=== design 1 ===
design_1/clock_wires.png
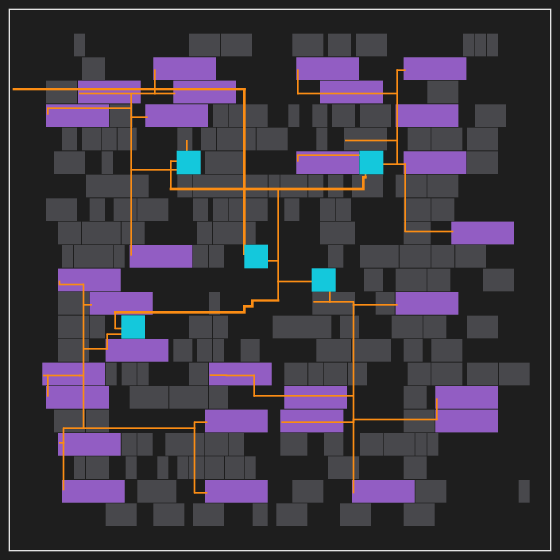

`src/rtl/tabl_sweep_capture_if.sv`:
```
// Bundles the sweep request/status and the cell stimulus/response signals.
// The slave modport is the capture block; the master modport is its controller/cell side.
interface tabl_sweep_capture_if #(
    parameter int N_IN = 4
);
    logic                   start;
    logic                   busy;
    logic                   done;
    logic [N_IN-1:0]        x_out;
    logic                   y_in;
    logic [(1<<N_IN)-1:0]   table_out;
    logic [N_IN:0]          ones_cnt;
    logic                   mismatch;
    logic [N_IN-1:0]        bad_idx;

    modport master (
        output start, y_in,
        input  busy, done, x_out, table_out, ones_cnt, mismatch, bad_idx
    );

    modport slave (
        input  start, y_in,
        output busy, done, x_out, table_out, ones_cnt, mismatch, bad_idx
    );
endinterface

```
`src/rtl/tabl_sweep_capture.sv`:
```
// Sweeps the inputs of an external truth-table cell, samples its output and rebuilds the table.
// Optional compare against EXPECT is enabled by defining the macro TABL_CHECK_EN.
module tabl_sweep_capture #(
    parameter int                 N_IN   = 4,
    parameter int                 SETTLE = 1,
    parameter logic [(1<<N_IN)-1:0] EXPECT = 16'h0AC5
) (
    input  logic                 clk,
    input  logic                 rst,
    tabl_sweep_capture_if.slave  bus
);
    localparam int TBL_W = 1 << N_IN;
    localparam int WC_W  = (SETTLE > 1) ? $clog2(SETTLE) : 1;
    localparam logic [WC_W-1:0] WC_INIT = WC_W'(SETTLE - 1);

    if (SETTLE < 1 || $bits(EXPECT) != TBL_W) begin : g_bad_param
        $error("tabl_sweep_capture: SETTLE must be >= 1 and EXPECT must be 2^N_IN bits");
    end

    typedef enum logic [1:0] {IDLE, WAIT, DONE} state_t;

    state_t             state_q, state_d;
    logic               busy_q, busy_d;
    logic               done_q, done_d;
    logic [N_IN-1:0]    x_q, x_d;
    logic [WC_W-1:0]    wc_q, wc_d;
    logic [TBL_W-1:0]   tbl_q, tbl_d;
    logic [N_IN:0]      ones_q, ones_d;

    always_ff @(posedge clk) begin
        if (rst) begin
            state_q <= IDLE;
            busy_q  <= 1'b0;
            done_q  <= 1'b0;
            x_q     <= '0;
            wc_q    <= '0;
            tbl_q   <= '0;
            ones_q  <= '0;
        end else begin
            state_q <= state_d;
            busy_q  <= busy_d;
            done_q  <= done_d;
            x_q     <= x_d;
            wc_q    <= wc_d;
            tbl_q   <= tbl_d;
            ones_q  <= ones_d;
        end
    end

    always_comb begin
        state_d = state_q;
        busy_d  = busy_q;
        done_d  = 1'b0;
        x_d     = x_q;
        wc_d    = wc_q;
        tbl_d   = tbl_q;
        ones_d  = ones_q;
        case (state_q)
            IDLE: begin
                if (bus.start) begin
                    state_d = WAIT;
                    busy_d  = 1'b1;
                    x_d     = '0;
                    wc_d    = WC_INIT;
                    tbl_d   = '0;
                    ones_d  = '0;
                end
            end
            WAIT: begin
                if (wc_q != '0) begin
                    wc_d = wc_q - 1'b1;
                end else begin
                    // Sample point: the current code has been held SETTLE cycles.
                    tbl_d[x_q] = bus.y_in;
                    ones_d     = ones_q + {{N_IN{1'b0}}, bus.y_in};
                    if (x_q == {N_IN{1'b1}}) begin
                        state_d = DONE;
                        busy_d  = 1'b0;
                        done_d  = 1'b1;
                        x_d     = '0;
                    end else begin
                        x_d  = x_q + 1'b1;
                        wc_d = WC_INIT;
                    end
                end
            end
            DONE: begin
                state_d = IDLE;
            end
            default: begin
                state_d = IDLE;
                busy_d  = 1'b0;
            end
        endcase
    end

    assign bus.busy      = busy_q;
    assign bus.done      = done_q;
    assign bus.x_out     = x_q;
    assign bus.table_out = tbl_q;
    assign bus.ones_cnt  = ones_q;

`ifdef TABL_CHECK_EN
    logic            mm_q;
    logic [N_IN-1:0] bad_q;

    // Only the first disagreement is recorded; the flag stays set until the next sweep.
    always_ff @(posedge clk) begin
        if (rst) begin
            mm_q  <= 1'b0;
            bad_q <= '0;
        end else if (state_q == IDLE && bus.start) begin
            mm_q  <= 1'b0;
            bad_q <= '0;
        end else if (state_q == WAIT && wc_q == '0 && !mm_q && (bus.y_in != EXPECT[x_q])) begin
            mm_q  <= 1'b1;
            bad_q <= x_q;
        end
    end

    assign bus.mismatch = mm_q;
    assign bus.bad_idx  = bad_q;
`else
    assign bus.mismatch = 1'b0;
    assign bus.bad_idx  = '0;
`endif

endmodule

```
`src/flat_wrapper.sv`:
```
// flat-port wrapper written by rule: the top's interface ports become plain ports
module tabl_sweep_capture_flat 
#(
    parameter int                 N_IN   = 4,
    parameter int                 SETTLE = 1,
    parameter logic [(1<<N_IN)-1:0] EXPECT = 16'h0AC5
)
  (clk, rst, bus_start, bus_y_in, bus_busy, bus_done, bus_x_out, bus_table_out, bus_ones_cnt, bus_mismatch, bus_bad_idx);
  tabl_sweep_capture_if #(.N_IN(N_IN)) bus_i ();
  input  logic clk;
  input  logic rst;
  input wire logic [$bits(bus_i.start)-1:0] bus_start;
  input wire logic [$bits(bus_i.y_in)-1:0] bus_y_in;
  output wire logic [$bits(bus_i.busy)-1:0] bus_busy;
  output wire logic [$bits(bus_i.done)-1:0] bus_done;
  output wire logic [$bits(bus_i.x_out)-1:0] bus_x_out;
  output wire logic [$bits(bus_i.table_out)-1:0] bus_table_out;
  output wire logic [$bits(bus_i.ones_cnt)-1:0] bus_ones_cnt;
  output wire logic [$bits(bus_i.mismatch)-1:0] bus_mismatch;
  output wire logic [$bits(bus_i.bad_idx)-1:0] bus_bad_idx;
  assign bus_i.start = bus_start;
  assign bus_i.y_in = bus_y_in;
  assign bus_busy = bus_i.busy;
  assign bus_done = bus_i.done;
  assign bus_x_out = bus_i.x_out;
  assign bus_table_out = bus_i.table_out;
  assign bus_ones_cnt = bus_i.ones_cnt;
  assign bus_mismatch = bus_i.mismatch;
  assign bus_bad_idx = bus_i.bad_idx;
  tabl_sweep_capture #(.N_IN(N_IN), .SETTLE(SETTLE), .EXPECT(EXPECT)) u_core (.clk(clk), .rst(rst), .bus(bus_i));
endmodule
```
`config.mk`:
```
export PLATFORM = sky130hd
export DESIGN_NAME = tabl_sweep_capture_flat
export DESIGN_NICKNAME = d
export VERILOG_FILES = /design/src/rtl/tabl_sweep_capture_if.sv /design/src/rtl/tabl_sweep_capture.sv /design/src/flat_wrapper.sv
export SDC_FILE = /design/constraint.sdc
export NUM_CORES = 1
export LEC_CHECK = 0
export CORE_MARGIN = 2
export CORE_UTILIZATION = 45
export DETAILED_ROUTE_END_ITERATION = 10
export GPL_ROUTABILITY_DRIVEN = 0
export PLACE_DENSITY_LB_ADDON = 0.05
export SYNTH_ARGS = -nofsm -noshare
export SYNTH_HDL_FRONTEND = slang
export SYNTH_SLANG_ARGS = --single-unit
```
`constraint.sdc`:
```
create_clock -name clk -period 3.6 [get_ports clk]
set_input_delay 0.72 -clock clk [delete_from_list [all_inputs] [get_ports clk]]
set_output_delay 0.72 -clock clk [all_outputs]
set_load 0.02 [all_outputs]
```
=== design 2 ===
`config.mk`:
```
export PLATFORM = sky130hd
export DESIGN_NAME = ssc_mem_arbiter
export DESIGN_NICKNAME = d
export VERILOG_FILES = /design/src/rtl/ssc_pkg.sv /design/src/rtl/ssc_rr_pick.sv /design/src/rtl/ssc_mem_arbiter.sv
export SDC_FILE = /design/constraint.sdc
export NUM_CORES = 1
export LEC_CHECK = 0
export CAP_MARGIN = 5
export CORE_UTILIZATION = 39
export DETAILED_ROUTE_END_ITERATION = 10
export MAX_ROUTING_LAYER = met4
export PLACE_DENSITY_LB_ADDON = 0.25
export SLEW_MARGIN = 20
export SYNTH_ARGS = -nofsm -noshare
export SYNTH_HDL_FRONTEND = slang
export SYNTH_SLANG_ARGS = --single-unit
```
`constraint.sdc`:
```
create_clock -name clk -period 1.6 [get_ports clk]
set_input_delay 0.48 -clock clk [delete_from_list [all_inputs] [get_ports clk]]
set_output_delay 0.48 -clock clk [all_outputs]
set_load 0.02 [all_outputs]
```
`src/rtl/ssc_pkg.sv`:
```
`default_nettype none
// ============================================================================
// Module   : ssc_pkg
// Purpose  : Shared types and constants for the selection-sort memory arbiter.
// Revision : 1.0
// ============================================================================
package ssc_pkg;

    typedef enum logic [1:0] {
        IDLE   = 2'd0,
        ACCESS = 2'd1,
        RESP   = 2'd2
    } arb_state_e;

    localparam logic HOST = 1'b0;
    localparam logic SORT = 1'b1;

    localparam int unsigned SSC_AW = 8;
    localparam int unsigned SSC_DW = 16;

    function automatic logic [1:0] port_onehot(input logic port);
        return port ? 2'b10 : 2'b01;
    endfunction

endpackage
`default_nettype wire

```
`src/rtl/ssc_rr_pick.sv`:
```
`default_nettype none
// ============================================================================
// Module   : ssc_rr_pick
// Purpose  : Two-port round-robin picker with lock-owner masking.
// Revision : 1.0
// ============================================================================
module ssc_rr_pick
    import ssc_pkg::*;
(
    input  logic [1:0] req_i,
    input  logic [1:0] lock_i,
    input  logic       lock_valid_i,
    input  logic       lock_owner_i,
    input  logic       last_i,
    output logic [1:0] gnt_o
);

    logic [1:0] w_elig;

    always_comb begin
        w_elig = req_i;
        // A held lock hides the other port completely, even if the owner is not requesting.
        if (lock_valid_i && lock_i[lock_owner_i]) begin
            w_elig = req_i & port_onehot(lock_owner_i);
        end
    end

    always_comb begin
        gnt_o = 2'b00;
        case (w_elig)
            2'b01:   gnt_o = port_onehot(HOST);
            2'b10:   gnt_o = port_onehot(SORT);
            2'b11:   gnt_o = port_onehot(~last_i);
            default: gnt_o = 2'b00;
        endcase
    end

endmodule
`default_nettype wire

```
`src/rtl/ssc_mem_arbiter.sv`:
```
`default_nettype none
// ============================================================================
// Module   : ssc_mem_arbiter
// Purpose  : Shares one memory port between host and sorter with lock and timeout.
// Revision : 1.0
// ============================================================================
module ssc_mem_arbiter
    import ssc_pkg::*;
#(
    parameter int unsigned AW      = SSC_AW,
    parameter int unsigned DW      = SSC_DW,
    parameter int unsigned TIMEOUT = 255
)
(
    input  logic          clk,
    input  logic          rst,
    input  logic [1:0]    req,
    input  logic [1:0]    we,
    input  logic [1:0]    lock,
    input  logic [AW-1:0] addr0,
    input  logic [AW-1:0] addr1,
    input  logic [DW-1:0] wdata0,
    input  logic [DW-1:0] wdata1,
    output logic [1:0]    gnt,
    output logic [1:0]    done,
    output logic [1:0]    err,
    output logic [DW-1:0] rdata,
    output logic [AW-1:0] addrBus,
    output logic [DW-1:0] outBus,
    input  logic [DW-1:0] inBus,
    output logic          readMem,
    output logic          writeMem,
    input  logic          rdyMem
);

    localparam int unsigned CW = (TIMEOUT < 2) ? 1 : $clog2(TIMEOUT + 1);

    arb_state_e    state_q, state_d;
    logic [1:0]    gnt_q, gnt_d;
    logic [1:0]    done_q, done_d;
    logic [1:0]    err_q, err_d;
    logic [DW-1:0] rdata_q, rdata_d;
    logic [AW-1:0] addr_q, addr_d;
    logic [DW-1:0] wdata_q, wdata_d;
    logic          we_q, we_d;
    logic          last_q, last_d;
    logic          lock_valid_q, lock_valid_d;
    logic          lock_owner_q, lock_owner_d;
    logic [CW-1:0] cnt_q, cnt_d;
    logic [1:0]    w_pick;
    logic          w_tmo;

    ssc_rr_pick u_pick (
        .req_i        (req),
        .lock_i       (lock),
        .lock_valid_i (lock_valid_q),
        .lock_owner_i (lock_owner_q),
        .last_i       (last_q),
        .gnt_o        (w_pick)
    );

    assign w_tmo = (TIMEOUT != 0) && ((32'(cnt_q) + 32'd1) == TIMEOUT);

    always_comb begin
        state_d      = state_q;
        gnt_d        = gnt_q;
        done_d       = 2'b00;
        err_d        = 2'b00;
        rdata_d      = rdata_q;
        addr_d       = addr_q;
        wdata_d      = wdata_q;
        we_d         = we_q;
        last_d       = last_q;
        lock_valid_d = lock_valid_q;
        lock_owner_d = lock_owner_q;
        cnt_d        = cnt_q;
        case (state_q)
            IDLE: begin
                cnt_d = '0;
                gnt_d = 2'b00;
                if (|w_pick) begin
                    gnt_d   = w_pick;
                    addr_d  = w_pick[1] ? addr1  : addr0;
                    wdata_d = w_pick[1] ? wdata1 : wdata0;
                    we_d    = we[w_pick[1]];
                    state_d = ACCESS;
                end
            end
            ACCESS: begin
                cnt_d = cnt_q + CW'(1);
                // A ready in the final allowed cycle still completes normally.
                if (rdyMem) begin
                    rdata_d = we_q ? '0 : inBus;
                    done_d  = gnt_q;
                    state_d = RESP;
                end else if (w_tmo) begin
                    rdata_d = '0;
                    done_d  = gnt_q;
                    err_d   = gnt_q;
                    state_d = RESP;
                end
            end
            RESP: begin
                last_d       = gnt_q[1];
                lock_owner_d = gnt_q[1];
                lock_valid_d = lock[gnt_q[1]];
                gnt_d        = 2'b00;
                cnt_d        = '0;
                state_d      = IDLE;
            end
            default: state_d = IDLE;
        endcase
    end

    always_ff @(posedge clk) begin
        if (rst) begin
            state_q      <= IDLE;
            gnt_q        <= 2'b00;
            done_q       <= 2'b00;
            err_q        <= 2'b00;
            rdata_q      <= '0;
            addr_q       <= '0;
            wdata_q      <= '0;
            we_q         <= 1'b0;
            last_q       <= SORT;
            lock_valid_q <= 1'b0;
            lock_owner_q <= HOST;
            cnt_q        <= '0;
        end else begin
            state_q      <= state_d;
            gnt_q        <= gnt_d;
            done_q       <= done_d;
            err_q        <= err_d;
            rdata_q      <= rdata_d;
            addr_q       <= addr_d;
            wdata_q      <= wdata_d;
            we_q         <= we_d;
            last_q       <= last_d;
            lock_valid_q <= lock_valid_d;
            lock_owner_q <= lock_owner_d;
            cnt_q        <= cnt_d;
        end
    end

    assign gnt      = gnt_q;
    assign done     = done_q;
    assign err      = err_q;
    assign rdata    = rdata_q;
    assign addrBus  = addr_q;
    assign outBus   = wdata_q;
    assign readMem  = (state_q == ACCESS) && !we_q;
    assign writeMem = (state_q == ACCESS) &&  we_q;

endmodule
`default_nettype wire

```
=== design 3 ===
--- config.mk ---
export PLATFORM = sky130hd
export DESIGN_NAME = subbytes_sched
export DESIGN_NICKNAME = d
export VERILOG_FILES = /design/src/rtl/subbytes_sched.sv
export SDC_FILE = /design/constraint.sdc
export NUM_CORES = 2
export LEC_CHECK = 0
export ABC_AREA = 1
export CAP_MARGIN = 5
export CORE_MARGIN = 3
export CORE_UTILIZATION = 25
export CTS_BUF_LIST = sky130_fd_sc_hd__clkbuf_8 sky130_fd_sc_hd__clkbuf_16
export CTS_CLUSTER_DIAMETER = 50
export DETAILED_ROUTE_END_ITERATION = 10
export PLACE_DENSITY = 0.45
export SYNTH_ARGS = -nofsm -noshare
export SYNTH_HDL_FRONTEND = slang
export SYNTH_SLANG_ARGS = --single-unit
--- constraint.sdc ---
create_clock -name clk -period 10.8 [get_ports clk]
set_input_delay 2.7 -clock clk [delete_from_list [all_inputs] [get_ports clk]]
set_output_delay 2.7 -clock clk [all_outputs]
set_load 0.01 [all_outputs]
--- src/rtl/subbytes_sched.sv ---
// Shared 32-bit SubBytes engine with four S-box lanes, time-multiplexed between
// a 128-bit cipher-state requester and a 32-bit key-word (SubWord) requester.
module subbytes_sched (
  input  logic         clk,
  input  logic         rst,
  input  logic         stValid,
  input  logic [127:0] stIn,
  output logic         stReady,
  output logic         stOutValid,
  output logic [127:0] stOut,
  input  logic         kwValid,
  input  logic [31:0]  kwIn,
  output logic         kwReady,
  output logic         kwOutValid,
  output logic [31:0]  kwOut
);

  localparam int unsigned STATE_W = 128;
  localparam int unsigned WORD_W  = 32;
  localparam int unsigned LANES   = 4;

  localparam logic OWN_ST = 1'b0;
  localparam logic OWN_KW = 1'b1;

  // AES forward S-box, entry 0 first.
  localparam logic [0:255][7:0] SBOX = {
    128'h637c777bf26b6fc53001672bfed7ab76,
    128'hca82c97dfa5947f0add4a2af9ca472c0,
    128'hb7fd9326363ff7cc34a5e5f171d83115,
    128'h04c723c31896059a071280e2eb27b275,
    128'h09832c1a1b6e5aa0523bd6b329e32f84,
    128'h53d100ed20fcb15b6acbbe394a4c58cf,
    128'hd0efaafb434d338545f9027f503c9fa8,
    128'h51a3408f929d38f5bcb6da2110fff3d2,
    128'hcd0c13ec5f974417c4a77e3d645d1973,
    128'h60814fdc222a908846eeb814de5e0bdb,
    128'he0323a0a4906245cc2d3ac629195e479,
    128'he7c8376d8dd54ea96c56f4ea657aae08,
    128'hba78252e1ca6b4c6e8dd741f4bbd8b8a,
    128'h703eb5664803f60e613557b986c11d9e,
    128'he1f8981169d98e949b1e87e9ce5528df,
    128'h8ca1890dbfe6426841992d0fb054bb16
  };

  typedef enum logic [1:0] {
    IDLE = 2'd0,
    BUSY = 2'd1,
    DONE = 2'd2
  } state_t;

  state_t              state;
  state_t              state_nxt;
  logic [STATE_W-1:0]  work;
  logic [STATE_W-1:0]  work_wb;
  logic [1:0]          wcnt;
  logic                own;
  logic                last_gnt;
  logic [WORD_W-1:0]   sub_in;
  logic [WORD_W-1:0]   sub_out;
  logic                job_last;

  logic                st_out_valid_nxt;
  logic                kw_out_valid_nxt;
  logic [STATE_W-1:0]  st_out_nxt;
  logic [WORD_W-1:0]   kw_out_nxt;

  function automatic logic [7:0] sbox(input logic [7:0] b);
    return SBOX[b];
  endfunction

  // Word select: key jobs live in the low word, state jobs walk MSW first.
  always_comb begin
    sub_in = work[31:0];
    if (own == OWN_ST) begin
      case (wcnt)
        2'd0:    sub_in = work[127:96];
        2'd1:    sub_in = work[95:64];
        2'd2:    sub_in = work[63:32];
        default: sub_in = work[31:0];
      endcase
    end
  end

  for (genvar g = 0; g < LANES; g++) begin : g_lane
    assign sub_out[8*g +: 8] = sbox(sub_in[8*g +: 8]);
  end

  // Substituted word merged back into its slot of the work register.
  always_comb begin
    work_wb = work;
    if (own == OWN_KW) begin
      work_wb[31:0] = sub_out;
    end else begin
      case (wcnt)
        2'd0:    work_wb[127:96] = sub_out;
        2'd1:    work_wb[95:64]  = sub_out;
        2'd2:    work_wb[63:32]  = sub_out;
        default: work_wb[31:0]   = sub_out;
      endcase
    end
  end

  assign job_last = (own == OWN_KW) || (wcnt == 2'd3);

  // Round-robin grant; a tie goes to the requester not served last.
  assign stReady = (state == IDLE) && stValid && (!kwValid || (last_gnt == OWN_KW));
  assign kwReady = (state == IDLE) && kwValid && (!stValid || (last_gnt == OWN_ST));

  always_ff @(posedge clk or posedge rst) begin
    if (rst) begin
      state <= IDLE;
    end else begin
      state <= state_nxt;
    end
  end

  always_comb begin
    state_nxt = state;
    case (state)
      IDLE:    if (stReady || kwReady) state_nxt = BUSY;
      BUSY:    if (job_last)           state_nxt = DONE;
      DONE:    state_nxt = IDLE;
      default: state_nxt = IDLE;
    endcase
  end

  // Result registers load on the last BUSY cycle so the pulse lands in DONE.
  always_comb begin
    st_out_valid_nxt = 1'b0;
    kw_out_valid_nxt = 1'b0;
    st_out_nxt       = stOut;
    kw_out_nxt       = kwOut;
    if ((state == BUSY) && job_last) begin
      if (own == OWN_KW) begin
        kw_out_nxt       = sub_out;
        kw_out_valid_nxt = 1'b1;
      end else begin
        st_out_nxt       = work_wb;
        st_out_valid_nxt = 1'b1;
      end
    end
  end

  always_ff @(posedge clk or posedge rst) begin
    if (rst) begin
      stOutValid <= 1'b0;
      kwOutValid <= 1'b0;
      stOut      <= '0;
      kwOut      <= '0;
    end else begin
      stOutValid <= st_out_valid_nxt;
      kwOutValid <= kw_out_valid_nxt;
      stOut      <= st_out_nxt;
      kwOut      <= kw_out_nxt;
    end
  end

  // Job capture and word-by-word substitution.
  always_ff @(posedge clk or posedge rst) begin
    if (rst) begin
      work     <= '0;
      wcnt     <= 2'd0;
      own      <= OWN_ST;
      last_gnt <= OWN_KW;
    end else begin
      if (stReady) begin
        work     <= stIn;
        own      <= OWN_ST;
        last_gnt <= OWN_ST;
        wcnt     <= 2'd0;
      end else if (kwReady) begin
        work     <= {96'd0, kwIn};
        own      <= OWN_KW;
        last_gnt <= OWN_KW;
        wcnt     <= 2'd0;
      end else if (state == BUSY) begin
        work <= work_wb;
        wcnt <= wcnt + 2'd1;
      end
    end
  end

endmodule

==> notes/layouts.md <==
Pictures saved along the way, in no particular order.

Sequential cells colored by netlist name.
Other sequential cells in the stronger gray, the rest of the logic in the fainter gray.
panel A
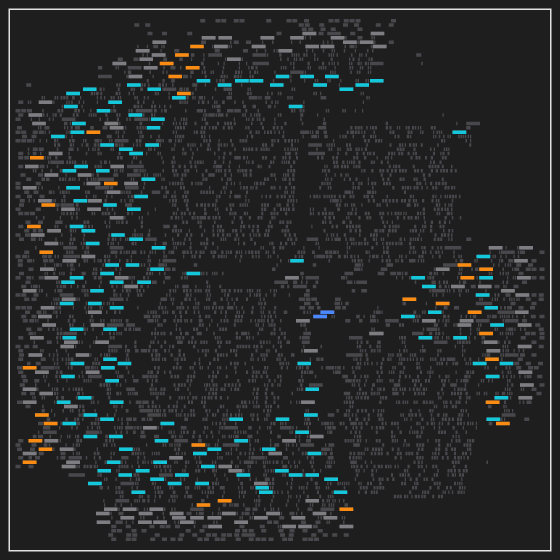
panel B
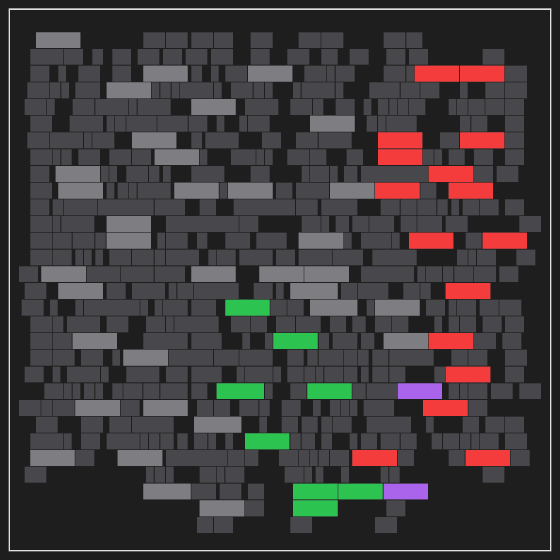
panel C
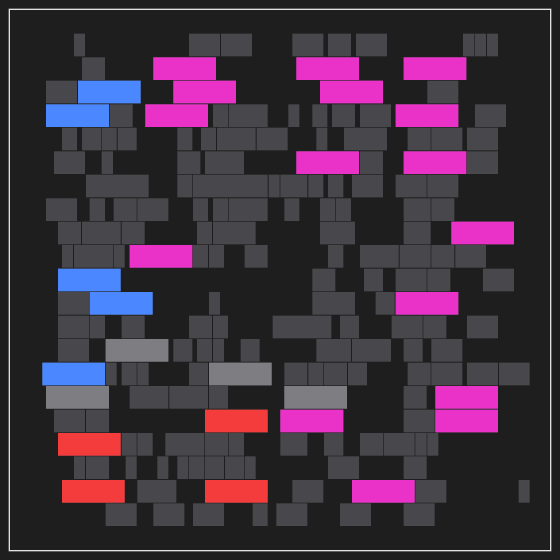
Panel C comes from design 1.
Panel B comes from design 2.
Panel A comes from design 3.
The one with the most cells is panel A.
The one with the most sequential cells is panel A.

design_1/port_trees.png
Bar = 20 um.
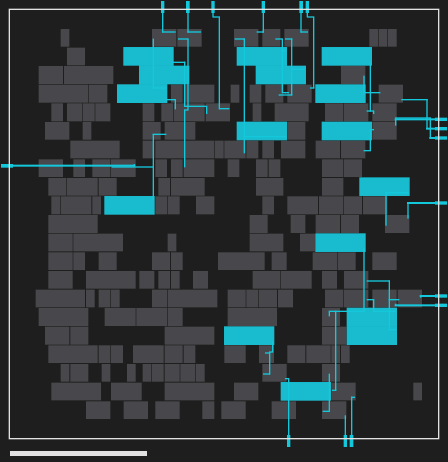
| color | port | direction | edge | end cells | buffers | wire |
|---|---|---|---|---|---|---|
| cyan | `bus_table_out` | output | 6 top, 6 right, 3 bottom, 1 left | 16 | 16 | 313 um |
IO Port Bufs: 30
num ports: 36

## Picture notes: design_1/clock_wires.png
[purple] flip-flops | count: 29
[cyan] clock-net drivers | count: 5
[orange] clock wires | length: 374 um
routed clock nets: 6
flops lie: widely spread

==> results.json, design 1 <==
{
  "numCtsBuffers": 5,
  "avgSynthCellArea_sq_um": 9.58,
  "xor_share_pct": 0,
  "fp_util_pct": 46.6,
  "nClkBuffers": 7,
  "met1_usage_pct": 22.7,
  "dpl_cell_area_sq_um": 1830,
  "comb_share_pct": 45.3,
  "post-synth-top-count-cell": "dfxtp_1",
  "fmax_mhz": 399,
  "ys_seq_share_pct": 37.6,
  "fin_util_pct": 57.3,
  "dp.cells": 226,
  "grt_pass1_wl_mm": 6.06,
  "cp_data_required_time_ps": 2880,
  "synth_area_sq_um": 1540,
  "critical_path.cell_chain": "clkdlybuf4s50_1",
  "status": "finished, final reports clean",
  "clockNetworkAreaShare_pct": 3.69,
  "holdBufCountCts": 0,
  "tap_cells": 46,
  "finalWorstSetupSlack_ps": 1100,
  "vias_per_cell": 5.72
}
design 1: path summary, 6_finish.rpt:
path,start,to,slack (ps),depth (start not counted)
setup / recovery,u_core.bus.x_out[2]$_SDFFE_PP0P_,bus_x_out[2],1100,1
hold / removal,u_core.bus.table_out[13]$_SDFFE_PP0P_,u_core.bus.table_out[13]$_SDFFE_PP0P_,470,1
setup reg to reg,u_core.state_q[0]$_SDFFE_PP0P_,u_core.bus.x_out[2]$_SDFFE_PP0P_,1650,3
hold reg to reg,u_core.bus.table_out[13]$_SDFFE_PP0P_,u_core.bus.table_out[13]$_SDFFE_PP0P_,470,1
design_2/congestion_map.png
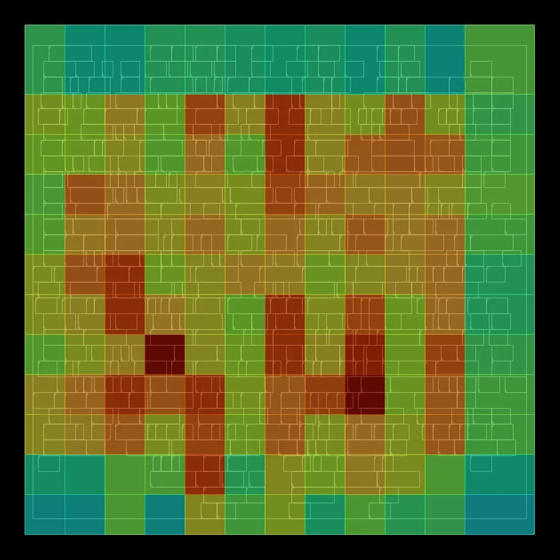
grt met3 use: 5.47%
post-detailed-route wirelength per cell: 15.8 um
GRT met1 Usage: 27.3%
gr usage total: 23.6%
Top Usage Layer GRT: met2

design_2/m1.png
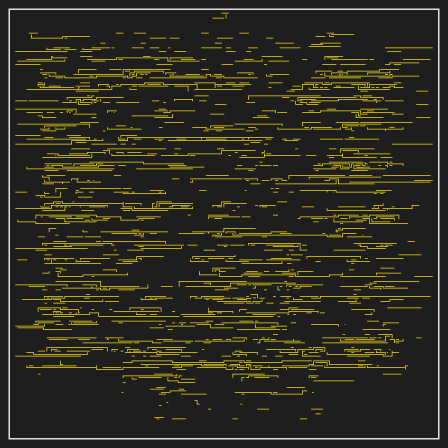
share of all routed wire: 41%
wire length on this layer: 3720 um
longest straight run: 29.9 um
main direction: horizontal

==> results.json, design 2 <==
{
  "seqCellArea_sq_um": 1210,
  "fp-row-count": 30,
  "vias_per_cell": 5.21,
  "path_common_cell": "buf_6",
  "yosys_warnings": 0,
  "fill_cells": 517,
  "grt_max_degree": 28,
  "flop_cell": "dfxtp_1",
  "xor_share_pct": 2.44,
  "worst-path-buf-inv": 4,
  "finalWorstSetupSlack_ps": -11.6,
  "logic_area_sq_um": 1550,
  "buffers": 169,
  "grt_pass1_wl_mm": 13.6,
  "ys_chip_area_sq_um": 2880,
  "comb_share_pct": 31.5,
  "top_cells_by_count": "dfxtp_1, nand2_1, a21oi_1, inv_1, a221oi_2",
  "die_y_um": 87.9,
  "period_used_pct": 101,
  "antenna_found_initial": 0,
  "violations": "negative setup slack",
  "grt-ovfl-total": 0,
  "worstPathMaxFanout": 6,
  "fin_util_pct": 70.8,
  "r2r_start": "state_q[1]$_SDFFE_PP0P_",
  "slowest_delay_ps": 330,
  "status": "finished, violations left",
  "flop-count": 60,
  "dp.cells": 548,
  "final.setup.tns_ps": -16.9,
  "critical_path.cell_chain": "buf_6 -> nor3b_4 -> a32oi_4 -> buf_6 -> clkbuf_16 -> buf_8 -> a221oi_2",
  "mostFrequentLayoutCells": "clkdlybuf4s50_1, dfxtp_1, nand2_1",
  "end_kind": "flip-flop",
  "syn_nets": 402,
  "fp_util_pct": 41.4,
  "netlist.area_leader.share_pct": 41.8,
  "cts.sinks": 60,
  "buf_share_pct": 34.8,
  "cp.depth": 7,
  "gp_congestion": 0.809,
  "fmax_mhz": 620,
  "grt_pass1_vias": 2937,
  "lay_top_count": "clkdlybuf4s50_1",
  "design.core.area_sq_um": 6940,
  "finalSetupViolCount": 2,
  "seq-cell-share_pct": 24.6,
  "crit_slowest_cell": "dfxtp_2",
  "drc": 0,
  "cts_buffer_depth": 2,
  "yosysUniqueCellTypes": 35,
  "dieArea_sq_um": 7720
}
[design 2: metal layers]
layer	share of wire, %	wire length, um	global-route usage (%)
met3	6.2	572	5.47
met4	1.6	148	7.60
met5	0	0	-
met2	51	4710	40.1
met1	41	3720	27.3
[design 2: state kept, by name (all words and copies together), names as in the netlist]
name          count
cnt_q             8
lock_owner_q      1
done              2
we_q              1
lock_valid_q      1
outBus           16
err               2
rdata            16
gnt               2
last_q            1
state_q           2
addrBus           8
design_3/clock_wires.png
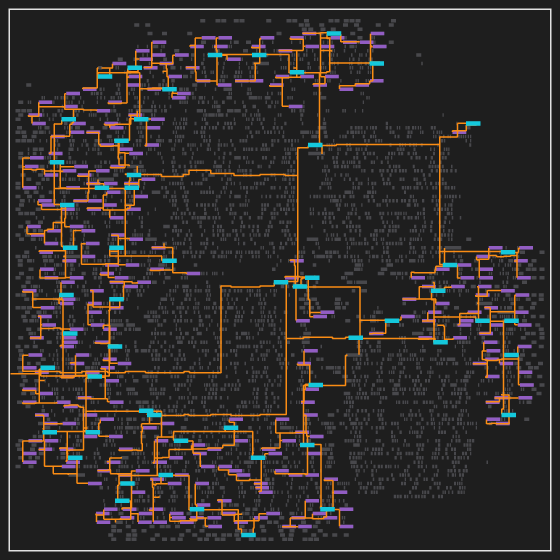
[cyan] clock-net drivers | count: 56
[orange] clock wires | length: 6050 um
[purple] flip-flops | count: 296
routed clock nets: 57
flops lie: widely spread

==> results.json, design 3 <==
{
  "r2r_cells": 22,
  "flop_cell": "dfrtp_1",
  "post-route-cell-area_sq_um": 34500,
  "firstDrtPassIters": 9,
  "num-nets-final": 5195,
  "stdcell_count": 6526,
  "fp-row-count": 122,
  "status": "finished, final reports clean",
  "dp.cells": 6420,
  "wl_met1_mm": 67.8,
  "critical_path_class": "in2out",
  "cp.depth": 4,
  "r2r_start": "wcnt[0]$_DFFE_PP0P_",
  "netlist.area_leader.share_pct": 26.0,
  "finalHoldViolations": 0,
  "h-tree-depth": 2,
  "hp-class": "reg2reg",
  "cp-start-kind": "input pin",
  "crit_slowest_cell": "nor4_2",
  "nClkBuffers": 62,
  "dieArea_sq_um": 117000
}
design 3: registers in the layout, indices dropped and copies added, names as in the netlist:
name	cells
kwOut	32
stOutValid	1
kwOutValid	1
state	2
stOut	128
work	128
own	1
wcnt	2
last_gnt	1
design 3: tightest hold or removal path: cells and delay by family, from the launching register on:
kind / cells / cell delay [ps]
and+or+nand+nor: 2 / 100
DFF: 1 / 370
design 3: logic make-up after synthesis:
kind of cell | count (synthesis) | synth area share, %
buf+inv | 659 | 10.1
fa+ha+maj | 41 | 1.81
compound gates | 282 | 6.10
flops | 296 | 26.1
simple gates | 3607 | 55.9

=== design 4 ===
<file path="src/rtl/rv_enc_pkg.sv">
// Shared constants for the RV32I instruction encoder: format codes, opcodes, FSM states.
package rv_enc_pkg;

   localparam logic [2:0] FMT_R = 3'd0;
   localparam logic [2:0] FMT_I = 3'd1;
   localparam logic [2:0] FMT_S = 3'd2;
   localparam logic [2:0] FMT_B = 3'd3;
   localparam logic [2:0] FMT_U = 3'd4;
   localparam logic [2:0] FMT_J = 3'd5;

   localparam logic [6:0] OP_R    = 7'b0110011;
   localparam logic [6:0] OP_I    = 7'b0010011;
   localparam logic [6:0] OP_LOAD = 7'b0000011;
   localparam logic [6:0] OP_S    = 7'b0100011;
   localparam logic [6:0] OP_B    = 7'b1100011;
   localparam logic [6:0] OP_LUI  = 7'b0110111;
   localparam logic [6:0] OP_JAL  = 7'b1101111;

   localparam logic [2:0] F3_SR = 3'b101;

   typedef enum logic [1:0] {
      ST_IDLE = 2'd0,
      ST_LOAD = 2'd1,
      ST_DONE = 2'd2
   } state_t;

endpackage

</file>
<file path="src/rtl/rv_imm_pack.sv">
// Combinational packer: decoded fields -> 32-bit RV32I word, plus immediate range flag.
// Range checking is compiled in only when RV_ENC_RANGE_CHECK_EN is defined.
module rv_imm_pack
   import rv_enc_pkg::*;
(
   input  logic [2:0]  fmt,
   input  logic [6:0]  op,
   input  logic [2:0]  funct3,
   input  logic        funct7b5,
   input  logic [4:0]  rd,
   input  logic [4:0]  rs1,
   input  logic [4:0]  rs2,
   input  logic [31:0] imm,
   output logic [31:0] word,
   output logic        range_err
);

   always_comb begin
      word = '0;
      case (fmt)
         FMT_R: word = {1'b0, funct7b5, 5'b00000, rs2, rs1, funct3, rd, op};
         FMT_I: begin
            word = {imm[11:0], rs1, funct3, rd, op};
            // Shift-right immediates carry the arithmetic/logical select in bit 30
            if (op == OP_I && funct3 == F3_SR) begin
               word[30] = funct7b5;
            end
         end
         FMT_S: word = {imm[11:5], rs2, rs1, funct3, imm[4:0], op};
         FMT_B: word = {imm[12], imm[10:5], rs2, rs1, funct3, imm[4:1], imm[11], op};
         FMT_U: word = {imm[31:12], rd, op};
         FMT_J: word = {imm[20], imm[10:1], imm[11], imm[19:12], rd, op};
         default: word = '0;
      endcase
   end

`ifdef RV_ENC_RANGE_CHECK_EN
   logic fit_12;
   logic fit_13;
   logic fit_21;

   // A value fits N signed bits when every bit above N-1 equals the sign bit
   assign fit_12 = (imm[31:11] == {21{imm[11]}});
   assign fit_13 = (imm[31:12] == {20{imm[12]}});
   assign fit_21 = (imm[31:20] == {12{imm[20]}});

   always_comb begin
      range_err = 1'b0;
      case (fmt)
         FMT_I, FMT_S: range_err = ~fit_12;
         FMT_B:        range_err = ~fit_13 | imm[0];
         FMT_J:        range_err = ~fit_21 | imm[0];
         FMT_U:        range_err = (imm[11:0] != 12'h000);
         default:      range_err = 1'b0;
      endcase
   end
`else
   assign range_err = 1'b0;
`endif

endmodule

</file>
<file path="src/rtl/rv_instr_encoder.sv">
// Streams decoded RV32I fields into instruction memory, one registered write per beat.
// Optional immediate range checking via RV_ENC_RANGE_CHECK_EN.
module rv_instr_encoder
   import rv_enc_pkg::*;
#(
   parameter int          DEPTH = 64,
   parameter logic [31:0] BASE  = 32'h0000_0000
) (
   input  logic        clk,
   input  logic        reset,
   input  logic        start,
   input  logic        in_valid,
   output logic        in_ready,
   input  logic        in_last,
   input  logic [2:0]  fmt,
   input  logic [6:0]  op,
   input  logic [2:0]  funct3,
   input  logic        funct7b5,
   input  logic [4:0]  rd,
   input  logic [4:0]  rs1,
   input  logic [4:0]  rs2,
   input  logic [31:0] imm,
   output logic        imem_we,
   output logic [31:0] imem_addr,
   output logic [31:0] imem_wdata,
   output logic        busy,
   output logic        done,
   output logic        full,
   output logic        err
);

   localparam int             CW        = $clog2(DEPTH + 1);
   localparam logic [CW-1:0]  LAST_SLOT = CW'(DEPTH - 1);

   state_t         state_reg, state_next;
   logic [CW-1:0]  count_reg;
   logic [31:0]    addr_reg;
   logic           we_reg;
   logic [31:0]    waddr_reg;
   logic [31:0]    wdata_reg;
   logic           full_reg;
   logic           err_reg;

   logic [31:0]    packed_word;
   logic           range_err;
   logic           accept;
   logic           drop;
   logic           write_en;
   logic           count_hit;

   rv_imm_pack u_pack (
      .fmt       (fmt),
      .op        (op),
      .funct3    (funct3),
      .funct7b5  (funct7b5),
      .rd        (rd),
      .rs1       (rs1),
      .rs2       (rs2),
      .imm       (imm),
      .word      (packed_word),
      .range_err (range_err)
   );

   assign in_ready  = (state_reg == ST_LOAD);
   assign accept    = in_valid & in_ready;
   assign drop      = (fmt > FMT_J) | range_err;
   assign write_en  = accept & ~drop;
   assign count_hit = write_en & (count_reg == LAST_SLOT);

   always_comb begin
      state_next = state_reg;
      case (state_reg)
         ST_IDLE: if (start) state_next = ST_LOAD;
         ST_LOAD: if (accept && (in_last || count_hit)) state_next = ST_DONE;
         ST_DONE: state_next = ST_IDLE;
         default: state_next = ST_IDLE;
      endcase
   end

   always_ff @(posedge clk) begin
      if (reset) begin
         state_reg <= ST_IDLE;
         count_reg <= '0;
         addr_reg  <= BASE;
         we_reg    <= 1'b0;
         waddr_reg <= BASE;
         wdata_reg <= '0;
         full_reg  <= 1'b0;
         err_reg   <= 1'b0;
      end else begin
         state_reg <= state_next;
         we_reg    <= write_en;
         if (state_reg == ST_IDLE && start) begin
            count_reg <= '0;
            addr_reg  <= BASE;
            full_reg  <= 1'b0;
            err_reg   <= 1'b0;
         end
         if (write_en) begin
            waddr_reg <= addr_reg;
            wdata_reg <= packed_word;
            addr_reg  <= addr_reg + 32'd4;
            count_reg <= count_reg + CW'(1);
         end
         if (count_hit) full_reg <= 1'b1;
         if (accept && drop) err_reg <= 1'b1;
      end
   end

   assign imem_we    = we_reg;
   assign imem_addr  = waddr_reg;
   assign imem_wdata = wdata_reg;
   assign busy       = (state_reg != ST_IDLE);
   assign done       = (state_reg == ST_DONE);
   assign full       = full_reg;
   assign err        = err_reg;

endmodule
</file>
<file path="config.mk">
export PLATFORM = sky130hd
export DESIGN_NAME = rv_instr_encoder
export DESIGN_NICKNAME = d
export VERILOG_FILES = /design/src/rtl/rv_enc_pkg.sv /design/src/rtl/rv_imm_pack.sv /design/src/rtl/rv_instr_encoder.sv
export SDC_FILE = /design/constraint.sdc
export NUM_CORES = 1
export LEC_CHECK = 0
export CAP_MARGIN = 20
export CELL_PAD_IN_SITES_DETAIL_PLACEMENT = 1
export CELL_PAD_IN_SITES_GLOBAL_PLACEMENT = 1
export CORE_MARGIN = 2
export CORE_UTILIZATION = 37
export CTS_CLUSTER_DIAMETER = 30
export DETAILED_ROUTE_END_ITERATION = 8
export PLACE_DENSITY = 0.9
export SYNTH_ARGS = -nofsm -noshare
export SYNTH_HDL_FRONTEND = slang
export SYNTH_SLANG_ARGS = --single-unit
</file>
<file path="constraint.sdc">
create_clock -name clk -period 3.3 [get_ports clk]
set_input_delay 0.66 -clock clk [delete_from_list [all_inputs] [get_ports clk]]
set_output_delay 0.66 -clock clk [all_outputs]
set_load 0.05 [all_outputs]
</file>
=== design 5 ===
File: src/rtl/riscv_regfile_wb.sv
// rtl/riscv_regfile_wb.sv - 32-entry integer register file with post-reset clear sequencer
//
// Ports:
//   clk       rising-edge clock
//   rst       synchronous active-high reset
//   rs1_addr  read port 1 address      -> rv1 read port 1 data
//   rs2_addr  read port 2 address      -> rv2 read port 2 data
//   we        write request (ignored while busy)
//   rd_addr   write address
//   wdata     write data from the execute stage result
//   busy      high while the storage is being zeroed after reset
module riscv_regfile_wb #(
    parameter int XLEN   = 32,
    parameter int NREGS  = 32,
    parameter int BYPASS = 1,
    localparam int AW    = $clog2(NREGS)
) (
    input  logic            clk,
    input  logic            rst,
    input  logic [AW-1:0]   rs1_addr,
    input  logic [AW-1:0]   rs2_addr,
    output logic [XLEN-1:0] rv1,
    output logic [XLEN-1:0] rv2,
    input  logic            we,
    input  logic [AW-1:0]   rd_addr,
    input  logic [XLEN-1:0] wdata,
    output logic            busy
);

    localparam logic [0:0] CLEAR = 1'b0;
    localparam logic [0:0] READY = 1'b1;

    localparam logic [AW-1:0] LAST_IDX = AW'(NREGS - 1);

    logic [0:0]      state;
    logic [AW-1:0]   clr_idx;
    logic [XLEN-1:0] regs [NREGS];

    assign busy = (state == CLEAR);

    always_ff @(posedge clk) begin
        if (rst) begin
            state   <= CLEAR;
            clr_idx <= '0;
        end else if (state == CLEAR) begin
            clr_idx <= clr_idx + 1'b1;
            if (clr_idx == LAST_IDX) begin
                state <= READY;
            end
        end
    end

    // The array has no reset so it can map onto RAM; the sequencer zeroes
    // it instead. A reset edge blocks every write, including a concurrent
    // external write while READY.
    always_ff @(posedge clk) begin
        if (!rst) begin
            if (state == CLEAR) begin
                regs[clr_idx] <= '0;
            end else if (we && (rd_addr != '0)) begin
                regs[rd_addr] <= wdata;
            end
        end
    end

    logic write_live;
    assign write_live = we && (rd_addr != '0) && !busy;

    always_comb begin
        rv1 = '0;
        if (!busy && (rs1_addr != '0)) begin
            if ((BYPASS != 0) && write_live && (rd_addr == rs1_addr)) begin
                rv1 = wdata;
            end else begin
                rv1 = regs[rs1_addr];
            end
        end
    end

    always_comb begin
        rv2 = '0;
        if (!busy && (rs2_addr != '0)) begin
            if ((BYPASS != 0) && write_live && (rd_addr == rs2_addr)) begin
                rv2 = wdata;
            end else begin
                rv2 = regs[rs2_addr];
            end
        end
    end

endmodule

File: config.mk
export PLATFORM = sky130hd
export DESIGN_NAME = riscv_regfile_wb
export DESIGN_NICKNAME = d
export VERILOG_FILES = /design/src/rtl/riscv_regfile_wb.sv
export SDC_FILE = /design/constraint.sdc
export NUM_CORES = 1
export LEC_CHECK = 0
export ABC_AREA = 1
export CAP_MARGIN = 20
export CORE_MARGIN = 4
export CORE_UTILIZATION = 40
export DETAILED_ROUTE_END_ITERATION = 7
export PLACE_DENSITY = 0.56
export REMOVE_ABC_BUFFERS = 1
export SYNTH_ARGS = -nofsm -noshare
export SYNTH_HDL_FRONTEND = slang
export SYNTH_SLANG_ARGS = --single-unit
File: constraint.sdc
create_clock -name clk -period 6.6 [get_ports clk]
set_input_delay 0.99 -clock clk [delete_from_list [all_inputs] [get_ports clk]]
set_output_delay 0.99 -clock clk [all_outputs]
set_load 0.1 [all_outputs]

==> screenshots <==
Met1 routing.
image #1
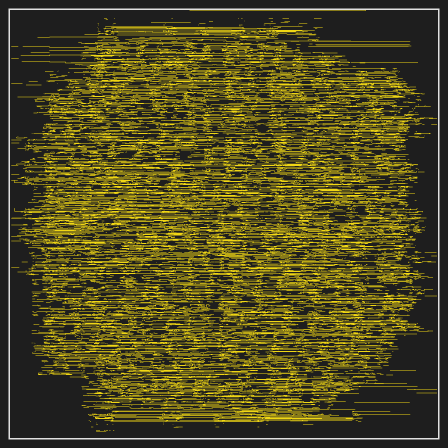
image #2
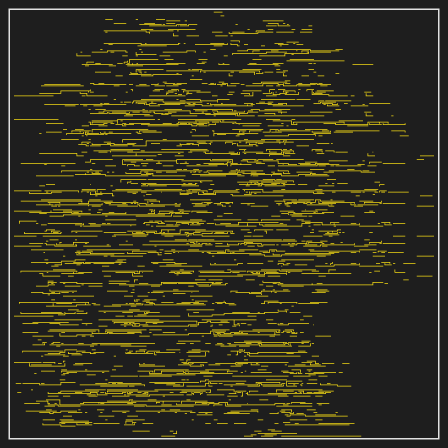
For design 5, see image #1.
For design 4, see image #2.

design_5/congestion_map.png
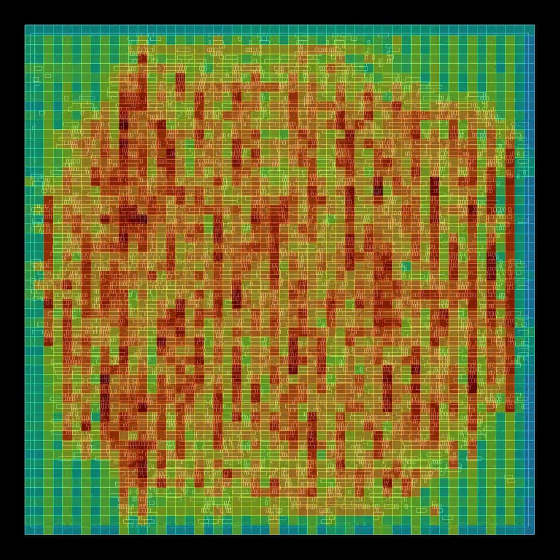
grt met3 use: 4.61%
post-detailed-route wirelength per cell: 26.0 um

design_5/port_trees.png
Bar = 100 um.
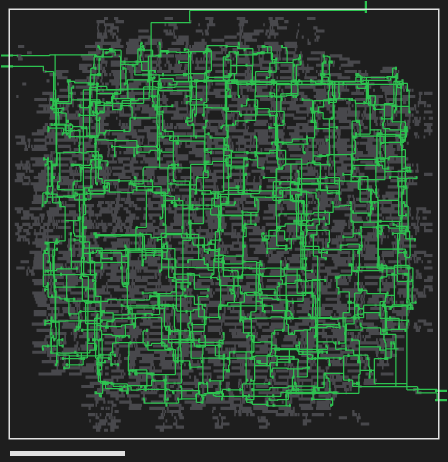
| color | port | direction | edge | end cells | buffers | wire |
|---|---|---|---|---|---|---|
| green | `rs1_addr` | input | 2 right, 2 left, 1 top | 1012 | 17 | 21.2 mm |
num ports: 115
IO Port Bufs: 114

==> results.json, design 5 <==
{
  "r2r_end": "regs[28][3]$_DFFE_PP_",
  "max-vdd-ir-drop_mv": 0.213,
  "holdBufCountCts": 0,
  "vias_per_cell": 5.83,
  "drc": 0,
  "status": "finished, final reports clean",
  "worstPathMaxFanout": 47,
  "cts.clk_slew.worst_paths_ps": 50,
  "timing.final.crit_period_ps": 5170,
  "grt-ovfl-total": 0,
  "grt_pass1_vias": 44178,
  "dieArea_sq_um": 139000,
  "r2r_start": "state$_SDFF_PP0_",
  "yosys.area.top_type": "edfxtp_1",
  "stdcell_count": 8062,
  "path_delay_family": "buffers and inverters",
  "fa_ha_area_share_pct": 0.0469,
  "seqCellArea_sq_um": 30900,
  "postCtsSetupRepairBufs": 0,
  "fin_util_pct": 45.9,
  "cts_tree": "yes",
  "cts_root_buffer": "clkbuf_16",
  "firstDrtPassIters": 6
}
design 5: final cells by class:
class	instances	area share (%)
tap	1755	3.62
clock buffer	153	5.12
inverter	240	1.57
timing repair buffer	257	5.38
multi-input combinational	4573	32.7
sequential	1030	50.9
clock inverter	54	0.644
design 5: flip-flops by register name, indices dropped and copies added, names as in the netlist:
register / flops
state: 1
clr_idx: 5
regs: 1024
design 5: per-layer routing:
| layer | routed length (um) | vias up |
|---|---|---|
| li1 | - | 20992 |
| met1 | 84700 | 22753 |
| met2 | 94600 | 2740 |
| met3 | 20500 | 500 |
| met4 | 9740 | 0 |
| met5 | 0 | - |
design_4/congestion_map.png
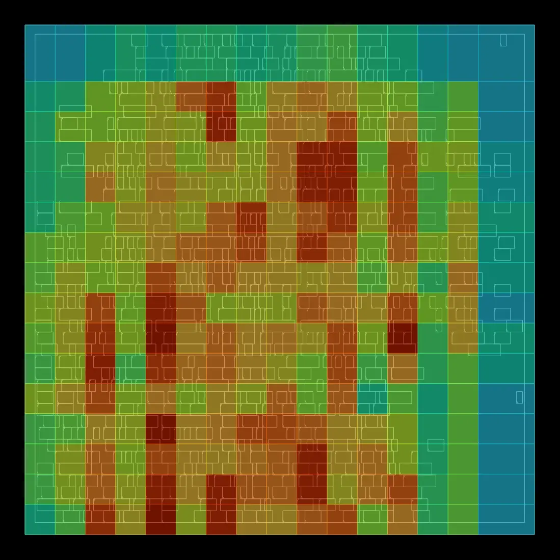
gr usage total: 23.9%
GRT met1 Usage: 28.1%
Top Usage Layer GRT: met2
post-detailed-route wirelength per cell: 18.9 um

==> results.json, design 4 <==
{
  "status": "finished, final reports clean",
  "wl_met1_mm": 6.72,
  "dpl_worst_slack_ps": 354,
  "ys_sh_simple_pct": 25.1,
  "cts_buffer_depth": 2,
  "yosysUniqueCellTypes": 57,
  "xor_share_pct": 0.938,
  "numCtsBuffers": 9,
  "layout-drive-gt1-share_pct": 6.98,
  "holdBufCountCts": 0,
  "gr-usage-met2_pct": 42.8,
  "top_logic_kind": "simple AND/OR/NAND/NOR gates",
  "post-synth-top-count-cell": "dfxtp_1",
  "largest_reg_flops": 32,
  "cp.arrival_ps": 2920,
  "lay_top_count": "clkdlybuf4s50_1",
  "crit_end": "imem_wdata[7]$_SDFFE_PP0P_",
  "synth-edff-count": 0,
  "p_switching_mw": 0.784,
  "drt_iter0_markers": 262,
  "power.density_nw_per_um2": 463,
  "dpl_cell_area_sq_um": 6140,
  "design.core.area_sq_um": 12500,
  "r2r_end": "addr_reg[22]$_SDFFE_PP0P_",
  "wl_met2_mm": 8.45,
  "ys_seq_share_pct": 44.6,
  "avgSynthCellArea_sq_um": 8.18,
  "async_reset_ff_share_pct": 0,
  "ff2ff_setup_slack_ps": 970,
  "p_clk_mw": 1.24,
  "worst_pin_slew_ps": 900,
  "fmax_mhz": 375,
  "num-nets-final": 752,
  "post-route-cell-area_sq_um": 6480,
  "postCtsSetupRepairBufs": 0,
  "ys_sh_aoi_pct": 20.9,
  "warnings": 26,
  "antenna_left": 0,
  "fin_util_pct": 52.0,
  "final.setup.tns_ps": 0,
  "grt_pass1_wl_mm": 25.4,
  "critical_path.cell_chain": "clkdlybuf4s50_1 -> and2_1 -> nor2_4 -> buf_4 -> nor2_1 -> nor3_1",
  "die_y_um": 116,
  "cp-start-kind": "input pin",
  "clk_latency_ps": 350,
  "p_sw_share_pct": 26.1,
  "flop_cell": "dfxtp_1",
  "combinationalPowerShare_pct": 15.2,
  "power_leader": "sequential cells",
  "numSynthFlops": 104,
  "dieArea_sq_um": 13500,
  "ys_chip_area_sq_um": 4670,
  "slowest_delay_ps": 700,
  "vias_per_cell": 5.65,
  "crit_slowest_cell": "nor2_4",
  "antenna_found_initial": 0,
  "timing.final.crit_period_ps": 2670,
  "met3_length_um": 665,
  "cp.depth": 6,
  "boundaryPins": 136,
  "period_used_pct": 80.8,
  "powerComb_mw": 0.456,
  "max-vdd-ir-drop_mv": 0.205,
  "p_clk_share_pct": 41.5,
  "fp-row-count": 41
}
-- design 4: per-stage QoR --
step / total power [mW] / instances
after floorplan: 1.58 / 572
after global placement: 1.76 / 845
after detailed placement: 1.78 / 845
after CTS: 3.02 / 860
after global routing: 3.09 / 860
final: 3.00 / 860
-- design 4: area by class of cell --
cell class              count  area [sq um]  area share, %
repair buffers            148          1450           22.4
multi-input cells         414          2360           36.5
clock buffers              10           239           3.69
flip-flops and latches    104          2080           32.1
well taps                 172           215           3.32
inverters                   7          26.3          0.405
clock inverters             5           105           1.62

=== design 6 ===
design_6/ff_map.png
Other sequential cells in the stronger gray, the rest of the logic in the fainter gray.
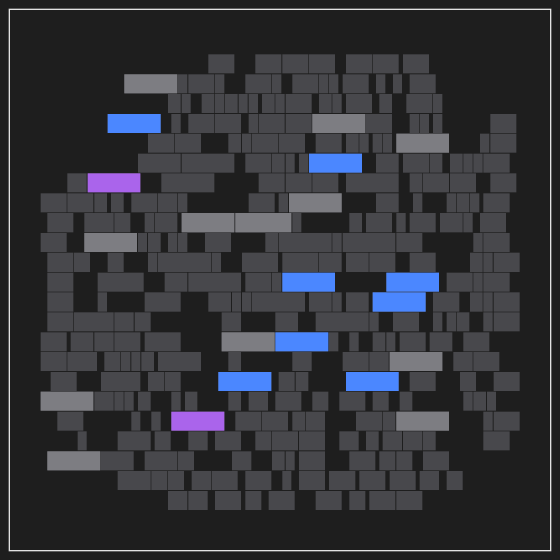

$ cat config.mk
export PLATFORM = sky130hd
export DESIGN_NAME = rcas_arbiter
export DESIGN_NICKNAME = d
export VERILOG_FILES = /design/src/rtl/rcas_arbiter.sv
export SDC_FILE = /design/constraint.sdc
export NUM_CORES = 1
export LEC_CHECK = 0
export CAP_MARGIN = 20
export CORE_MARGIN = 4
export CORE_UTILIZATION = 40
export CTS_CLUSTER_DIAMETER = 100
export DETAILED_ROUTE_END_ITERATION = 6
export HOLD_SLACK_MARGIN = 0.06
export PLACE_DENSITY = 0.83
export SETUP_SLACK_MARGIN = 0.4
export SYNTH_ARGS = -nofsm -noshare
export SYNTH_HDL_FRONTEND = slang
export SYNTH_SLANG_ARGS = --single-unit
$ cat constraint.sdc
create_clock -name clk -period 5.5 [get_ports clk]
set_input_delay 0.55 -clock clk [delete_from_list [all_inputs] [get_ports clk]]
set_output_delay 0.55 -clock clk [all_outputs]
set_load 0.1 [all_outputs]
$ cat src/rtl/rcas_arbiter.sv
// Round-robin arbiter that shares one ripple-carry adder/subtractor among REQ requesters.
// Latency: an operation accepted at edge k is presented on rsp_* in cycle k+1; one op per cycle.
// Backpressure: rsp_ready=0 holds the response bit-stable, and no new request is accepted.

module RCAS_Nbit #(
    parameter int N = 8
) (
    input  logic [N-1:0] a,
    input  logic [N-1:0] b,
    input  logic         sub,
    output logic [N-1:0] s,
    output logic         c_out
);
    logic [N:0]   c;
    logic [N-1:0] bx;

    // Subtract is A + ~B + 1. The raw carry is inverted so that c_out reads as a borrow.
    assign bx   = b ^ {N{sub}};
    assign c[0] = sub;

    genvar i;
    generate
        for (i = 0; i < N; i++) begin : g_fa
            assign s[i]   = a[i] ^ bx[i] ^ c[i];
            assign c[i+1] = (a[i] & bx[i]) | (c[i] & (a[i] ^ bx[i]));
        end
    endgenerate

    assign c_out = c[N] ^ sub;
endmodule

module rcas_arbiter #(
    parameter int N   = 8,
    parameter int REQ = 4,
    parameter int IW  = $clog2(REQ)
) (
    input  logic             clk,
    input  logic             rst_n,
    input  logic [REQ-1:0]   req_valid,
    input  logic [REQ*N-1:0] req_a,
    input  logic [REQ*N-1:0] req_b,
    input  logic [REQ-1:0]   req_sub,
    output logic [REQ-1:0]   req_ready,
    output logic             rsp_valid,
    input  logic             rsp_ready,
    output logic [IW-1:0]    rsp_id,
    output logic [N-1:0]     rsp_s,
    output logic             rsp_c_out,
    output logic             rsp_ovf
);
    typedef enum logic {IDLE = 1'b0, HOLD = 1'b1} state_t;

    state_t        state;
    state_t        state_nxt;
    logic [IW-1:0] ptr;
    logic [IW-1:0] winner;
    logic          found;
    logic          can_accept;
    logic          accept;

    logic [N-1:0]  op_a;
    logic [N-1:0]  op_b;
    logic          op_sub;
    logic [IW-1:0] op_id;

    // Scan starts at ptr and wraps, so the last winner has the lowest priority next time.
    always_comb begin
        found  = 1'b0;
        winner = '0;
        for (int k = 0; k < REQ; k++) begin
            if (!found && req_valid[(int'(ptr) + k) % REQ]) begin
                found  = 1'b1;
                winner = IW'((int'(ptr) + k) % REQ);
            end
        end
    end

    assign can_accept = rst_n && ((state == IDLE) || rsp_ready);
    assign accept     = found && can_accept;

    always_ff @(posedge clk) begin
        if (!rst_n) begin
            state <= IDLE;
        end else begin
            state <= state_nxt;
        end
    end

    always_comb begin
        state_nxt = state;
        case (state)
            IDLE: if (accept) state_nxt = HOLD;
            HOLD: begin
                if (accept)         state_nxt = HOLD;
                else if (rsp_ready) state_nxt = IDLE;
            end
            default: state_nxt = IDLE;
        endcase
    end

    always_comb begin
        req_ready = '0;
        if (accept) req_ready[winner] = 1'b1;
        rsp_valid = (state == HOLD);
    end

    always_ff @(posedge clk) begin
        if (!rst_n) begin
            ptr    <= '0;
            op_a   <= '0;
            op_b   <= '0;
            op_sub <= 1'b0;
            op_id  <= '0;
        end else if (accept) begin
            ptr    <= (winner == IW'(REQ - 1)) ? '0 : winner + 1'b1;
            op_a   <= req_a[int'(winner)*N +: N];
            op_b   <= req_b[int'(winner)*N +: N];
            op_sub <= req_sub[winner];
            op_id  <= winner;
        end
    end

    RCAS_Nbit #(.N(N)) u_rcas (
        .a     (op_a),
        .b     (op_b),
        .sub   (op_sub),
        .s     (rsp_s),
        .c_out (rsp_c_out)
    );

    // The operand signs agree for an add and differ for a subtract. Overflow is a result sign that differs from A.
    assign rsp_ovf = ((op_a[N-1] ^ op_b[N-1]) == op_sub) && (rsp_s[N-1] != op_a[N-1]);
    assign rsp_id  = op_id;
endmodule

=== design 7 ===
<file path="src/rtl/reg_file_pkg.sv">
// reg_file_pkg: shared constants, types and helpers for the register file
// with integrated busy-bit scoreboard.
//   DEF_XLEN / DEF_NREGS / DEF_AW : default data width, register count, address width
//   MAX_WR                        : widest write-port match vector the helper accepts
//   reg_addr_t / reg_data_t       : address and data types for the default configuration
//   hi_idx()                      : index of the highest set bit of a port-match vector
package reg_file_pkg;

  localparam int DEF_XLEN  = 32;
  localparam int DEF_NREGS = 32;
  localparam int DEF_AW    = $clog2(DEF_NREGS);
  localparam int MAX_WR    = 32;

  typedef logic [DEF_AW-1:0]   reg_addr_t;
  typedef logic [DEF_XLEN-1:0] reg_data_t;

  // Highest-index write port wins whenever several ports hit the same
  // register, both for storage and for read bypass. Callers zero-extend
  // their NWR-bit match vector to MAX_WR bits. With no bit set the result
  // is 0; callers qualify it with the OR of the vector.
  function automatic int hi_idx(input logic [MAX_WR-1:0] vec);
    int idx;
    idx = 32'sd0;
    for (int p = 0; p < MAX_WR; p++) begin
      if (vec[p]) begin
        idx = p;
      end else begin
        idx = idx;
      end
    end
    return idx;
  endfunction

endpackage

</file>
<file path="src/rtl/rf_scoreboard.sv">
// rf_scoreboard: per-register pending-write (busy) tracking.
//   clk, rst          : clock, synchronous active-high reset
//   iss_valid, iss_rd : decode issues an instruction that will write iss_rd
//   flush             : clear every busy bit
//   wen, waddr        : writeback ports; a write clears the target's busy bit
//   busy              : registered busy vector (bit 0 always 0)
//   iss_ready         : iss_rd is free to be issued (from registered busy only)
module rf_scoreboard
  import reg_file_pkg::*;
#(
  parameter int NREGS = DEF_NREGS,
  parameter int NWR   = 2,
  localparam int AW   = $clog2(NREGS)
) (
  input  logic                    clk,
  input  logic                    rst,
  input  logic                    iss_valid,
  input  logic [AW-1:0]           iss_rd,
  input  logic                    flush,
  input  logic [NWR-1:0]          wen,
  input  logic [NWR-1:0][AW-1:0]  waddr,
  output logic [NREGS-1:0]        busy,
  output logic                    iss_ready
);

  logic [NREGS-1:0] busy_r;
  logic [NREGS-1:0] busy_nxt_s;
  logic [NREGS-1:0] wclr_s;
  logic             iss_fire_s;

  assign busy = busy_r;

  // Readiness looks only at registered busy: a writeback landing this
  // cycle does not shorten the stall, which keeps this path short.
  always_comb begin
    iss_ready = 1'b0;
    if (iss_rd == {AW{1'b0}}) begin
      iss_ready = 1'b1;
    end else begin
      iss_ready = ~busy_r[iss_rd];
    end
  end

  // An issue is accepted only when the destination is free.
  always_comb begin
    iss_fire_s = iss_valid & iss_ready;
  end

  // Per-register flag: some enabled write port targets this register.
  always_comb begin
    wclr_s = {NREGS{1'b0}};
    for (int r = 0; r < NREGS; r++) begin
      for (int p = 0; p < NWR; p++) begin
        if (wen[p] && (waddr[p] == AW'(r))) begin
          wclr_s[r] = 1'b1;
        end else begin
          wclr_s[r] = wclr_s[r];
        end
      end
    end
  end

  // Next busy state: a new issue beats flush, flush beats a writeback
  // clear, otherwise hold. Register 0 is never busy.
  always_comb begin
    busy_nxt_s = busy_r;
    for (int r = 0; r < NREGS; r++) begin
      if (r == 32'sd0) begin
        busy_nxt_s[r] = 1'b0;
      end else if (iss_fire_s && (iss_rd == AW'(r))) begin
        busy_nxt_s[r] = 1'b1;
      end else if (flush) begin
        busy_nxt_s[r] = 1'b0;
      end else if (wclr_s[r]) begin
        busy_nxt_s[r] = 1'b0;
      end else begin
        busy_nxt_s[r] = busy_r[r];
      end
    end
  end

  // Busy vector register; reset drops any writebacks pending in that cycle.
  always_ff @(posedge clk) begin
    if (rst) begin
      busy_r <= {NREGS{1'b0}};
    end else begin
      busy_r <= busy_nxt_s;
    end
  end

endmodule

</file>
<file path="src/rtl/reg_file_sb.sv">
// reg_file_sb: multi-port integer register file with busy-bit scoreboard.
//   clk, rst          : clock, synchronous active-high reset (clears data and busy)
//   wen/waddr/wdata   : NWR write ports; highest index wins on conflicts; reg 0 dropped
//   raddr/rdata/rbusy : NRD combinational read ports with optional write bypass
//   iss_valid/iss_rd  : decode issue of an instruction writing iss_rd
//   iss_ready         : iss_rd not busy
//   flush             : clear all busy bits, data untouched
// NWR must not exceed reg_file_pkg::MAX_WR.
module reg_file_sb
  import reg_file_pkg::*;
#(
  parameter int XLEN   = DEF_XLEN,
  parameter int NREGS  = DEF_NREGS,
  parameter int NRD    = 2,
  parameter int NWR    = 2,
  parameter bit BYPASS = 1'b1,
  localparam int AW    = $clog2(NREGS)
) (
  input  logic                     clk,
  input  logic                     rst,
  input  logic [NWR-1:0]           wen,
  input  logic [NWR-1:0][AW-1:0]   waddr,
  input  logic [NWR-1:0][XLEN-1:0] wdata,
  input  logic [NRD-1:0][AW-1:0]   raddr,
  output logic [NRD-1:0][XLEN-1:0] rdata,
  output logic [NRD-1:0]           rbusy,
  input  logic                     iss_valid,
  input  logic [AW-1:0]            iss_rd,
  output logic                     iss_ready,
  input  logic                     flush
);

  localparam int WW = (NWR > 1) ? $clog2(NWR) : 1;

  logic [NREGS-1:0][XLEN-1:0] regs_r;
  logic [NREGS-1:0]           busy_s;
  logic [NWR-1:0]             wmatch_s [NREGS];
  logic [NWR-1:0]             rmatch_s [NRD];

  rf_scoreboard #(
    .NREGS (NREGS),
    .NWR   (NWR)
  ) u_sb (
    .clk       (clk),
    .rst       (rst),
    .iss_valid (iss_valid),
    .iss_rd    (iss_rd),
    .flush     (flush),
    .wen       (wen),
    .waddr     (waddr),
    .busy      (busy_s),
    .iss_ready (iss_ready)
  );

  // Which write ports target each register this cycle.
  always_comb begin
    for (int r = 0; r < NREGS; r++) begin
      for (int p = 0; p < NWR; p++) begin
        wmatch_s[r][p] = wen[p] & (waddr[p] == AW'(r));
      end
    end
  end

  // Storage: reg 0 is never written so it stays at its reset value of 0.
  always_ff @(posedge clk) begin
    if (rst) begin
      regs_r <= {(NREGS*XLEN){1'b0}};
    end else begin
      regs_r[0] <= {XLEN{1'b0}};
      for (int r = 1; r < NREGS; r++) begin
        if (|wmatch_s[r]) begin
          regs_r[r] <= wdata[WW'(hi_idx(MAX_WR'(wmatch_s[r])))];
        end else begin
          regs_r[r] <= regs_r[r];
        end
      end
    end
  end

  // Which enabled, non-zero write ports hit each read address.
  always_comb begin
    for (int q = 0; q < NRD; q++) begin
      for (int p = 0; p < NWR; p++) begin
        rmatch_s[q][p] = wen[p] & (waddr[p] != {AW{1'b0}}) & (waddr[p] == raddr[q]);
      end
    end
  end

  // Read muxes. A bypassed read reports not-busy because the pending
  // value is the one being delivered right now.
  always_comb begin
    rdata = {(NRD*XLEN){1'b0}};
    rbusy = {NRD{1'b0}};
    for (int q = 0; q < NRD; q++) begin
      if (raddr[q] == {AW{1'b0}}) begin
        rdata[q] = {XLEN{1'b0}};
        rbusy[q] = 1'b0;
      end else if (BYPASS && (|rmatch_s[q])) begin
        rdata[q] = wdata[WW'(hi_idx(MAX_WR'(rmatch_s[q])))];
        rbusy[q] = 1'b0;
      end else begin
        rdata[q] = regs_r[raddr[q]];
        rbusy[q] = busy_s[raddr[q]];
      end
    end
  end

endmodule

</file>
<file path="config.mk">
export PLATFORM = sky130hd
export DESIGN_NAME = reg_file_sb
export DESIGN_NICKNAME = d
export VERILOG_FILES = /design/src/rtl/reg_file_pkg.sv /design/src/rtl/rf_scoreboard.sv /design/src/rtl/reg_file_sb.sv
export SDC_FILE = /design/constraint.sdc
export NUM_CORES = 2
export LEC_CHECK = 0
export CAP_MARGIN = 10
export CORE_ASPECT_RATIO = 0.6
export CORE_UTILIZATION = 40
export DETAILED_ROUTE_END_ITERATION = 10
export DONT_BUFFER_PORTS = 1
export PLACE_DENSITY = 0.65
export SYNTH_ARGS = -nofsm -noshare
export SYNTH_HDL_FRONTEND = slang
export SYNTH_SLANG_ARGS = --single-unit
export TNS_END_PERCENT = 1
</file>
<file path="constraint.sdc">
create_clock -name clk -period 2.45 [get_ports clk]
set_clock_uncertainty 0.15 [all_clocks]
set_input_delay 0.245 -clock clk [delete_from_list [all_inputs] [get_ports clk]]
set_output_delay 0.245 -clock clk [all_outputs]
set_load 0.05 [all_outputs]
</file>
=== design 8 ===
==> src/rtl/stream_demux4.sv <==
// stream_demux4: registered 1-to-4 stream demultiplexer with per-channel FIFOs.
// Each input word is pushed into the FIFO that in_sel selects. That FIFO's head
// word is presented on its own valid/ready output channel.
//
// Ports
//   clk        sole clock, rising edge
//   rst_n      asynchronous active-low reset
//   in_data    input word
//   in_sel     destination channel 0..3
//   in_valid   input word/select valid
//   in_ready   input accepted this cycle (rst_n && !full[in_sel])
//   out_data   channel k head word in bits [k*WIDTH +: WIDTH]
//   out_valid  bit k: channel k non-empty
//   out_ready  bit k: sink k takes its head word
//   busy       at least one channel FIFO non-empty
module stream_demux4 #(
    parameter int unsigned WIDTH = 4,
    parameter int unsigned DEPTH = 2
) (
    input  logic                 clk,
    input  logic                 rst_n,
    input  logic [WIDTH-1:0]     in_data,
    input  logic [1:0]           in_sel,
    input  logic                 in_valid,
    output logic                 in_ready,
    output logic [4*WIDTH-1:0]   out_data,
    output logic [3:0]           out_valid,
    input  logic [3:0]           out_ready,
    output logic                 busy
);

    localparam int unsigned PTR_W = (DEPTH > 1) ? $clog2(DEPTH) : 1;
    localparam int unsigned CNT_W = PTR_W + 1;

    logic [3:0] full;
    logic [3:0] empty;

    // A full channel never accepts, even if it pops in the same cycle.
    assign in_ready = rst_n && !full[in_sel];

    // Derived only from the count registers, so it cannot glitch on input changes.
    assign busy = |(~empty);

    for (genvar k = 0; k < 4; k++) begin : g_ch
        logic [WIDTH-1:0] mem [DEPTH];
        logic [PTR_W-1:0] rd_ptr;
        logic [PTR_W-1:0] wr_ptr;
        logic [CNT_W-1:0] count;
        logic             push;
        logic             pop;

        assign push     = in_valid && in_ready && (in_sel == 2'(k));
        assign pop      = out_ready[k] && !empty[k];
        assign full[k]  = (count == CNT_W'(DEPTH));
        assign empty[k] = (count == '0);

        // Pointers wrap naturally because DEPTH is a power of two.
        always_ff @(posedge clk or negedge rst_n) begin
            if (!rst_n) begin
                rd_ptr <= '0;
                wr_ptr <= '0;
                count  <= '0;
                for (int unsigned i = 0; i < DEPTH; i++) begin
                    mem[i] <= '0;
                end
            end else begin
                if (push) begin
                    mem[wr_ptr] <= in_data;
                    wr_ptr      <= wr_ptr + PTR_W'(1);
                end
                if (pop) begin
                    rd_ptr <= rd_ptr + PTR_W'(1);
                end
                if (push && !pop) begin
                    count <= count + CNT_W'(1);
                end else if (!push && pop) begin
                    count <= count - CNT_W'(1);
                end
            end
        end

        assign out_data[k*WIDTH +: WIDTH] = mem[rd_ptr];
        assign out_valid[k]               = !empty[k];
    end

endmodule

==> config.mk <==
export PLATFORM = sky130hd
export DESIGN_NAME = stream_demux4
export DESIGN_NICKNAME = d
export VERILOG_FILES = /design/src/rtl/stream_demux4.sv
export SDC_FILE = /design/constraint.sdc
export NUM_CORES = 1
export LEC_CHECK = 0
export CORE_ASPECT_RATIO = 1.1
export CORE_MARGIN = 2
export CORE_UTILIZATION = 30
export DETAILED_ROUTE_END_ITERATION = 8
export DONT_BUFFER_PORTS = 1
export SLEW_MARGIN = 20
export SYNTH_ARGS = -nofsm -noshare
export SYNTH_HDL_FRONTEND = slang
export SYNTH_SLANG_ARGS = --single-unit
export TNS_END_PERCENT = 10
==> constraint.sdc <==
create_clock -name clk -period 2.15 [get_ports clk]
set_clock_uncertainty 0.2 [all_clocks]
set_input_delay 0.43 -clock clk [delete_from_list [all_inputs] [get_ports clk]]
set_output_delay 0.43 -clock clk [all_outputs]
set_load 0.1 [all_outputs]
=== design 9 ===
**src/rtl/rcb_frl_msg_rx_align.sv**
```systemverilog
// Receive-side word aligner and message extractor for the FRL message link.
// Trains ISERDES word alignment with BITSLIP, then frames HEADER + payload + checksum messages.
module rcb_frl_msg_rx_align #(
    parameter logic [7:0] TRAIN_PATTERN = 8'h5C,
    parameter logic [7:0] HEADER        = 8'hF5,
    parameter int         MSG_LEN       = 8,
    parameter int         LOCK_COUNT    = 16,
    parameter int         SLIP_WAIT     = 3,
    parameter int         MAX_SLIPS     = 8,
    parameter int         LOSS_COUNT    = 4
) (
    input  logic       CLK,
    input  logic       RST,
    input  logic [7:0] DI,
    output logic       BITSLIP,
    output logic       LOCKED,
    output logic [7:0] MSG_DATA,
    output logic       MSG_VALID,
    output logic       MSG_SOF,
    output logic       MSG_EOF,
    output logic       MSG_CRC_OK,
    output logic       MSG_CRC_ERR,
    output logic       ALIGN_ERR,
    output logic [2:0] DBG_STATE
);

    localparam logic [7:0] LEN_LAST  = 8'(MSG_LEN - 1);
    localparam logic [7:0] LOCK_LAST = 8'(LOCK_COUNT - 1);
    localparam logic [7:0] SLIP_LAST = 8'(MAX_SLIPS - 1);
    localparam logic [3:0] WAIT_LAST = 4'(SLIP_WAIT - 1);
    localparam logic [3:0] LOSS_LAST = 4'(LOSS_COUNT - 1);

    typedef enum logic [2:0] {
        ST_HUNT      = 3'd0,
        ST_SLIP_WAIT = 3'd1,
        ST_IDLE      = 3'd2,
        ST_PAYLOAD   = 3'd3,
        ST_CHECK     = 3'd4
    } state_t;

    state_t     state_q, state_d;
    logic [7:0] match_cnt_q, match_cnt_d;
    logic [7:0] slip_cnt_q, slip_cnt_d;
    logic [3:0] wait_cnt_q, wait_cnt_d;
    logic [3:0] bad_cnt_q, bad_cnt_d;
    logic [7:0] byte_cnt_q, byte_cnt_d;
    logic [7:0] sum_q, sum_d;
    logic       bitslip_q, bitslip_d;
    logic       locked_q, locked_d;
    logic [7:0] msg_data_q, msg_data_d;
    logic       msg_valid_q, msg_valid_d;
    logic       msg_sof_q, msg_sof_d;
    logic       msg_eof_q, msg_eof_d;
    logic       crc_ok_q, crc_ok_d;
    logic       crc_err_q, crc_err_d;
    logic       align_err_q, align_err_d;

    // Message stream is valid-only: the sink must accept a byte on every cycle MSG_VALID is high.
    always_comb begin
        state_d     = state_q;
        match_cnt_d = match_cnt_q;
        slip_cnt_d  = slip_cnt_q;
        wait_cnt_d  = wait_cnt_q;
        bad_cnt_d   = bad_cnt_q;
        byte_cnt_d  = byte_cnt_q;
        sum_d       = sum_q;
        locked_d    = locked_q;
        bitslip_d   = 1'b0;
        msg_data_d  = 8'h00;
        msg_valid_d = 1'b0;
        msg_sof_d   = 1'b0;
        msg_eof_d   = 1'b0;
        crc_ok_d    = 1'b0;
        crc_err_d   = 1'b0;
        align_err_d = 1'b0;

        case (state_q)
            ST_HUNT: begin
                if (DI == TRAIN_PATTERN) begin
                    if (match_cnt_q == LOCK_LAST) begin
                        locked_d    = 1'b1;
                        match_cnt_d = 8'd0;
                        bad_cnt_d   = 4'd0;
                        state_d     = ST_IDLE;
                    end else begin
                        match_cnt_d = match_cnt_q + 8'd1;
                    end
                end else begin
                    match_cnt_d = 8'd0;
                    bitslip_d   = 1'b1;
                    wait_cnt_d  = 4'd0;
                    state_d     = ST_SLIP_WAIT;
                    if (slip_cnt_q == SLIP_LAST) begin
                        align_err_d = 1'b1;
                        slip_cnt_d  = 8'd0;
                    end else begin
                        slip_cnt_d = slip_cnt_q + 8'd1;
                    end
                end
            end
            ST_SLIP_WAIT: begin
                if (wait_cnt_q == WAIT_LAST) state_d = ST_HUNT;
                else wait_cnt_d = wait_cnt_q + 4'd1;
            end
            ST_IDLE: begin
                if (DI == TRAIN_PATTERN) begin
                    bad_cnt_d = 4'd0;
                end else if (DI == HEADER) begin
                    bad_cnt_d  = 4'd0;
                    sum_d      = 8'h00;
                    byte_cnt_d = 8'd0;
                    state_d    = ST_PAYLOAD;
                end else if (bad_cnt_q == LOSS_LAST) begin
                    locked_d    = 1'b0;
                    match_cnt_d = 8'd0;
                    slip_cnt_d  = 8'd0;
                    bad_cnt_d   = 4'd0;
                    state_d     = ST_HUNT;
                end else begin
                    bad_cnt_d = bad_cnt_q + 4'd1;
                end
            end
            ST_PAYLOAD: begin
                msg_valid_d = 1'b1;
                msg_data_d  = DI;
                msg_sof_d   = (byte_cnt_q == 8'd0);
                msg_eof_d   = (byte_cnt_q == LEN_LAST);
                sum_d       = sum_q + DI;
                if (byte_cnt_q == LEN_LAST) state_d = ST_CHECK;
                else byte_cnt_d = byte_cnt_q + 8'd1;
            end
            ST_CHECK: begin
                crc_ok_d  = (DI == sum_q);
                crc_err_d = (DI != sum_q);
                state_d   = ST_IDLE;
            end
            default: state_d = ST_HUNT;
        endcase
    end

    always_ff @(posedge CLK or posedge RST) begin
        if (RST) begin
            state_q     <= ST_HUNT;
            match_cnt_q <= 8'd0;
            slip_cnt_q  <= 8'd0;
            wait_cnt_q  <= 4'd0;
            bad_cnt_q   <= 4'd0;
            byte_cnt_q  <= 8'd0;
            sum_q       <= 8'h00;
            bitslip_q   <= 1'b0;
            locked_q    <= 1'b0;
            msg_data_q  <= 8'h00;
            msg_valid_q <= 1'b0;
            msg_sof_q   <= 1'b0;
            msg_eof_q   <= 1'b0;
            crc_ok_q    <= 1'b0;
            crc_err_q   <= 1'b0;
            align_err_q <= 1'b0;
        end else begin
            state_q     <= state_d;
            match_cnt_q <= match_cnt_d;
            slip_cnt_q  <= slip_cnt_d;
            wait_cnt_q  <= wait_cnt_d;
            bad_cnt_q   <= bad_cnt_d;
            byte_cnt_q  <= byte_cnt_d;
            sum_q       <= sum_d;
            bitslip_q   <= bitslip_d;
            locked_q    <= locked_d;
            msg_data_q  <= msg_data_d;
            msg_valid_q <= msg_valid_d;
            msg_sof_q   <= msg_sof_d;
            msg_eof_q   <= msg_eof_d;
            crc_ok_q    <= crc_ok_d;
            crc_err_q   <= crc_err_d;
            align_err_q <= align_err_d;
        end
    end

    assign BITSLIP     = bitslip_q;
    assign LOCKED      = locked_q;
    assign MSG_DATA    = msg_data_q;
    assign MSG_VALID   = msg_valid_q;
    assign MSG_SOF     = msg_sof_q;
    assign MSG_EOF     = msg_eof_q;
    assign MSG_CRC_OK  = crc_ok_q;
    assign MSG_CRC_ERR = crc_err_q;
    assign ALIGN_ERR   = align_err_q;
    assign DBG_STATE   = state_q;

endmodule
```
**config.mk**
```make
export PLATFORM = sky130hd
export DESIGN_NAME = rcb_frl_msg_rx_align
export DESIGN_NICKNAME = d
export VERILOG_FILES = /design/src/rtl/rcb_frl_msg_rx_align.sv
export SDC_FILE = /design/constraint.sdc
export NUM_CORES = 1
export LEC_CHECK = 0
export ABC_AREA = 1
export ABC_CLOCK_PERIOD_IN_PS = 4300
export CORE_ASPECT_RATIO = 0.8
export CORE_MARGIN = 1.5
export CORE_UTILIZATION = 40
export DETAILED_ROUTE_END_ITERATION = 16
export SYNTH_ARGS = -nofsm -noshare
export SYNTH_HDL_FRONTEND = slang
export SYNTH_SLANG_ARGS = --single-unit
```
**constraint.sdc**
```tcl
create_clock -name CLK -period 4.3 [get_ports CLK]
set_input_delay 0.645 -clock CLK [delete_from_list [all_inputs] [get_ports CLK]]
set_output_delay 0.645 -clock CLK [all_outputs]
set_load 0.02 [all_outputs]
```
design_6/port_trees.png
Bar = 20 um.
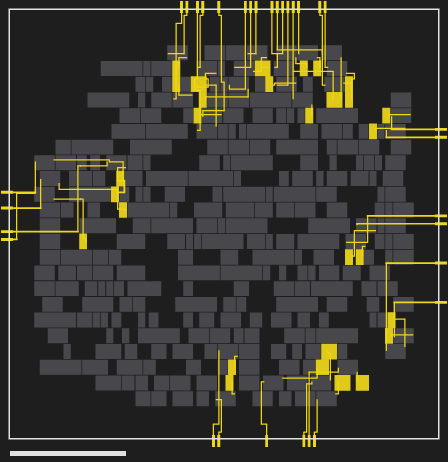
| color | port | direction | edge | end cells | buffers | wire |
|---|---|---|---|---|---|---|
| yellow | `req_a` | input | 16 top, 6 right, 6 bottom, 4 left | 32 | 32 | 621 um |

Notes on design_6/ff_map.png above:
| color | name in the netlist | placed flops |
|---|---|---|
| blue | `op_b` | 8 |
| purple | `rsp_id` | 2 |

==> results.json, design 6 <==
{
  "status": "finished, final reports clean",
  "slew_violations": 0,
  "antenna_found_initial": 0,
  "ys_sh_aoi_pct": 25.4,
  "max_slew_margin_pct": 33.3,
  "post-synth-top-count-cell": "nand2_1",
  "drv_cap": 0,
  "design.core.area_sq_um": 4120,
  "worst_pin_slew_ps": 998,
  "yosys-top-cells-area": "dfxtp_1, nand2_1, fa_1",
  "hold_depth": 2,
  "cts_resized": 0,
  "xor_share_pct": 4.52,
  "warnings": 30,
  "vias_per_cell": 5.17,
  "cp-start-kind": "flip-flop",
  "synthMuxAreaShare_pct": 1.15,
  "end_kind": "output pin",
  "seq-cell-share_pct": 16.3,
  "synth_area_sq_um": 1740,
  "finalWorstSetupSlack_ps": 762,
  "cts_tree": "yes",
  "rsz0062_at_grt": "no",
  "grt.busiest_layer": "met2",
  "holdBufCountCts": 0,
  "antenna_left": 0,
  "syn_inst": 223,
  "grt-ovfl-total": 0,
  "postCtsSetupRepairBufs": 0,
  "numSynthFlops": 22
}
-- design 6: layout by cell type (no fill, tap or decap), drive strengths merged, types with 6 or more instances in the layout --
cell type | Yosys | layout
a211oi | 10 | 10
a21oi | 30 | 30
a311o | 12 | 12
and2 | 14 | 14
buf | 5 | 9
clkdlybuf4s50 | 0 | 83
dfxtp | 22 | 22
fa | 7 | 7
inv | 18 | 18
nand2 | 53 | 53
nor3 | 6 | 6
xnor2 | 7 | 7
-- design 6: flip-flops by register name, indices dropped and copies added, names as in the netlist --
register	cells
rsp_valid	1
op_b	8
ptr	2
rsp_id	2
op_sub	1
op_a	8
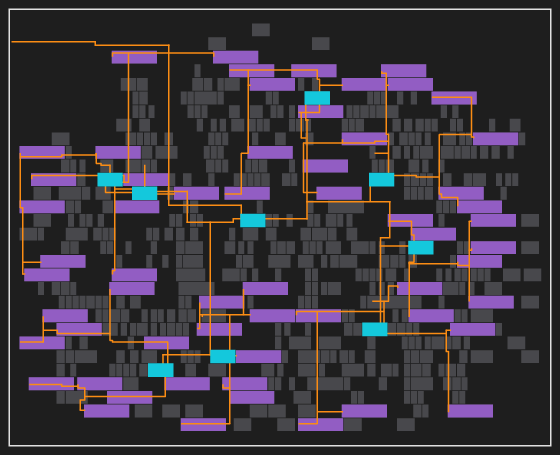
design_9/clock_wires.png
[cyan] clock-net drivers | count: 9
[orange] clock wires | length: 898 um
[purple] flip-flops | count: 59
routed clock nets: 10
flops lie: widely spread

design_9/congestion_map.png
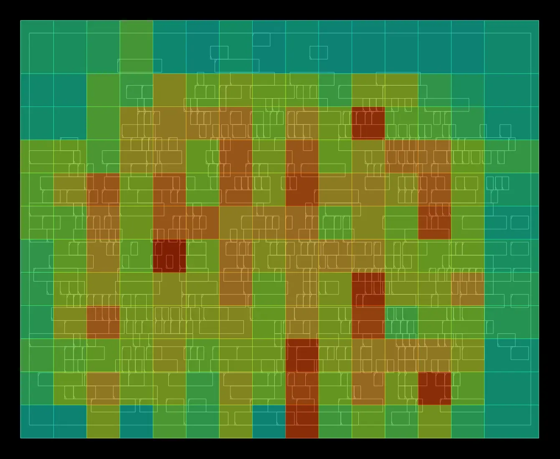
M2 GR Usage: 28.0%
Top Usage Layer GRT: met2

==> results.json, design 9 <==
{
  "critical_path_class": "reg2out",
  "fill_cells": 835,
  "num-nets-final": 524,
  "layout-drive-gt1-share_pct": 8.53,
  "drv_cap": 0,
  "gp_congestion": 0.858,
  "cts_buffer_depth": 2,
  "logic_gates": 344,
  "status": "finished, final reports clean",
  "xor_share_pct": 1.24,
  "r2r_start": "DBG_STATE[0]$_DFFE_PP0P_",
  "ys_sh_simple_pct": 36.9,
  "h-tree-depth": 3,
  "timing.final.crit_period_ps": 2320,
  "netlist.area_leader.share_pct": 41.9,
  "dpl_cell_area_sq_um": 3890,
  "num-nonclk-inverters": 56,
  "post-route-cell-area_sq_um": 4080,
  "avgSynthCellArea_sq_um": 7.54,
  "clockNetworkAreaShare_pct": 4.75,
  "drt_iter0_markers": 146,
  "r2r_cells": 7,
  "seq-cell-share_pct": 36.2,
  "crit_slowest_cell": "clkdlybuf4s50_1",
  "antenna_left": 0,
  "drc": 0,
  "clk_latency_ps": 340,
  "mostFrequentLayoutCells": "nand2_1, dfrtp_1, nor2_1",
  "logic_area_sq_um": 1770,
  "finalWorstSetupSlack_ps": 1980,
  "slowest_delay_ps": 700,
  "wl_per_cell_um": 12.8
}
design 9: layer usage:
metal	vias to the layer above	track usage, %	wire, um
li1	1575	-	-
met3	14	3.81	232
met2	40	28.0	3350
met1	1397	27.7	4150
met4	0	6.70	127
met5	-	0	0
design 9: cells by family after synthesis:
group	after synthesis
AND-OR/OR-AND	38
adder cells (fa/ha/maj)	15
buffers and inverters	64
XOR/XNOR	5
flip-flops	59
AND/OR/NAND/NOR	286
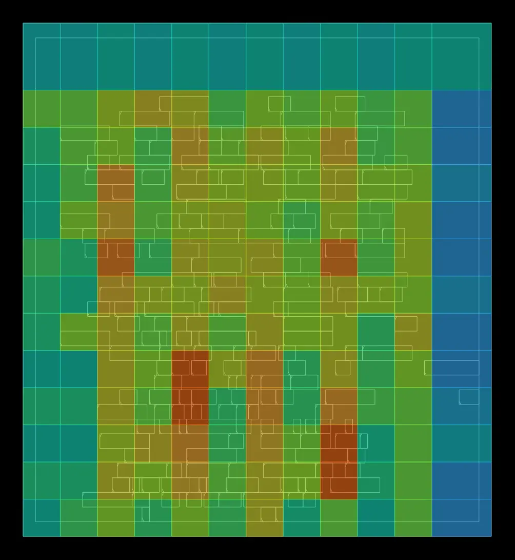
design_8/congestion_map.png
grt met3 use: 3.98%
post-detailed-route wirelength per cell: 16.0 um
M2 GR Usage: 19.2%
final core utilization: 36.8%
Top Usage Layer GRT: met2

==> results.json, design 8 <==
{
  "status": "finished, violations left",
  "violations": "negative setup slack",
  "ff2ff_setup_slack_ps": 240,
  "netlist.area_leader.share_pct": 52.9,
  "hold_depth": 1,
  "firstDrtPassIters": 3,
  "grt-ovfl-total": 0,
  "top_logic_kind": "multiplexers",
  "end_kind": "output pin",
  "ys_sh_simple_pct": 11.0,
  "drt_iter0_markers": 55,
  "rsz0062_at_grt": "yes",
  "die_x_um": 86.9,
  "finalSetupViolCount": 2,
  "gp_congestion": 0.688,
  "timing.final.crit_period_ps": 2290,
  "dpl_cell_area_sq_um": 2480,
  "antenna_cells": 0,
  "hold_path_end": "g_ch[0].mem[6]$_DFFE_PN0P_",
  "max_slew_margin_pct": 61.2,
  "post-synth-top-count-cell": "dfrtp_1",
  "cts_root_buffer": "clkbuf_8",
  "yosys_warnings": 0,
  "avgSynthCellArea_sq_um": 14.0,
  "num-nets-final": 201,
  "layout-drive-gt1-share_pct": 45.9,
  "cts.sinks": 48,
  "port_buffers": 0,
  "slew_violations": 0,
  "finalWorstSetupSlack_ps": -143,
  "final.setup.tns_ps": -199,
  "cp.depth": 2,
  "warnings": 29,
  "cts_buffer_depth": 2,
  "lay_top_count": "dfrtp_1",
  "worst_pin_slew_ps": 578,
  "grt_pass1_vias": 1368,
  "clk_latency_ps": 300,
  "drv_cap": 0,
  "critical_path_class": "reg2out",
  "syn_nets": 179,
  "r2r_start": "g_ch[0].count[1]$_DFFE_PN0P_",
  "ys_sh_aoi_pct": 0.606,
  "cts_tree": "yes",
  "r2r_cells": 6,
  "cts.clk_slew.worst_paths_ps": 100,
  "area_growth_pct": 20.0,
  "postCtsSetupRepairBufs": 4,
  "synthMuxAreaShare_pct": 25.0,
  "dp_hpwl_mm": 3.16,
  "critical_path.cell_chain": "or2_4 -> or4_4"
}
-- design 8: cell type report --
cell class	instances	area, sq um	area share (%)
Clock buffer	5	68.8	2.53
Timing Repair Buffer	17	163	5.97
Inverter	1	3.75	0.138
Multi-Input combinational cell	111	1110	40.7
Tap cell	87	109	4.00
Sequential cell	48	1200	44.2
Clock inverter	3	68.8	2.53
design_7/ff_map.png
Other cells in gray.
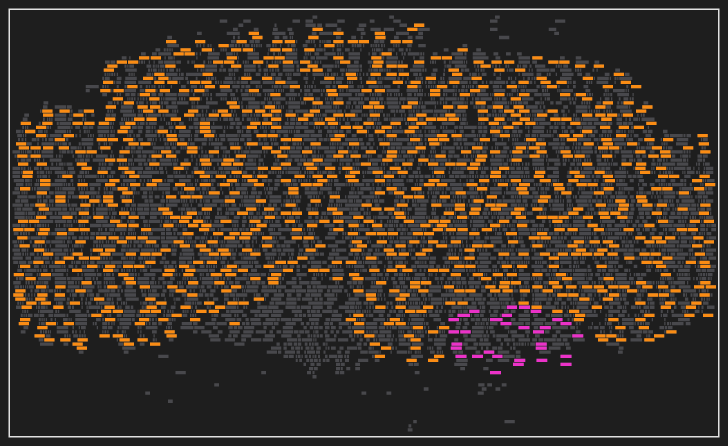
| color | name in the netlist | placed flops |
|---|---|---|
| orange | `regs_r` | 992 |
| magenta | `u_sb.busy` | 31 |
Flop area: 20600 sq um
flop share of the area: 29.4%

==> results.json, design 7 <==
{
  "firstDrtPassIters": 9,
  "max_slew_margin_pct": -27.8,
  "grt_pass1_wl_mm": 337,
  "mostFrequentLayoutCells": "nand2_1, dlygate4sd3_1, dfxtp_1",
  "synth-edff-count": 0,
  "postCtsSetupRepairBufs": 0,
  "warnings": 96,
  "routed.top_layer": "met4",
  "grt_max_degree": 888,
  "yosys_warnings": 0,
  "finalWorstSetupSlack_ps": -1160,
  "fill_cells": 10981,
  "yosys.area.top_type": "dfxtp_1",
  "dp_hpwl_mm": 122,
  "violations": "max-slew violations, negative setup slack",
  "buffers": 1210,
  "slew_violations": 117,
  "r2r_end": "u_sb.busy[5]$_SDFFE_PP0P_",
  "dieArea_sq_um": 134000,
  "ys_cells": 5928,
  "finalSetupViolCount": 70,
  "cp-startpoint": "raddr[5]",
  "die_x_um": 471,
  "wl_met2_mm": 96.0,
  "drc": 0,
  "status": "finished, violations left",
  "area_growth_pct": 32.3,
  "clockNetworkAreaShare_pct": 4.72,
  "grt_usage_pct": 33.4,
  "netlist.area_leader.share_pct": 38.8,
  "hold_depth": 2,
  "cts.clk_slew.worst_paths_ps": 80,
  "hold_path_end": "regs_r[479]$_SDFFE_PP0P_",
  "cts_tree": "yes"
}
[design 7: worst max-delay path by stage]
stage                            to  slack (ps)  cells after the start
after floorplan            rbusy[0]        -150                      7
after global placement    rdata[35]        -350                      7
after detailed placement   rdata[3]        -280                      7
after CTS                 rdata[35]        -590                      6
after global routing      rdata[35]        -750                      6
final                     rdata[35]       -1160                      6
[design 7: state kept, by name, indices dropped and copies added (netlist names)]
register / flops
regs_r: 992
u_sb.busy: 31

=== design 10 ===
design_10/ff_map.png
Other sequential cells in the stronger gray, the rest of the logic in the fainter gray.
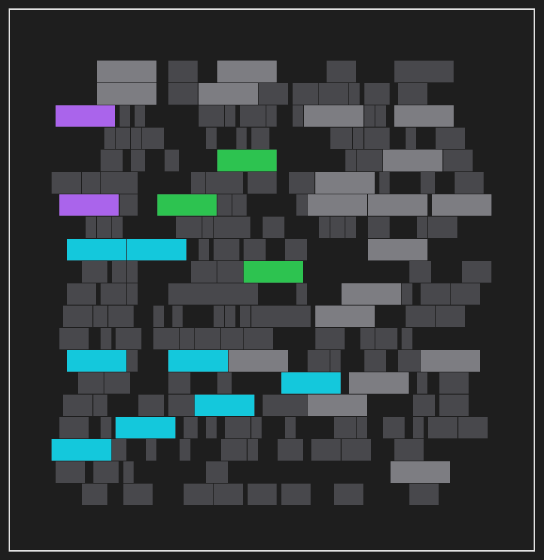

**src/rtl/serial_pkg.sv**
```systemverilog
// Shared types and constants for the bit-serial add/subtract controller.
package serial_pkg;

    localparam int DEF_WIDTH = 8;

    typedef enum logic [1:0] {
        IDLE = 2'd0,
        RUN  = 2'd1,
        DONE = 2'd2
    } state_e;

    // Gate-style incrementer so the full-adder cell stays the only adder in the block.
    function automatic logic [31:0] incr(input logic [31:0] v);
        logic [31:0] r;
        logic        c;
        c = 1'b1;
        for (int i = 0; i < 32; i++) begin
            r[i] = v[i] ^ c;
            c    = c & v[i];
        end
        return r;
    endfunction

endpackage

```
**src/rtl/add.sv**
```systemverilog
// Gate-level full-adder cell: z = a ^ b ^ ci, co = majority(a, b, ci).
module add (
    input  logic a,
    input  logic b,
    input  logic ci,
    output logic z,
    output logic co
);

    logic p, g, t;

    xor u_p  (p, a, b);
    xor u_z  (z, p, ci);
    and u_g  (g, a, b);
    and u_t  (t, p, ci);
    or  u_co (co, g, t);

endmodule

```
**src/rtl/serial_addsub_ctrl.sv**
```systemverilog
// Bit-serial adder/subtractor: one full-adder cell walked LSB-first over WIDTH cycles.
module serial_addsub_ctrl
    import serial_pkg::*;
#(
    parameter int WIDTH = DEF_WIDTH
) (
    input  logic             clk,
    input  logic             rst,
    input  logic             start,
    input  logic             sub,
    input  logic [WIDTH-1:0] a,
    input  logic [WIDTH-1:0] b,
    output logic             busy,
    output logic             done,
    output logic [WIDTH-1:0] result,
    output logic             cout,
    output logic             ovf
);

    localparam int CW = (WIDTH > 1) ? $clog2(WIDTH) : 1;

    state_e           state_q, state_d;
    logic [CW-1:0]    cnt_q, cnt_d;
    logic [WIDTH-1:0] sa_q, sa_d;
    logic [WIDTH-1:0] sb_q, sb_d;
    logic [WIDTH-1:0] res_q, res_d;
    logic             carry_q, carry_d;
    logic             cout_q, cout_d;
    logic             ovf_q, ovf_d;
    logic             fa_z, fa_co;
    logic             accept, last;

    assign accept = start && (state_q != RUN);
    assign last   = (cnt_q == CW'(WIDTH - 1));

    add u_add (
        .a  (sa_q[0]),
        .b  (sb_q[0]),
        .ci (carry_q),
        .z  (fa_z),
        .co (fa_co)
    );

    always_ff @(posedge clk) begin
        if (rst) state_q <= IDLE;
        else     state_q <= state_d;
    end

    always_comb begin
        state_d = state_q;
        case (state_q)
            IDLE:    if (start) state_d = RUN;
            RUN:     if (last)  state_d = DONE;
            DONE:    state_d = start ? RUN : IDLE;
            default: state_d = IDLE;
        endcase
    end

    always_comb begin
        busy = (state_q == RUN);
        done = (state_q == DONE);
    end

    // Subtract is a + ~b + 1: invert B at load and seed the carry with sub.
    always_comb begin
        cnt_d   = cnt_q;
        sa_d    = sa_q;
        sb_d    = sb_q;
        res_d   = res_q;
        carry_d = carry_q;
        cout_d  = cout_q;
        ovf_d   = ovf_q;
        if (accept) begin
            sa_d    = a;
            sb_d    = sub ? ~b : b;
            carry_d = sub;
            cnt_d   = '0;
            res_d   = '0;
        end else if (state_q == RUN) begin
            sa_d    = {1'b0, sa_q[WIDTH-1:1]};
            sb_d    = {1'b0, sb_q[WIDTH-1:1]};
            res_d   = {fa_z, res_q[WIDTH-1:1]};
            carry_d = fa_co;
            if (last) begin
                // carry_q here is the carry into the MSB.
                cout_d = fa_co;
                ovf_d  = carry_q ^ fa_co;
            end else begin
                cnt_d = CW'(incr(32'(cnt_q)));
            end
        end
    end

    always_ff @(posedge clk) begin
        if (rst) begin
            cnt_q   <= '0;
            sa_q    <= '0;
            sb_q    <= '0;
            res_q   <= '0;
            carry_q <= 1'b0;
            cout_q  <= 1'b0;
            ovf_q   <= 1'b0;
        end else begin
            cnt_q   <= cnt_d;
            sa_q    <= sa_d;
            sb_q    <= sb_d;
            res_q   <= res_d;
            carry_q <= carry_d;
            cout_q  <= cout_d;
            ovf_q   <= ovf_d;
        end
    end

    assign result = res_q;
    assign cout   = cout_q;
    assign ovf    = ovf_q;

endmodule

```
**config.mk**
```make
export PLATFORM = sky130hd
export DESIGN_NAME = serial_addsub_ctrl
export DESIGN_NICKNAME = d
export VERILOG_FILES = /design/src/rtl/serial_pkg.sv /design/src/rtl/add.sv /design/src/rtl/serial_addsub_ctrl.sv
export SDC_FILE = /design/constraint.sdc
export NUM_CORES = 1
export LEC_CHECK = 0
export CORE_AREA = 5 5 59 61
export DETAILED_ROUTE_END_ITERATION = 6
export DIE_AREA = 0 0 64 66
export HOLD_SLACK_MARGIN = 0.1
export PLACE_DENSITY_LB_ADDON = 0.05
export SLEW_MARGIN = 20
export SYNTH_ARGS = -nofsm -noshare
export SYNTH_HDL_FRONTEND = slang
export SYNTH_HIERARCHICAL = 1
export SYNTH_SLANG_ARGS = --single-unit
```
**constraint.sdc**
```tcl
create_clock -name clk -period 2.6 [get_ports clk]
set_input_delay 0.39 -clock clk [delete_from_list [all_inputs] [get_ports clk]]
set_output_delay 0.39 -clock clk [all_outputs]
set_load 0.05 [all_outputs]
```
=== design 11 ===
===== config.mk =====
export PLATFORM = sky130hd
export DESIGN_NAME = l2_arbiter_flat
export DESIGN_NICKNAME = d
export VERILOG_FILES = /design/src/rtl/l2_arbiter_pkg.sv /design/src/rtl/l2_arbiter_if.sv /design/src/rtl/l2_arbiter_arb_pick.sv /design/src/rtl/l2_arbiter.sv /design/src/flat_wrapper.sv
export SDC_FILE = /design/constraint.sdc
export NUM_CORES = 1
export LEC_CHECK = 0
export CAP_MARGIN = 20
export CORE_AREA = 10 10 533 535
export DETAILED_ROUTE_END_ITERATION = 10
export DIE_AREA = 0 0 543 545
export GPL_TIMING_DRIVEN = 1
export HOLD_SLACK_MARGIN = 0.02
export SLEW_MARGIN = 20
export SYNTH_ARGS = -nofsm -noshare
export SYNTH_HDL_FRONTEND = slang
export SYNTH_SLANG_ARGS = --single-unit

===== constraint.sdc =====
create_clock -name clk -period 4 [get_ports clk]
set_clock_uncertainty 0.1 [all_clocks]
set_input_delay 0.8 -clock clk [delete_from_list [all_inputs] [get_ports clk]]
set_output_delay 0.8 -clock clk [all_outputs]
set_load 0.005 [all_outputs]

===== src/rtl/l2_arbiter_pkg.sv =====
// Shared types for the L2 port arbiter.
//   arb_state_t : controller state (idle, I-cache granted, D-cache granted)
//   arb_grant_t : which requester wins the next grant
package arb_types;

  typedef enum logic [1:0] {ARB_IDLE, ARB_I, ARB_D} arb_state_t;

  typedef enum logic {GRANT_I, GRANT_D} arb_grant_t;

endpackage


===== src/rtl/l2_arbiter_if.sv =====
// Bundle of every signal around the L2 arbiter: the I-cache side, the D-cache side and the
// single downstream memory port.
//   slave  : arbiter view (takes cache requests and the pmem response, drives pmem strobes)
//   master : environment view (caches plus downstream memory)
// Parameters: ADDR_W byte address width, LINE_W cache-line width.
interface l2_arbiter_if #(
  parameter int unsigned ADDR_W = 32,
  parameter int unsigned LINE_W = 256
);

  logic              i_read;
  logic [ADDR_W-1:0] i_address;
  logic [LINE_W-1:0] i_rdata;
  logic              i_resp;

  logic              d_read;
  logic              d_write;
  logic [ADDR_W-1:0] d_address;
  logic [LINE_W-1:0] d_wdata;
  logic [LINE_W-1:0] d_rdata;
  logic              d_resp;

  logic              pmem_read;
  logic              pmem_write;
  logic [ADDR_W-1:0] pmem_address;
  logic [LINE_W-1:0] pmem_wdata;
  logic [LINE_W-1:0] pmem_rdata;
  logic              pmem_resp;

  modport slave (
    input  i_read, i_address, d_read, d_write, d_address, d_wdata, pmem_rdata, pmem_resp,
    output i_rdata, i_resp, d_rdata, d_resp, pmem_read, pmem_write, pmem_address, pmem_wdata
  );

  modport master (
    output i_read, i_address, d_read, d_write, d_address, d_wdata, pmem_rdata, pmem_resp,
    input  i_rdata, i_resp, d_rdata, d_resp, pmem_read, pmem_write, pmem_address, pmem_wdata
  );

endinterface


===== src/rtl/l2_arbiter_arb_pick.sv =====
// Grant policy for the L2 arbiter. Purely combinational.
//   i_req, d_req : pending requests from the I- and D-cache
//   last_grant   : side granted most recently (consulted only in round-robin builds)
//   grant        : side to grant next; meaningful only when a request is pending
// Macro L2_ARB_RR_EN selects round-robin; otherwise the D side always wins a tie, because an
// outstanding D-miss stalls every pipeline stage.
module arb_pick
  import arb_types::*;
(
  input  logic       i_req,
  input  logic       d_req,
  input  arb_grant_t last_grant,
  output arb_grant_t grant
);

  always_comb begin
    grant = GRANT_I;
    if (d_req && !i_req) begin
      grant = GRANT_D;
    end else if (d_req && i_req) begin
`ifdef L2_ARB_RR_EN
      grant = (last_grant == GRANT_I) ? GRANT_D : GRANT_I;
`else
      grant = GRANT_D;
`endif
    end
  end

`ifndef L2_ARB_RR_EN
  // Fixed priority ignores history.
  logic unused_last_grant;
  assign unused_last_grant = last_grant;
`endif

endmodule


===== src/rtl/l2_arbiter.sv =====
// Shares the single L2/physical memory port between the L1 I-cache and D-cache. One line
// transaction is granted at a time; the downstream response is forwarded only to the granted
// side. All pmem outputs are combinational from the state register and the held requests.
//   clk   : clock
//   rst_n : synchronous active-low reset
//   bus   : l2_arbiter_if slave modport (cache sides and downstream port)
// Macro L2_ARB_RR_EN: round-robin tie-break with a last_grant register; undefined gives fixed
// D-side priority and no last_grant register.
module l2_arbiter
  import arb_types::*;
(
  input logic         clk,
  input logic         rst_n,
  l2_arbiter_if.slave bus
);

  arb_state_t state_q, state_d;
  arb_grant_t grant;
  arb_grant_t last_grant;
  logic       i_req, d_req;

  assign i_req = bus.i_read;
  assign d_req = bus.d_read | bus.d_write;

  arb_pick u_pick (
    .i_req      (i_req),
    .d_req      (d_req),
    .last_grant (last_grant),
    .grant      (grant)
  );

`ifdef L2_ARB_RR_EN
  arb_grant_t last_grant_q;

  always_ff @(posedge clk) begin
    if (!rst_n) begin
      last_grant_q <= GRANT_I;
    end else if (state_q == ARB_IDLE && (i_req || d_req)) begin
      last_grant_q <= grant;
    end
  end

  assign last_grant = last_grant_q;
`else
  assign last_grant = GRANT_I;
`endif

  always_ff @(posedge clk) begin
    if (!rst_n) begin
      state_q <= ARB_IDLE;
    end else begin
      state_q <= state_d;
    end
  end

  always_comb begin
    state_d          = state_q;
    bus.pmem_read    = 1'b0;
    bus.pmem_write   = 1'b0;
    bus.pmem_address = '0;
    bus.pmem_wdata   = bus.d_wdata;  // only meaningful for D writes
    bus.i_resp       = 1'b0;
    bus.d_resp       = 1'b0;
    unique case (state_q)
      ARB_IDLE: begin
        // A pmem_resp here is stray and deliberately dropped.
        if (i_req || d_req) begin
          state_d = (grant == GRANT_D) ? ARB_D : ARB_I;
        end
      end
      ARB_I: begin
        bus.pmem_read    = bus.i_read;
        bus.pmem_address = bus.i_address;
        bus.i_resp       = bus.pmem_resp;
        if (bus.pmem_resp) state_d = ARB_IDLE;
      end
      ARB_D: begin
        // Read and write together is illegal; the write wins.
        bus.pmem_read    = bus.d_read & ~bus.d_write;
        bus.pmem_write   = bus.d_write;
        bus.pmem_address = bus.d_address;
        bus.i_resp       = 1'b0;
        bus.d_resp       = bus.pmem_resp;
        if (bus.pmem_resp) state_d = ARB_IDLE;
      end
      default: state_d = ARB_IDLE;
    endcase
  end

  // Each requester qualifies the shared read data with its own resp.
  assign bus.i_rdata = bus.pmem_rdata;
  assign bus.d_rdata = bus.pmem_rdata;

endmodule


===== src/flat_wrapper.sv =====
// flat-port wrapper written by rule: the top's interface ports become plain ports
module l2_arbiter_flat import arb_types::*;
  (clk, rst_n, bus_i_read, bus_i_address, bus_d_read, bus_d_write, bus_d_address, bus_d_wdata, bus_pmem_rdata, bus_pmem_resp, bus_i_rdata, bus_i_resp, bus_d_rdata, bus_d_resp, bus_pmem_read, bus_pmem_write, bus_pmem_address, bus_pmem_wdata);
  l2_arbiter_if #(.ADDR_W((32)), .LINE_W((256))) bus_i ();
  input logic clk;
  input logic rst_n;
  input wire logic [$bits(bus_i.i_read)-1:0] bus_i_read;
  input wire logic [$bits(bus_i.i_address)-1:0] bus_i_address;
  input wire logic [$bits(bus_i.d_read)-1:0] bus_d_read;
  input wire logic [$bits(bus_i.d_write)-1:0] bus_d_write;
  input wire logic [$bits(bus_i.d_address)-1:0] bus_d_address;
  input wire logic [$bits(bus_i.d_wdata)-1:0] bus_d_wdata;
  input wire logic [$bits(bus_i.pmem_rdata)-1:0] bus_pmem_rdata;
  input wire logic [$bits(bus_i.pmem_resp)-1:0] bus_pmem_resp;
  output wire logic [$bits(bus_i.i_rdata)-1:0] bus_i_rdata;
  output wire logic [$bits(bus_i.i_resp)-1:0] bus_i_resp;
  output wire logic [$bits(bus_i.d_rdata)-1:0] bus_d_rdata;
  output wire logic [$bits(bus_i.d_resp)-1:0] bus_d_resp;
  output wire logic [$bits(bus_i.pmem_read)-1:0] bus_pmem_read;
  output wire logic [$bits(bus_i.pmem_write)-1:0] bus_pmem_write;
  output wire logic [$bits(bus_i.pmem_address)-1:0] bus_pmem_address;
  output wire logic [$bits(bus_i.pmem_wdata)-1:0] bus_pmem_wdata;
  assign bus_i.i_read = bus_i_read;
  assign bus_i.i_address = bus_i_address;
  assign bus_i.d_read = bus_d_read;
  assign bus_i.d_write = bus_d_write;
  assign bus_i.d_address = bus_d_address;
  assign bus_i.d_wdata = bus_d_wdata;
  assign bus_i.pmem_rdata = bus_pmem_rdata;
  assign bus_i.pmem_resp = bus_pmem_resp;
  assign bus_i_rdata = bus_i.i_rdata;
  assign bus_i_resp = bus_i.i_resp;
  assign bus_d_rdata = bus_i.d_rdata;
  assign bus_d_resp = bus_i.d_resp;
  assign bus_pmem_read = bus_i.pmem_read;
  assign bus_pmem_write = bus_i.pmem_write;
  assign bus_pmem_address = bus_i.pmem_address;
  assign bus_pmem_wdata = bus_i.pmem_wdata;
  l2_arbiter u_core (.clk(clk), .rst_n(rst_n), .bus(bus_i));
endmodule


==> gallery <==
Clock distribution.
picture 1
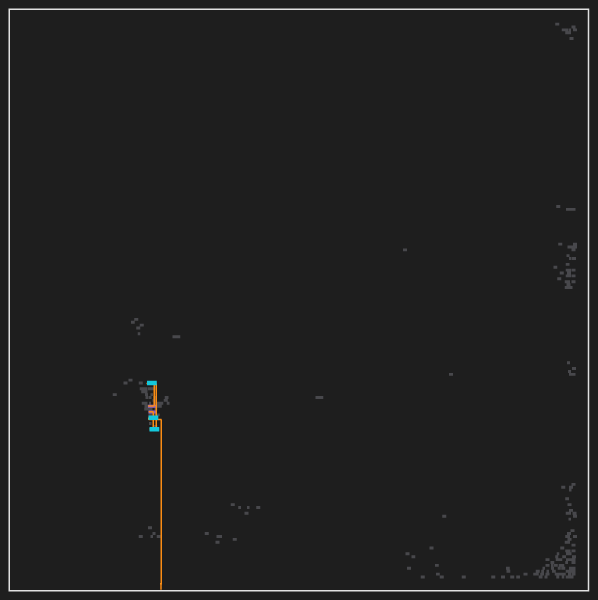
picture 2
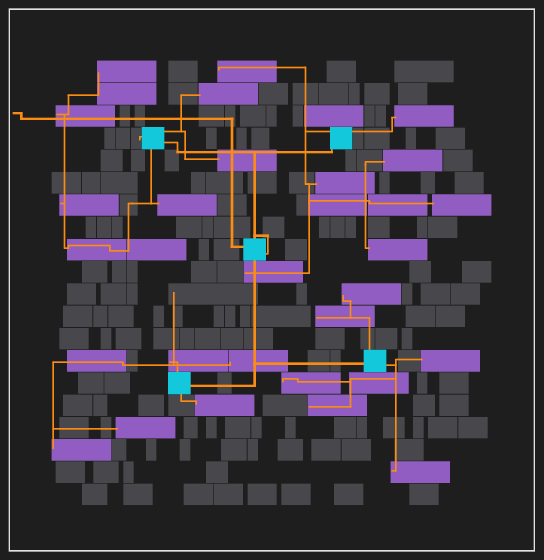
- most sequential cells: picture 2
picture 2: design 10
picture 1: design 11

Key to picture 2:
[purple] flip-flops | count: 32
[cyan] clock-net drivers | count: 5
[orange] clock wires | length: 408 um
routed clock nets: 6

design_10/congestion_map.png
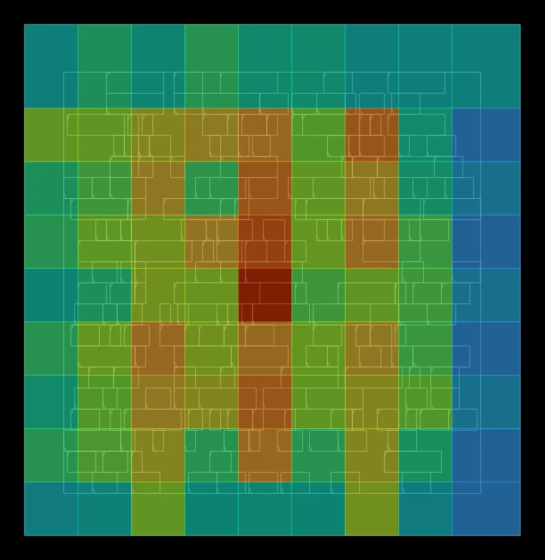
grt met3 use: 6.63%
Top Usage Layer GRT: met2
final core utilization: 62.9%
gr usage total: 15.1%
M2 GR Usage: 24.4%

About design_10/ff_map.png:
| color | name in the netlist | placed flops |
|---|---|---|
| green | `cnt_q` | 3 |
| cyan | `sb_q` | 8 |
| purple | `state_q` | 2 |
not colored: 19

==> results.json, design 10 <==
{
  "routed_wl_mm": 2.84,
  "cts_resized": 0,
  "wl_met1_mm": 1.24,
  "path_delay_family": "buffers and inverters",
  "mostFrequentLayoutCells": "dfxtp_1, clkdlybuf4s50_1, nand2_1",
  "power.density_nw_per_um2": 581,
  "yosysUniqueCellTypes": 27,
  "antenna_left": 0,
  "pwr-share-seq_pct": 50.0,
  "combinationalPowerShare_pct": 15.7,
  "vias": 1163,
  "port_buffers": 31,
  "die_y_um": 66,
  "ys_cells": 160,
  "num-nets-final": 212,
  "cp-start-kind": "flip-flop",
  "top_cells_by_count": "dfxtp_1, nand2_1, nor2_1, a21oi_1",
  "area_growth_pct": 24.6,
  "end_kind": "output pin",
  "stdcell_count": 223,
  "warnings": 26,
  "cellInternalPower_mw": 0.801,
  "cts.sinks": 32,
  "hold_path_end": "sb_q[2]$_SDFFE_PP0P_",
  "flop_cell": "dfxtp_1",
  "ff2ff_setup_slack_ps": 1100,
  "finalWorstSetupSlack_ps": 557,
  "crit_slowest_cell": "clkdlybuf4s50_1",
  "wl_per_cell_um": 12.7,
  "yosys_warnings": 6,
  "drv_cap": 0,
  "antenna_found_initial": 0,
  "dpl_worst_slack_ps": 700,
  "powerComb_mw": 0.168,
  "status": "finished, final reports clean"
}
-- design 10: final cells by class --
class	count	area [sq um]
clock buffer	6	41.3
timing repair buffer	34	343
multi-input combinational	114	731
clock inverter	2	35.0
fill	267	1090
inverter	2	10.0
sequential	32	641
tap	33	41.3
-- design 10: kinds of logic after synthesis --
logic type,Yosys count
and+or+nand+nor,53
AOI/OAI and AO/OA,39
DFF,32
buffers and inverters,14
xor gates and xnor gates,10
muxes,9
adders and majority gates,3
design_11/congestion_map.png
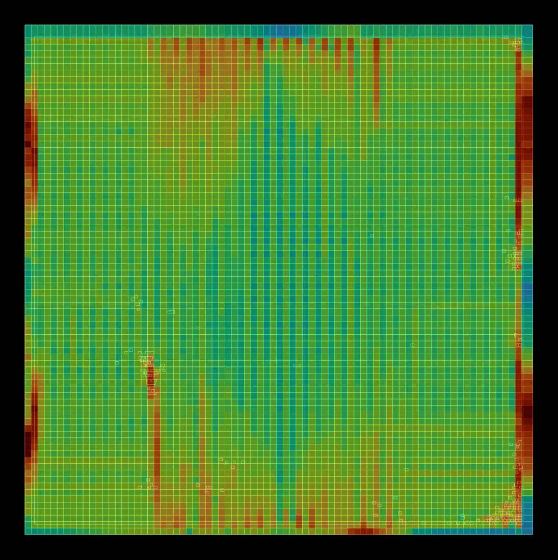
GRT met1 Usage: 2.23%
grt met3 use: 29.8%
Top Usage Layer GRT: met3
M2 GR Usage: 17.7%

design_11/port_trees.png
Bar = 200 um.
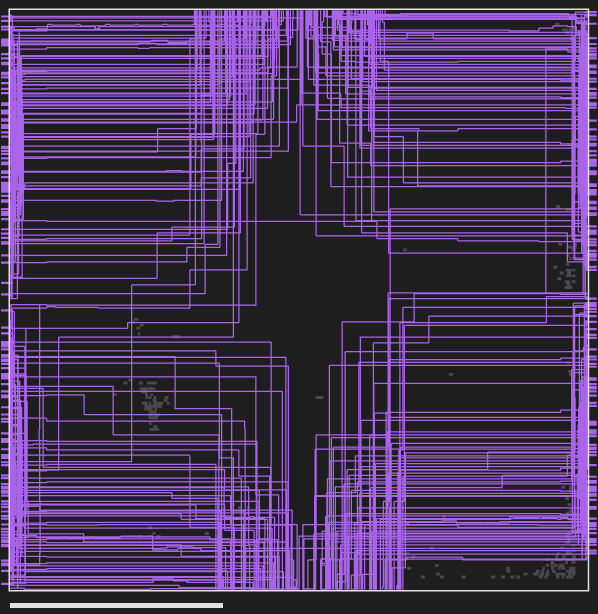
| color | port | direction | edge | end cells | buffers | wire |
|---|---|---|---|---|---|---|
| purple | `bus_i_rdata` | output | 129 left, 127 right | 0 | 0 | 105 mm |

==> results.json, design 11 <==
{
  "antenna_left": 0,
  "cellInternalPower_mw": 0.367,
  "ys_chip_area_sq_um": 6480,
  "finalHoldViolations": 0,
  "p_seq_mw": 0.0257,
  "worst_pin_slew_ps": 550,
  "p_sw_share_pct": 41.7,
  "flop-count": 2,
  "syn_inst": 867,
  "firstDrtPassIters": 5,
  "synth-edff-count": 0,
  "synth_area_sq_um": 6480,
  "fmax_mhz": 305,
  "dpl_worst_slack_ps": 687,
  "stdcell_count": 3790,
  "cp_data_required_time_ps": 3100,
  "fin_util_pct": 2.32,
  "postCtsSetupRepairBufs": 0,
  "seq-cell-share_pct": 0.634,
  "warnings": 28,
  "powerComb_mw": 0.448,
  "r2r_end": "u_core.state_q[0]$_SDFFE_PN0P_",
  "buffers": 110,
  "r2r_cells": 5,
  "drv_cap": 0,
  "top_cells_by_count": "buf_4, a22oi_1, nor2b_1",
  "grt-ovfl-total": 0,
  "cp.arrival_ps": 2370,
  "r2r_start": "u_core.state_q[1]$_SDFFE_PN0P_",
  "die_x_um": 543,
  "power.total_mw": 0.630,
  "seqCellArea_sq_um": 40.0,
  "dieArea_sq_um": 296000,
  "cts_resized": 0,
  "hp-class": "reg2reg",
  "critical_path_class": "reg2out",
  "drc": 0,
  "hold_path_end": "u_core.state_q[1]$_SDFFE_PN0P_",
  "ys_cells": 867,
  "post-synth-top-count-cell": "buf_4",
  "period_used_pct": 81.9,
  "max-vdd-ir-drop_mv": 0.105,
  "nClkBuffers": 3,
  "post-route-cell-area_sq_um": 6320,
  "status": "finished, final reports clean",
  "hold_ws_ps": 397,
  "grt_usage_pct": 12.5,
  "hold_depth": 2,
  "path_delay_family": "buffers and inverters",
  "largest_reg_flops": 2,
  "worstPathMaxFanout": 24,
  "syn_nets": 1452,
  "design.core.area_sq_um": 273000,
  "top_register": "u_core.state_q",
  "top_regs": "u_core.state_q x2",
  "drt_iter0_markers": 132,
  "avgSynthCellArea_sq_um": 7.47,
  "num-nonclk-inverters": 3,
  "mostFrequentLayoutCells": "clkdlybuf4s50_1, a22oi_1, nor2b_1",
  "combinationalPowerShare_pct": 71.1,
  "cts_root_buffer": "clkbuf_16",
  "wl_per_cell_um": 52.0,
  "power_leader": "combinational logic",
  "end_kind": "output pin",
  "cp-start-kind": "flip-flop",
  "yosys.area.top_type": "buf_4"
}
==> design 11: cells by family after synthesis <==
family | after synthesis | synth area share, %
flops | 2 | 0.618
simple gates | 43 | 4.05
buf+inv | 782 | 90.6
fa+ha+maj | 3 | 0.579
compound gates | 37 | 4.15
==> design 11: layer usage <==
layer  global-route usage, %  vias up  wire [um]
met2                    17.7     1591      77900
met4                    4.18       12       8130
met3                    29.8      293      99100
met1                    2.23      752      11900
met5                       0        -         86
li1                        -      560          -

=== design 12 ===
===== src/rtl/draw_player.sv =====
// Two-stage overlay that paints the player rectangle onto the incoming VGA stream.
// Optional one-pixel white outline is enabled by defining DRAW_PLAYER_BORDER_EN.
module draw_player #(
    parameter logic [10:0] XPOS      = 11'd100,
    parameter logic [10:0] WIDTH     = 11'd40,
    parameter logic [10:0] HEIGHT    = 11'd30,
    parameter logic [11:0] COLOR     = 12'hF_8_0,
    parameter logic [11:0] END_COLOR = 12'hF_0_0
) (
    input  logic        clk,
    input  logic        rst_n,
    input  logic [10:0] vcount_in,
    input  logic [10:0] hcount_in,
    input  logic        vsync_in,
    input  logic        vblnk_in,
    input  logic        hsync_in,
    input  logic        hblnk_in,
    input  logic [11:0] rgb_in,
    input  logic [11:0] ypos,
    input  logic        endgame,
    output logic [10:0] vcount_out,
    output logic [10:0] hcount_out,
    output logic        vsync_out,
    output logic        vblnk_out,
    output logic        hsync_out,
    output logic        hblnk_out,
    output logic [11:0] rgb_out
);

    localparam logic [11:0] VER_PIXELS = 12'd600;
    localparam logic [11:0] Y_MAX      = VER_PIXELS - {1'b0, HEIGHT};
    localparam logic [11:0] X_LO       = {1'b0, XPOS};
    localparam logic [11:0] X_HI       = {1'b0, XPOS} + {1'b0, WIDTH};

    function automatic logic [11:0] f_clamp_y(input logic [11:0] y);
        return (y > Y_MAX) ? Y_MAX : y;
    endfunction

    function automatic logic [11:0] f_rgb(input logic blank, input logic hit,
                                          input logic ended, input logic border,
                                          input logic [11:0] bg);
        if (blank)
            return 12'h000;
        else if (hit && border)
            return 12'hFFF;
        else if (hit)
            return ended ? END_COLOR : COLOR;
        else
            return bg;
    endfunction

    logic        r_vblnk_prev;
    logic [11:0] r_y_frame;
    logic        r_end_q;

    logic [11:0] w_h;
    logic [11:0] w_v;
    logic [11:0] w_y_bot;
    logic        w_vblnk_rise;
    logic        w_hit;
    logic        w_edge;
    logic        w_border_p1;

    assign w_h          = {1'b0, hcount_in};
    assign w_v          = {1'b0, vcount_in};
    assign w_y_bot      = r_y_frame + {1'b0, HEIGHT};
    assign w_vblnk_rise = vblnk_in & ~r_vblnk_prev;
    assign w_hit        = (w_h >= X_LO) && (w_h < X_HI) &&
                          (w_v >= r_y_frame) && (w_v < w_y_bot);

    // Frame-rate state: position only moves at the vblank rise, game-over is sticky
    always_ff @(posedge clk or negedge rst_n) begin
        if (!rst_n) begin
            r_vblnk_prev <= 1'b0;
            r_y_frame    <= 12'd0;
            r_end_q      <= 1'b0;
        end else begin
            r_vblnk_prev <= vblnk_in;
            if (w_vblnk_rise)
                r_y_frame <= f_clamp_y(ypos);
            if (endgame)
                r_end_q <= 1'b1;
        end
    end

    logic [10:0] r_vcount_p1, r_hcount_p1;
    logic        r_vsync_p1, r_vblnk_p1, r_hsync_p1, r_hblnk_p1;
    logic [11:0] r_rgb_p1;
    logic        r_hit_p1;
    logic        r_end_p1;

`ifdef DRAW_PLAYER_BORDER_EN
    logic r_border_p1;

    assign w_edge = (w_h == X_LO) || (w_h == X_HI - 12'd1) ||
                    (w_v == r_y_frame) || (w_v == w_y_bot - 12'd1);

    always_ff @(posedge clk or negedge rst_n) begin
        if (!rst_n)
            r_border_p1 <= 1'b0;
        else
            r_border_p1 <= w_edge;
    end

    assign w_border_p1 = r_border_p1;
`else
    assign w_edge      = 1'b0;
    assign w_border_p1 = w_edge;
`endif

    // Stage 1: hit test against the frame-latched rectangle
    always_ff @(posedge clk or negedge rst_n) begin
        if (!rst_n) begin
            r_vcount_p1 <= 11'd0;
            r_hcount_p1 <= 11'd0;
            r_vsync_p1  <= 1'b0;
            r_vblnk_p1  <= 1'b0;
            r_hsync_p1  <= 1'b0;
            r_hblnk_p1  <= 1'b0;
            r_rgb_p1    <= 12'd0;
            r_hit_p1    <= 1'b0;
            r_end_p1    <= 1'b0;
        end else begin
            r_vcount_p1 <= vcount_in;
            r_hcount_p1 <= hcount_in;
            r_vsync_p1  <= vsync_in;
            r_vblnk_p1  <= vblnk_in;
            r_hsync_p1  <= hsync_in;
            r_hblnk_p1  <= hblnk_in;
            r_rgb_p1    <= rgb_in;
            r_hit_p1    <= w_hit;
            r_end_p1    <= r_end_q;
        end
    end

    logic [10:0] r_vcount_p2, r_hcount_p2;
    logic        r_vsync_p2, r_vblnk_p2, r_hsync_p2, r_hblnk_p2;
    logic [11:0] r_rgb_p2;

    // Stage 2: colour select with blanking override
    always_ff @(posedge clk or negedge rst_n) begin
        if (!rst_n) begin
            r_vcount_p2 <= 11'd0;
            r_hcount_p2 <= 11'd0;
            r_vsync_p2  <= 1'b0;
            r_vblnk_p2  <= 1'b0;
            r_hsync_p2  <= 1'b0;
            r_hblnk_p2  <= 1'b0;
            r_rgb_p2    <= 12'd0;
        end else begin
            r_vcount_p2 <= r_vcount_p1;
            r_hcount_p2 <= r_hcount_p1;
            r_vsync_p2  <= r_vsync_p1;
            r_vblnk_p2  <= r_vblnk_p1;
            r_hsync_p2  <= r_hsync_p1;
            r_hblnk_p2  <= r_hblnk_p1;
            r_rgb_p2    <= f_rgb(r_hblnk_p1 | r_vblnk_p1, r_hit_p1, r_end_p1,
                                 w_border_p1, r_rgb_p1);
        end
    end

    assign vcount_out = r_vcount_p2;
    assign hcount_out = r_hcount_p2;
    assign vsync_out  = r_vsync_p2;
    assign vblnk_out  = r_vblnk_p2;
    assign hsync_out  = r_hsync_p2;
    assign hblnk_out  = r_hblnk_p2;
    assign rgb_out    = r_rgb_p2;

endmodule


===== config.mk =====
export PLATFORM = sky130hd
export DESIGN_NAME = draw_player
export DESIGN_NICKNAME = d
export VERILOG_FILES = /design/src/rtl/draw_player.sv
export SDC_FILE = /design/constraint.sdc
export NUM_CORES = 1
export LEC_CHECK = 0
export CAP_MARGIN = 30
export CORE_MARGIN = 1
export CORE_UTILIZATION = 51
export CTS_CLUSTER_DIAMETER = 150
export DETAILED_ROUTE_END_ITERATION = 12
export GPL_ROUTABILITY_DRIVEN = 0
export PLACE_DENSITY = 0.81
export SLEW_MARGIN = 20
export SYNTH_ARGS = -nofsm -noshare
export SYNTH_HDL_FRONTEND = slang
export SYNTH_SLANG_ARGS = --single-unit

===== constraint.sdc =====
create_clock -name clk -period 3.9 [get_ports clk]
set_clock_uncertainty 0.05 [all_clocks]
set_input_delay 0.39 -clock clk [delete_from_list [all_inputs] [get_ports clk]]
set_output_delay 0.39 -clock clk [all_outputs]
set_load 0.02 [all_outputs]

=== design 13 ===
<file path="src/rtl/pipe_reg_pkg.sv">
// pipe_reg_pkg: shared defaults, stage record type and count-width helper for pipe_reg
package pipe_reg_pkg;

  localparam int DEF_WIDTH = 4;
  localparam int DEF_DEPTH = 2;

  // One stage record at the default width; pipe_stage declares the same shape at its own WIDTH.
  typedef struct packed {
    logic                 v;
    logic [DEF_WIDTH-1:0] d;
  } stage_def_t;

  // Bits needed to hold a stage count in the range 0..depth.
  function automatic int cnt_w(input int depth);
    return $clog2(depth + 1);
  endfunction

endpackage

</file>
<file path="src/rtl/pipe_stage.sv">
// pipe_stage: one valid/data register stage with bubble-collapsing ready
module pipe_stage
  import pipe_reg_pkg::*;
#(
  parameter int               WIDTH     = DEF_WIDTH,
  parameter logic [WIDTH-1:0] RESET_VAL = '0
) (
  input  logic             clk,
  input  logic             reset_n,
  input  logic             flush,
  input  logic             up_valid_i,
  input  logic [WIDTH-1:0] up_data_i,
  input  logic             dn_ready_i,
  output logic             rdy_o,
  output logic             v_o,
  output logic [WIDTH-1:0] d_o
);

  typedef struct packed {
    logic             v;
    logic [WIDTH-1:0] d;
  } stage_t;

  stage_t s_q, s_d;

  // An empty stage can always take a word; a full one only if it can pass its own word on.
  assign rdy_o = !s_q.v || dn_ready_i;
  assign v_o   = s_q.v;
  assign d_o   = s_q.d;

  // Next state: flush empties the stage, otherwise load when ready; data only moves with a valid word.
  always_comb begin
    s_d.v = flush ? 1'b0 : (rdy_o ? up_valid_i : s_q.v);
    s_d.d = (rdy_o && up_valid_i && !flush) ? up_data_i : s_q.d;
  end

  // Stage register with asynchronous reset to empty / RESET_VAL.
  always_ff @(posedge clk or negedge reset_n) begin
    if (!reset_n) s_q <= '{v: 1'b0, d: RESET_VAL};
    else          s_q <= s_d;
  end

endmodule

</file>
<file path="src/rtl/pipe_reg.sv">
// pipe_reg: DEPTH-stage valid/ready register pipeline with flush and occupancy count
module pipe_reg
  import pipe_reg_pkg::*;
#(
  parameter int               WIDTH     = DEF_WIDTH,
  parameter int               DEPTH     = DEF_DEPTH,
  parameter logic [WIDTH-1:0] RESET_VAL = '0
) (
  input  logic                          clk,
  input  logic                          reset_n,
  input  logic                          flush,
  input  logic                          in_valid,
  output logic                          in_ready,
  input  logic [WIDTH-1:0]              in_data,
  output logic                          out_valid,
  input  logic                          out_ready,
  output logic [WIDTH-1:0]              out_data,
  output logic [$clog2(DEPTH+1)-1:0]    count
);

  localparam int CW = cnt_w(DEPTH);

  logic [DEPTH-1:0] v;
  logic [DEPTH:0]   rdy;
  logic [WIDTH-1:0] d [DEPTH];

  // Ready ripples combinationally from the output back to the input; no skid buffer.
  assign rdy[DEPTH] = out_ready;
  assign in_ready   = rdy[0] && !flush;
  assign out_valid  = v[DEPTH-1] && !flush;
  assign out_data   = d[DEPTH-1];

  for (genvar k = 0; k < DEPTH; k++) begin : g_stage
    logic             up_v;
    logic [WIDTH-1:0] up_d;
    if (k == 0) begin : g_head
      assign up_v = in_valid;
      assign up_d = in_data;
    end else begin : g_tail
      assign up_v = v[k-1];
      assign up_d = d[k-1];
    end
    pipe_stage #(
      .WIDTH     (WIDTH),
      .RESET_VAL (RESET_VAL)
    ) u_stage (
      .clk        (clk),
      .reset_n    (reset_n),
      .flush      (flush),
      .up_valid_i (up_v),
      .up_data_i  (up_d),
      .dn_ready_i (rdy[k+1]),
      .rdy_o      (rdy[k]),
      .v_o        (v[k]),
      .d_o        (d[k])
    );
  end

  // Occupancy is the popcount of the stage valid bits.
  always_comb begin
    count = '0;
    for (int k = 0; k < DEPTH; k++) count = count + CW'(v[k]);
  end

endmodule

</file>
<file path="config.mk">
export PLATFORM = sky130hd
export DESIGN_NAME = pipe_reg
export DESIGN_NICKNAME = d
export VERILOG_FILES = /design/src/rtl/pipe_reg_pkg.sv /design/src/rtl/pipe_stage.sv /design/src/rtl/pipe_reg.sv
export SDC_FILE = /design/constraint.sdc
export NUM_CORES = 1
export LEC_CHECK = 0
export CORE_AREA = 2 2 39 41
export DETAILED_ROUTE_END_ITERATION = 8
export DIE_AREA = 0 0 41 43
export PLACE_DENSITY = 0.73
export SLEW_MARGIN = 20
export SYNTH_ARGS = -nofsm -noshare
export SYNTH_HDL_FRONTEND = slang
export SYNTH_SLANG_ARGS = --single-unit
</file>
<file path="constraint.sdc">
create_clock -name clk -period 4.18 [get_ports clk]
set_input_delay 0.836 -clock clk [delete_from_list [all_inputs] [get_ports clk]]
set_output_delay 0.836 -clock clk [all_outputs]
set_load 0.01 [all_outputs]
</file>
=== design 14 ===
<file path="config.mk">
export PLATFORM = sky130hd
export DESIGN_NAME = systolic1x4_result_drain
export DESIGN_NICKNAME = d
export VERILOG_FILES = /design/src/rtl/systolic_pkg.sv /design/src/rtl/frame_fifo.sv /design/src/rtl/systolic1x4_result_drain.sv
export SDC_FILE = /design/constraint.sdc
export NUM_CORES = 1
export LEC_CHECK = 0
export CAP_MARGIN = 20
export CORE_ASPECT_RATIO = 2
export CORE_MARGIN = 2
export CORE_UTILIZATION = 30
export DETAILED_ROUTE_END_ITERATION = 10
export PLACE_DENSITY_LB_ADDON = 0.12
export SYNTH_ARGS = -nofsm -noshare
export SYNTH_HDL_FRONTEND = slang
export SYNTH_SLANG_ARGS = --single-unit
</file>
<file path="constraint.sdc">
create_clock -name clk -period 7.35 [get_ports clk]
set_input_delay 2.205 -clock clk [delete_from_list [all_inputs] [get_ports clk]]
set_output_delay 2.205 -clock clk [all_outputs]
set_load 0.02 [all_outputs]
</file>
<file path="src/rtl/systolic_pkg.sv">
// Shared types for the 2x2 systolic multiplier result path.
//   PROD_W          - width of one product
//   PRODS_PER_FRAME - products produced by one multiply (p0..p3)
//   prod_t          - one product
//   frame_t         - the four products of one multiply; element k holds pk
//   drain_state_t   - states of the result drain FSM
package systolic_pkg;
  localparam int PROD_W          = 16;
  localparam int PRODS_PER_FRAME = 4;

  typedef logic [PROD_W-1:0] prod_t;
  typedef prod_t [PRODS_PER_FRAME-1:0] frame_t;

  typedef enum logic {
    IDLE   = 1'b0,
    STREAM = 1'b1
  } drain_state_t;
endpackage

</file>
<file path="src/rtl/frame_fifo.sv">
// Circular buffer of DEPTH complete product frames.
// Ports:
//   clk, rst  - clock, asynchronous active-high reset (clears storage too)
//   push_i    - write din_i at the tail (caller guarantees !full_o)
//   din_i     - frame to write
//   pop_i     - drop the head frame (caller guarantees !empty_o)
//   head_o    - frame at the head, read straight from storage
//   count_o   - number of stored frames, 0..DEPTH
//   full_o    - count_o == DEPTH
//   empty_o   - count_o == 0
module frame_fifo
  import systolic_pkg::*;
#(
  parameter int DEPTH = 2,
  parameter int CNT_W = $clog2(DEPTH) + 1
) (
  input  logic             clk,
  input  logic             rst,
  input  logic             push_i,
  input  frame_t           din_i,
  input  logic             pop_i,
  output frame_t           head_o,
  output logic [CNT_W-1:0] count_o,
  output logic             full_o,
  output logic             empty_o
);
  localparam int AW = $clog2(DEPTH);

  frame_t           mem_q [DEPTH];
  logic [AW-1:0]    wr_ptr_q;
  logic [AW-1:0]    rd_ptr_q;
  logic [CNT_W-1:0] count_q;
  logic [CNT_W-1:0] count_d;

  // Push and pop in the same cycle leave the occupancy unchanged.
  always_comb begin
    count_d = count_q + {{(CNT_W-1){1'b0}}, push_i} - {{(CNT_W-1){1'b0}}, pop_i};
  end

  // DEPTH is a power of two, so the pointers wrap by plain overflow.
  always_ff @(posedge clk or posedge rst) begin
    if (rst) begin
      for (int i = 0; i < DEPTH; i++) begin
        mem_q[i] <= '0;
      end
      wr_ptr_q <= '0;
      rd_ptr_q <= '0;
      count_q  <= '0;
    end else begin
      if (push_i) begin
        mem_q[wr_ptr_q] <= din_i;
        wr_ptr_q        <= wr_ptr_q + 1'b1;
      end
      if (pop_i) begin
        rd_ptr_q <= rd_ptr_q + 1'b1;
      end
      count_q <= count_d;
    end
  end

  assign head_o  = mem_q[rd_ptr_q];
  assign count_o = count_q;
  assign full_o  = (count_q == CNT_W'(DEPTH));
  assign empty_o = (count_q == '0);
endmodule

</file>
<file path="src/rtl/systolic1x4_result_drain.sv">
// Reader end of the 2x2 systolic multiplier result interface.
// Accepts one frame {p0,p1,p2,p3} per in_valid/in_ready handshake, buffers
// up to DEPTH frames and replays each as four DW-bit beats p0,p1,p2,p3 on a
// valid/ready stream.
// Ports:
//   clk, rst              - clock, asynchronous active-high reset
//   in_valid / in_ready   - frame handshake; in_ready depends only on the
//                           registered occupancy, never on out_ready
//   p0..p3                - products x0*y0, x1*y0, x0*y1, x1*y1
//   out_valid / out_ready - beat handshake
//   out_data              - current beat (0 while out_valid is low)
//   out_idx, out_last     - beat index within its frame, high on index 3
//   frames_sent           - fully drained frames, wraps modulo 2^CW
module systolic1x4_result_drain
  import systolic_pkg::*;
#(
  parameter int DW    = 16,
  parameter int DEPTH = 2,
  parameter int CW    = 16
) (
  input  logic          clk,
  input  logic          rst,
  input  logic          in_valid,
  output logic          in_ready,
  input  logic [DW-1:0] p0,
  input  logic [DW-1:0] p1,
  input  logic [DW-1:0] p2,
  input  logic [DW-1:0] p3,
  output logic          out_valid,
  input  logic          out_ready,
  output logic [DW-1:0] out_data,
  output logic [1:0]    out_idx,
  output logic          out_last,
  output logic [CW-1:0] frames_sent
);
  localparam int CNT_W = $clog2(DEPTH) + 1;

  drain_state_t     state_q, state_d;
  logic [1:0]       idx_q, idx_d;
  logic [CW-1:0]    sent_q, sent_d;

  frame_t           in_frame;
  frame_t           head;
  logic [CNT_W-1:0] count;
  logic             fifo_full;
  logic             fifo_empty;
  logic             push;
  logic             pop;
  logic             beat_xfer;

  assign in_frame[0] = p0;
  assign in_frame[1] = p1;
  assign in_frame[2] = p2;
  assign in_frame[3] = p3;

  // A full buffer refuses the push even if the head drains on this edge.
  assign in_ready  = !fifo_full;
  assign push      = in_valid && in_ready;
  assign beat_xfer = out_valid && out_ready;
  assign pop       = beat_xfer && (idx_q == 2'd3) && !fifo_empty;

  frame_fifo #(
    .DEPTH (DEPTH),
    .CNT_W (CNT_W)
  ) u_fifo (
    .clk     (clk),
    .rst     (rst),
    .push_i  (push),
    .din_i   (in_frame),
    .pop_i   (pop),
    .head_o  (head),
    .count_o (count),
    .full_o  (fifo_full),
    .empty_o (fifo_empty)
  );

  // State register plus beat counter and drained-frame counter.
  always_ff @(posedge clk or posedge rst) begin
    if (rst) begin
      state_q <= IDLE;
      idx_q   <= '0;
      sent_q  <= '0;
    end else begin
      state_q <= state_d;
      idx_q   <= idx_d;
      sent_q  <= sent_d;
    end
  end

  // Next state: leave STREAM only when the last stored frame finishes and
  // nothing new arrives on the same edge.
  always_comb begin
    state_d = state_q;
    unique case (state_q)
      IDLE:    if (push) state_d = STREAM;
      STREAM:  if (pop && !push && (count == CNT_W'(1))) state_d = IDLE;
      default: state_d = IDLE;
    endcase
  end

  // The 2-bit beat index rolls 3 -> 0 on its own, which starts the next
  // frame at beat 0 with no bubble.
  always_comb begin
    idx_d  = beat_xfer ? idx_q + 2'd1 : idx_q;
    sent_d = pop ? sent_q + 1'b1 : sent_q;
  end

  // Outputs come from state and stored frames only, never from p0..p3.
  always_comb begin
    out_valid   = (state_q == STREAM);
    out_idx     = idx_q;
    out_last    = out_valid && (idx_q == 2'd3);
    out_data    = out_valid ? head[idx_q] : '0;
    frames_sent = sent_q;
  end
endmodule

</file>
=== design 15 ===
--- config.mk ---
export PLATFORM = sky130hd
export DESIGN_NAME = shift_add_mult
export DESIGN_NICKNAME = d
export VERILOG_FILES = /design/src/rtl/mult_pkg.sv /design/src/rtl/shift_add_mult_dp.sv /design/src/rtl/shift_add_mult.sv
export SDC_FILE = /design/constraint.sdc
export NUM_CORES = 1
export LEC_CHECK = 0
export CORE_MARGIN = 2
export CORE_UTILIZATION = 40
export CTS_CLUSTER_SIZE = 14
export DETAILED_ROUTE_END_ITERATION = 10
export PLACE_DENSITY = 0.58
export REMOVE_ABC_BUFFERS = 1
export SKIP_LAST_GASP = 1
export SLEW_MARGIN = 5
export SYNTH_ARGS = -nofsm -noshare
export SYNTH_HDL_FRONTEND = slang
export SYNTH_SLANG_ARGS = --single-unit
--- constraint.sdc ---
create_clock -name clk -period 10.3 [get_ports clk]
set_input_delay 1.03 -clock clk [delete_from_list [all_inputs] [get_ports clk]]
set_output_delay 1.03 -clock clk [all_outputs]
set_load 0.005 [all_outputs]
--- src/rtl/mult_pkg.sv ---
// Shared definitions for the shift-and-add multiplier: state encodings and default width.
package mult_pkg;

    localparam int MULT_WIDTH_DEFAULT = 8;

    typedef enum logic [1:0] {
        ST_IDLE    = 2'b00,
        ST_RUN     = 2'b01,
        ST_DONE    = 2'b10,
        ST_ILLEGAL = 2'b11
    } mult_state_t;

endpackage

--- src/rtl/shift_add_mult_dp.sv ---
// Shift-and-add datapath: operand magnitude registers, accumulating product and
// the final sign correction.
module shift_add_mult_dp
    import mult_pkg::*;
#(
    parameter int WIDTH = MULT_WIDTH_DEFAULT
) (
    input  logic                 clk,
    input  logic                 rst_n,
    input  logic                 load,
    input  logic                 step,
    input  logic                 signed_mode,
    input  logic [WIDTH-1:0]     a,
    input  logic [WIDTH-1:0]     b,
    output logic [2*WIDTH-1:0]   product,
    output logic                 b_zero,
    output logic                 last_step
);

    logic [2*WIDTH-1:0] a_q;
    logic [WIDTH-1:0]   b_q;
    logic               neg_q;
    logic [WIDTH-1:0]   mag_a;
    logic [WIDTH-1:0]   mag_b;
    logic [2*WIDTH-1:0] sum;

    // Negating the most negative value wraps to 2^(WIDTH-1), which is the correct unsigned magnitude.
    always_comb begin
        mag_a     = (signed_mode && a[WIDTH-1]) ? -a : a;
        mag_b     = (signed_mode && b[WIDTH-1]) ? -b : b;
        b_zero    = (mag_b == '0);
        last_step = (b_q[WIDTH-1:1] == '0);
        sum       = product + (b_q[0] ? a_q : '0);
    end

    always_ff @(posedge clk or negedge rst_n) begin
        if (!rst_n) begin
            a_q     <= '0;
            b_q     <= '0;
            neg_q   <= 1'b0;
            product <= '0;
        end else if (load) begin
            a_q     <= {{WIDTH{1'b0}}, mag_a};
            b_q     <= mag_b;
            neg_q   <= signed_mode & (a[WIDTH-1] ^ b[WIDTH-1]);
            product <= '0;
        end else if (step) begin
            a_q     <= a_q << 1;
            b_q     <= b_q >> 1;
            product <= (last_step && neg_q) ? -sum : sum;
        end
    end

endmodule

--- src/rtl/shift_add_mult.sv ---
// Sequential shift-and-add multiplier with early termination on the multiplier's highest set bit.
//
// state   | meaning
// IDLE    | waiting for start; product holds the last result
// RUN     | one partial product accumulated per cycle
// DONE    | one-cycle result strobe, then back to IDLE
// ILLEGAL | unreachable encoding, recovers to IDLE
module shift_add_mult
    import mult_pkg::*;
#(
    parameter int WIDTH = MULT_WIDTH_DEFAULT
) (
    input  logic                 clk,
    input  logic                 rst_n,
    input  logic                 start,
    input  logic                 signed_mode,
    input  logic [WIDTH-1:0]     a,
    input  logic [WIDTH-1:0]     b,
    output logic [2*WIDTH-1:0]   product,
    output logic                 busy,
    output logic                 done,
    output logic [1:0]           state
);

    mult_state_t state_q;
    mult_state_t state_d;
    logic        load;
    logic        step;
    logic        b_zero;
    logic        last_step;

    always_ff @(posedge clk or negedge rst_n) begin
        if (!rst_n) begin
            state_q <= ST_IDLE;
        end else begin
            state_q <= state_d;
        end
    end

    always_comb begin
        state_d = ST_IDLE;
        case (state_q)
            ST_IDLE: begin
                if (start) begin
                    state_d = b_zero ? ST_DONE : ST_RUN;
                end else begin
                    state_d = ST_IDLE;
                end
            end
            ST_RUN:  state_d = last_step ? ST_DONE : ST_RUN;
            default: state_d = ST_IDLE;
        endcase
    end

    always_comb begin
        busy  = (state_q == ST_RUN) || (state_q == ST_DONE);
        done  = (state_q == ST_DONE);
        state = state_q;
    end

    assign load = (state_q == ST_IDLE) && start;
    assign step = (state_q == ST_RUN);

    shift_add_mult_dp #(
        .WIDTH (WIDTH)
    ) u_dp (
        .clk         (clk),
        .rst_n       (rst_n),
        .load        (load),
        .step        (step),
        .signed_mode (signed_mode),
        .a           (a),
        .b           (b),
        .product     (product),
        .b_zero      (b_zero),
        .last_step   (last_step)
    );

endmodule

design_12/ff_map.png
Other sequential cells in the stronger gray, the rest of the logic in the fainter gray.
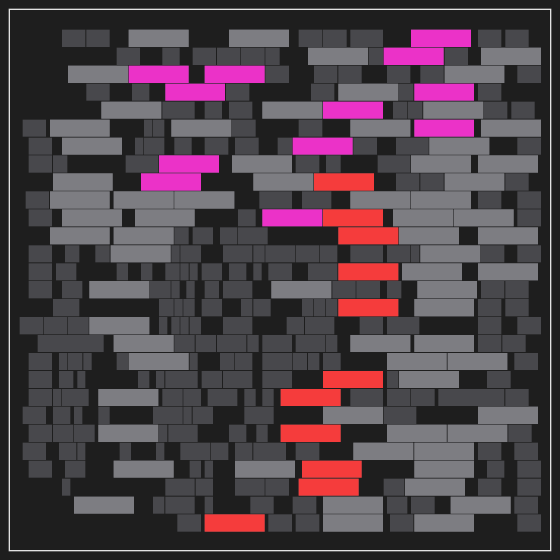
| color | name in the netlist | placed flops |
|---|---|---|
| magenta | `rgb_out` | 12 |
| red | `r_vcount_p1` | 11 |
not colored: 68
P_seq: 1.00 mW
Flop area: 2280 sq um
flop share of the area: 51.0%
final core utilization: 74.0%

==> results.json, design 12 <==
{
  "power.total_mw": 1.81,
  "async_reset_ff_share_pct": 100,
  "cts.clk_slew.worst_paths_ps": 80,
  "worstPathMaxFanout": 4,
  "grt_usage_pct": 19.7,
  "r2r_cells": 11,
  "clockNetworkAreaShare_pct": 4.18,
  "hold_depth": 0,
  "power.density_nw_per_um2": 405,
  "path_common_cell": "ha_1",
  "synth-edff-count": 0,
  "ys_seq_share_pct": 70.1,
  "slowest_delay_ps": 460,
  "status": "finished, final reports clean",
  "worst_pin_slew_ps": 660,
  "wl_met2_mm": 2.94,
  "timing.final.crit_period_ps": 2710,
  "logic_gates": 120,
  "max_slew_margin_pct": 55.6,
  "buf_share_pct": 21.0,
  "cp.arrival_ps": 2950,
  "total_leakage_power_nw": 1.97,
  "combinationalPowerShare_pct": 11.9,
  "synth_area_sq_um": 3250,
  "numSynthFlops": 91,
  "post-synth-top-count-cell": "dfrtp_1",
  "flop_cell": "dfrtp_1",
  "h-tree-depth": 3,
  "cp-start-kind": "flip-flop"
}
design 12: sequential cells by signal, indices dropped and copies added (netlist names), 11 cells and up:
signal and count:
rgb_out 12, r_y_frame 12, r_vcount_p1 11, vcount_out 11
r_rgb_p1 12, r_hcount_p1 11, hcount_out 11
design 12: repair_timing:
item / in CTS / in global routing
buffers inserted: 0 / 0
resized: 0 / 0
endpoints found under the hold margin: 35 / 0
hold buffers: 1 / 0
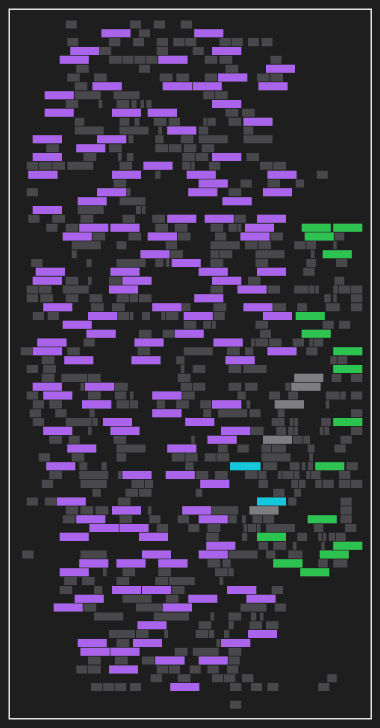
design_14/ff_map.png
Other sequential cells in the stronger gray, the rest of the logic in the fainter gray.
| color | name in the netlist | placed flops |
|---|---|---|
| cyan | `out_idx` | 2 |
| green | `frames_sent` | 16 |
| purple | `u_fifo.mem_q` | 128 |
P_seq: 1.47 mW
Flop area: 3780 sq um
final core utilization: 38.9%
flop share of the area: 43.1%

==> results.json, design 14 <==
{
  "r2r_cells": 6,
  "fa_ha_area_share_pct": 0.547,
  "mostFrequentLayoutCells": "dfrtp_1, mux2_2, clkdlybuf4s50_1",
  "clockNetworkAreaShare_pct": 6.49,
  "cts_tree": "yes",
  "r2r_start": "out_idx[1]$_DFFE_PP0P_",
  "power_leader": "combinational logic",
  "tap_cells": 280,
  "hold_depth": 1,
  "p_clk_mw": 0.851,
  "numSynthFlops": 151,
  "cp.depth": 6,
  "post-synth-top-count-cell": "dfrtp_1",
  "grt_pass1_wl_mm": 28.5,
  "path_delay_family": "buffers and inverters",
  "p_switching_mw": 1.48,
  "drv_cap": 0,
  "avgSynthCellArea_sq_um": 14.0,
  "grt-ovfl-total": 0,
  "ff2ff_setup_slack_ps": 4590,
  "timing.final.crit_period_ps": 5340,
  "ys_cells": 490,
  "dp.cells": 853,
  "power.density_nw_per_um2": 475,
  "port_buffers": 104,
  "antenna_found_initial": 0,
  "largest_class": "registers",
  "numCtsBuffers": 17,
  "die_x_um": 111,
  "dpl_cell_area_sq_um": 8200,
  "logic_gates": 291,
  "dieArea_sq_um": 24200,
  "antenna_left": 0,
  "yosys-top-cells-area": "dfrtp_1, mux2_2, mux4_2",
  "status": "finished, final reports clean",
  "pwr-share-seq_pct": 35.2,
  "p_sw_share_pct": 35.5,
  "drt_iter0_markers": 126,
  "yosys.area.top_type": "dfrtp_1",
  "end_kind": "output pin",
  "ys_sh_simple_pct": 4.23,
  "cp-start-kind": "flip-flop",
  "worst_pin_slew_ps": 975,
  "logic_area_sq_um": 2880,
  "critical_path.cell_chain": "nor2b_1 -> buf_4 -> nand2_1 -> o211ai_1 -> a21oi_1 -> clkdlybuf4s50_1",
  "rsz0062_at_grt": "no",
  "syn_inst": 490,
  "stdcell_count": 885,
  "nClkBuffers": 17,
  "ys_sh_aoi_pct": 3.26
}
[design 14: state kept, by name, summed over array words and instances, names as in the netlist]
register         flops
frames_sent         16
out_idx              2
out_valid            1
u_fifo.count_o       2
u_fifo.mem_q       128
u_fifo.rd_ptr_q      1
u_fifo.wr_ptr_q      1
[design 14: per-layer routing]
layer / track usage (%) / vias up / wire [um]
li1: - / 1954 / -
met4: 8.96 / 0 / 808
met5: 0 / - / 0
met1: 16.3 / 2243 / 6790
met2: 29.1 / 87 / 10000
met3: 3.06 / 27 / 454
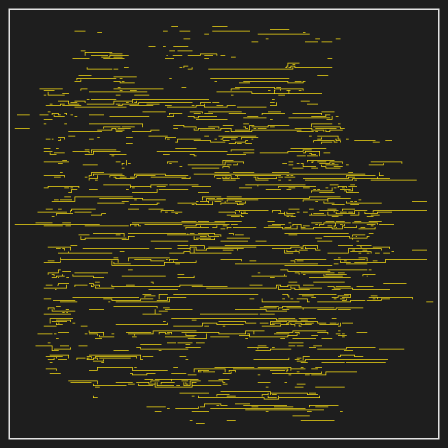
design_15/m1.png
nets with wire on the layer: 409
longest straight run: 38.2 um

==> results.json, design 15 <==
{
  "layout-drive-gt1-share_pct": 6.54,
  "crit_end": "u_dp.product[15]$_DFFE_PN0P_",
  "dieArea_sq_um": 9150,
  "grt_pass1_wl_mm": 13.2,
  "yosys.area.top_type": "dfrtp_1",
  "vias": 2807,
  "top_logic_kind": "simple AND/OR/NAND/NOR gates",
  "area_growth_pct": 16.9,
  "syn_inst": 381,
  "grt_use_met3_pct": 1.98,
  "met3_length_um": 253,
  "logic_area_sq_um": 2170,
  "cts_root_buffer": "clkbuf_8",
  "comb_share_pct": 55.2,
  "power_leader": "combinational logic",
  "slew_violations": 0,
  "fin_util_pct": 48.1,
  "fa_ha_area_share_pct": 8.41,
  "num-nonclk-inverters": 14,
  "powerComb_mw": 0.776,
  "fp-row-count": 33,
  "cp.arrival_ps": 3780,
  "ys_seq_share_pct": 32.0,
  "avgSynthCellArea_sq_um": 8.82,
  "status": "finished, final reports clean",
  "tap_cells": 105,
  "p_clk_share_pct": 9.7,
  "logic_gates": 307,
  "postCtsSetupRepairBufs": 0,
  "grt_pass1_vias": 2795,
  "hold_path_end": "u_dp.neg_q$_DFFE_PN0P_",
  "yosysUniqueCellTypes": 60,
  "xor_share_pct": 8.86,
  "cp-startpoint": "u_dp.b_q[0]$_DFFE_PN0P_",
  "drt_iter0_markers": 125,
  "buffers": 41,
  "timing.final.crit_period_ps": 3610,
  "wl_met2_mm": 3.74,
  "r2r_cells": 12,
  "synth-edff-count": 0,
  "h-tree-depth": 2,
  "ys_sh_aoi_pct": 18.5,
  "worstPathMaxFanout": 17
}
design 15: stage by stage:
| step | cells | instance area (sq um) |
|---|---|---|
| 4_1_cts | 518 | 3930 |
| 6_report | 518 | 3930 |
| 5_1_grt | 518 | 3930 |
| 3_5_place_dp | 510 | 3830 |
| 3_3_place_gp | 510 | 3830 |
| 2_1_floorplan | 364 | 3300 |
design 15: sequential cells by signal (all words and copies together), names as in the netlist:
| signal | count |
|---|---|
| u_dp.neg_q | 1 |
| state | 2 |
| u_dp.product | 16 |
| u_dp.a_q | 16 |
| u_dp.b_q | 8 |
design_13/congestion_map.png
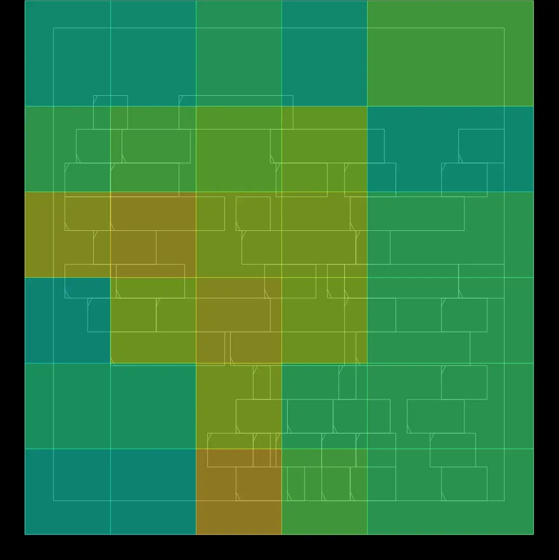
grt met3 use: 7.85%
Top Usage Layer GRT: met2
M2 GR Usage: 14.7%

==> results.json, design 13 <==
{
  "dpl_worst_slack_ps": 1200,
  "cts_tree": "yes",
  "hold_path_end": "g_stage[1].u_stage.d_o[2]$_DFFE_PN0P_",
  "finalWorstSetupSlack_ps": 1210,
  "yosysUniqueCellTypes": 10,
  "fin_util_pct": 46.9,
  "fp-row-count": 14,
  "cts_resized": 0,
  "drc": 0,
  "ys_sh_aoi_pct": 0,
  "power.total_mw": 0.281,
  "max_slew_margin_pct": 71.2,
  "tap_cells": 16,
  "lay_top_count": "clkdlybuf4s50_1",
  "wl_met2_um": 327,
  "flop_cell": "dfrtp_1",
  "xor_share_pct": 0,
  "final.setup.tns_ps": 0,
  "total_leakage_power_nw": 0.296,
  "power.density_nw_per_um2": 433,
  "clock_skew_ps": 3.64,
  "synth-edff-count": 0,
  "status": "finished, final reports clean",
  "dp.cells": 61,
  "hold_ws_ps": 506,
  "antenna_found_initial": 0,
  "post-route-cell-area_sq_um": 649
}
## design 13: report_power, final
| group | leakage (nW) | internal, mW | switching (mW) |
|---|---|---|---|
| Clock | 0.0210 | 0.0528 | 0.0317 |
| Sequential | 0.121 | 0.115 | 0.0101 |
| Combinational | 0.154 | 0.0492 | 0.0218 |
## design 13: registers in the layout, indices dropped and copies added, names as in the netlist
signal	flops
g_stage.u_stage.d_o	8
g_stage.u_stage.v_o	2
## design 13: critical path, stage by stage
cell             delay [ps]
clkdlybuf4s50_1         460
and3b_1                 200
nor2_1                   90
clkdlybuf4s50_1         540

=== design 16 ===
File: src/rtl/axi_host_arbiter.sv
// Arbitrates NUM_REQ single-request requesters onto one simple_axi_master host port.
// Round-robin by default; define ARB_FIXED_PRIO_EN for fixed priority (lowest index wins).
module axi_host_arbiter #(
    parameter int NUM_REQ = 4,
    parameter int IDX_W   = 2
) (
    input  logic                    i_clk,
    input  logic                    i_rst,
    input  logic [2*NUM_REQ-1:0]    i_req_rw,
    input  logic [3*NUM_REQ-1:0]    i_req_size,
    input  logic [32*NUM_REQ-1:0]   i_req_addr,
    input  logic [64*NUM_REQ-1:0]   i_req_wdata,
    output logic [NUM_REQ-1:0]      o_req_ack,
    output logic                    o_req_error,
    output logic                    o_req_invalid,
    output logic [63:0]             o_req_rdata,
    output logic [IDX_W-1:0]        o_grant,
    output logic                    o_busy,
    output logic [2:0]              o_m_size,
    output logic [31:0]             o_m_addr,
    output logic [63:0]             o_m_wdata,
    output logic [1:0]              o_m_rw,
    output logic                    o_m_clear,
    input  logic [63:0]             i_m_rdata,
    input  logic                    i_m_wait,
    input  logic                    i_m_done,
    input  logic                    i_m_error,
    input  logic                    i_m_invalid
);

    typedef enum logic [1:0] {
        ST_IDLE,
        ST_ISSUE,
        ST_WAIT,
        ST_ACK
    } state_t;

    state_t state, state_n;

    logic [1:0]           rw_a    [NUM_REQ];
    logic [2:0]           size_a  [NUM_REQ];
    logic [31:0]          addr_a  [NUM_REQ];
    logic [63:0]          wdata_a [NUM_REQ];
    logic [NUM_REQ-1:0]   active;

    logic                 found;
    logic [IDX_W-1:0]     winner;

    logic                 load;
    logic                 capture;
    logic                 capture_rdata;

    logic [IDX_W-1:0]     grant;
    logic [1:0]           lat_rw;
    logic [2:0]           lat_size;
    logic [31:0]          lat_addr;
    logic [63:0]          lat_wdata;
    logic                 req_error;
    logic                 req_invalid;
    logic [63:0]          req_rdata;

    always_comb begin
        for (int i = 0; i < NUM_REQ; i++) begin
            rw_a[i]    = i_req_rw[2*i +: 2];
            size_a[i]  = i_req_size[3*i +: 3];
            addr_a[i]  = i_req_addr[32*i +: 32];
            wdata_a[i] = i_req_wdata[64*i +: 64];
            // Code 11 is deliberately not an active request.
            active[i]  = (rw_a[i] == 2'b01) || (rw_a[i] == 2'b10);
        end
    end

`ifdef ARB_FIXED_PRIO_EN
    always_comb begin
        found  = 1'b0;
        winner = '0;
        for (int i = 0; i < NUM_REQ; i++) begin
            if (!found && active[IDX_W'(i)]) begin
                found  = 1'b1;
                winner = IDX_W'(i);
            end
        end
    end
`else
    logic [IDX_W-1:0] rr_ptr;

    // Search starts one past the last winner so the last winner is considered last.
    always_comb begin
        int cand;
        found  = 1'b0;
        winner = '0;
        cand   = 0;
        for (int k = 1; k <= NUM_REQ; k++) begin
            cand = (int'(rr_ptr) + k) % NUM_REQ;
            if (!found && active[IDX_W'(cand)]) begin
                found  = 1'b1;
                winner = IDX_W'(cand);
            end
        end
    end

    always_ff @(posedge i_clk) begin
        if (i_rst) begin
            rr_ptr <= IDX_W'(NUM_REQ - 1);
        end else if (state == ST_IDLE && found) begin
            rr_ptr <= winner;
        end
    end
`endif

    always_ff @(posedge i_clk) begin
        if (i_rst) begin
            state <= ST_IDLE;
        end else begin
            state <= state_n;
        end
    end

    always_comb begin
        state_n       = state;
        load          = 1'b0;
        capture       = 1'b0;
        capture_rdata = 1'b0;
        case (state)
            ST_IDLE: begin
                if (found) begin
                    load    = 1'b1;
                    state_n = ST_ISSUE;
                end
            end
            ST_ISSUE: begin
                // Completion while not waiting here means the master rejected the access outright.
                if (i_m_done && !i_m_wait) begin
                    capture = 1'b1;
                    state_n = ST_ACK;
                end else begin
                    state_n = ST_WAIT;
                end
            end
            ST_WAIT: begin
                if (i_m_done && !i_m_wait) begin
                    capture       = 1'b1;
                    capture_rdata = (lat_rw == 2'b10);
                    state_n       = ST_ACK;
                end
            end
            ST_ACK: begin
                state_n = ST_IDLE;
            end
            default: begin
                state_n = ST_IDLE;
            end
        endcase
    end

    always_ff @(posedge i_clk) begin
        if (i_rst) begin
            grant       <= '0;
            lat_rw      <= 2'b00;
            lat_size    <= 3'd0;
            lat_addr    <= 32'd0;
            lat_wdata   <= 64'd0;
            req_error   <= 1'b0;
            req_invalid <= 1'b0;
            req_rdata   <= 64'd0;
        end else begin
            if (load) begin
                grant     <= winner;
                lat_rw    <= rw_a[winner];
                lat_size  <= size_a[winner];
                lat_addr  <= addr_a[winner];
                lat_wdata <= wdata_a[winner];
            end
            if (capture) begin
                req_error   <= i_m_error;
                req_invalid <= i_m_invalid;
            end
            if (capture_rdata) begin
                req_rdata <= i_m_rdata;
            end
        end
    end

    assign o_req_ack     = (state == ST_ACK) ? (NUM_REQ'(1) << grant) : '0;
    assign o_req_error   = req_error;
    assign o_req_invalid = req_invalid;
    assign o_req_rdata   = req_rdata;
    assign o_grant       = grant;
    assign o_busy        = (state != ST_IDLE);
    assign o_m_rw        = (state == ST_ISSUE) ? lat_rw : 2'b00;
    assign o_m_size      = lat_size;
    assign o_m_addr      = lat_addr;
    assign o_m_wdata     = lat_wdata;
    assign o_m_clear     = 1'b1;

endmodule

File: config.mk
export PLATFORM = sky130hd
export DESIGN_NAME = axi_host_arbiter
export DESIGN_NICKNAME = d
export VERILOG_FILES = /design/src/rtl/axi_host_arbiter.sv
export SDC_FILE = /design/constraint.sdc
export NUM_CORES = 1
export LEC_CHECK = 0
export CAP_MARGIN = 15
export CORE_AREA = 2 2 255 257
export CTS_CLUSTER_SIZE = 25
export DETAILED_ROUTE_END_ITERATION = 6
export DIE_AREA = 0 0 257 259
export SLEW_MARGIN = 20
export SYNTH_ARGS = -nofsm -noshare
export SYNTH_HDL_FRONTEND = slang
export SYNTH_SLANG_ARGS = --single-unit
File: constraint.sdc
create_clock -name i_clk -period 2.6 [get_ports i_clk]
set_input_delay 0.39 -clock i_clk [delete_from_list [all_inputs] [get_ports i_clk]]
set_output_delay 0.39 -clock i_clk [all_outputs]
set_load 0.02 [all_outputs]
=== design 17 ===
**config.mk**
```make
export PLATFORM = sky130hd
export DESIGN_NAME = uart_host_ctrl
export DESIGN_NICKNAME = d
export VERILOG_FILES = /design/src/rtl/uart_host_ctrl.sv
export SDC_FILE = /design/constraint.sdc
export NUM_CORES = 1
export LEC_CHECK = 0
export CAP_MARGIN = 30
export CORE_UTILIZATION = 30
export DETAILED_ROUTE_END_ITERATION = 12
export HOLD_SLACK_MARGIN = 0.05
export PLACE_DENSITY = 0.8
export SLEW_MARGIN = 25
export SYNTH_ARGS = -nofsm -noshare
export SYNTH_HDL_FRONTEND = slang
export SYNTH_SLANG_ARGS = --single-unit
```
**constraint.sdc**
```tcl
create_clock -name clk -period 3 [get_ports clk]
set_input_delay 0.3 -clock clk [delete_from_list [all_inputs] [get_ports clk]]
set_output_delay 0.3 -clock clk [all_outputs]
set_load 0.01 [all_outputs]
```
**src/rtl/uart_host_ctrl.sv**
```systemverilog
// Bus master for the uart register block: boots it, polls STATUS, arbitrates TX
// requesters round-robin onto TXDATA and forwards received bytes to one sink.
module uart_host_ctrl #(
    parameter int          NREQ         = 2,
    parameter int          CPU_CLOCK_HZ = 50_000_000,
    parameter logic [15:0] BAUD_DIV     = 16'(CPU_CLOCK_HZ / 115200),
    parameter logic [1:0]  CTRL_INIT    = 2'b11
) (
    input  logic              clk,
    input  logic              rst_n,
    input  logic [NREQ-1:0]   req_valid_i,
    input  logic [NREQ*8-1:0] req_data_i,
    output logic [NREQ-1:0]   req_ready_o,
    output logic              rx_valid_o,
    output logic [7:0]        rx_data_o,
    output logic              boot_done_o,
    output logic [7:0]        uart_waddr_o,
    output logic [31:0]       uart_wdata_o,
    output logic [3:0]        uart_sel_o,
    output logic              uart_we_o,
    output logic [7:0]        uart_raddr_o,
    output logic              uart_rd_o,
    input  logic [31:0]       uart_rdata_i
);

    localparam int PW = (NREQ > 1) ? $clog2(NREQ) : 1;

    localparam logic [7:0] A_CTRL   = 8'h00;
    localparam logic [7:0] A_STATUS = 8'h04;
    localparam logic [7:0] A_BAUD   = 8'h08;
    localparam logic [7:0] A_TXDATA = 8'h0C;
    localparam logic [7:0] A_RXDATA = 8'h10;

    typedef enum logic [3:0] {
        S_BOOT,
        S_INIT_B,
        S_INIT_C,
        S_IDLE,
        S_POLL_RD,
        S_POLL_CHK,
        S_TX_WR,
        S_RX_RD,
        S_RX_CAP,
        S_RX_CLR
    } state_t;

    state_t          state_q;
    logic [PW-1:0]   ptr_q;
    logic [PW-1:0]   grant_q;
    logic [7:0]      rx_data_q;
    logic            rx_valid_q;
    logic            boot_done_q;

    logic [PW-1:0]   pick;
    logic [PW-1:0]   idx;
    logic            any_valid;
    logic            tx_ok;
    logic [PW-1:0]   ptr_d;
    logic [7:0]      req_byte [NREQ];
    logic            unused_rdata;

    assign unused_rdata = ^uart_rdata_i[31:8];

    for (genvar gi = 0; gi < NREQ; gi++) begin : g_bytes
        assign req_byte[gi] = req_data_i[8*gi +: 8];
    end

    // Scan from the highest offset down so the nearest valid index at/after the pointer wins.
    always_comb begin
        pick      = '0;
        idx       = '0;
        any_valid = 1'b0;
        for (int i = NREQ - 1; i >= 0; i--) begin
            idx = PW'((int'(ptr_q) + i) % NREQ);
            if (req_valid_i[idx]) begin
                pick      = idx;
                any_valid = 1'b1;
            end
        end
    end

    // A requester that drops valid before its write slot withdraws the byte.
    assign tx_ok = (state_q == S_TX_WR) && req_valid_i[grant_q];
    assign ptr_d = (grant_q == PW'(NREQ - 1)) ? '0 : grant_q + 1'b1;

    always_comb begin
        uart_waddr_o = '0;
        uart_wdata_o = '0;
        uart_sel_o   = '0;
        uart_we_o    = 1'b0;
        uart_raddr_o = '0;
        uart_rd_o    = 1'b0;
        req_ready_o  = '0;
        case (state_q)
            S_INIT_B: begin
                uart_we_o    = 1'b1;
                uart_waddr_o = A_BAUD;
                uart_wdata_o = {16'h0, BAUD_DIV};
                uart_sel_o   = 4'b0011;
            end
            S_INIT_C: begin
                uart_we_o    = 1'b1;
                uart_waddr_o = A_CTRL;
                uart_wdata_o = {30'h0, CTRL_INIT};
                uart_sel_o   = 4'b0001;
            end
            S_POLL_RD: begin
                uart_rd_o    = 1'b1;
                uart_raddr_o = A_STATUS;
            end
            S_TX_WR: begin
                uart_we_o            = tx_ok;
                uart_waddr_o         = A_TXDATA;
                uart_wdata_o         = {24'h0, req_byte[grant_q]};
                uart_sel_o           = 4'b0001;
                req_ready_o[grant_q] = tx_ok;
            end
            S_RX_RD: begin
                uart_rd_o    = 1'b1;
                uart_raddr_o = A_RXDATA;
            end
            S_RX_CLR: begin
                uart_we_o    = 1'b1;
                uart_waddr_o = A_STATUS;
                uart_sel_o   = 4'b0001;
            end
            default: ;
        endcase
    end

    always_ff @(posedge clk or negedge rst_n) begin
        if (!rst_n) begin
            state_q     <= S_BOOT;
            ptr_q       <= '0;
            grant_q     <= '0;
            rx_data_q   <= '0;
            rx_valid_q  <= 1'b0;
            boot_done_q <= 1'b0;
        end else begin
            rx_valid_q <= 1'b0;
            case (state_q)
                S_BOOT:    state_q <= S_INIT_B;
                S_INIT_B:  state_q <= S_INIT_C;
                S_INIT_C: begin
                    boot_done_q <= 1'b1;
                    state_q     <= S_IDLE;
                end
                S_IDLE:    state_q <= S_POLL_RD;
                S_POLL_RD: state_q <= S_POLL_CHK;
                // RX wins over TX, but neither touches STATUS/TXDATA while TX is busy.
                S_POLL_CHK: begin
                    if (uart_rdata_i[0]) begin
                        state_q <= S_IDLE;
                    end else if (uart_rdata_i[1]) begin
                        state_q <= S_RX_RD;
                    end else if (any_valid) begin
                        grant_q <= pick;
                        state_q <= S_TX_WR;
                    end else begin
                        state_q <= S_IDLE;
                    end
                end
                S_TX_WR: begin
                    if (tx_ok) ptr_q <= ptr_d;
                    state_q <= S_IDLE;
                end
                S_RX_RD:   state_q <= S_RX_CAP;
                S_RX_CAP: begin
                    rx_data_q  <= uart_rdata_i[7:0];
                    rx_valid_q <= 1'b1;
                    state_q    <= S_RX_CLR;
                end
                S_RX_CLR:  state_q <= S_IDLE;
                default:   state_q <= S_BOOT;
            endcase
        end
    end

    assign rx_data_o   = rx_data_q;
    assign rx_valid_o  = rx_valid_q;
    assign boot_done_o = boot_done_q;

endmodule
```
=== design 18 ===
===== src/rtl/cache_fill_arbiter_if.sv =====
// rtl/cache_fill_arbiter_if.sv - cache request, SRAM and fill-return bundle for cache_fill_arbiter
// Purpose: groups both cache request ports, the SRAM port and the shared
//          fill-return port into one bundle.
// Modports:
//   slave  - the arbiter: takes requests and SRAM read data, drives SRAM
//            controls, the fill-return port and busy.
//   master - the caches and SRAM side facing the arbiter.
// Signals:
//   i_req/i_addr                   icache fill request
//   d_req/d_wr/d_addr/d_wdata      dcache fill or single-word write request
//   mem_en/mem_wr/mem_addr/mem_wdata/mem_rdata   single-ported SRAM
//   rdata/rword/i_rvalid/d_rvalid  returned fill words
//   i_done/d_done                  completion pulses
//   busy                           arbiter not idle
interface cache_fill_arbiter_if;
  logic        i_req;
  logic [15:0] i_addr;
  logic        d_req;
  logic        d_wr;
  logic [15:0] d_addr;
  logic [15:0] d_wdata;
  logic        mem_en;
  logic        mem_wr;
  logic [15:0] mem_addr;
  logic [15:0] mem_wdata;
  logic [15:0] mem_rdata;
  logic [15:0] rdata;
  logic [2:0]  rword;
  logic        i_rvalid;
  logic        d_rvalid;
  logic        i_done;
  logic        d_done;
  logic        busy;

  modport slave (
    input  i_req, i_addr, d_req, d_wr, d_addr, d_wdata, mem_rdata,
    output mem_en, mem_wr, mem_addr, mem_wdata, rdata, rword,
           i_rvalid, d_rvalid, i_done, d_done, busy
  );

  modport master (
    output i_req, i_addr, d_req, d_wr, d_addr, d_wdata, mem_rdata,
    input  mem_en, mem_wr, mem_addr, mem_wdata, rdata, rword,
           i_rvalid, d_rvalid, i_done, d_done, busy
  );
endinterface


===== src/rtl/cache_fill_arbiter.sv =====
// rtl/cache_fill_arbiter.sv - round-robin icache/dcache fill and write arbiter onto one SRAM
// Purpose: accepts block fills from both caches and single-word writes from
//          the dcache, serves them one at a time on a single-ported SRAM, and
//          returns fill words through a LATENCY-deep return pipeline.
// Ports:
//   clk    clock, rising edge
//   rst_n  synchronous active-low reset
//   bus    cache_fill_arbiter_if.slave (requests, SRAM, fill return, busy)
// Parameters:
//   LATENCY  cycles from SRAM address issue to word delivery (>= 1)
module cache_fill_arbiter #(
  parameter int LATENCY = 4
) (
  input  logic                  clk,
  input  logic                  rst_n,
  cache_fill_arbiter_if.slave   bus
);

  typedef enum logic [1:0] {IDLE, ISSUE, DRAIN, HOLD} state_t;

  state_t      state_q, state_d;
  logic [2:0]  k_q, k_d;
  logic        port_q, port_d;        // 1 = dcache owns the transaction
  logic        wr_q, wr_d;
  logic [15:0] addr_q, addr_d;
  logic [15:0] wdata_q, wdata_d;
  logic        last_d_q, last_d_d;    // 1 = dcache was served most recently

  // Return pipeline. Stage 0 is the cycle the SRAM presents read data, so
  // its data comes straight from mem_rdata; pd_q[0] therefore stays zero.
  logic        pv_q [LATENCY];
  logic        pv_d [LATENCY];
  logic        pw_q [LATENCY];
  logic        pw_d [LATENCY];
  logic [2:0]  pk_q [LATENCY];
  logic [2:0]  pk_d [LATENCY];
  logic [15:0] pd_q [LATENCY];
  logic [15:0] pd_d [LATENCY];

  logic        out_v;
  logic        out_wr;
  logic [2:0]  out_k;
  logic [15:0] out_data;
  logic        out_rvalid;
  logic        done_now;
  logic        pick_d;

  always_comb begin
    out_v    = pv_q[LATENCY-1];
    out_wr   = pw_q[LATENCY-1];
    out_k    = pk_q[LATENCY-1];
    out_data = (LATENCY == 1) ? bus.mem_rdata : pd_q[LATENCY-1];
    // Writes travel as data-less tags: they end the transaction but never
    // present a word.
    out_rvalid = out_v && !out_wr;
    done_now   = out_v && (out_wr || (out_k == 3'd7));
  end

  always_comb begin
    pv_d[0] = (state_q == ISSUE);
    pw_d[0] = wr_q;
    pk_d[0] = k_q;
    pd_d[0] = '0;
    for (int s = 1; s < LATENCY; s++) begin
      pv_d[s] = pv_q[s-1];
      pw_d[s] = pw_q[s-1];
      pk_d[s] = pk_q[s-1];
      pd_d[s] = (s == 1) ? bus.mem_rdata : pd_q[s-1];
    end
  end

  always_comb begin
    state_d   = state_q;
    k_d       = k_q;
    port_d    = port_q;
    wr_d      = wr_q;
    addr_d    = addr_q;
    wdata_d   = wdata_q;
    last_d_d  = last_d_q;
    pick_d    = 1'b0;
    bus.mem_en    = 1'b0;
    bus.mem_wr    = 1'b0;
    bus.mem_addr  = '0;
    bus.mem_wdata = '0;
    bus.i_done    = 1'b0;
    bus.d_done    = 1'b0;

    case (state_q)
      IDLE: begin
        if (bus.i_req || bus.d_req) begin
          // On contention the port not served last wins.
          pick_d   = bus.d_req && (!bus.i_req || !last_d_q);
          port_d   = pick_d;
          last_d_d = pick_d;
          wr_d     = pick_d && bus.d_wr;
          addr_d   = pick_d ? bus.d_addr : bus.i_addr;
          wdata_d  = pick_d ? bus.d_wdata : '0;
          k_d      = '0;
          state_d  = ISSUE;
        end
      end
      ISSUE: begin
        bus.mem_en = 1'b1;
        bus.mem_wr = wr_q;
        if (wr_q) begin
          bus.mem_addr  = addr_q & 16'hFFFE;
          bus.mem_wdata = wdata_q;
          state_d       = DRAIN;
        end else begin
          bus.mem_addr = {addr_q[15:4], k_q, 1'b0};
          k_d          = k_q + 3'd1;
          if (k_q == 3'd7) begin
            state_d = DRAIN;
          end
        end
      end
      DRAIN: begin
        if (done_now) begin
          bus.i_done = !port_q;
          bus.d_done = port_q;
          state_d    = HOLD;
        end
      end
      HOLD: begin
        // Requests are ignored here so a cache can drop req after done.
        state_d = IDLE;
      end
      default: state_d = IDLE;
    endcase
  end

  always_comb begin
    bus.i_rvalid = out_rvalid && !port_q;
    bus.d_rvalid = out_rvalid && port_q;
    bus.rdata    = out_rvalid ? out_data : '0;
    bus.rword    = out_rvalid ? out_k : '0;
    bus.busy     = (state_q != IDLE);
  end

  always_ff @(posedge clk) begin
    if (!rst_n) begin
      state_q  <= IDLE;
      k_q      <= '0;
      port_q   <= 1'b0;
      wr_q     <= 1'b0;
      addr_q   <= '0;
      wdata_q  <= '0;
      last_d_q <= 1'b0;
      for (int s = 0; s < LATENCY; s++) begin
        pv_q[s] <= 1'b0;
        pw_q[s] <= 1'b0;
        pk_q[s] <= '0;
        pd_q[s] <= '0;
      end
    end else begin
      state_q  <= state_d;
      k_q      <= k_d;
      port_q   <= port_d;
      wr_q     <= wr_d;
      addr_q   <= addr_d;
      wdata_q  <= wdata_d;
      last_d_q <= last_d_d;
      for (int s = 0; s < LATENCY; s++) begin
        pv_q[s] <= pv_d[s];
        pw_q[s] <= pw_d[s];
        pk_q[s] <= pk_d[s];
        pd_q[s] <= pd_d[s];
      end
    end
  end

endmodule


===== src/flat_wrapper.sv =====
// flat-port wrapper written by rule: the top's interface ports become plain ports
module cache_fill_arbiter_flat 
#(
  parameter int LATENCY = 4
)
  (clk, rst_n, bus_i_req, bus_i_addr, bus_d_req, bus_d_wr, bus_d_addr, bus_d_wdata, bus_mem_rdata, bus_mem_en, bus_mem_wr, bus_mem_addr, bus_mem_wdata, bus_rdata, bus_rword, bus_i_rvalid, bus_d_rvalid, bus_i_done, bus_d_done, bus_busy);
  cache_fill_arbiter_if bus_i ();
  input  logic clk;
  input  logic rst_n;
  input wire logic [$bits(bus_i.i_req)-1:0] bus_i_req;
  input wire logic [$bits(bus_i.i_addr)-1:0] bus_i_addr;
  input wire logic [$bits(bus_i.d_req)-1:0] bus_d_req;
  input wire logic [$bits(bus_i.d_wr)-1:0] bus_d_wr;
  input wire logic [$bits(bus_i.d_addr)-1:0] bus_d_addr;
  input wire logic [$bits(bus_i.d_wdata)-1:0] bus_d_wdata;
  input wire logic [$bits(bus_i.mem_rdata)-1:0] bus_mem_rdata;
  output wire logic [$bits(bus_i.mem_en)-1:0] bus_mem_en;
  output wire logic [$bits(bus_i.mem_wr)-1:0] bus_mem_wr;
  output wire logic [$bits(bus_i.mem_addr)-1:0] bus_mem_addr;
  output wire logic [$bits(bus_i.mem_wdata)-1:0] bus_mem_wdata;
  output wire logic [$bits(bus_i.rdata)-1:0] bus_rdata;
  output wire logic [$bits(bus_i.rword)-1:0] bus_rword;
  output wire logic [$bits(bus_i.i_rvalid)-1:0] bus_i_rvalid;
  output wire logic [$bits(bus_i.d_rvalid)-1:0] bus_d_rvalid;
  output wire logic [$bits(bus_i.i_done)-1:0] bus_i_done;
  output wire logic [$bits(bus_i.d_done)-1:0] bus_d_done;
  output wire logic [$bits(bus_i.busy)-1:0] bus_busy;
  assign bus_i.i_req = bus_i_req;
  assign bus_i.i_addr = bus_i_addr;
  assign bus_i.d_req = bus_d_req;
  assign bus_i.d_wr = bus_d_wr;
  assign bus_i.d_addr = bus_d_addr;
  assign bus_i.d_wdata = bus_d_wdata;
  assign bus_i.mem_rdata = bus_mem_rdata;
  assign bus_mem_en = bus_i.mem_en;
  assign bus_mem_wr = bus_i.mem_wr;
  assign bus_mem_addr = bus_i.mem_addr;
  assign bus_mem_wdata = bus_i.mem_wdata;
  assign bus_rdata = bus_i.rdata;
  assign bus_rword = bus_i.rword;
  assign bus_i_rvalid = bus_i.i_rvalid;
  assign bus_d_rvalid = bus_i.d_rvalid;
  assign bus_i_done = bus_i.i_done;
  assign bus_d_done = bus_i.d_done;
  assign bus_busy = bus_i.busy;
  cache_fill_arbiter #(.LATENCY(LATENCY)) u_core (.clk(clk), .rst_n(rst_n), .bus(bus_i));
endmodule

===== config.mk =====
export PLATFORM = sky130hd
export DESIGN_NAME = cache_fill_arbiter_flat
export DESIGN_NICKNAME = d
export VERILOG_FILES = /design/src/rtl/cache_fill_arbiter_if.sv /design/src/rtl/cache_fill_arbiter.sv /design/src/flat_wrapper.sv
export SDC_FILE = /design/constraint.sdc
export NUM_CORES = 1
export LEC_CHECK = 0
export ABC_AREA = 1
export ABC_CLOCK_PERIOD_IN_PS = 1600
export CAP_MARGIN = 30
export CORE_AREA = 4 4 127 104
export DETAILED_ROUTE_END_ITERATION = 16
export DIE_AREA = 0 0 131 108
export PLACE_DENSITY = 0.67
export SYNTH_ARGS = -nofsm -noshare
export SYNTH_HDL_FRONTEND = slang
export SYNTH_SLANG_ARGS = --single-unit

===== constraint.sdc =====
create_clock -name clk -period 1.6 [get_ports clk]
set_input_delay 0.32 -clock clk [delete_from_list [all_inputs] [get_ports clk]]
set_output_delay 0.32 -clock clk [all_outputs]
set_load 0.1 [all_outputs]

design_18/ff_map.png
Other sequential cells in the stronger gray, the rest of the logic in the fainter gray.
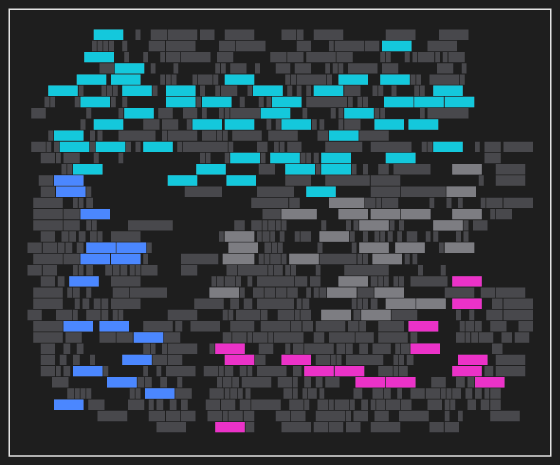
| color | name in the netlist | placed flops |
|---|---|---|
| cyan | `u_core.pd_q` | 48 |
| blue | `u_core.wdata_q` | 16 |
| magenta | `u_core.addr_q` | 15 |
not colored: 27

==> results.json, design 18 <==
{
  "vias_per_cell": 4.36,
  "grt_max_degree": 34,
  "syn_nets": 610,
  "post-synth-top-count-cell": "nand2_1",
  "period_used_pct": 117,
  "path_delay_family": "flip-flops",
  "drc": 0,
  "power_leader": "sequential cells",
  "stdcell_count": 831,
  "flop_cell": "dfxtp_1",
  "p_clk_mw": 2.81,
  "finalSetupViolCount": 47,
  "synth-edff-count": 0,
  "yosys_warnings": 0,
  "finalWorstSetupSlack_ps": -277,
  "final.setup.tns_ps": -6460,
  "max-vdd-ir-drop_mv": 0.642,
  "seqCellArea_sq_um": 2130,
  "end_kind": "output pin",
  "slew_violations": 0,
  "yosys-top-cells-area": "dfxtp_1, nand2_1, inv_1",
  "drt_iter0_markers": 178,
  "dieArea_sq_um": 14100,
  "h-tree-depth": 3,
  "combinationalPowerShare_pct": 33.9,
  "worstPathMaxFanout": 4,
  "status": "finished, violations left",
  "top_register": "u_core.pd_q",
  "layout-drive-gt1-share_pct": 28.0,
  "firstDrtPassIters": 4,
  "ys_cells": 535,
  "port_buffers": 123,
  "mostFrequentLayoutCells": "nand2_1, inv_1, dfxtp_1",
  "fp_util_pct": 33.2,
  "clk_latency_ps": 340,
  "p_clk_share_pct": 30.9,
  "hp-start": "rst_n",
  "fmax_mhz": 533,
  "yosysUniqueCellTypes": 22,
  "crit_slowest_cell": "dfxtp_2",
  "routed.top_layer": "met4",
  "area_growth_pct": 78.1,
  "violations": "negative setup slack",
  "gp_congestion": 0.788,
  "cp.depth": 6,
  "largest_class": "non-clock buffers",
  "fill_cells": 1007,
  "drv_cap": 0,
  "wl_met2_mm": 5.51,
  "finalHoldViolations": 0,
  "total_leakage_power_nw": 3.16,
  "numCtsBuffers": 9,
  "gr-usage-met2_pct": 27.0
}
## design 18: cells by family (layout without fill, tap and decap cells)
kind of cell / after synthesis / in the layout / share of synthesized area (%)
buffers and inverters: 156 / 300 / 15.8
AND-OR/OR-AND: 59 / 59 / 8.83
AND/OR/NAND/NOR: 207 / 207 / 20.2
flip-flops: 106 / 106 / 53.1
other: 1 / 1 / 0.0939
adder cells (fa/ha/maj): 6 / 6 / 1.88
## design 18: repair_timing
action | CTS | global route
endpoints found under the setup margin | 57 | 61
pin swaps | 10 | 5
cloned | 3 | 1
resized | 39 | 0
setup buffers | 9 | 3
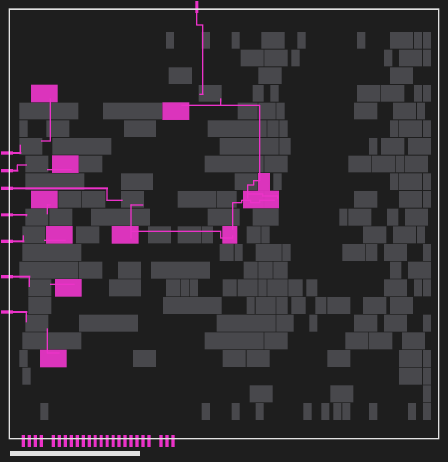
design_17/port_trees.png
Bar = 20 um.
| color | port | direction | edge | end cells | buffers | wire |
|---|---|---|---|---|---|---|
| magenta | `uart_rdata_i` | input | 24 bottom, 7 left, 1 top | 12 | 8 | 146 um |
IO Port Bufs: 56
num ports: 118

design_17/congestion_map.png
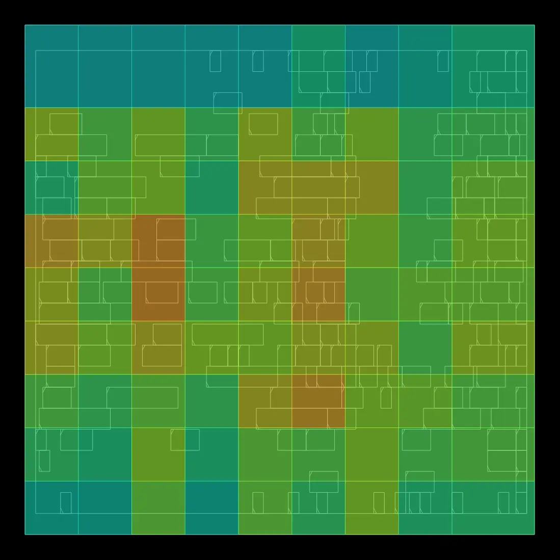
gr usage total: 10.9%
GRT met1 Usage: 11.9%

==> results.json, design 17 <==
{
  "wl_met1_um": 977,
  "critical_path.cell_chain": "nand4bb_1 -> nor3_1 -> clkdlybuf4s50_1",
  "timing.final.crit_period_ps": 2620,
  "final.setup.tns_ps": 0,
  "max_slew_margin_pct": 51.6,
  "fin_util_pct": 45.1,
  "lay_top_count": "clkdlybuf4s50_1",
  "grt_use_met3_pct": 5.17,
  "dp_hpwl_mm": 1.97,
  "p_clk_share_pct": 11.1,
  "grt-ovfl-total": 0,
  "syn_inst": 131,
  "post-route-cell-area_sq_um": 1710,
  "cp.depth": 3,
  "vias": 976,
  "h-tree-depth": 1,
  "yosys_warnings": 0,
  "logic_area_sq_um": 628,
  "mostFrequentLayoutCells": "clkdlybuf4s50_1, conb_1, dfrtp_1",
  "r2r_cells": 3,
  "cp_data_required_time_ps": 2700,
  "cts_resized": 0,
  "async_reset_ff_share_pct": 100,
  "ys_seq_share_pct": 32.7,
  "status": "finished, final reports clean",
  "yosysUniqueCellTypes": 29
}
[design 17: cell type report]
type                            count  share of cell area [%]
Timing Repair Buffer               56                    32.7
Tap cell                           48                    3.51
Clock buffer                        3                    2.41
Inverter                            6                    1.31
Multi-Input combinational cell    102                    36.7
Sequential cell                    16                    23.4
[design 17: kinds of logic after synthesis]
kind of cell | count (synthesis) | share of synthesized area, %
other cells | 1 | 0.306
xor+xnor | 1 | 0.716
simple gates | 31 | 15.2
buf+inv | 49 | 27.0
compound gates | 15 | 8.49
flops | 16 | 32.7
mux | 18 | 15.5
design_16/port_trees.png
Bar = 100 um.
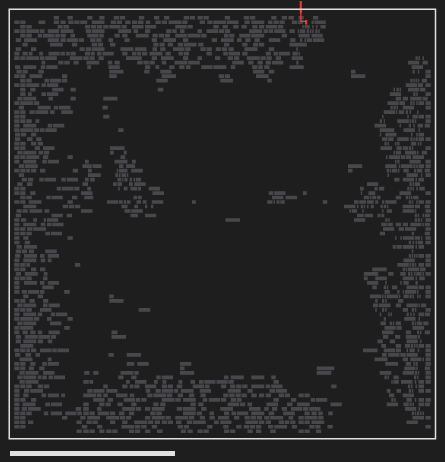
| color | port | direction | edge | end cells | buffers | wire |
|---|---|---|---|---|---|---|
| red | `o_m_clear` | output | top | 1 | 0 | 9.40 um |
IO Port Bufs: 647
num ports: 649

==> results.json, design 16 <==
{
  "fa_ha_area_share_pct": 0.608,
  "die_y_um": 259,
  "period_used_pct": 95.5,
  "async_reset_ff_share_pct": 0,
  "powerComb_mw": 8.29,
  "yosys-top-cells-area": "dfxtp_1, mux4_2, a22o_1",
  "clk_latency_ps": 470,
  "finalWorstSetupSlack_ps": 117,
  "fin_util_pct": 26.1,
  "layout-drive-gt1-share_pct": 14.9,
  "synth-edff-count": 0,
  "yosys_warnings": 0,
  "worst-path-buf-inv": 4,
  "stdcell_count": 2228,
  "yosysUniqueCellTypes": 41,
  "die_x_um": 257,
  "design.core.area_sq_um": 63900,
  "antenna_found_initial": 3,
  "ys_sh_aoi_pct": 16.3,
  "flop_cell": "dfxtp_1",
  "netlist.area_leader.share_pct": 42.1,
  "gp_congestion": 0.894,
  "warnings": 29,
  "slowest_delay_ps": 570,
  "status": "finished, final reports clean",
  "synthMuxAreaShare_pct": 27.9,
  "drt_iter0_markers": 344,
  "logic_gates": 459,
  "lay_top_count": "clkdlybuf4s50_1",
  "cp-start-kind": "input pin",
  "cp_data_required_time_ps": 2970,
  "h-tree-depth": 4,
  "p_switching_mw": 5.53,
  "grt_pass1_vias": 9216,
  "cp.depth": 9,
  "rsz0062_at_grt": "no",
  "syn_inst": 702,
  "hold_depth": 2,
  "path_delay_family": "buffers and inverters",
  "path_common_cell": "buf_4",
  "finalHoldViolations": 0,
  "ys_cells": 702,
  "buf_share_pct": 42.4,
  "power.total_mw": 15.0,
  "drc": 0,
  "top_logic_kind": "multiplexers",
  "max-vdd-ir-drop_mv": 0.352,
  "mostFrequentLayoutCells": "clkdlybuf4s50_1, dfxtp_1, nand2_1",
  "end_kind": "flip-flop",
  "power_leader": "combinational logic"
}
-- design 16: how the worst max path moves through the flow --
stage	start	end	slack, ps
floorplan	i_req_rw[4]	o_m_wdata[22]$_SDFFE_PP0P_	360
global placement	i_req_rw[1]	o_m_wdata[39]$_SDFFE_PP0P_	-450
detailed placement	i_req_rw[2]	o_m_wdata[40]$_SDFFE_PP0P_	-490
CTS	i_req_rw[2]	o_m_wdata[46]$_SDFFE_PP0P_	50
global route	state[1]$_SDFFE_PP0P_	o_req_ack[0]	40
finish	i_req_rw[7]	o_m_addr[25]$_SDFFE_PP0P_	120

=== design 19 ===
design_19/port_trees.png
Bar = 50 um.
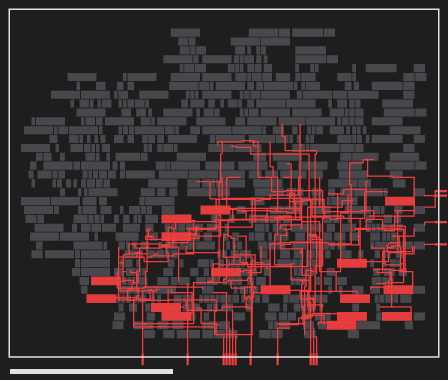

`src/rtl/stopwatch_bcd_core.sv`:
```
// stopwatch_bcd_core
// BCD stopwatch/timer core. It counts up or down over DIGITS BCD digits,
// starting from zero, all-nines or a clamped preset. It supports pause/resume,
// terminal detection and lap hold, and it drives a multiplexed common-anode
// seven-segment display.
//
// Ports:
//   clk       system clock (only clock)
//   rst       asynchronous active-low reset
//   start     level; rising edge = start / pause / resume / clear
//   lap       level; rising edge toggles lap hold (RUN or PAUSE only)
//   mode      bit0 direction (0 up, 1 down), bit1 load source (1 = init)
//   init      BCD preset, digit 0 in bits [3:0]
//   count     live BCD count
//   running   high in RUN
//   done      high in DONE
//   lap_hold  high while the display shows the lap snapshot
//   an        active-low one-hot digit enables
//   sseg      active-low segments {dp,g,f,e,d,c,b,a}
`timescale 1ns/1ps
module stopwatch_bcd_core #(
    parameter int DIGITS   = 4,
    parameter int TICK_DIV = 1_000_000,
    parameter int SCAN_DIV = 100_000,
    parameter int DP_POS   = 2
) (
    input  logic                  clk,
    input  logic                  rst,
    input  logic                  start,
    input  logic                  lap,
    input  logic [1:0]            mode,
    input  logic [4*DIGITS-1:0]   init,
    output logic [4*DIGITS-1:0]   count,
    output logic                  running,
    output logic                  done,
    output logic                  lap_hold,
    output logic [DIGITS-1:0]     an,
    output logic [7:0]            sseg
);

    localparam int CW = 4 * DIGITS;
    localparam int PW = (TICK_DIV > 1) ? $clog2(TICK_DIV) : 1;
    localparam int SW = (SCAN_DIV > 1) ? $clog2(SCAN_DIV) : 1;
    localparam int IW = $clog2(DIGITS);
    localparam logic [CW-1:0] ALL_NINES = {DIGITS{4'h9}};
    localparam logic [PW-1:0] TICK_LAST = PW'(TICK_DIV - 1);
    localparam logic [SW-1:0] SCAN_LAST = SW'(SCAN_DIV - 1);
    localparam logic [IW-1:0] IDX_LAST  = IW'(DIGITS - 1);
    localparam logic [IW-1:0] IDX_DP    = IW'(DP_POS);

    typedef enum logic [1:0] {S_IDLE, S_RUN, S_PAUSE, S_DONE} state_t;

    state_t          state_q, state_d;
    logic            start_prev_q, start_evt_q;
    logic            lap_prev_q, lap_evt_q;
    logic            down_q, down_d;
    logic [CW-1:0]   count_q, count_d;
    logic [CW-1:0]   lap_val_q, lap_val_d;
    logic            lap_hold_q, lap_hold_d;
    logic [PW-1:0]   presc_q, presc_d;
    logic [SW-1:0]   scan_q;
    logic [IW-1:0]   idx_q;
    logic            running_q, done_q;
    logic [DIGITS-1:0] an_q;
    logic [7:0]      sseg_q;

    logic [CW-1:0]   load_val, step_val, terminal_val, disp_src;
    logic [3:0]      disp_digit;
    logic            tick;

    // One BCD step across all digits; carry/borrow ripples from digit 0.
    function automatic logic [CW-1:0] bcd_step(input logic [CW-1:0] v, input logic down);
        logic [CW-1:0] r;
        logic          c;
        logic [3:0]    d;
        r = v;
        c = 1'b1;
        for (int i = 0; i < DIGITS; i++) begin
            d = v[4*i +: 4];
            if (c) begin
                if (!down) begin
                    if (d == 4'd9) begin r[4*i +: 4] = 4'd0; c = 1'b1; end
                    else begin r[4*i +: 4] = d + 4'd1; c = 1'b0; end
                end else begin
                    if (d == 4'd0) begin r[4*i +: 4] = 4'd9; c = 1'b1; end
                    else begin r[4*i +: 4] = d - 4'd1; c = 1'b0; end
                end
            end
        end
        return r;
    endfunction

    function automatic logic [CW-1:0] clamp_bcd(input logic [CW-1:0] v);
        logic [CW-1:0] r;
        r = v;
        for (int i = 0; i < DIGITS; i++) begin
            if (v[4*i +: 4] > 4'd9) r[4*i +: 4] = 4'd9;
        end
        return r;
    endfunction

    function automatic logic [6:0] seg7(input logic [3:0] d);
        case (d)
            4'd0:    seg7 = 7'h40;
            4'd1:    seg7 = 7'h79;
            4'd2:    seg7 = 7'h24;
            4'd3:    seg7 = 7'h30;
            4'd4:    seg7 = 7'h19;
            4'd5:    seg7 = 7'h12;
            4'd6:    seg7 = 7'h02;
            4'd7:    seg7 = 7'h78;
            4'd8:    seg7 = 7'h00;
            4'd9:    seg7 = 7'h10;
            default: seg7 = 7'h7F;
        endcase
    endfunction

    // Load value follows the live mode so IDLE tracks the preset.
    assign load_val     = mode[1] ? clamp_bcd(init) : (mode[0] ? ALL_NINES : '0);
    assign terminal_val = down_q ? '0 : ALL_NINES;
    assign step_val     = bcd_step(count_q, down_q);
    assign tick         = (state_q == S_RUN) && (presc_q == TICK_LAST);
    assign disp_src     = lap_hold_q ? lap_val_q : count_q;
    assign disp_digit   = disp_src[4*idx_q +: 4];

    always_comb begin
        state_d    = state_q;
        down_d     = down_q;
        count_d    = count_q;
        lap_val_d  = lap_val_q;
        lap_hold_d = lap_hold_q;
        presc_d    = presc_q;
        case (state_q)
            S_IDLE: begin
                count_d    = load_val;
                lap_hold_d = 1'b0;
                if (start_evt_q) begin
                    state_d = S_RUN;
                    down_d  = mode[0];
                    presc_d = '0;
                end
            end
            S_RUN: begin
                presc_d = tick ? '0 : presc_q + 1'b1;
                if (tick) begin
                    // Already terminal: finish without stepping (no wrap).
                    if (count_q == terminal_val) begin
                        state_d = S_DONE;
                    end else begin
                        count_d = step_val;
                        if (step_val == terminal_val) state_d = S_DONE;
                    end
                end
                // Start wins over both a terminal tick and a lap edge.
                if (start_evt_q) begin
                    state_d = S_PAUSE;
                end else if (lap_evt_q) begin
                    lap_hold_d = ~lap_hold_q;
                    if (!lap_hold_q) lap_val_d = count_q;
                end
            end
            S_PAUSE: begin
                if (start_evt_q) begin
                    state_d = S_RUN;
                end else if (lap_evt_q) begin
                    lap_hold_d = ~lap_hold_q;
                    if (!lap_hold_q) lap_val_d = count_q;
                end
            end
            S_DONE: begin
                if (start_evt_q) begin
                    state_d    = S_IDLE;
                    count_d    = load_val;
                    lap_hold_d = 1'b0;
                end
            end
            default: state_d = S_IDLE;
        endcase
    end

    always_ff @(posedge clk or negedge rst) begin
        if (!rst) begin
            state_q      <= S_IDLE;
            start_prev_q <= 1'b0;
            start_evt_q  <= 1'b0;
            lap_prev_q   <= 1'b0;
            lap_evt_q    <= 1'b0;
            down_q       <= 1'b0;
            count_q      <= '0;
            lap_val_q    <= '0;
            lap_hold_q   <= 1'b0;
            presc_q      <= '0;
            scan_q       <= '0;
            idx_q        <= '0;
            running_q    <= 1'b0;
            done_q       <= 1'b0;
            an_q         <= '1;
            sseg_q       <= 8'hFF;
        end else begin
            start_prev_q <= start;
            start_evt_q  <= start & ~start_prev_q;
            lap_prev_q   <= lap;
            lap_evt_q    <= lap & ~lap_prev_q;
            state_q      <= state_d;
            down_q       <= down_d;
            count_q      <= count_d;
            lap_val_q    <= lap_val_d;
            lap_hold_q   <= lap_hold_d;
            presc_q      <= presc_d;
            running_q    <= (state_d == S_RUN);
            done_q       <= (state_d == S_DONE);
            if (scan_q == SCAN_LAST) begin
                scan_q <= '0;
                idx_q  <= (idx_q == IDX_LAST) ? '0 : idx_q + 1'b1;
            end else begin
                scan_q <= scan_q + 1'b1;
            end
            an_q   <= ~(DIGITS'(1) << idx_q);
            sseg_q <= {(idx_q != IDX_DP), seg7(disp_digit)};
        end
    end

    assign count    = count_q;
    assign running  = running_q;
    assign done     = done_q;
    assign lap_hold = lap_hold_q;
    assign an       = an_q;
    assign sseg     = sseg_q;

endmodule

```
`config.mk`:
```
export PLATFORM = sky130hd
export DESIGN_NAME = stopwatch_bcd_core
export DESIGN_NICKNAME = d
export VERILOG_FILES = /design/src/rtl/stopwatch_bcd_core.sv
export SDC_FILE = /design/constraint.sdc
export NUM_CORES = 1
export LEC_CHECK = 0
export CAP_MARGIN = 0
export CORE_ASPECT_RATIO = 0.8
export CORE_MARGIN = 3
export CORE_UTILIZATION = 45
export CTS_CLUSTER_DIAMETER = 120
export DETAILED_ROUTE_END_ITERATION = 8
export PLACE_DENSITY = 0.67
export SLEW_MARGIN = 10
export SYNTH_ARGS = -nofsm -noshare
export SYNTH_HDL_FRONTEND = slang
export SYNTH_SLANG_ARGS = --single-unit
```
`constraint.sdc`:
```
create_clock -name clk -period 2.84 [get_ports clk]
set_input_delay 0.284 -clock clk [delete_from_list [all_inputs] [get_ports clk]]
set_output_delay 0.284 -clock clk [all_outputs]
set_load 0.01 [all_outputs]
```
=== design 20 ===
$ cat src/rtl/serial_alu_if.sv
`default_nettype none
// ============================================================================
// Module      : serial_alu_if
// Description : Start/busy/done handshake and operand/result bundle for the
//               bit-serial ALU. The requester drives start/op/a/b and
//               observes the result and flags.
// Revision    : 1.0 - initial release
// ============================================================================
interface serial_alu_if #(
    parameter int WIDTH = 8
);
    logic             start;
    logic [3:0]       op;
    logic [WIDTH-1:0] a;
    logic [WIDTH-1:0] b;
    logic             busy;
    logic             done;
    logic [WIDTH-1:0] res;
    logic             cout;
    logic             ovf;
    logic             zero;
    logic             err;

    // Requester side
    modport master (
        output start, op, a, b,
        input  busy, done, res, cout, ovf, zero, err
    );

    // ALU side
    modport slave (
        input  start, op, a, b,
        output busy, done, res, cout, ovf, zero, err
    );
endinterface
`default_nettype wire

$ cat src/rtl/serial_alu.sv
`default_nettype none
// ============================================================================
// Module      : serial_alu
// Description : Parametrised bit-serial ALU. A single one-bit slice plus a
//               carry flip-flop processes the operands LSB-first, one bit per
//               clock. Result and flags are registered and only change on the
//               completion edge, WIDTH edges after the capture edge.
// Revision    : 1.0 - initial release
// ============================================================================
module serial_alu #(
    parameter int WIDTH = 8
) (
    input  wire logic    clk,
    input  wire logic    rst,
    serial_alu_if.slave  bus
);

    localparam int                 c_idx_w    = $clog2(WIDTH) + 1;
    localparam logic [c_idx_w-1:0] c_last_idx = c_idx_w'(WIDTH - 1);
    localparam logic [c_idx_w-1:0] c_idx_one  = c_idx_w'(1);

    localparam logic [3:0] c_op_add  = 4'b0000;
    localparam logic [3:0] c_op_sub  = 4'b0001;
    localparam logic [3:0] c_op_and  = 4'b0010;
    localparam logic [3:0] c_op_or   = 4'b0011;
    localparam logic [3:0] c_op_xor  = 4'b0100;
    localparam logic [3:0] c_op_nor  = 4'b0101;
    localparam logic [3:0] c_op_pass = 4'b0110;
    localparam logic [3:0] c_op_not  = 4'b0111;
    localparam logic [3:0] c_op_inc  = 4'b1000;
    localparam logic [3:0] c_op_dec  = 4'b1001;

    typedef enum logic [0:0] {
        ST_IDLE = 1'b0,
        ST_RUN  = 1'b1
    } state_t;

    state_t               r_state;
    state_t               w_state_nxt;
    logic                 w_accept;
    logic                 w_last;

    // Operation context captured at start
    logic [WIDTH-1:0]     r_a_sh;
    logic [WIDTH-1:0]     r_b_sh;
    logic [3:0]           r_op;
    logic                 r_carry;
    logic [c_idx_w-1:0]   r_idx;
    // Upper WIDTH-1 result bits collected so far; the final bit joins at completion
    logic [WIDTH-1:1]     r_res_sh;

    // Architectural outputs, written only on the completion edge
    logic [WIDTH-1:0]     r_res;
    logic                 r_cout;
    logic                 r_ovf;
    logic                 r_zero;
    logic                 r_err;
    logic                 r_done;

    // Slice signals
    logic                 w_a0;
    logic                 w_b_eff;
    logic                 w_sum;
    logic                 w_carry_out;
    logic                 w_arith;
    logic                 w_illegal;
    logic                 w_bit;
    logic [WIDTH-1:0]     w_res_shifted;
    logic                 w_cin_load;

    // State register
    always_ff @(posedge clk or posedge rst) begin
        if (rst) begin
            r_state <= ST_IDLE;
        end else begin
            r_state <= w_state_nxt;
        end
    end

    // Next-state: accept start only in IDLE, leave RUN after the MSB is processed
    always_comb begin
        w_state_nxt = r_state;
        w_accept    = 1'b0;
        w_last      = 1'b0;
        case (r_state)
            ST_IDLE: begin
                if (bus.start) begin
                    w_accept    = 1'b1;
                    w_state_nxt = ST_RUN;
                end
            end
            ST_RUN: begin
                if (r_idx == c_last_idx) begin
                    w_last      = 1'b1;
                    w_state_nxt = ST_IDLE;
                end
            end
            default: w_state_nxt = ST_IDLE;
        endcase
    end

    // Carry-in preload for the op presented at start
    always_comb begin
        w_cin_load = 1'b0;
        if (bus.op == c_op_sub || bus.op == c_op_inc) begin
            w_cin_load = 1'b1;
        end
    end

    // One-bit slice: arithmetic ops share a full adder with a per-op B operand
    always_comb begin
        w_a0      = r_a_sh[0];
        w_b_eff   = 1'b0;
        w_arith   = 1'b0;
        w_illegal = 1'b0;
        w_bit     = 1'b0;
        case (r_op)
            c_op_add: begin w_b_eff = r_b_sh[0];  w_arith = 1'b1; end
            c_op_sub: begin w_b_eff = ~r_b_sh[0]; w_arith = 1'b1; end
            c_op_inc: begin w_b_eff = 1'b0;       w_arith = 1'b1; end
            c_op_dec: begin w_b_eff = 1'b1;       w_arith = 1'b1; end
            default:  begin w_b_eff = 1'b0;       w_arith = 1'b0; end
        endcase
        w_sum       = w_a0 ^ w_b_eff ^ r_carry;
        w_carry_out = (w_a0 & w_b_eff) | (w_a0 & r_carry) | (w_b_eff & r_carry);
        case (r_op)
            c_op_add, c_op_sub, c_op_inc, c_op_dec: w_bit = w_sum;
            c_op_and:  w_bit = r_a_sh[0] & r_b_sh[0];
            c_op_or:   w_bit = r_a_sh[0] | r_b_sh[0];
            c_op_xor:  w_bit = r_a_sh[0] ^ r_b_sh[0];
            c_op_nor:  w_bit = ~(r_a_sh[0] | r_b_sh[0]);
            c_op_pass: w_bit = r_a_sh[0];
            c_op_not:  w_bit = ~r_a_sh[0];
            default: begin
                w_bit     = 1'b0;
                w_illegal = 1'b1;
            end
        endcase
        w_res_shifted = {w_bit, r_res_sh};
    end

    // Datapath: capture on accept, shift one bit per RUN edge, publish on the last edge
    always_ff @(posedge clk or posedge rst) begin
        if (rst) begin
            r_a_sh   <= '0;
            r_b_sh   <= '0;
            r_op     <= '0;
            r_carry  <= 1'b0;
            r_idx    <= '0;
            r_res_sh <= '0;
            r_res    <= '0;
            r_cout   <= 1'b0;
            r_ovf    <= 1'b0;
            r_zero   <= 1'b0;
            r_err    <= 1'b0;
            r_done   <= 1'b0;
        end else begin
            r_done <= 1'b0;
            if (w_accept) begin
                r_a_sh   <= bus.a;
                r_b_sh   <= bus.b;
                r_op     <= bus.op;
                r_carry  <= w_cin_load;
                r_idx    <= '0;
                r_res_sh <= '0;
            end else if (r_state == ST_RUN) begin
                r_a_sh   <= r_a_sh >> 1;
                r_b_sh   <= r_b_sh >> 1;
                r_res_sh <= w_res_shifted[WIDTH-1:1];
                r_carry  <= w_carry_out;
                r_idx    <= r_idx + c_idx_one;
                if (w_last) begin
                    r_done <= 1'b1;
                    r_res  <= w_res_shifted;
                    r_cout <= w_arith & w_carry_out;
                    // r_carry holds the carry into the MSB at this point
                    r_ovf  <= w_arith & (r_carry ^ w_carry_out);
                    r_zero <= (w_res_shifted == '0);
                    r_err  <= w_illegal;
                end
            end
        end
    end

    assign bus.busy = (r_state == ST_RUN);
    assign bus.done = r_done;
    assign bus.res  = r_res;
    assign bus.cout = r_cout;
    assign bus.ovf  = r_ovf;
    assign bus.zero = r_zero;
    assign bus.err  = r_err;

endmodule
`default_nettype wire
$ cat src/flat_wrapper.sv
// flat-port wrapper written by rule: the top's interface ports become plain ports
module serial_alu_flat 
#(
    parameter int WIDTH = 8
)
  (clk, rst, bus_start, bus_op, bus_a, bus_b, bus_busy, bus_done, bus_res, bus_cout, bus_ovf, bus_zero, bus_err);
  serial_alu_if #(.WIDTH(WIDTH)) bus_i ();
  input  wire logic clk;
  input  wire logic rst;
  input wire logic [$bits(bus_i.start)-1:0] bus_start;
  input wire logic [$bits(bus_i.op)-1:0] bus_op;
  input wire logic [$bits(bus_i.a)-1:0] bus_a;
  input wire logic [$bits(bus_i.b)-1:0] bus_b;
  output wire logic [$bits(bus_i.busy)-1:0] bus_busy;
  output wire logic [$bits(bus_i.done)-1:0] bus_done;
  output wire logic [$bits(bus_i.res)-1:0] bus_res;
  output wire logic [$bits(bus_i.cout)-1:0] bus_cout;
  output wire logic [$bits(bus_i.ovf)-1:0] bus_ovf;
  output wire logic [$bits(bus_i.zero)-1:0] bus_zero;
  output wire logic [$bits(bus_i.err)-1:0] bus_err;
  assign bus_i.start = bus_start;
  assign bus_i.op = bus_op;
  assign bus_i.a = bus_a;
  assign bus_i.b = bus_b;
  assign bus_busy = bus_i.busy;
  assign bus_done = bus_i.done;
  assign bus_res = bus_i.res;
  assign bus_cout = bus_i.cout;
  assign bus_ovf = bus_i.ovf;
  assign bus_zero = bus_i.zero;
  assign bus_err = bus_i.err;
  serial_alu #(.WIDTH(WIDTH)) u_core (.clk(clk), .rst(rst), .bus(bus_i));
endmodule
$ cat config.mk
export PLATFORM = sky130hd
export DESIGN_NAME = serial_alu_flat
export DESIGN_NICKNAME = d
export VERILOG_FILES = /design/src/rtl/serial_alu_if.sv /design/src/rtl/serial_alu.sv /design/src/flat_wrapper.sv
export SDC_FILE = /design/constraint.sdc
export NUM_CORES = 1
export LEC_CHECK = 0
export ABC_CLOCK_PERIOD_IN_PS = 2000
export CAP_MARGIN = 20
export CORE_ASPECT_RATIO = 0.75
export CORE_MARGIN = 3
export CORE_UTILIZATION = 52
export DETAILED_ROUTE_END_ITERATION = 8
export PLACE_DENSITY = 0.84
export RECOVER_POWER = 50
export SLEW_MARGIN = 15
export SYNTH_ARGS = -nofsm -noshare
export SYNTH_HDL_FRONTEND = slang
export SYNTH_SLANG_ARGS = --single-unit
$ cat constraint.sdc
create_clock -name clk -period 2 [get_ports clk]
set_input_delay 0.4 -clock clk [delete_from_list [all_inputs] [get_ports clk]]
set_output_delay 0.4 -clock clk [all_outputs]
set_load 0.005 [all_outputs]
=== design 21 ===
==> src/rtl/band_mixer_mac.sv <==
// Multi-band mixer: one signed-sample x unsigned-gain MAC per cycle, then
// round-half-up, saturate and hand the result out over a valid/ready port.
module band_mixer_mac #(
  parameter int DATA_W    = 10,
  parameter int GAIN_W    = 10,
  parameter int FRAC_BITS = 8,
  parameter int N_BANDS   = 10
) (
  input  logic                         clk,
  input  logic                         reset,
  input  logic [N_BANDS*DATA_W-1:0]    band_in,
  input  logic                         in_valid,
  output logic                         in_ready,
  input  logic                         gain_we,
  input  logic [$clog2(N_BANDS)-1:0]   gain_addr,
  input  logic [GAIN_W-1:0]            gain_wdata,
  output logic signed [DATA_W-1:0]     data_out,
  output logic                         out_valid,
  input  logic                         out_ready,
  output logic                         ovf,
  input  logic                         ovf_clr
);

  localparam int AW     = $clog2(N_BANDS);
  localparam int PROD_W = DATA_W + GAIN_W + 1;
  localparam int ACC_W  = PROD_W + AW;
  localparam logic [GAIN_W-1:0]        UNITY   = GAIN_W'(2**FRAC_BITS);
  localparam logic signed [ACC_W-1:0]  HALF    = ACC_W'(2**(FRAC_BITS-1));
  localparam logic signed [ACC_W-1:0]  OUT_MAX = ACC_W'(2**(DATA_W-1) - 1);
  localparam logic signed [ACC_W-1:0]  OUT_MIN = ~OUT_MAX;

  typedef enum logic [1:0] {IDLE, ACCUM, ROUND, OUTPUT} state_t;

  state_t                    state_q, state_d;
  logic [AW-1:0]             k_q, k_d;
  logic signed [ACC_W-1:0]   acc_q, acc_d;
  logic [GAIN_W-1:0]         gain_q [N_BANDS];
  logic [GAIN_W-1:0]         gain_d [N_BANDS];
  logic [GAIN_W-1:0]         snap_q [N_BANDS];
  logic [GAIN_W-1:0]         snap_d [N_BANDS];
  logic signed [DATA_W-1:0]  samp_q [N_BANDS];
  logic signed [DATA_W-1:0]  samp_d [N_BANDS];
  logic signed [DATA_W-1:0]  data_out_q, data_out_d;
  logic                      out_valid_q, out_valid_d;
  logic                      ovf_q, ovf_d;

  logic signed [PROD_W-1:0]  prod;
  logic signed [ACC_W-1:0]   prod_ext;
  logic signed [ACC_W-1:0]   rnd;
  logic signed [ACC_W-1:0]   shifted;
  logic                      sat_hit;

  always_comb begin
    state_d     = state_q;
    k_d         = k_q;
    acc_d       = acc_q;
    gain_d      = gain_q;
    snap_d      = snap_q;
    samp_d      = samp_q;
    data_out_d  = data_out_q;
    out_valid_d = out_valid_q;
    sat_hit     = 1'b0;

    // Gain is zero-extended by one bit so the product treats it as unsigned.
    prod     = PROD_W'(samp_q[k_q]) * PROD_W'($signed({1'b0, snap_q[k_q]}));
    prod_ext = ACC_W'(prod);
    rnd      = acc_q + HALF;
    shifted  = rnd >>> FRAC_BITS;

    // Live gain table update; the snapshot below samples gain_q, so a write
    // landing on the capture cycle only reaches the following frame.
    if (gain_we && ({1'b0, gain_addr} < (AW+1)'(N_BANDS)))
      gain_d[gain_addr] = gain_wdata;

    case (state_q)
      IDLE: begin
        if (in_valid) begin
          for (int i = 0; i < N_BANDS; i++)
            samp_d[i] = band_in[i*DATA_W +: DATA_W];
          snap_d  = gain_q;
          acc_d   = '0;
          k_d     = '0;
          state_d = ACCUM;
        end
      end
      ACCUM: begin
        acc_d = acc_q + prod_ext;
        if (k_q == AW'(N_BANDS - 1)) state_d = ROUND;
        else                         k_d     = k_q + AW'(1);
      end
      ROUND: begin
        if (shifted > OUT_MAX) begin
          data_out_d = OUT_MAX[DATA_W-1:0];
          sat_hit    = 1'b1;
        end else if (shifted < OUT_MIN) begin
          data_out_d = OUT_MIN[DATA_W-1:0];
          sat_hit    = 1'b1;
        end else begin
          data_out_d = shifted[DATA_W-1:0];
        end
        out_valid_d = 1'b1;
        state_d     = OUTPUT;
      end
      OUTPUT: begin
        if (out_ready) begin
          out_valid_d = 1'b0;
          state_d     = IDLE;
        end
      end
      default: state_d = IDLE;
    endcase

    ovf_d = (ovf_q & ~ovf_clr) | sat_hit;
  end

  always_ff @(posedge clk or negedge reset) begin
    if (!reset) begin
      state_q     <= IDLE;
      k_q         <= '0;
      acc_q       <= '0;
      data_out_q  <= '0;
      out_valid_q <= 1'b0;
      ovf_q       <= 1'b0;
      for (int i = 0; i < N_BANDS; i++) begin
        gain_q[i] <= UNITY;
        snap_q[i] <= UNITY;
        samp_q[i] <= '0;
      end
    end else begin
      state_q     <= state_d;
      k_q         <= k_d;
      acc_q       <= acc_d;
      data_out_q  <= data_out_d;
      out_valid_q <= out_valid_d;
      ovf_q       <= ovf_d;
      gain_q      <= gain_d;
      snap_q      <= snap_d;
      samp_q      <= samp_d;
    end
  end

  assign in_ready  = (state_q == IDLE);
  assign data_out  = data_out_q;
  assign out_valid = out_valid_q;
  assign ovf       = ovf_q;

endmodule

==> config.mk <==
export PLATFORM = sky130hd
export DESIGN_NAME = band_mixer_mac
export DESIGN_NICKNAME = d
export VERILOG_FILES = /design/src/rtl/band_mixer_mac.sv
export SDC_FILE = /design/constraint.sdc
export NUM_CORES = 1
export LEC_CHECK = 0
export CORE_MARGIN = 2
export CORE_UTILIZATION = 60
export DETAILED_ROUTE_END_ITERATION = 6
export MAX_ROUTING_LAYER = met4
export PLACE_DENSITY = 0.93
export SYNTH_ARGS = -nofsm -noshare
export SYNTH_HDL_FRONTEND = slang
export SYNTH_SLANG_ARGS = --single-unit
==> constraint.sdc <==
create_clock -name clk -period 7.6 [get_ports clk]
set_input_delay 1.14 -clock clk [delete_from_list [all_inputs] [get_ports clk]]
set_output_delay 1.14 -clock clk [all_outputs]
set_load 0.005 [all_outputs]
=== design 22 ===
**src/rtl/fv_arb_pkg.sv**
```systemverilog
// Shared types and defaults for the feature-value bank request arbiter.
//   arb_state_e   : transaction sequencer states
//   fv_req_pkt_t  : flattened request bundle, laid out like Req2Output_SRAM_Bank
//   FV_NODE_W / FV_DATA_W / FV_TAG_W : default field widths
package fv_arb_pkg;

    localparam int FV_NODE_W = 10;
    localparam int FV_DATA_W = 128;
    localparam int FV_TAG_W  = 2;

    typedef enum logic [1:0] {
        ST_IDLE     = 2'd0,
        ST_WR_BURST = 2'd1,
        ST_RD_WAIT  = 2'd2
    } arb_state_e;

    // Field order matches the bank controller's request input.
    typedef struct packed {
        logic                 valid;
        logic                 rd_wr;
        logic [FV_NODE_W-1:0] node_id;
        logic [FV_DATA_W-1:0] data;
        logic                 wr_eos;
        logic [FV_TAG_W-1:0]  pe_tag;
    } fv_req_pkt_t;

endpackage

```
**src/rtl/fv_bank_req_arbiter_rr_pick.sv**
```systemverilog
// Round-robin one-hot picker.
//   req : request vector
//   ptr : highest-priority index this cycle (must be < N)
//   gnt : one-hot grant of the first request at or after ptr, circular
//   idx : binary index of the granted request
//   any : at least one request present
module rr_pick
    import fv_arb_pkg::*;
#(
    parameter int N     = 4,
    parameter int IDX_W = (N > 1) ? $clog2(N) : 1
) (
    input  logic [N-1:0]     req,
    input  logic [IDX_W-1:0] ptr,
    output logic [N-1:0]     gnt,
    output logic [IDX_W-1:0] idx,
    output logic             any
);

    // rot_req[k] is the request k positions after ptr, so a plain
    // lowest-index search over rot_req gives the round-robin winner.
    logic [N-1:0] rot_req;
    logic         found;

    genvar gi;
    generate
        for (gi = 0; gi < N; gi++) begin : g_rot
            assign rot_req[gi] = req[(int'(ptr) + gi) % N];
        end
    endgenerate

    always_comb begin
        gnt   = '0;
        idx   = '0;
        found = 1'b0;
        for (int k = 0; k < N; k++) begin
            if (!found && rot_req[k]) begin
                found = 1'b1;
                idx   = IDX_W'((int'(ptr) + k) % N);
            end
        end
        gnt[idx] = found;
    end

    assign any = |req;

endmodule

```
**src/rtl/fv_bank_req_arbiter.sv**
```systemverilog
// Arbitrates the FV SRAM bank request port between N_RD Edge-PE readers and
// the output-buffer write-back stream, one whole transaction at a time.
//   clk, reset         : clock, synchronous active-high reset
//   bank_agg_mode      : arbitration enabled only when 1
//   rd_req/rd_node_id  : per-PE read requests (level) and node ids
//   rd_gnt             : one-hot single-cycle grant pulse
//   wb_valid/node/data/eos, wb_ready : write-back beat stream
//   bank_rd_eos        : bank's read end-of-stream
//   out_*              : request packet driven into the bank controller
//   busy               : a transaction is in flight
module fv_bank_req_arbiter
    import fv_arb_pkg::*;
#(
    parameter int N_RD         = 4,
    parameter int NODE_W       = FV_NODE_W,
    parameter int DATA_W       = FV_DATA_W,
    parameter int STARVE_LIMIT = 4,
    parameter int TAG_W        = (N_RD > 1) ? $clog2(N_RD) : 1
) (
    input  logic                     clk,
    input  logic                     reset,
    input  logic                     bank_agg_mode,
    input  logic [N_RD-1:0]          rd_req,
    input  logic [N_RD*NODE_W-1:0]   rd_node_id,
    output logic [N_RD-1:0]          rd_gnt,
    input  logic                     wb_valid,
    input  logic [NODE_W-1:0]        wb_node_id,
    input  logic [DATA_W-1:0]        wb_data,
    input  logic                     wb_eos,
    output logic                     wb_ready,
    input  logic                     bank_rd_eos,
    output logic                     out_valid,
    output logic                     out_rd_wr,
    output logic [NODE_W-1:0]        out_node_id,
    output logic [DATA_W-1:0]        out_data,
    output logic                     out_wr_eos,
    output logic [TAG_W-1:0]         out_pe_tag,
    output logic                     busy
);

    localparam int SC_W = $clog2(STARVE_LIMIT + 1);

    arb_state_e        state_reg, state_next;
    logic [TAG_W-1:0]  rr_ptr_reg, rr_ptr_next;
    logic [SC_W-1:0]   starve_cnt_reg, starve_cnt_next;
    logic [NODE_W-1:0] node_reg, node_next;
    logic [TAG_W-1:0]  tag_reg, tag_next;

    logic [N_RD-1:0]   pick_gnt;
    logic [TAG_W-1:0]  pick_idx;
    logic              any_rd;
    logic              wr_win;

    rr_pick #(
        .N     (N_RD),
        .IDX_W (TAG_W)
    ) u_rr_pick (
        .req (rd_req),
        .ptr (rr_ptr_reg),
        .gnt (pick_gnt),
        .idx (pick_idx),
        .any (any_rd)
    );

    // A waiting read may be passed over by at most STARVE_LIMIT write grants.
    assign wr_win = wb_valid && (!any_rd || (starve_cnt_reg < SC_W'(STARVE_LIMIT)));

    always_ff @(posedge clk) begin
        if (reset) begin
            state_reg      <= ST_IDLE;
            rr_ptr_reg     <= '0;
            starve_cnt_reg <= '0;
            node_reg       <= '0;
            tag_reg        <= '0;
        end else begin
            state_reg      <= state_next;
            rr_ptr_reg     <= rr_ptr_next;
            starve_cnt_reg <= starve_cnt_next;
            node_reg       <= node_next;
            tag_reg        <= tag_next;
        end
    end

    always_comb begin
        state_next      = state_reg;
        rr_ptr_next     = rr_ptr_reg;
        starve_cnt_next = starve_cnt_reg;
        node_next       = node_reg;
        tag_next        = tag_reg;
        rd_gnt          = '0;
        wb_ready        = 1'b0;
        out_valid       = 1'b0;
        out_rd_wr       = 1'b0;
        out_node_id     = '0;
        out_data        = '0;
        out_wr_eos      = 1'b0;
        out_pe_tag      = '0;
        busy            = (state_reg != ST_IDLE);

        case (state_reg)
            ST_IDLE: begin
                if (bank_agg_mode) begin
                    if (wr_win) begin
                        out_valid   = 1'b1;
                        out_rd_wr   = 1'b1;
                        out_node_id = wb_node_id;
                        out_data    = wb_data;
                        out_wr_eos  = wb_eos;
                        wb_ready    = 1'b1;
                        state_next  = wb_eos ? ST_IDLE : ST_WR_BURST;
                        if (!any_rd)
                            starve_cnt_next = '0;
                        else if (starve_cnt_reg < SC_W'(STARVE_LIMIT))
                            starve_cnt_next = starve_cnt_reg + 1'b1;
                    end else if (any_rd) begin
                        rd_gnt          = pick_gnt;
                        out_valid       = 1'b1;
                        out_node_id     = rd_node_id[int'(pick_idx)*NODE_W +: NODE_W];
                        out_pe_tag      = pick_idx;
                        node_next       = rd_node_id[int'(pick_idx)*NODE_W +: NODE_W];
                        tag_next        = pick_idx;
                        rr_ptr_next     = (int'(pick_idx) == N_RD - 1) ? '0 : pick_idx + 1'b1;
                        starve_cnt_next = '0;
                        state_next      = ST_RD_WAIT;
                    end
                end
            end
            ST_WR_BURST: begin
                out_valid   = wb_valid;
                out_rd_wr   = 1'b1;
                out_node_id = wb_node_id;
                out_data    = wb_data;
                out_wr_eos  = wb_eos;
                wb_ready    = 1'b1;
                if (wb_valid && wb_eos)
                    state_next = ST_IDLE;
            end
            ST_RD_WAIT: begin
                // The bank keeps indexing lines from node id for the whole read.
                out_node_id = node_reg;
                out_pe_tag  = tag_reg;
                if (bank_rd_eos)
                    state_next = ST_IDLE;
            end
            default: state_next = ST_IDLE;
        endcase

        // Nothing is presented to the bank or the requesters while in reset.
        if (reset) begin
            rd_gnt      = '0;
            wb_ready    = 1'b0;
            out_valid   = 1'b0;
            out_rd_wr   = 1'b0;
            out_node_id = '0;
            out_data    = '0;
            out_wr_eos  = 1'b0;
            out_pe_tag  = '0;
            busy        = 1'b0;
        end
    end

    // Write-back beats inside a burst must be contiguous.
    a_wb_contiguous: assert property (@(posedge clk) disable iff (reset)
        (state_reg == ST_WR_BURST) |-> wb_valid);

endmodule

```
**config.mk**
```make
export PLATFORM = sky130hd
export DESIGN_NAME = fv_bank_req_arbiter
export DESIGN_NICKNAME = d
export VERILOG_FILES = /design/src/rtl/fv_arb_pkg.sv /design/src/rtl/fv_bank_req_arbiter_rr_pick.sv /design/src/rtl/fv_bank_req_arbiter.sv
export SDC_FILE = /design/constraint.sdc
export NUM_CORES = 1
export LEC_CHECK = 0
export CAP_MARGIN = 15
export CORE_AREA = 2 2 132 134
export DETAILED_ROUTE_END_ITERATION = 8
export DIE_AREA = 0 0 134 136
export PLACE_DENSITY_LB_ADDON = 0.2
export SKIP_CTS_REPAIR_TIMING = 1
export SYNTH_ARGS = -nofsm -noshare
export SYNTH_HDL_FRONTEND = slang
export SYNTH_SLANG_ARGS = --single-unit
```
**constraint.sdc**
```tcl
create_clock -name clk -period 4.5 [get_ports clk]
set_input_delay 0.45 -clock clk [delete_from_list [all_inputs] [get_ports clk]]
set_output_delay 0.45 -clock clk [all_outputs]
set_load 0.05 [all_outputs]
```
design_22/port_trees.png
Bar = 50 um.
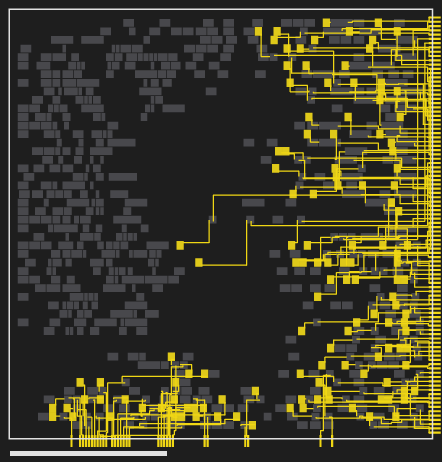
| color | port | direction | edge | end cells | buffers | wire |
|---|---|---|---|---|---|---|
| yellow | `out_data` | output | 98 right, 30 bottom | 128 | 128 | 3770 um |

design_22/congestion_map.png
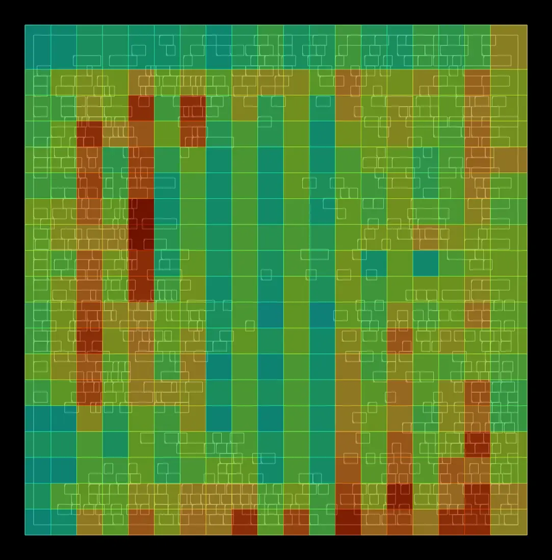
Top Usage Layer GRT: met2
gr usage total: 15.8%
M2 GR Usage: 29.0%
GRT met1 Usage: 18.6%
final core utilization: 37.2%

==> results.json, design 22 <==
{
  "clockNetworkAreaShare_pct": 1.28,
  "rsz0062_at_grt": "no",
  "logic_area_sq_um": 1970,
  "h-tree-depth": 1,
  "routed.top_layer": "met4",
  "hold_depth": 2,
  "antenna_cells": 3,
  "slowest_delay_ps": 850,
  "comb_share_pct": 31.4,
  "grt_pass1_wl_mm": 22.3,
  "cts.sinks": 19,
  "logic_gates": 295,
  "numCtsBuffers": 3,
  "final.setup.tns_ps": 0,
  "path_delay_family": "buffers and inverters",
  "vias": 3760,
  "yosys-top-cells-area": "and2_1, dfxtp_1, mux2i_1",
  "vias_per_cell": 4.18,
  "max_slew_margin_pct": 42.0,
  "post-synth-top-count-cell": "and2_1",
  "clk_latency_ps": 250,
  "ys_cells": 355,
  "synth-edff-count": 0,
  "synthMuxAreaShare_pct": 6.33,
  "r2r_start": "rr_ptr_reg[1]$_SDFFE_PP0P_",
  "worst-path-buf-inv": 2,
  "warnings": 29,
  "worstPathMaxFanout": 20,
  "wl_met1_mm": 6.18,
  "fmax_mhz": 258,
  "fill_cells": 1744,
  "syn_inst": 355,
  "firstDrtPassIters": 4,
  "async_reset_ff_share_pct": 0,
  "avgSynthCellArea_sq_um": 7.18,
  "end_kind": "output pin",
  "synth_area_sq_um": 2550,
  "path_common_cell": "clkdlybuf4s50_1",
  "status": "finished, final reports clean",
  "gp_congestion": 0.878,
  "hold_ws_ps": 465,
  "critical_path_class": "in2out",
  "buffers": 342,
  "wl_per_cell_um": 17.2,
  "xor_share_pct": 0,
  "dieArea_sq_um": 18200,
  "period_used_pct": 86.1,
  "slew_violations": 0,
  "largest_class": "non-clock buffers",
  "syn_nets": 548,
  "finalHoldViolations": 0,
  "fa_ha_area_share_pct": 2.45,
  "met3_length_mm": 1.25,
  "port_buffers": 336,
  "grt_max_degree": 76,
  "design.core.area_sq_um": 16900
}
design 22: routing by layer:
layer | global-route usage, % | up-vias
met5 | 0 | -
met4 | 3.90 | 0
met3 | 3.69 | 12
met2 | 29.0 | 194
met1 | 18.6 | 1722
li1 | - | 1832
design 22: cell families after synthesis:
family / Yosys count
simple gates: 209
compound gates: 65
buf+inv: 41
flops: 19
mux: 16
fa+ha+maj: 5
design 22: per-stage QoR:
stage	cells	area [sq um]	worst slack, ps
5_1_grt	899	6270	411
4_1_cts	896	6260	637
2_1_floorplan	355	2550	1500
3_3_place_gp	892	6180	716
6_report	899	6270	625
3_5_place_dp	892	6180	647
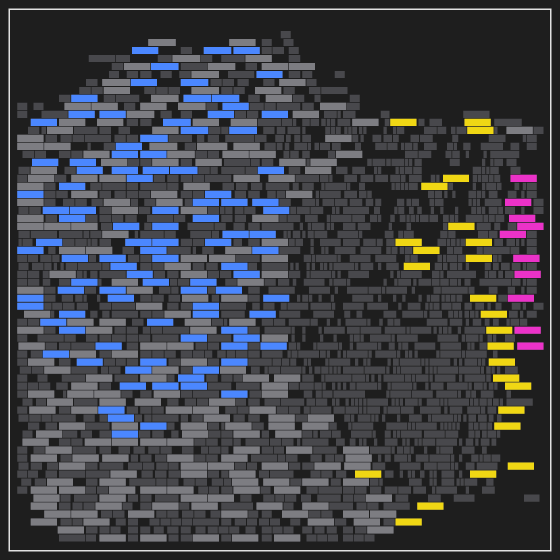
design_21/ff_map.png
Other sequential cells in the stronger gray, the rest of the logic in the fainter gray.
| color | name in the netlist | placed flops |
|---|---|---|
| magenta | `data_out` | 10 |
| blue | `snap_q` | 100 |
| yellow | `acc_q` | 25 |
not colored: 208

design_21/clock_wires.png
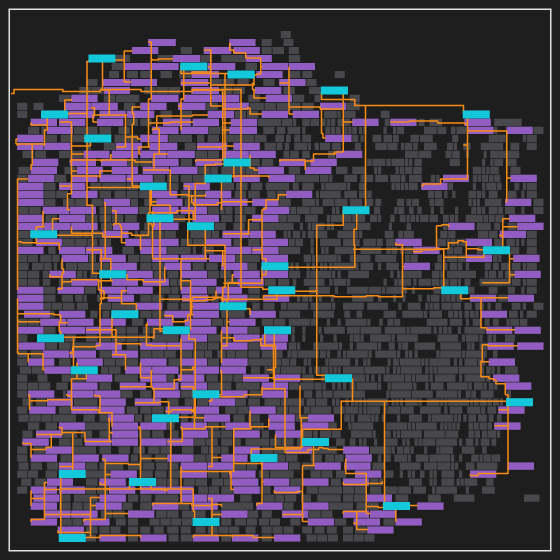
[orange] clock wires | length: 4270 um
[purple] flip-flops | count: 343
[cyan] clock-net drivers | count: 36
routed clock nets: 37
Skew-Pair Late Insertion Delay: 540 ps
Worst Clk Skew: 19.7 ps

==> results.json, design 21 <==
{
  "cts.clk_slew.worst_paths_ps": 70,
  "synth-edff-count": 0,
  "gp_congestion": 0.885,
  "status": "finished, final reports clean",
  "grt-ovfl-total": 0,
  "r2r_end": "acc_q[21]$_DFFE_PN0P_",
  "slowest_delay_ps": 640,
  "design.core.area_sq_um": 31700,
  "fmax_mhz": 140,
  "die_y_um": 184,
  "r2r_cells": 21,
  "vias": 12989,
  "cp.depth": 21,
  "worst_pin_slew_ps": 1090,
  "seqCellArea_sq_um": 8610,
  "buf_share_pct": 7.29,
  "post-route-cell-area_sq_um": 22500,
  "flop_cell": "dfrtp_1",
  "xor_share_pct": 1.17,
  "drv_cap": 0,
  "lay_top_count": "mux2_2",
  "clockNetworkAreaShare_pct": 5.47,
  "met3_length_mm": 2.91,
  "routed_wl_mm": 47.6,
  "mostFrequentLayoutCells": "mux2_2, dfrtp_1, inv_1",
  "numCtsBuffers": 36,
  "met1_usage_pct": 37.9,
  "antenna_left": 0,
  "h-tree-depth": 2,
  "crit_slowest_cell": "o2bb2ai_1"
}
-- design 21: sequential cells by signal (all words and copies together), names as in the netlist --
register,flops
samp_q,100
ovf,1
data_out,10
snap_q,100
state_q,2
out_valid,1
k_q,4
gain_q,100
acc_q,25
-- design 21: what timing repair did --
action                     CTS  global route
gates resized                0             2
setup endpoints to repair    0             4
hold buffers                 0             0
setup buffers                0             1
design_19/congestion_map.png
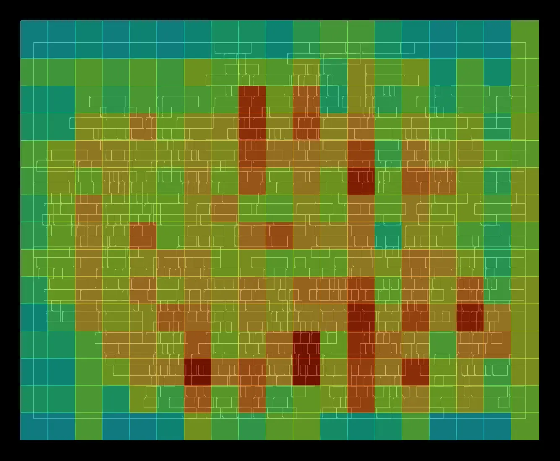
Top Usage Layer GRT: met2
gr usage total: 20.2%

design_19/clock_wires.png
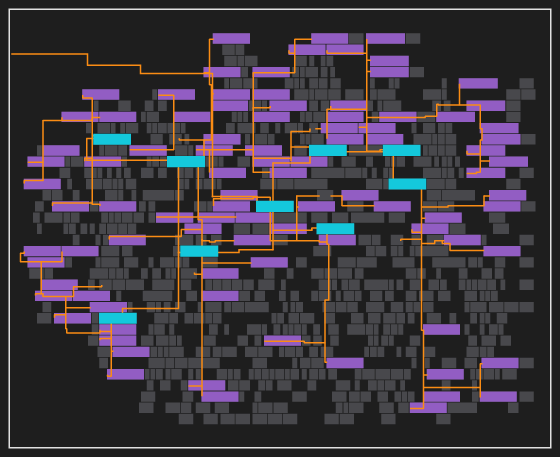
[purple] flip-flops | count: 92
[cyan] clock-net drivers | count: 9
[orange] clock wires | length: 1170 um
flops lie: widely spread
routed clock nets: 10

About design_19/port_trees.png:
| color | port | direction | edge | end cells | buffers | wire |
|---|---|---|---|---|---|---|
| red | `count` | output | 12 bottom, 4 right | 16 | 27 | 2480 um |

==> results.json, design 19 <==
{
  "top_regs": "presc_q x20, scan_q x17",
  "avgSynthCellArea_sq_um": 9.31,
  "drt_iter0_markers": 334,
  "hp-class": "reg2reg",
  "worstPathMaxFanout": 14,
  "ys_seq_share_pct": 41.0,
  "timing.final.crit_period_ps": 2680,
  "vias_per_cell": 5.74,
  "antenna_cells": 0,
  "grt-ovfl-total": 0,
  "cp-start-kind": "flip-flop",
  "clk_latency_ps": 340,
  "grt_max_degree": 49,
  "dieArea_sq_um": 13900,
  "wl_met2_mm": 6.33,
  "worst-path-buf-inv": 0,
  "cp.depth": 7,
  "hp-start": "lap_prev_q$_DFF_PN0_",
  "final.setup.tns_ps": 0,
  "post-synth-top-count-cell": "dfrtp_1",
  "comb_share_pct": 45.8,
  "end_kind": "flip-flop",
  "tap_cells": 166,
  "cts.clk_slew.worst_paths_ps": 70,
  "status": "finished, final reports clean",
  "ff2ff_setup_slack_ps": 160,
  "synth-edff-count": 0,
  "seqCellArea_sq_um": 2320
}
[design 19: what timing repair did]
action                                 in CTS  in global routing
hold buffers                                1                  0
endpoints found under the hold margin      36                  0
gates cloned                                0                  0
resized                                     1                  1
setup endpoints to repair                   1                  7
setup buffers                               0                  0
design_20/m1.png
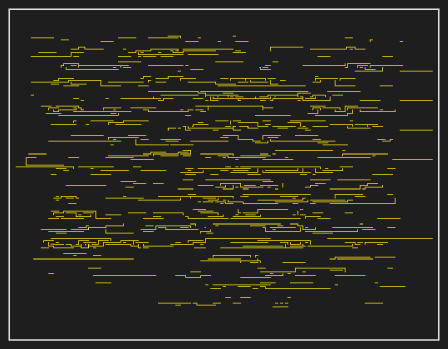
nets with wire on the layer: 231
wire length on this layer: 1850 um
longest straight run: 19.8 um
routed wire length: 3.94 mm
routed vias: 1495
GRT met1 Usage: 23.0%

==> results.json, design 20 <==
{
  "status": "finished, final reports clean",
  "post-synth-top-count-cell": "nand2_1",
  "dpl_cell_area_sq_um": 2520,
  "postCtsSetupRepairBufs": 0,
  "async_reset_ff_share_pct": 100,
  "wl_met1_mm": 1.85,
  "yosysUniqueCellTypes": 32,
  "clock_skew_ps": 11.0,
  "die_x_um": 79,
  "grt_pass1_wl_mm": 6.80,
  "slew_violations": 0,
  "dp_hpwl_mm": 2.86,
  "end_kind": "flip-flop",
  "cp.arrival_ps": 2080,
  "final.setup.tns_ps": 0,
  "wl_per_cell_um": 13.6,
  "boundaryPins": 37,
  "die_y_um": 60.8,
  "ff2ff_setup_slack_ps": 100,
  "cp.depth": 7,
  "critical_path.cell_chain": "nor2_1 -> xnor2_1 -> nor3_2 -> fa_1 -> nand2_1 -> nand4_1 -> mux2_1",
  "fin_util_pct": 68.8,
  "crit_slowest_cell": "dfrtp_1",
  "r2r_cells": 7,
  "hp-start": "u_core.bus.res[2]$_DFFE_PP0P_",
  "dpl_worst_slack_ps": 65.4,
  "stdcell_count": 290,
  "flop-count": 46,
  "dieArea_sq_um": 4800,
  "worst-path-buf-inv": 0,
  "clk_latency_ps": 290,
  "warnings": 27,
  "drc": 0,
  "num-nonclk-inverters": 4,
  "fp_util_pct": 55.3,
  "grt_max_degree": 47,
  "holdBufCountCts": 0,
  "wl_met2_mm": 1.90,
  "finalWorstSetupSlack_ps": 100,
  "grt-ovfl-total": 0,
  "grt_usage_pct": 18.4,
  "seqCellArea_sq_um": 1150,
  "netlist.area_leader.share_pct": 55.4,
  "avgSynthCellArea_sq_um": 10.4,
  "routed.top_layer": "met4",
  "cp-startpoint": "u_core.r_op[3]$_DFFE_PP0P_",
  "antenna_found_initial": 0,
  "period_used_pct": 95.0,
  "r2r_start": "u_core.r_op[3]$_DFFE_PP0P_",
  "yosys.area.top_type": "dfrtp_1",
  "fp-row-count": 19,
  "cts_root_buffer": "clkbuf_8",
  "yosys_warnings": 0,
  "post-route-cell-area_sq_um": 2580,
  "cts.sinks": 46,
  "timing.final.crit_period_ps": 1900,
  "tap_cells": 52,
  "comb_share_pct": 33.5,
  "antenna_left": 0,
  "hp-class": "reg2reg"
}
-- design 20: cell families (layout without fill, tap and decap cells) --
family                     count (synthesis)  count (layout)  share of synthesized area, %
buffers and inverters                     15              54                          3.25
and+or+nand+nor                           74              74                          16.0
xor gates and xnor gates                   6               6                          2.53
AOI/OAI and AO/OA                         31              31                          8.61
DFF                                       46              46                          55.4
muxes                                     23              23                          11.4
adders and majority gates                  4               4                          2.77
-- design 20: worst min-delay path, cell delays in order, from the launching register on --
cell,delay (ps)
dfrtp_1,340
nand2_1,50
nand2_1,50


==> screenshots <==
Routing congestion map.
shot_01.png
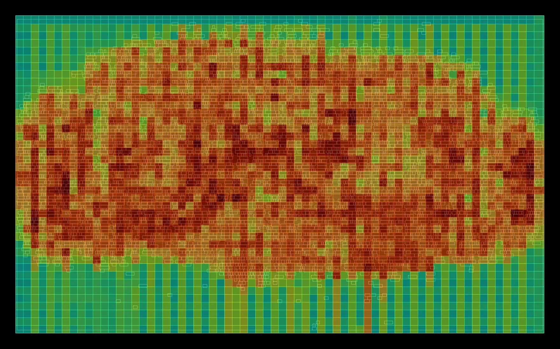
shot_02.png
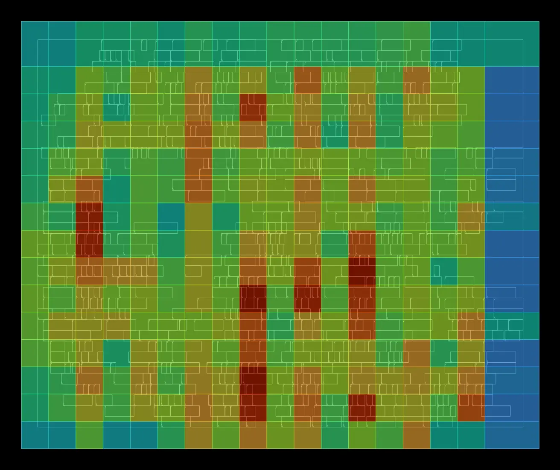
shot_03.png
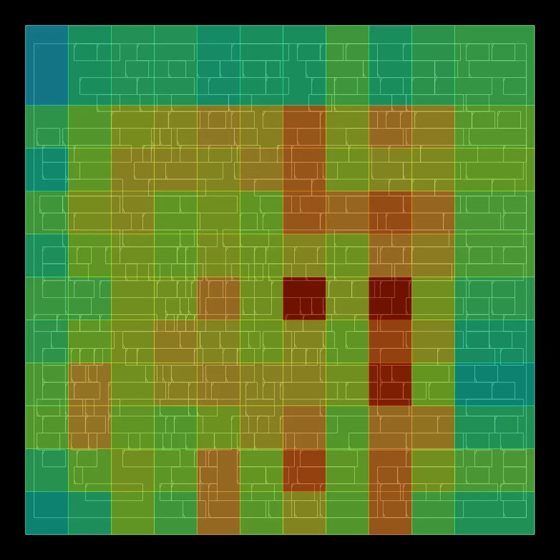
shot_04.png
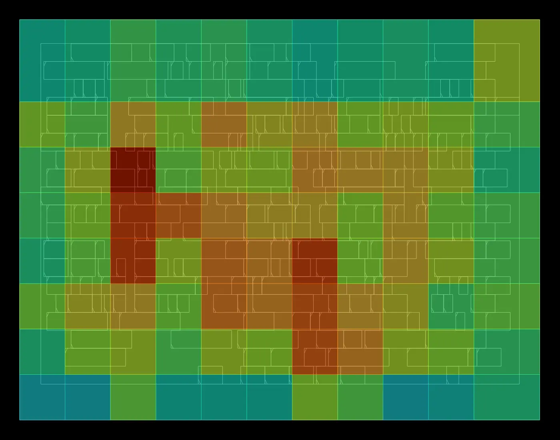
shot_05.png
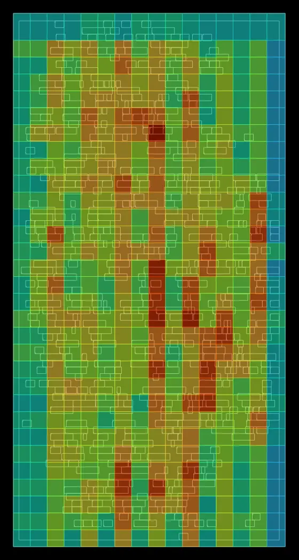
shot_06.png
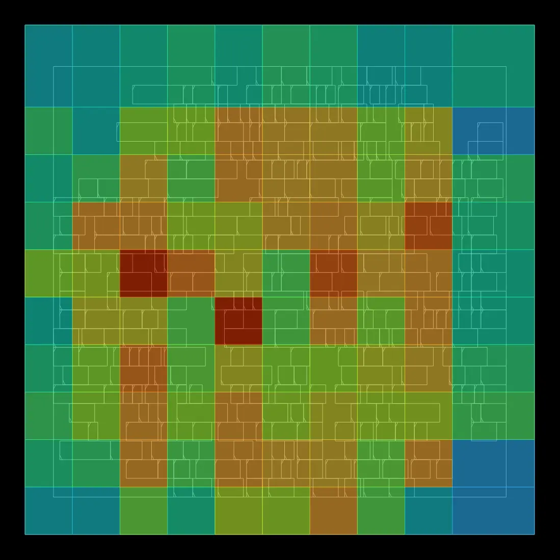
shot_06.png is design 6.
shot_03.png is design 12.
shot_01.png is design 7.
shot_05.png is design 14.
shot_04.png is design 20.
shot_02.png is design 18.
Of these, most wire per cell: shot_01.png
Of these, highest track usage: shot_01.png


==> layout pictures side by side <==
Sequential cells colored by netlist name.
Other sequential cells in the stronger gray, the rest of the logic in the fainter gray.
(a)
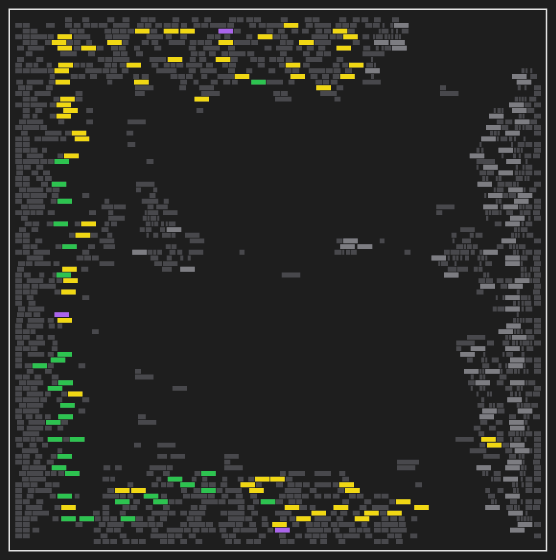
(b)
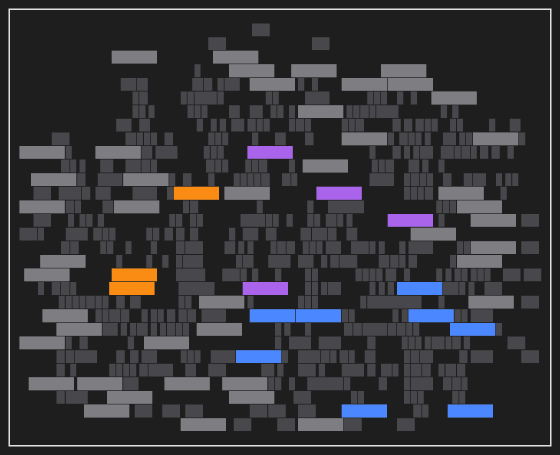
(c)
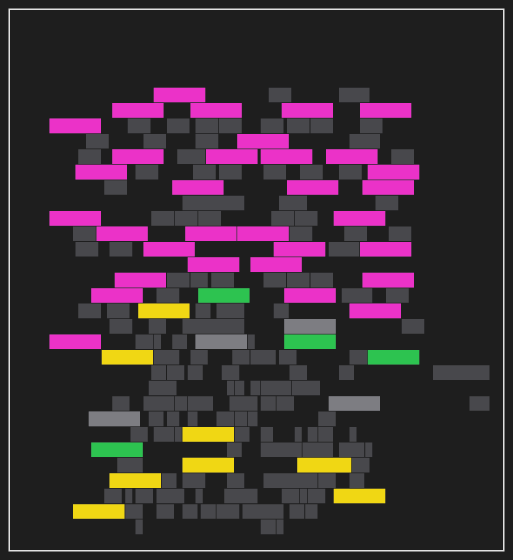
(d)
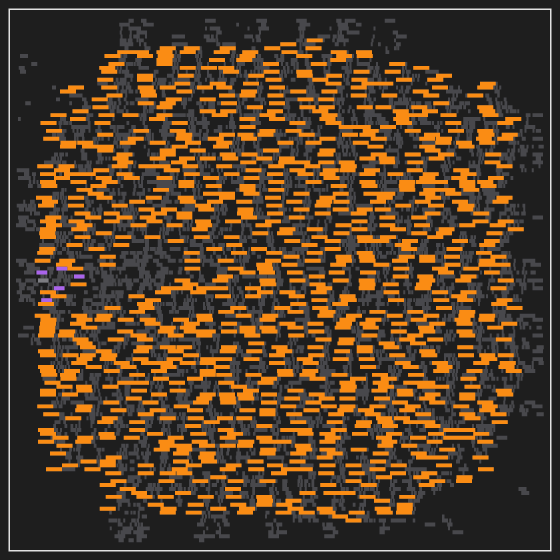
(e)
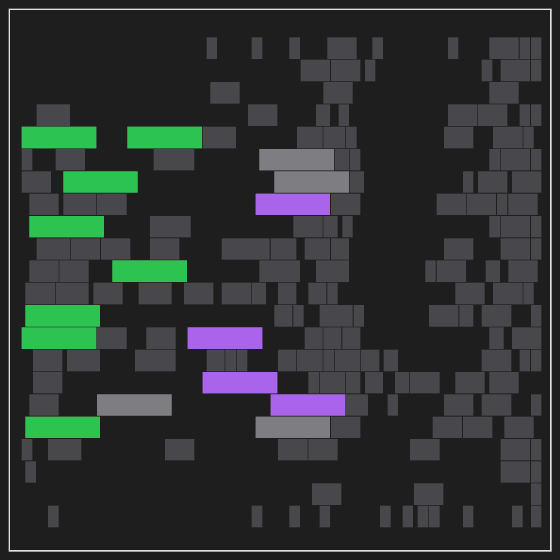
(f)
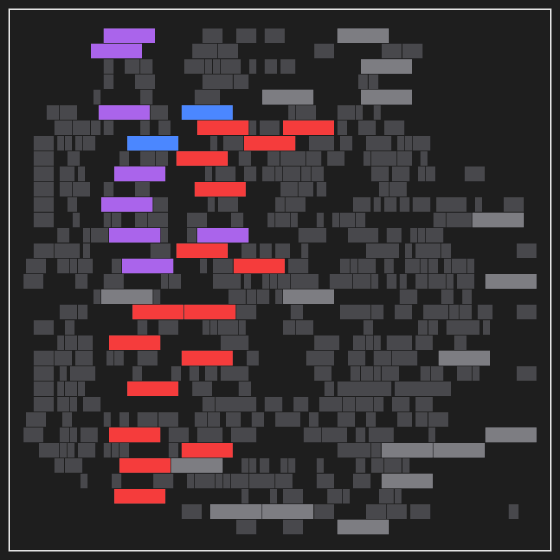
(e) is design 17.
(c) is design 8.
(f) is design 15.
(b) is design 9.
(d) is design 5.
(a) is design 16.

Power and IR drop assume default switching activity.
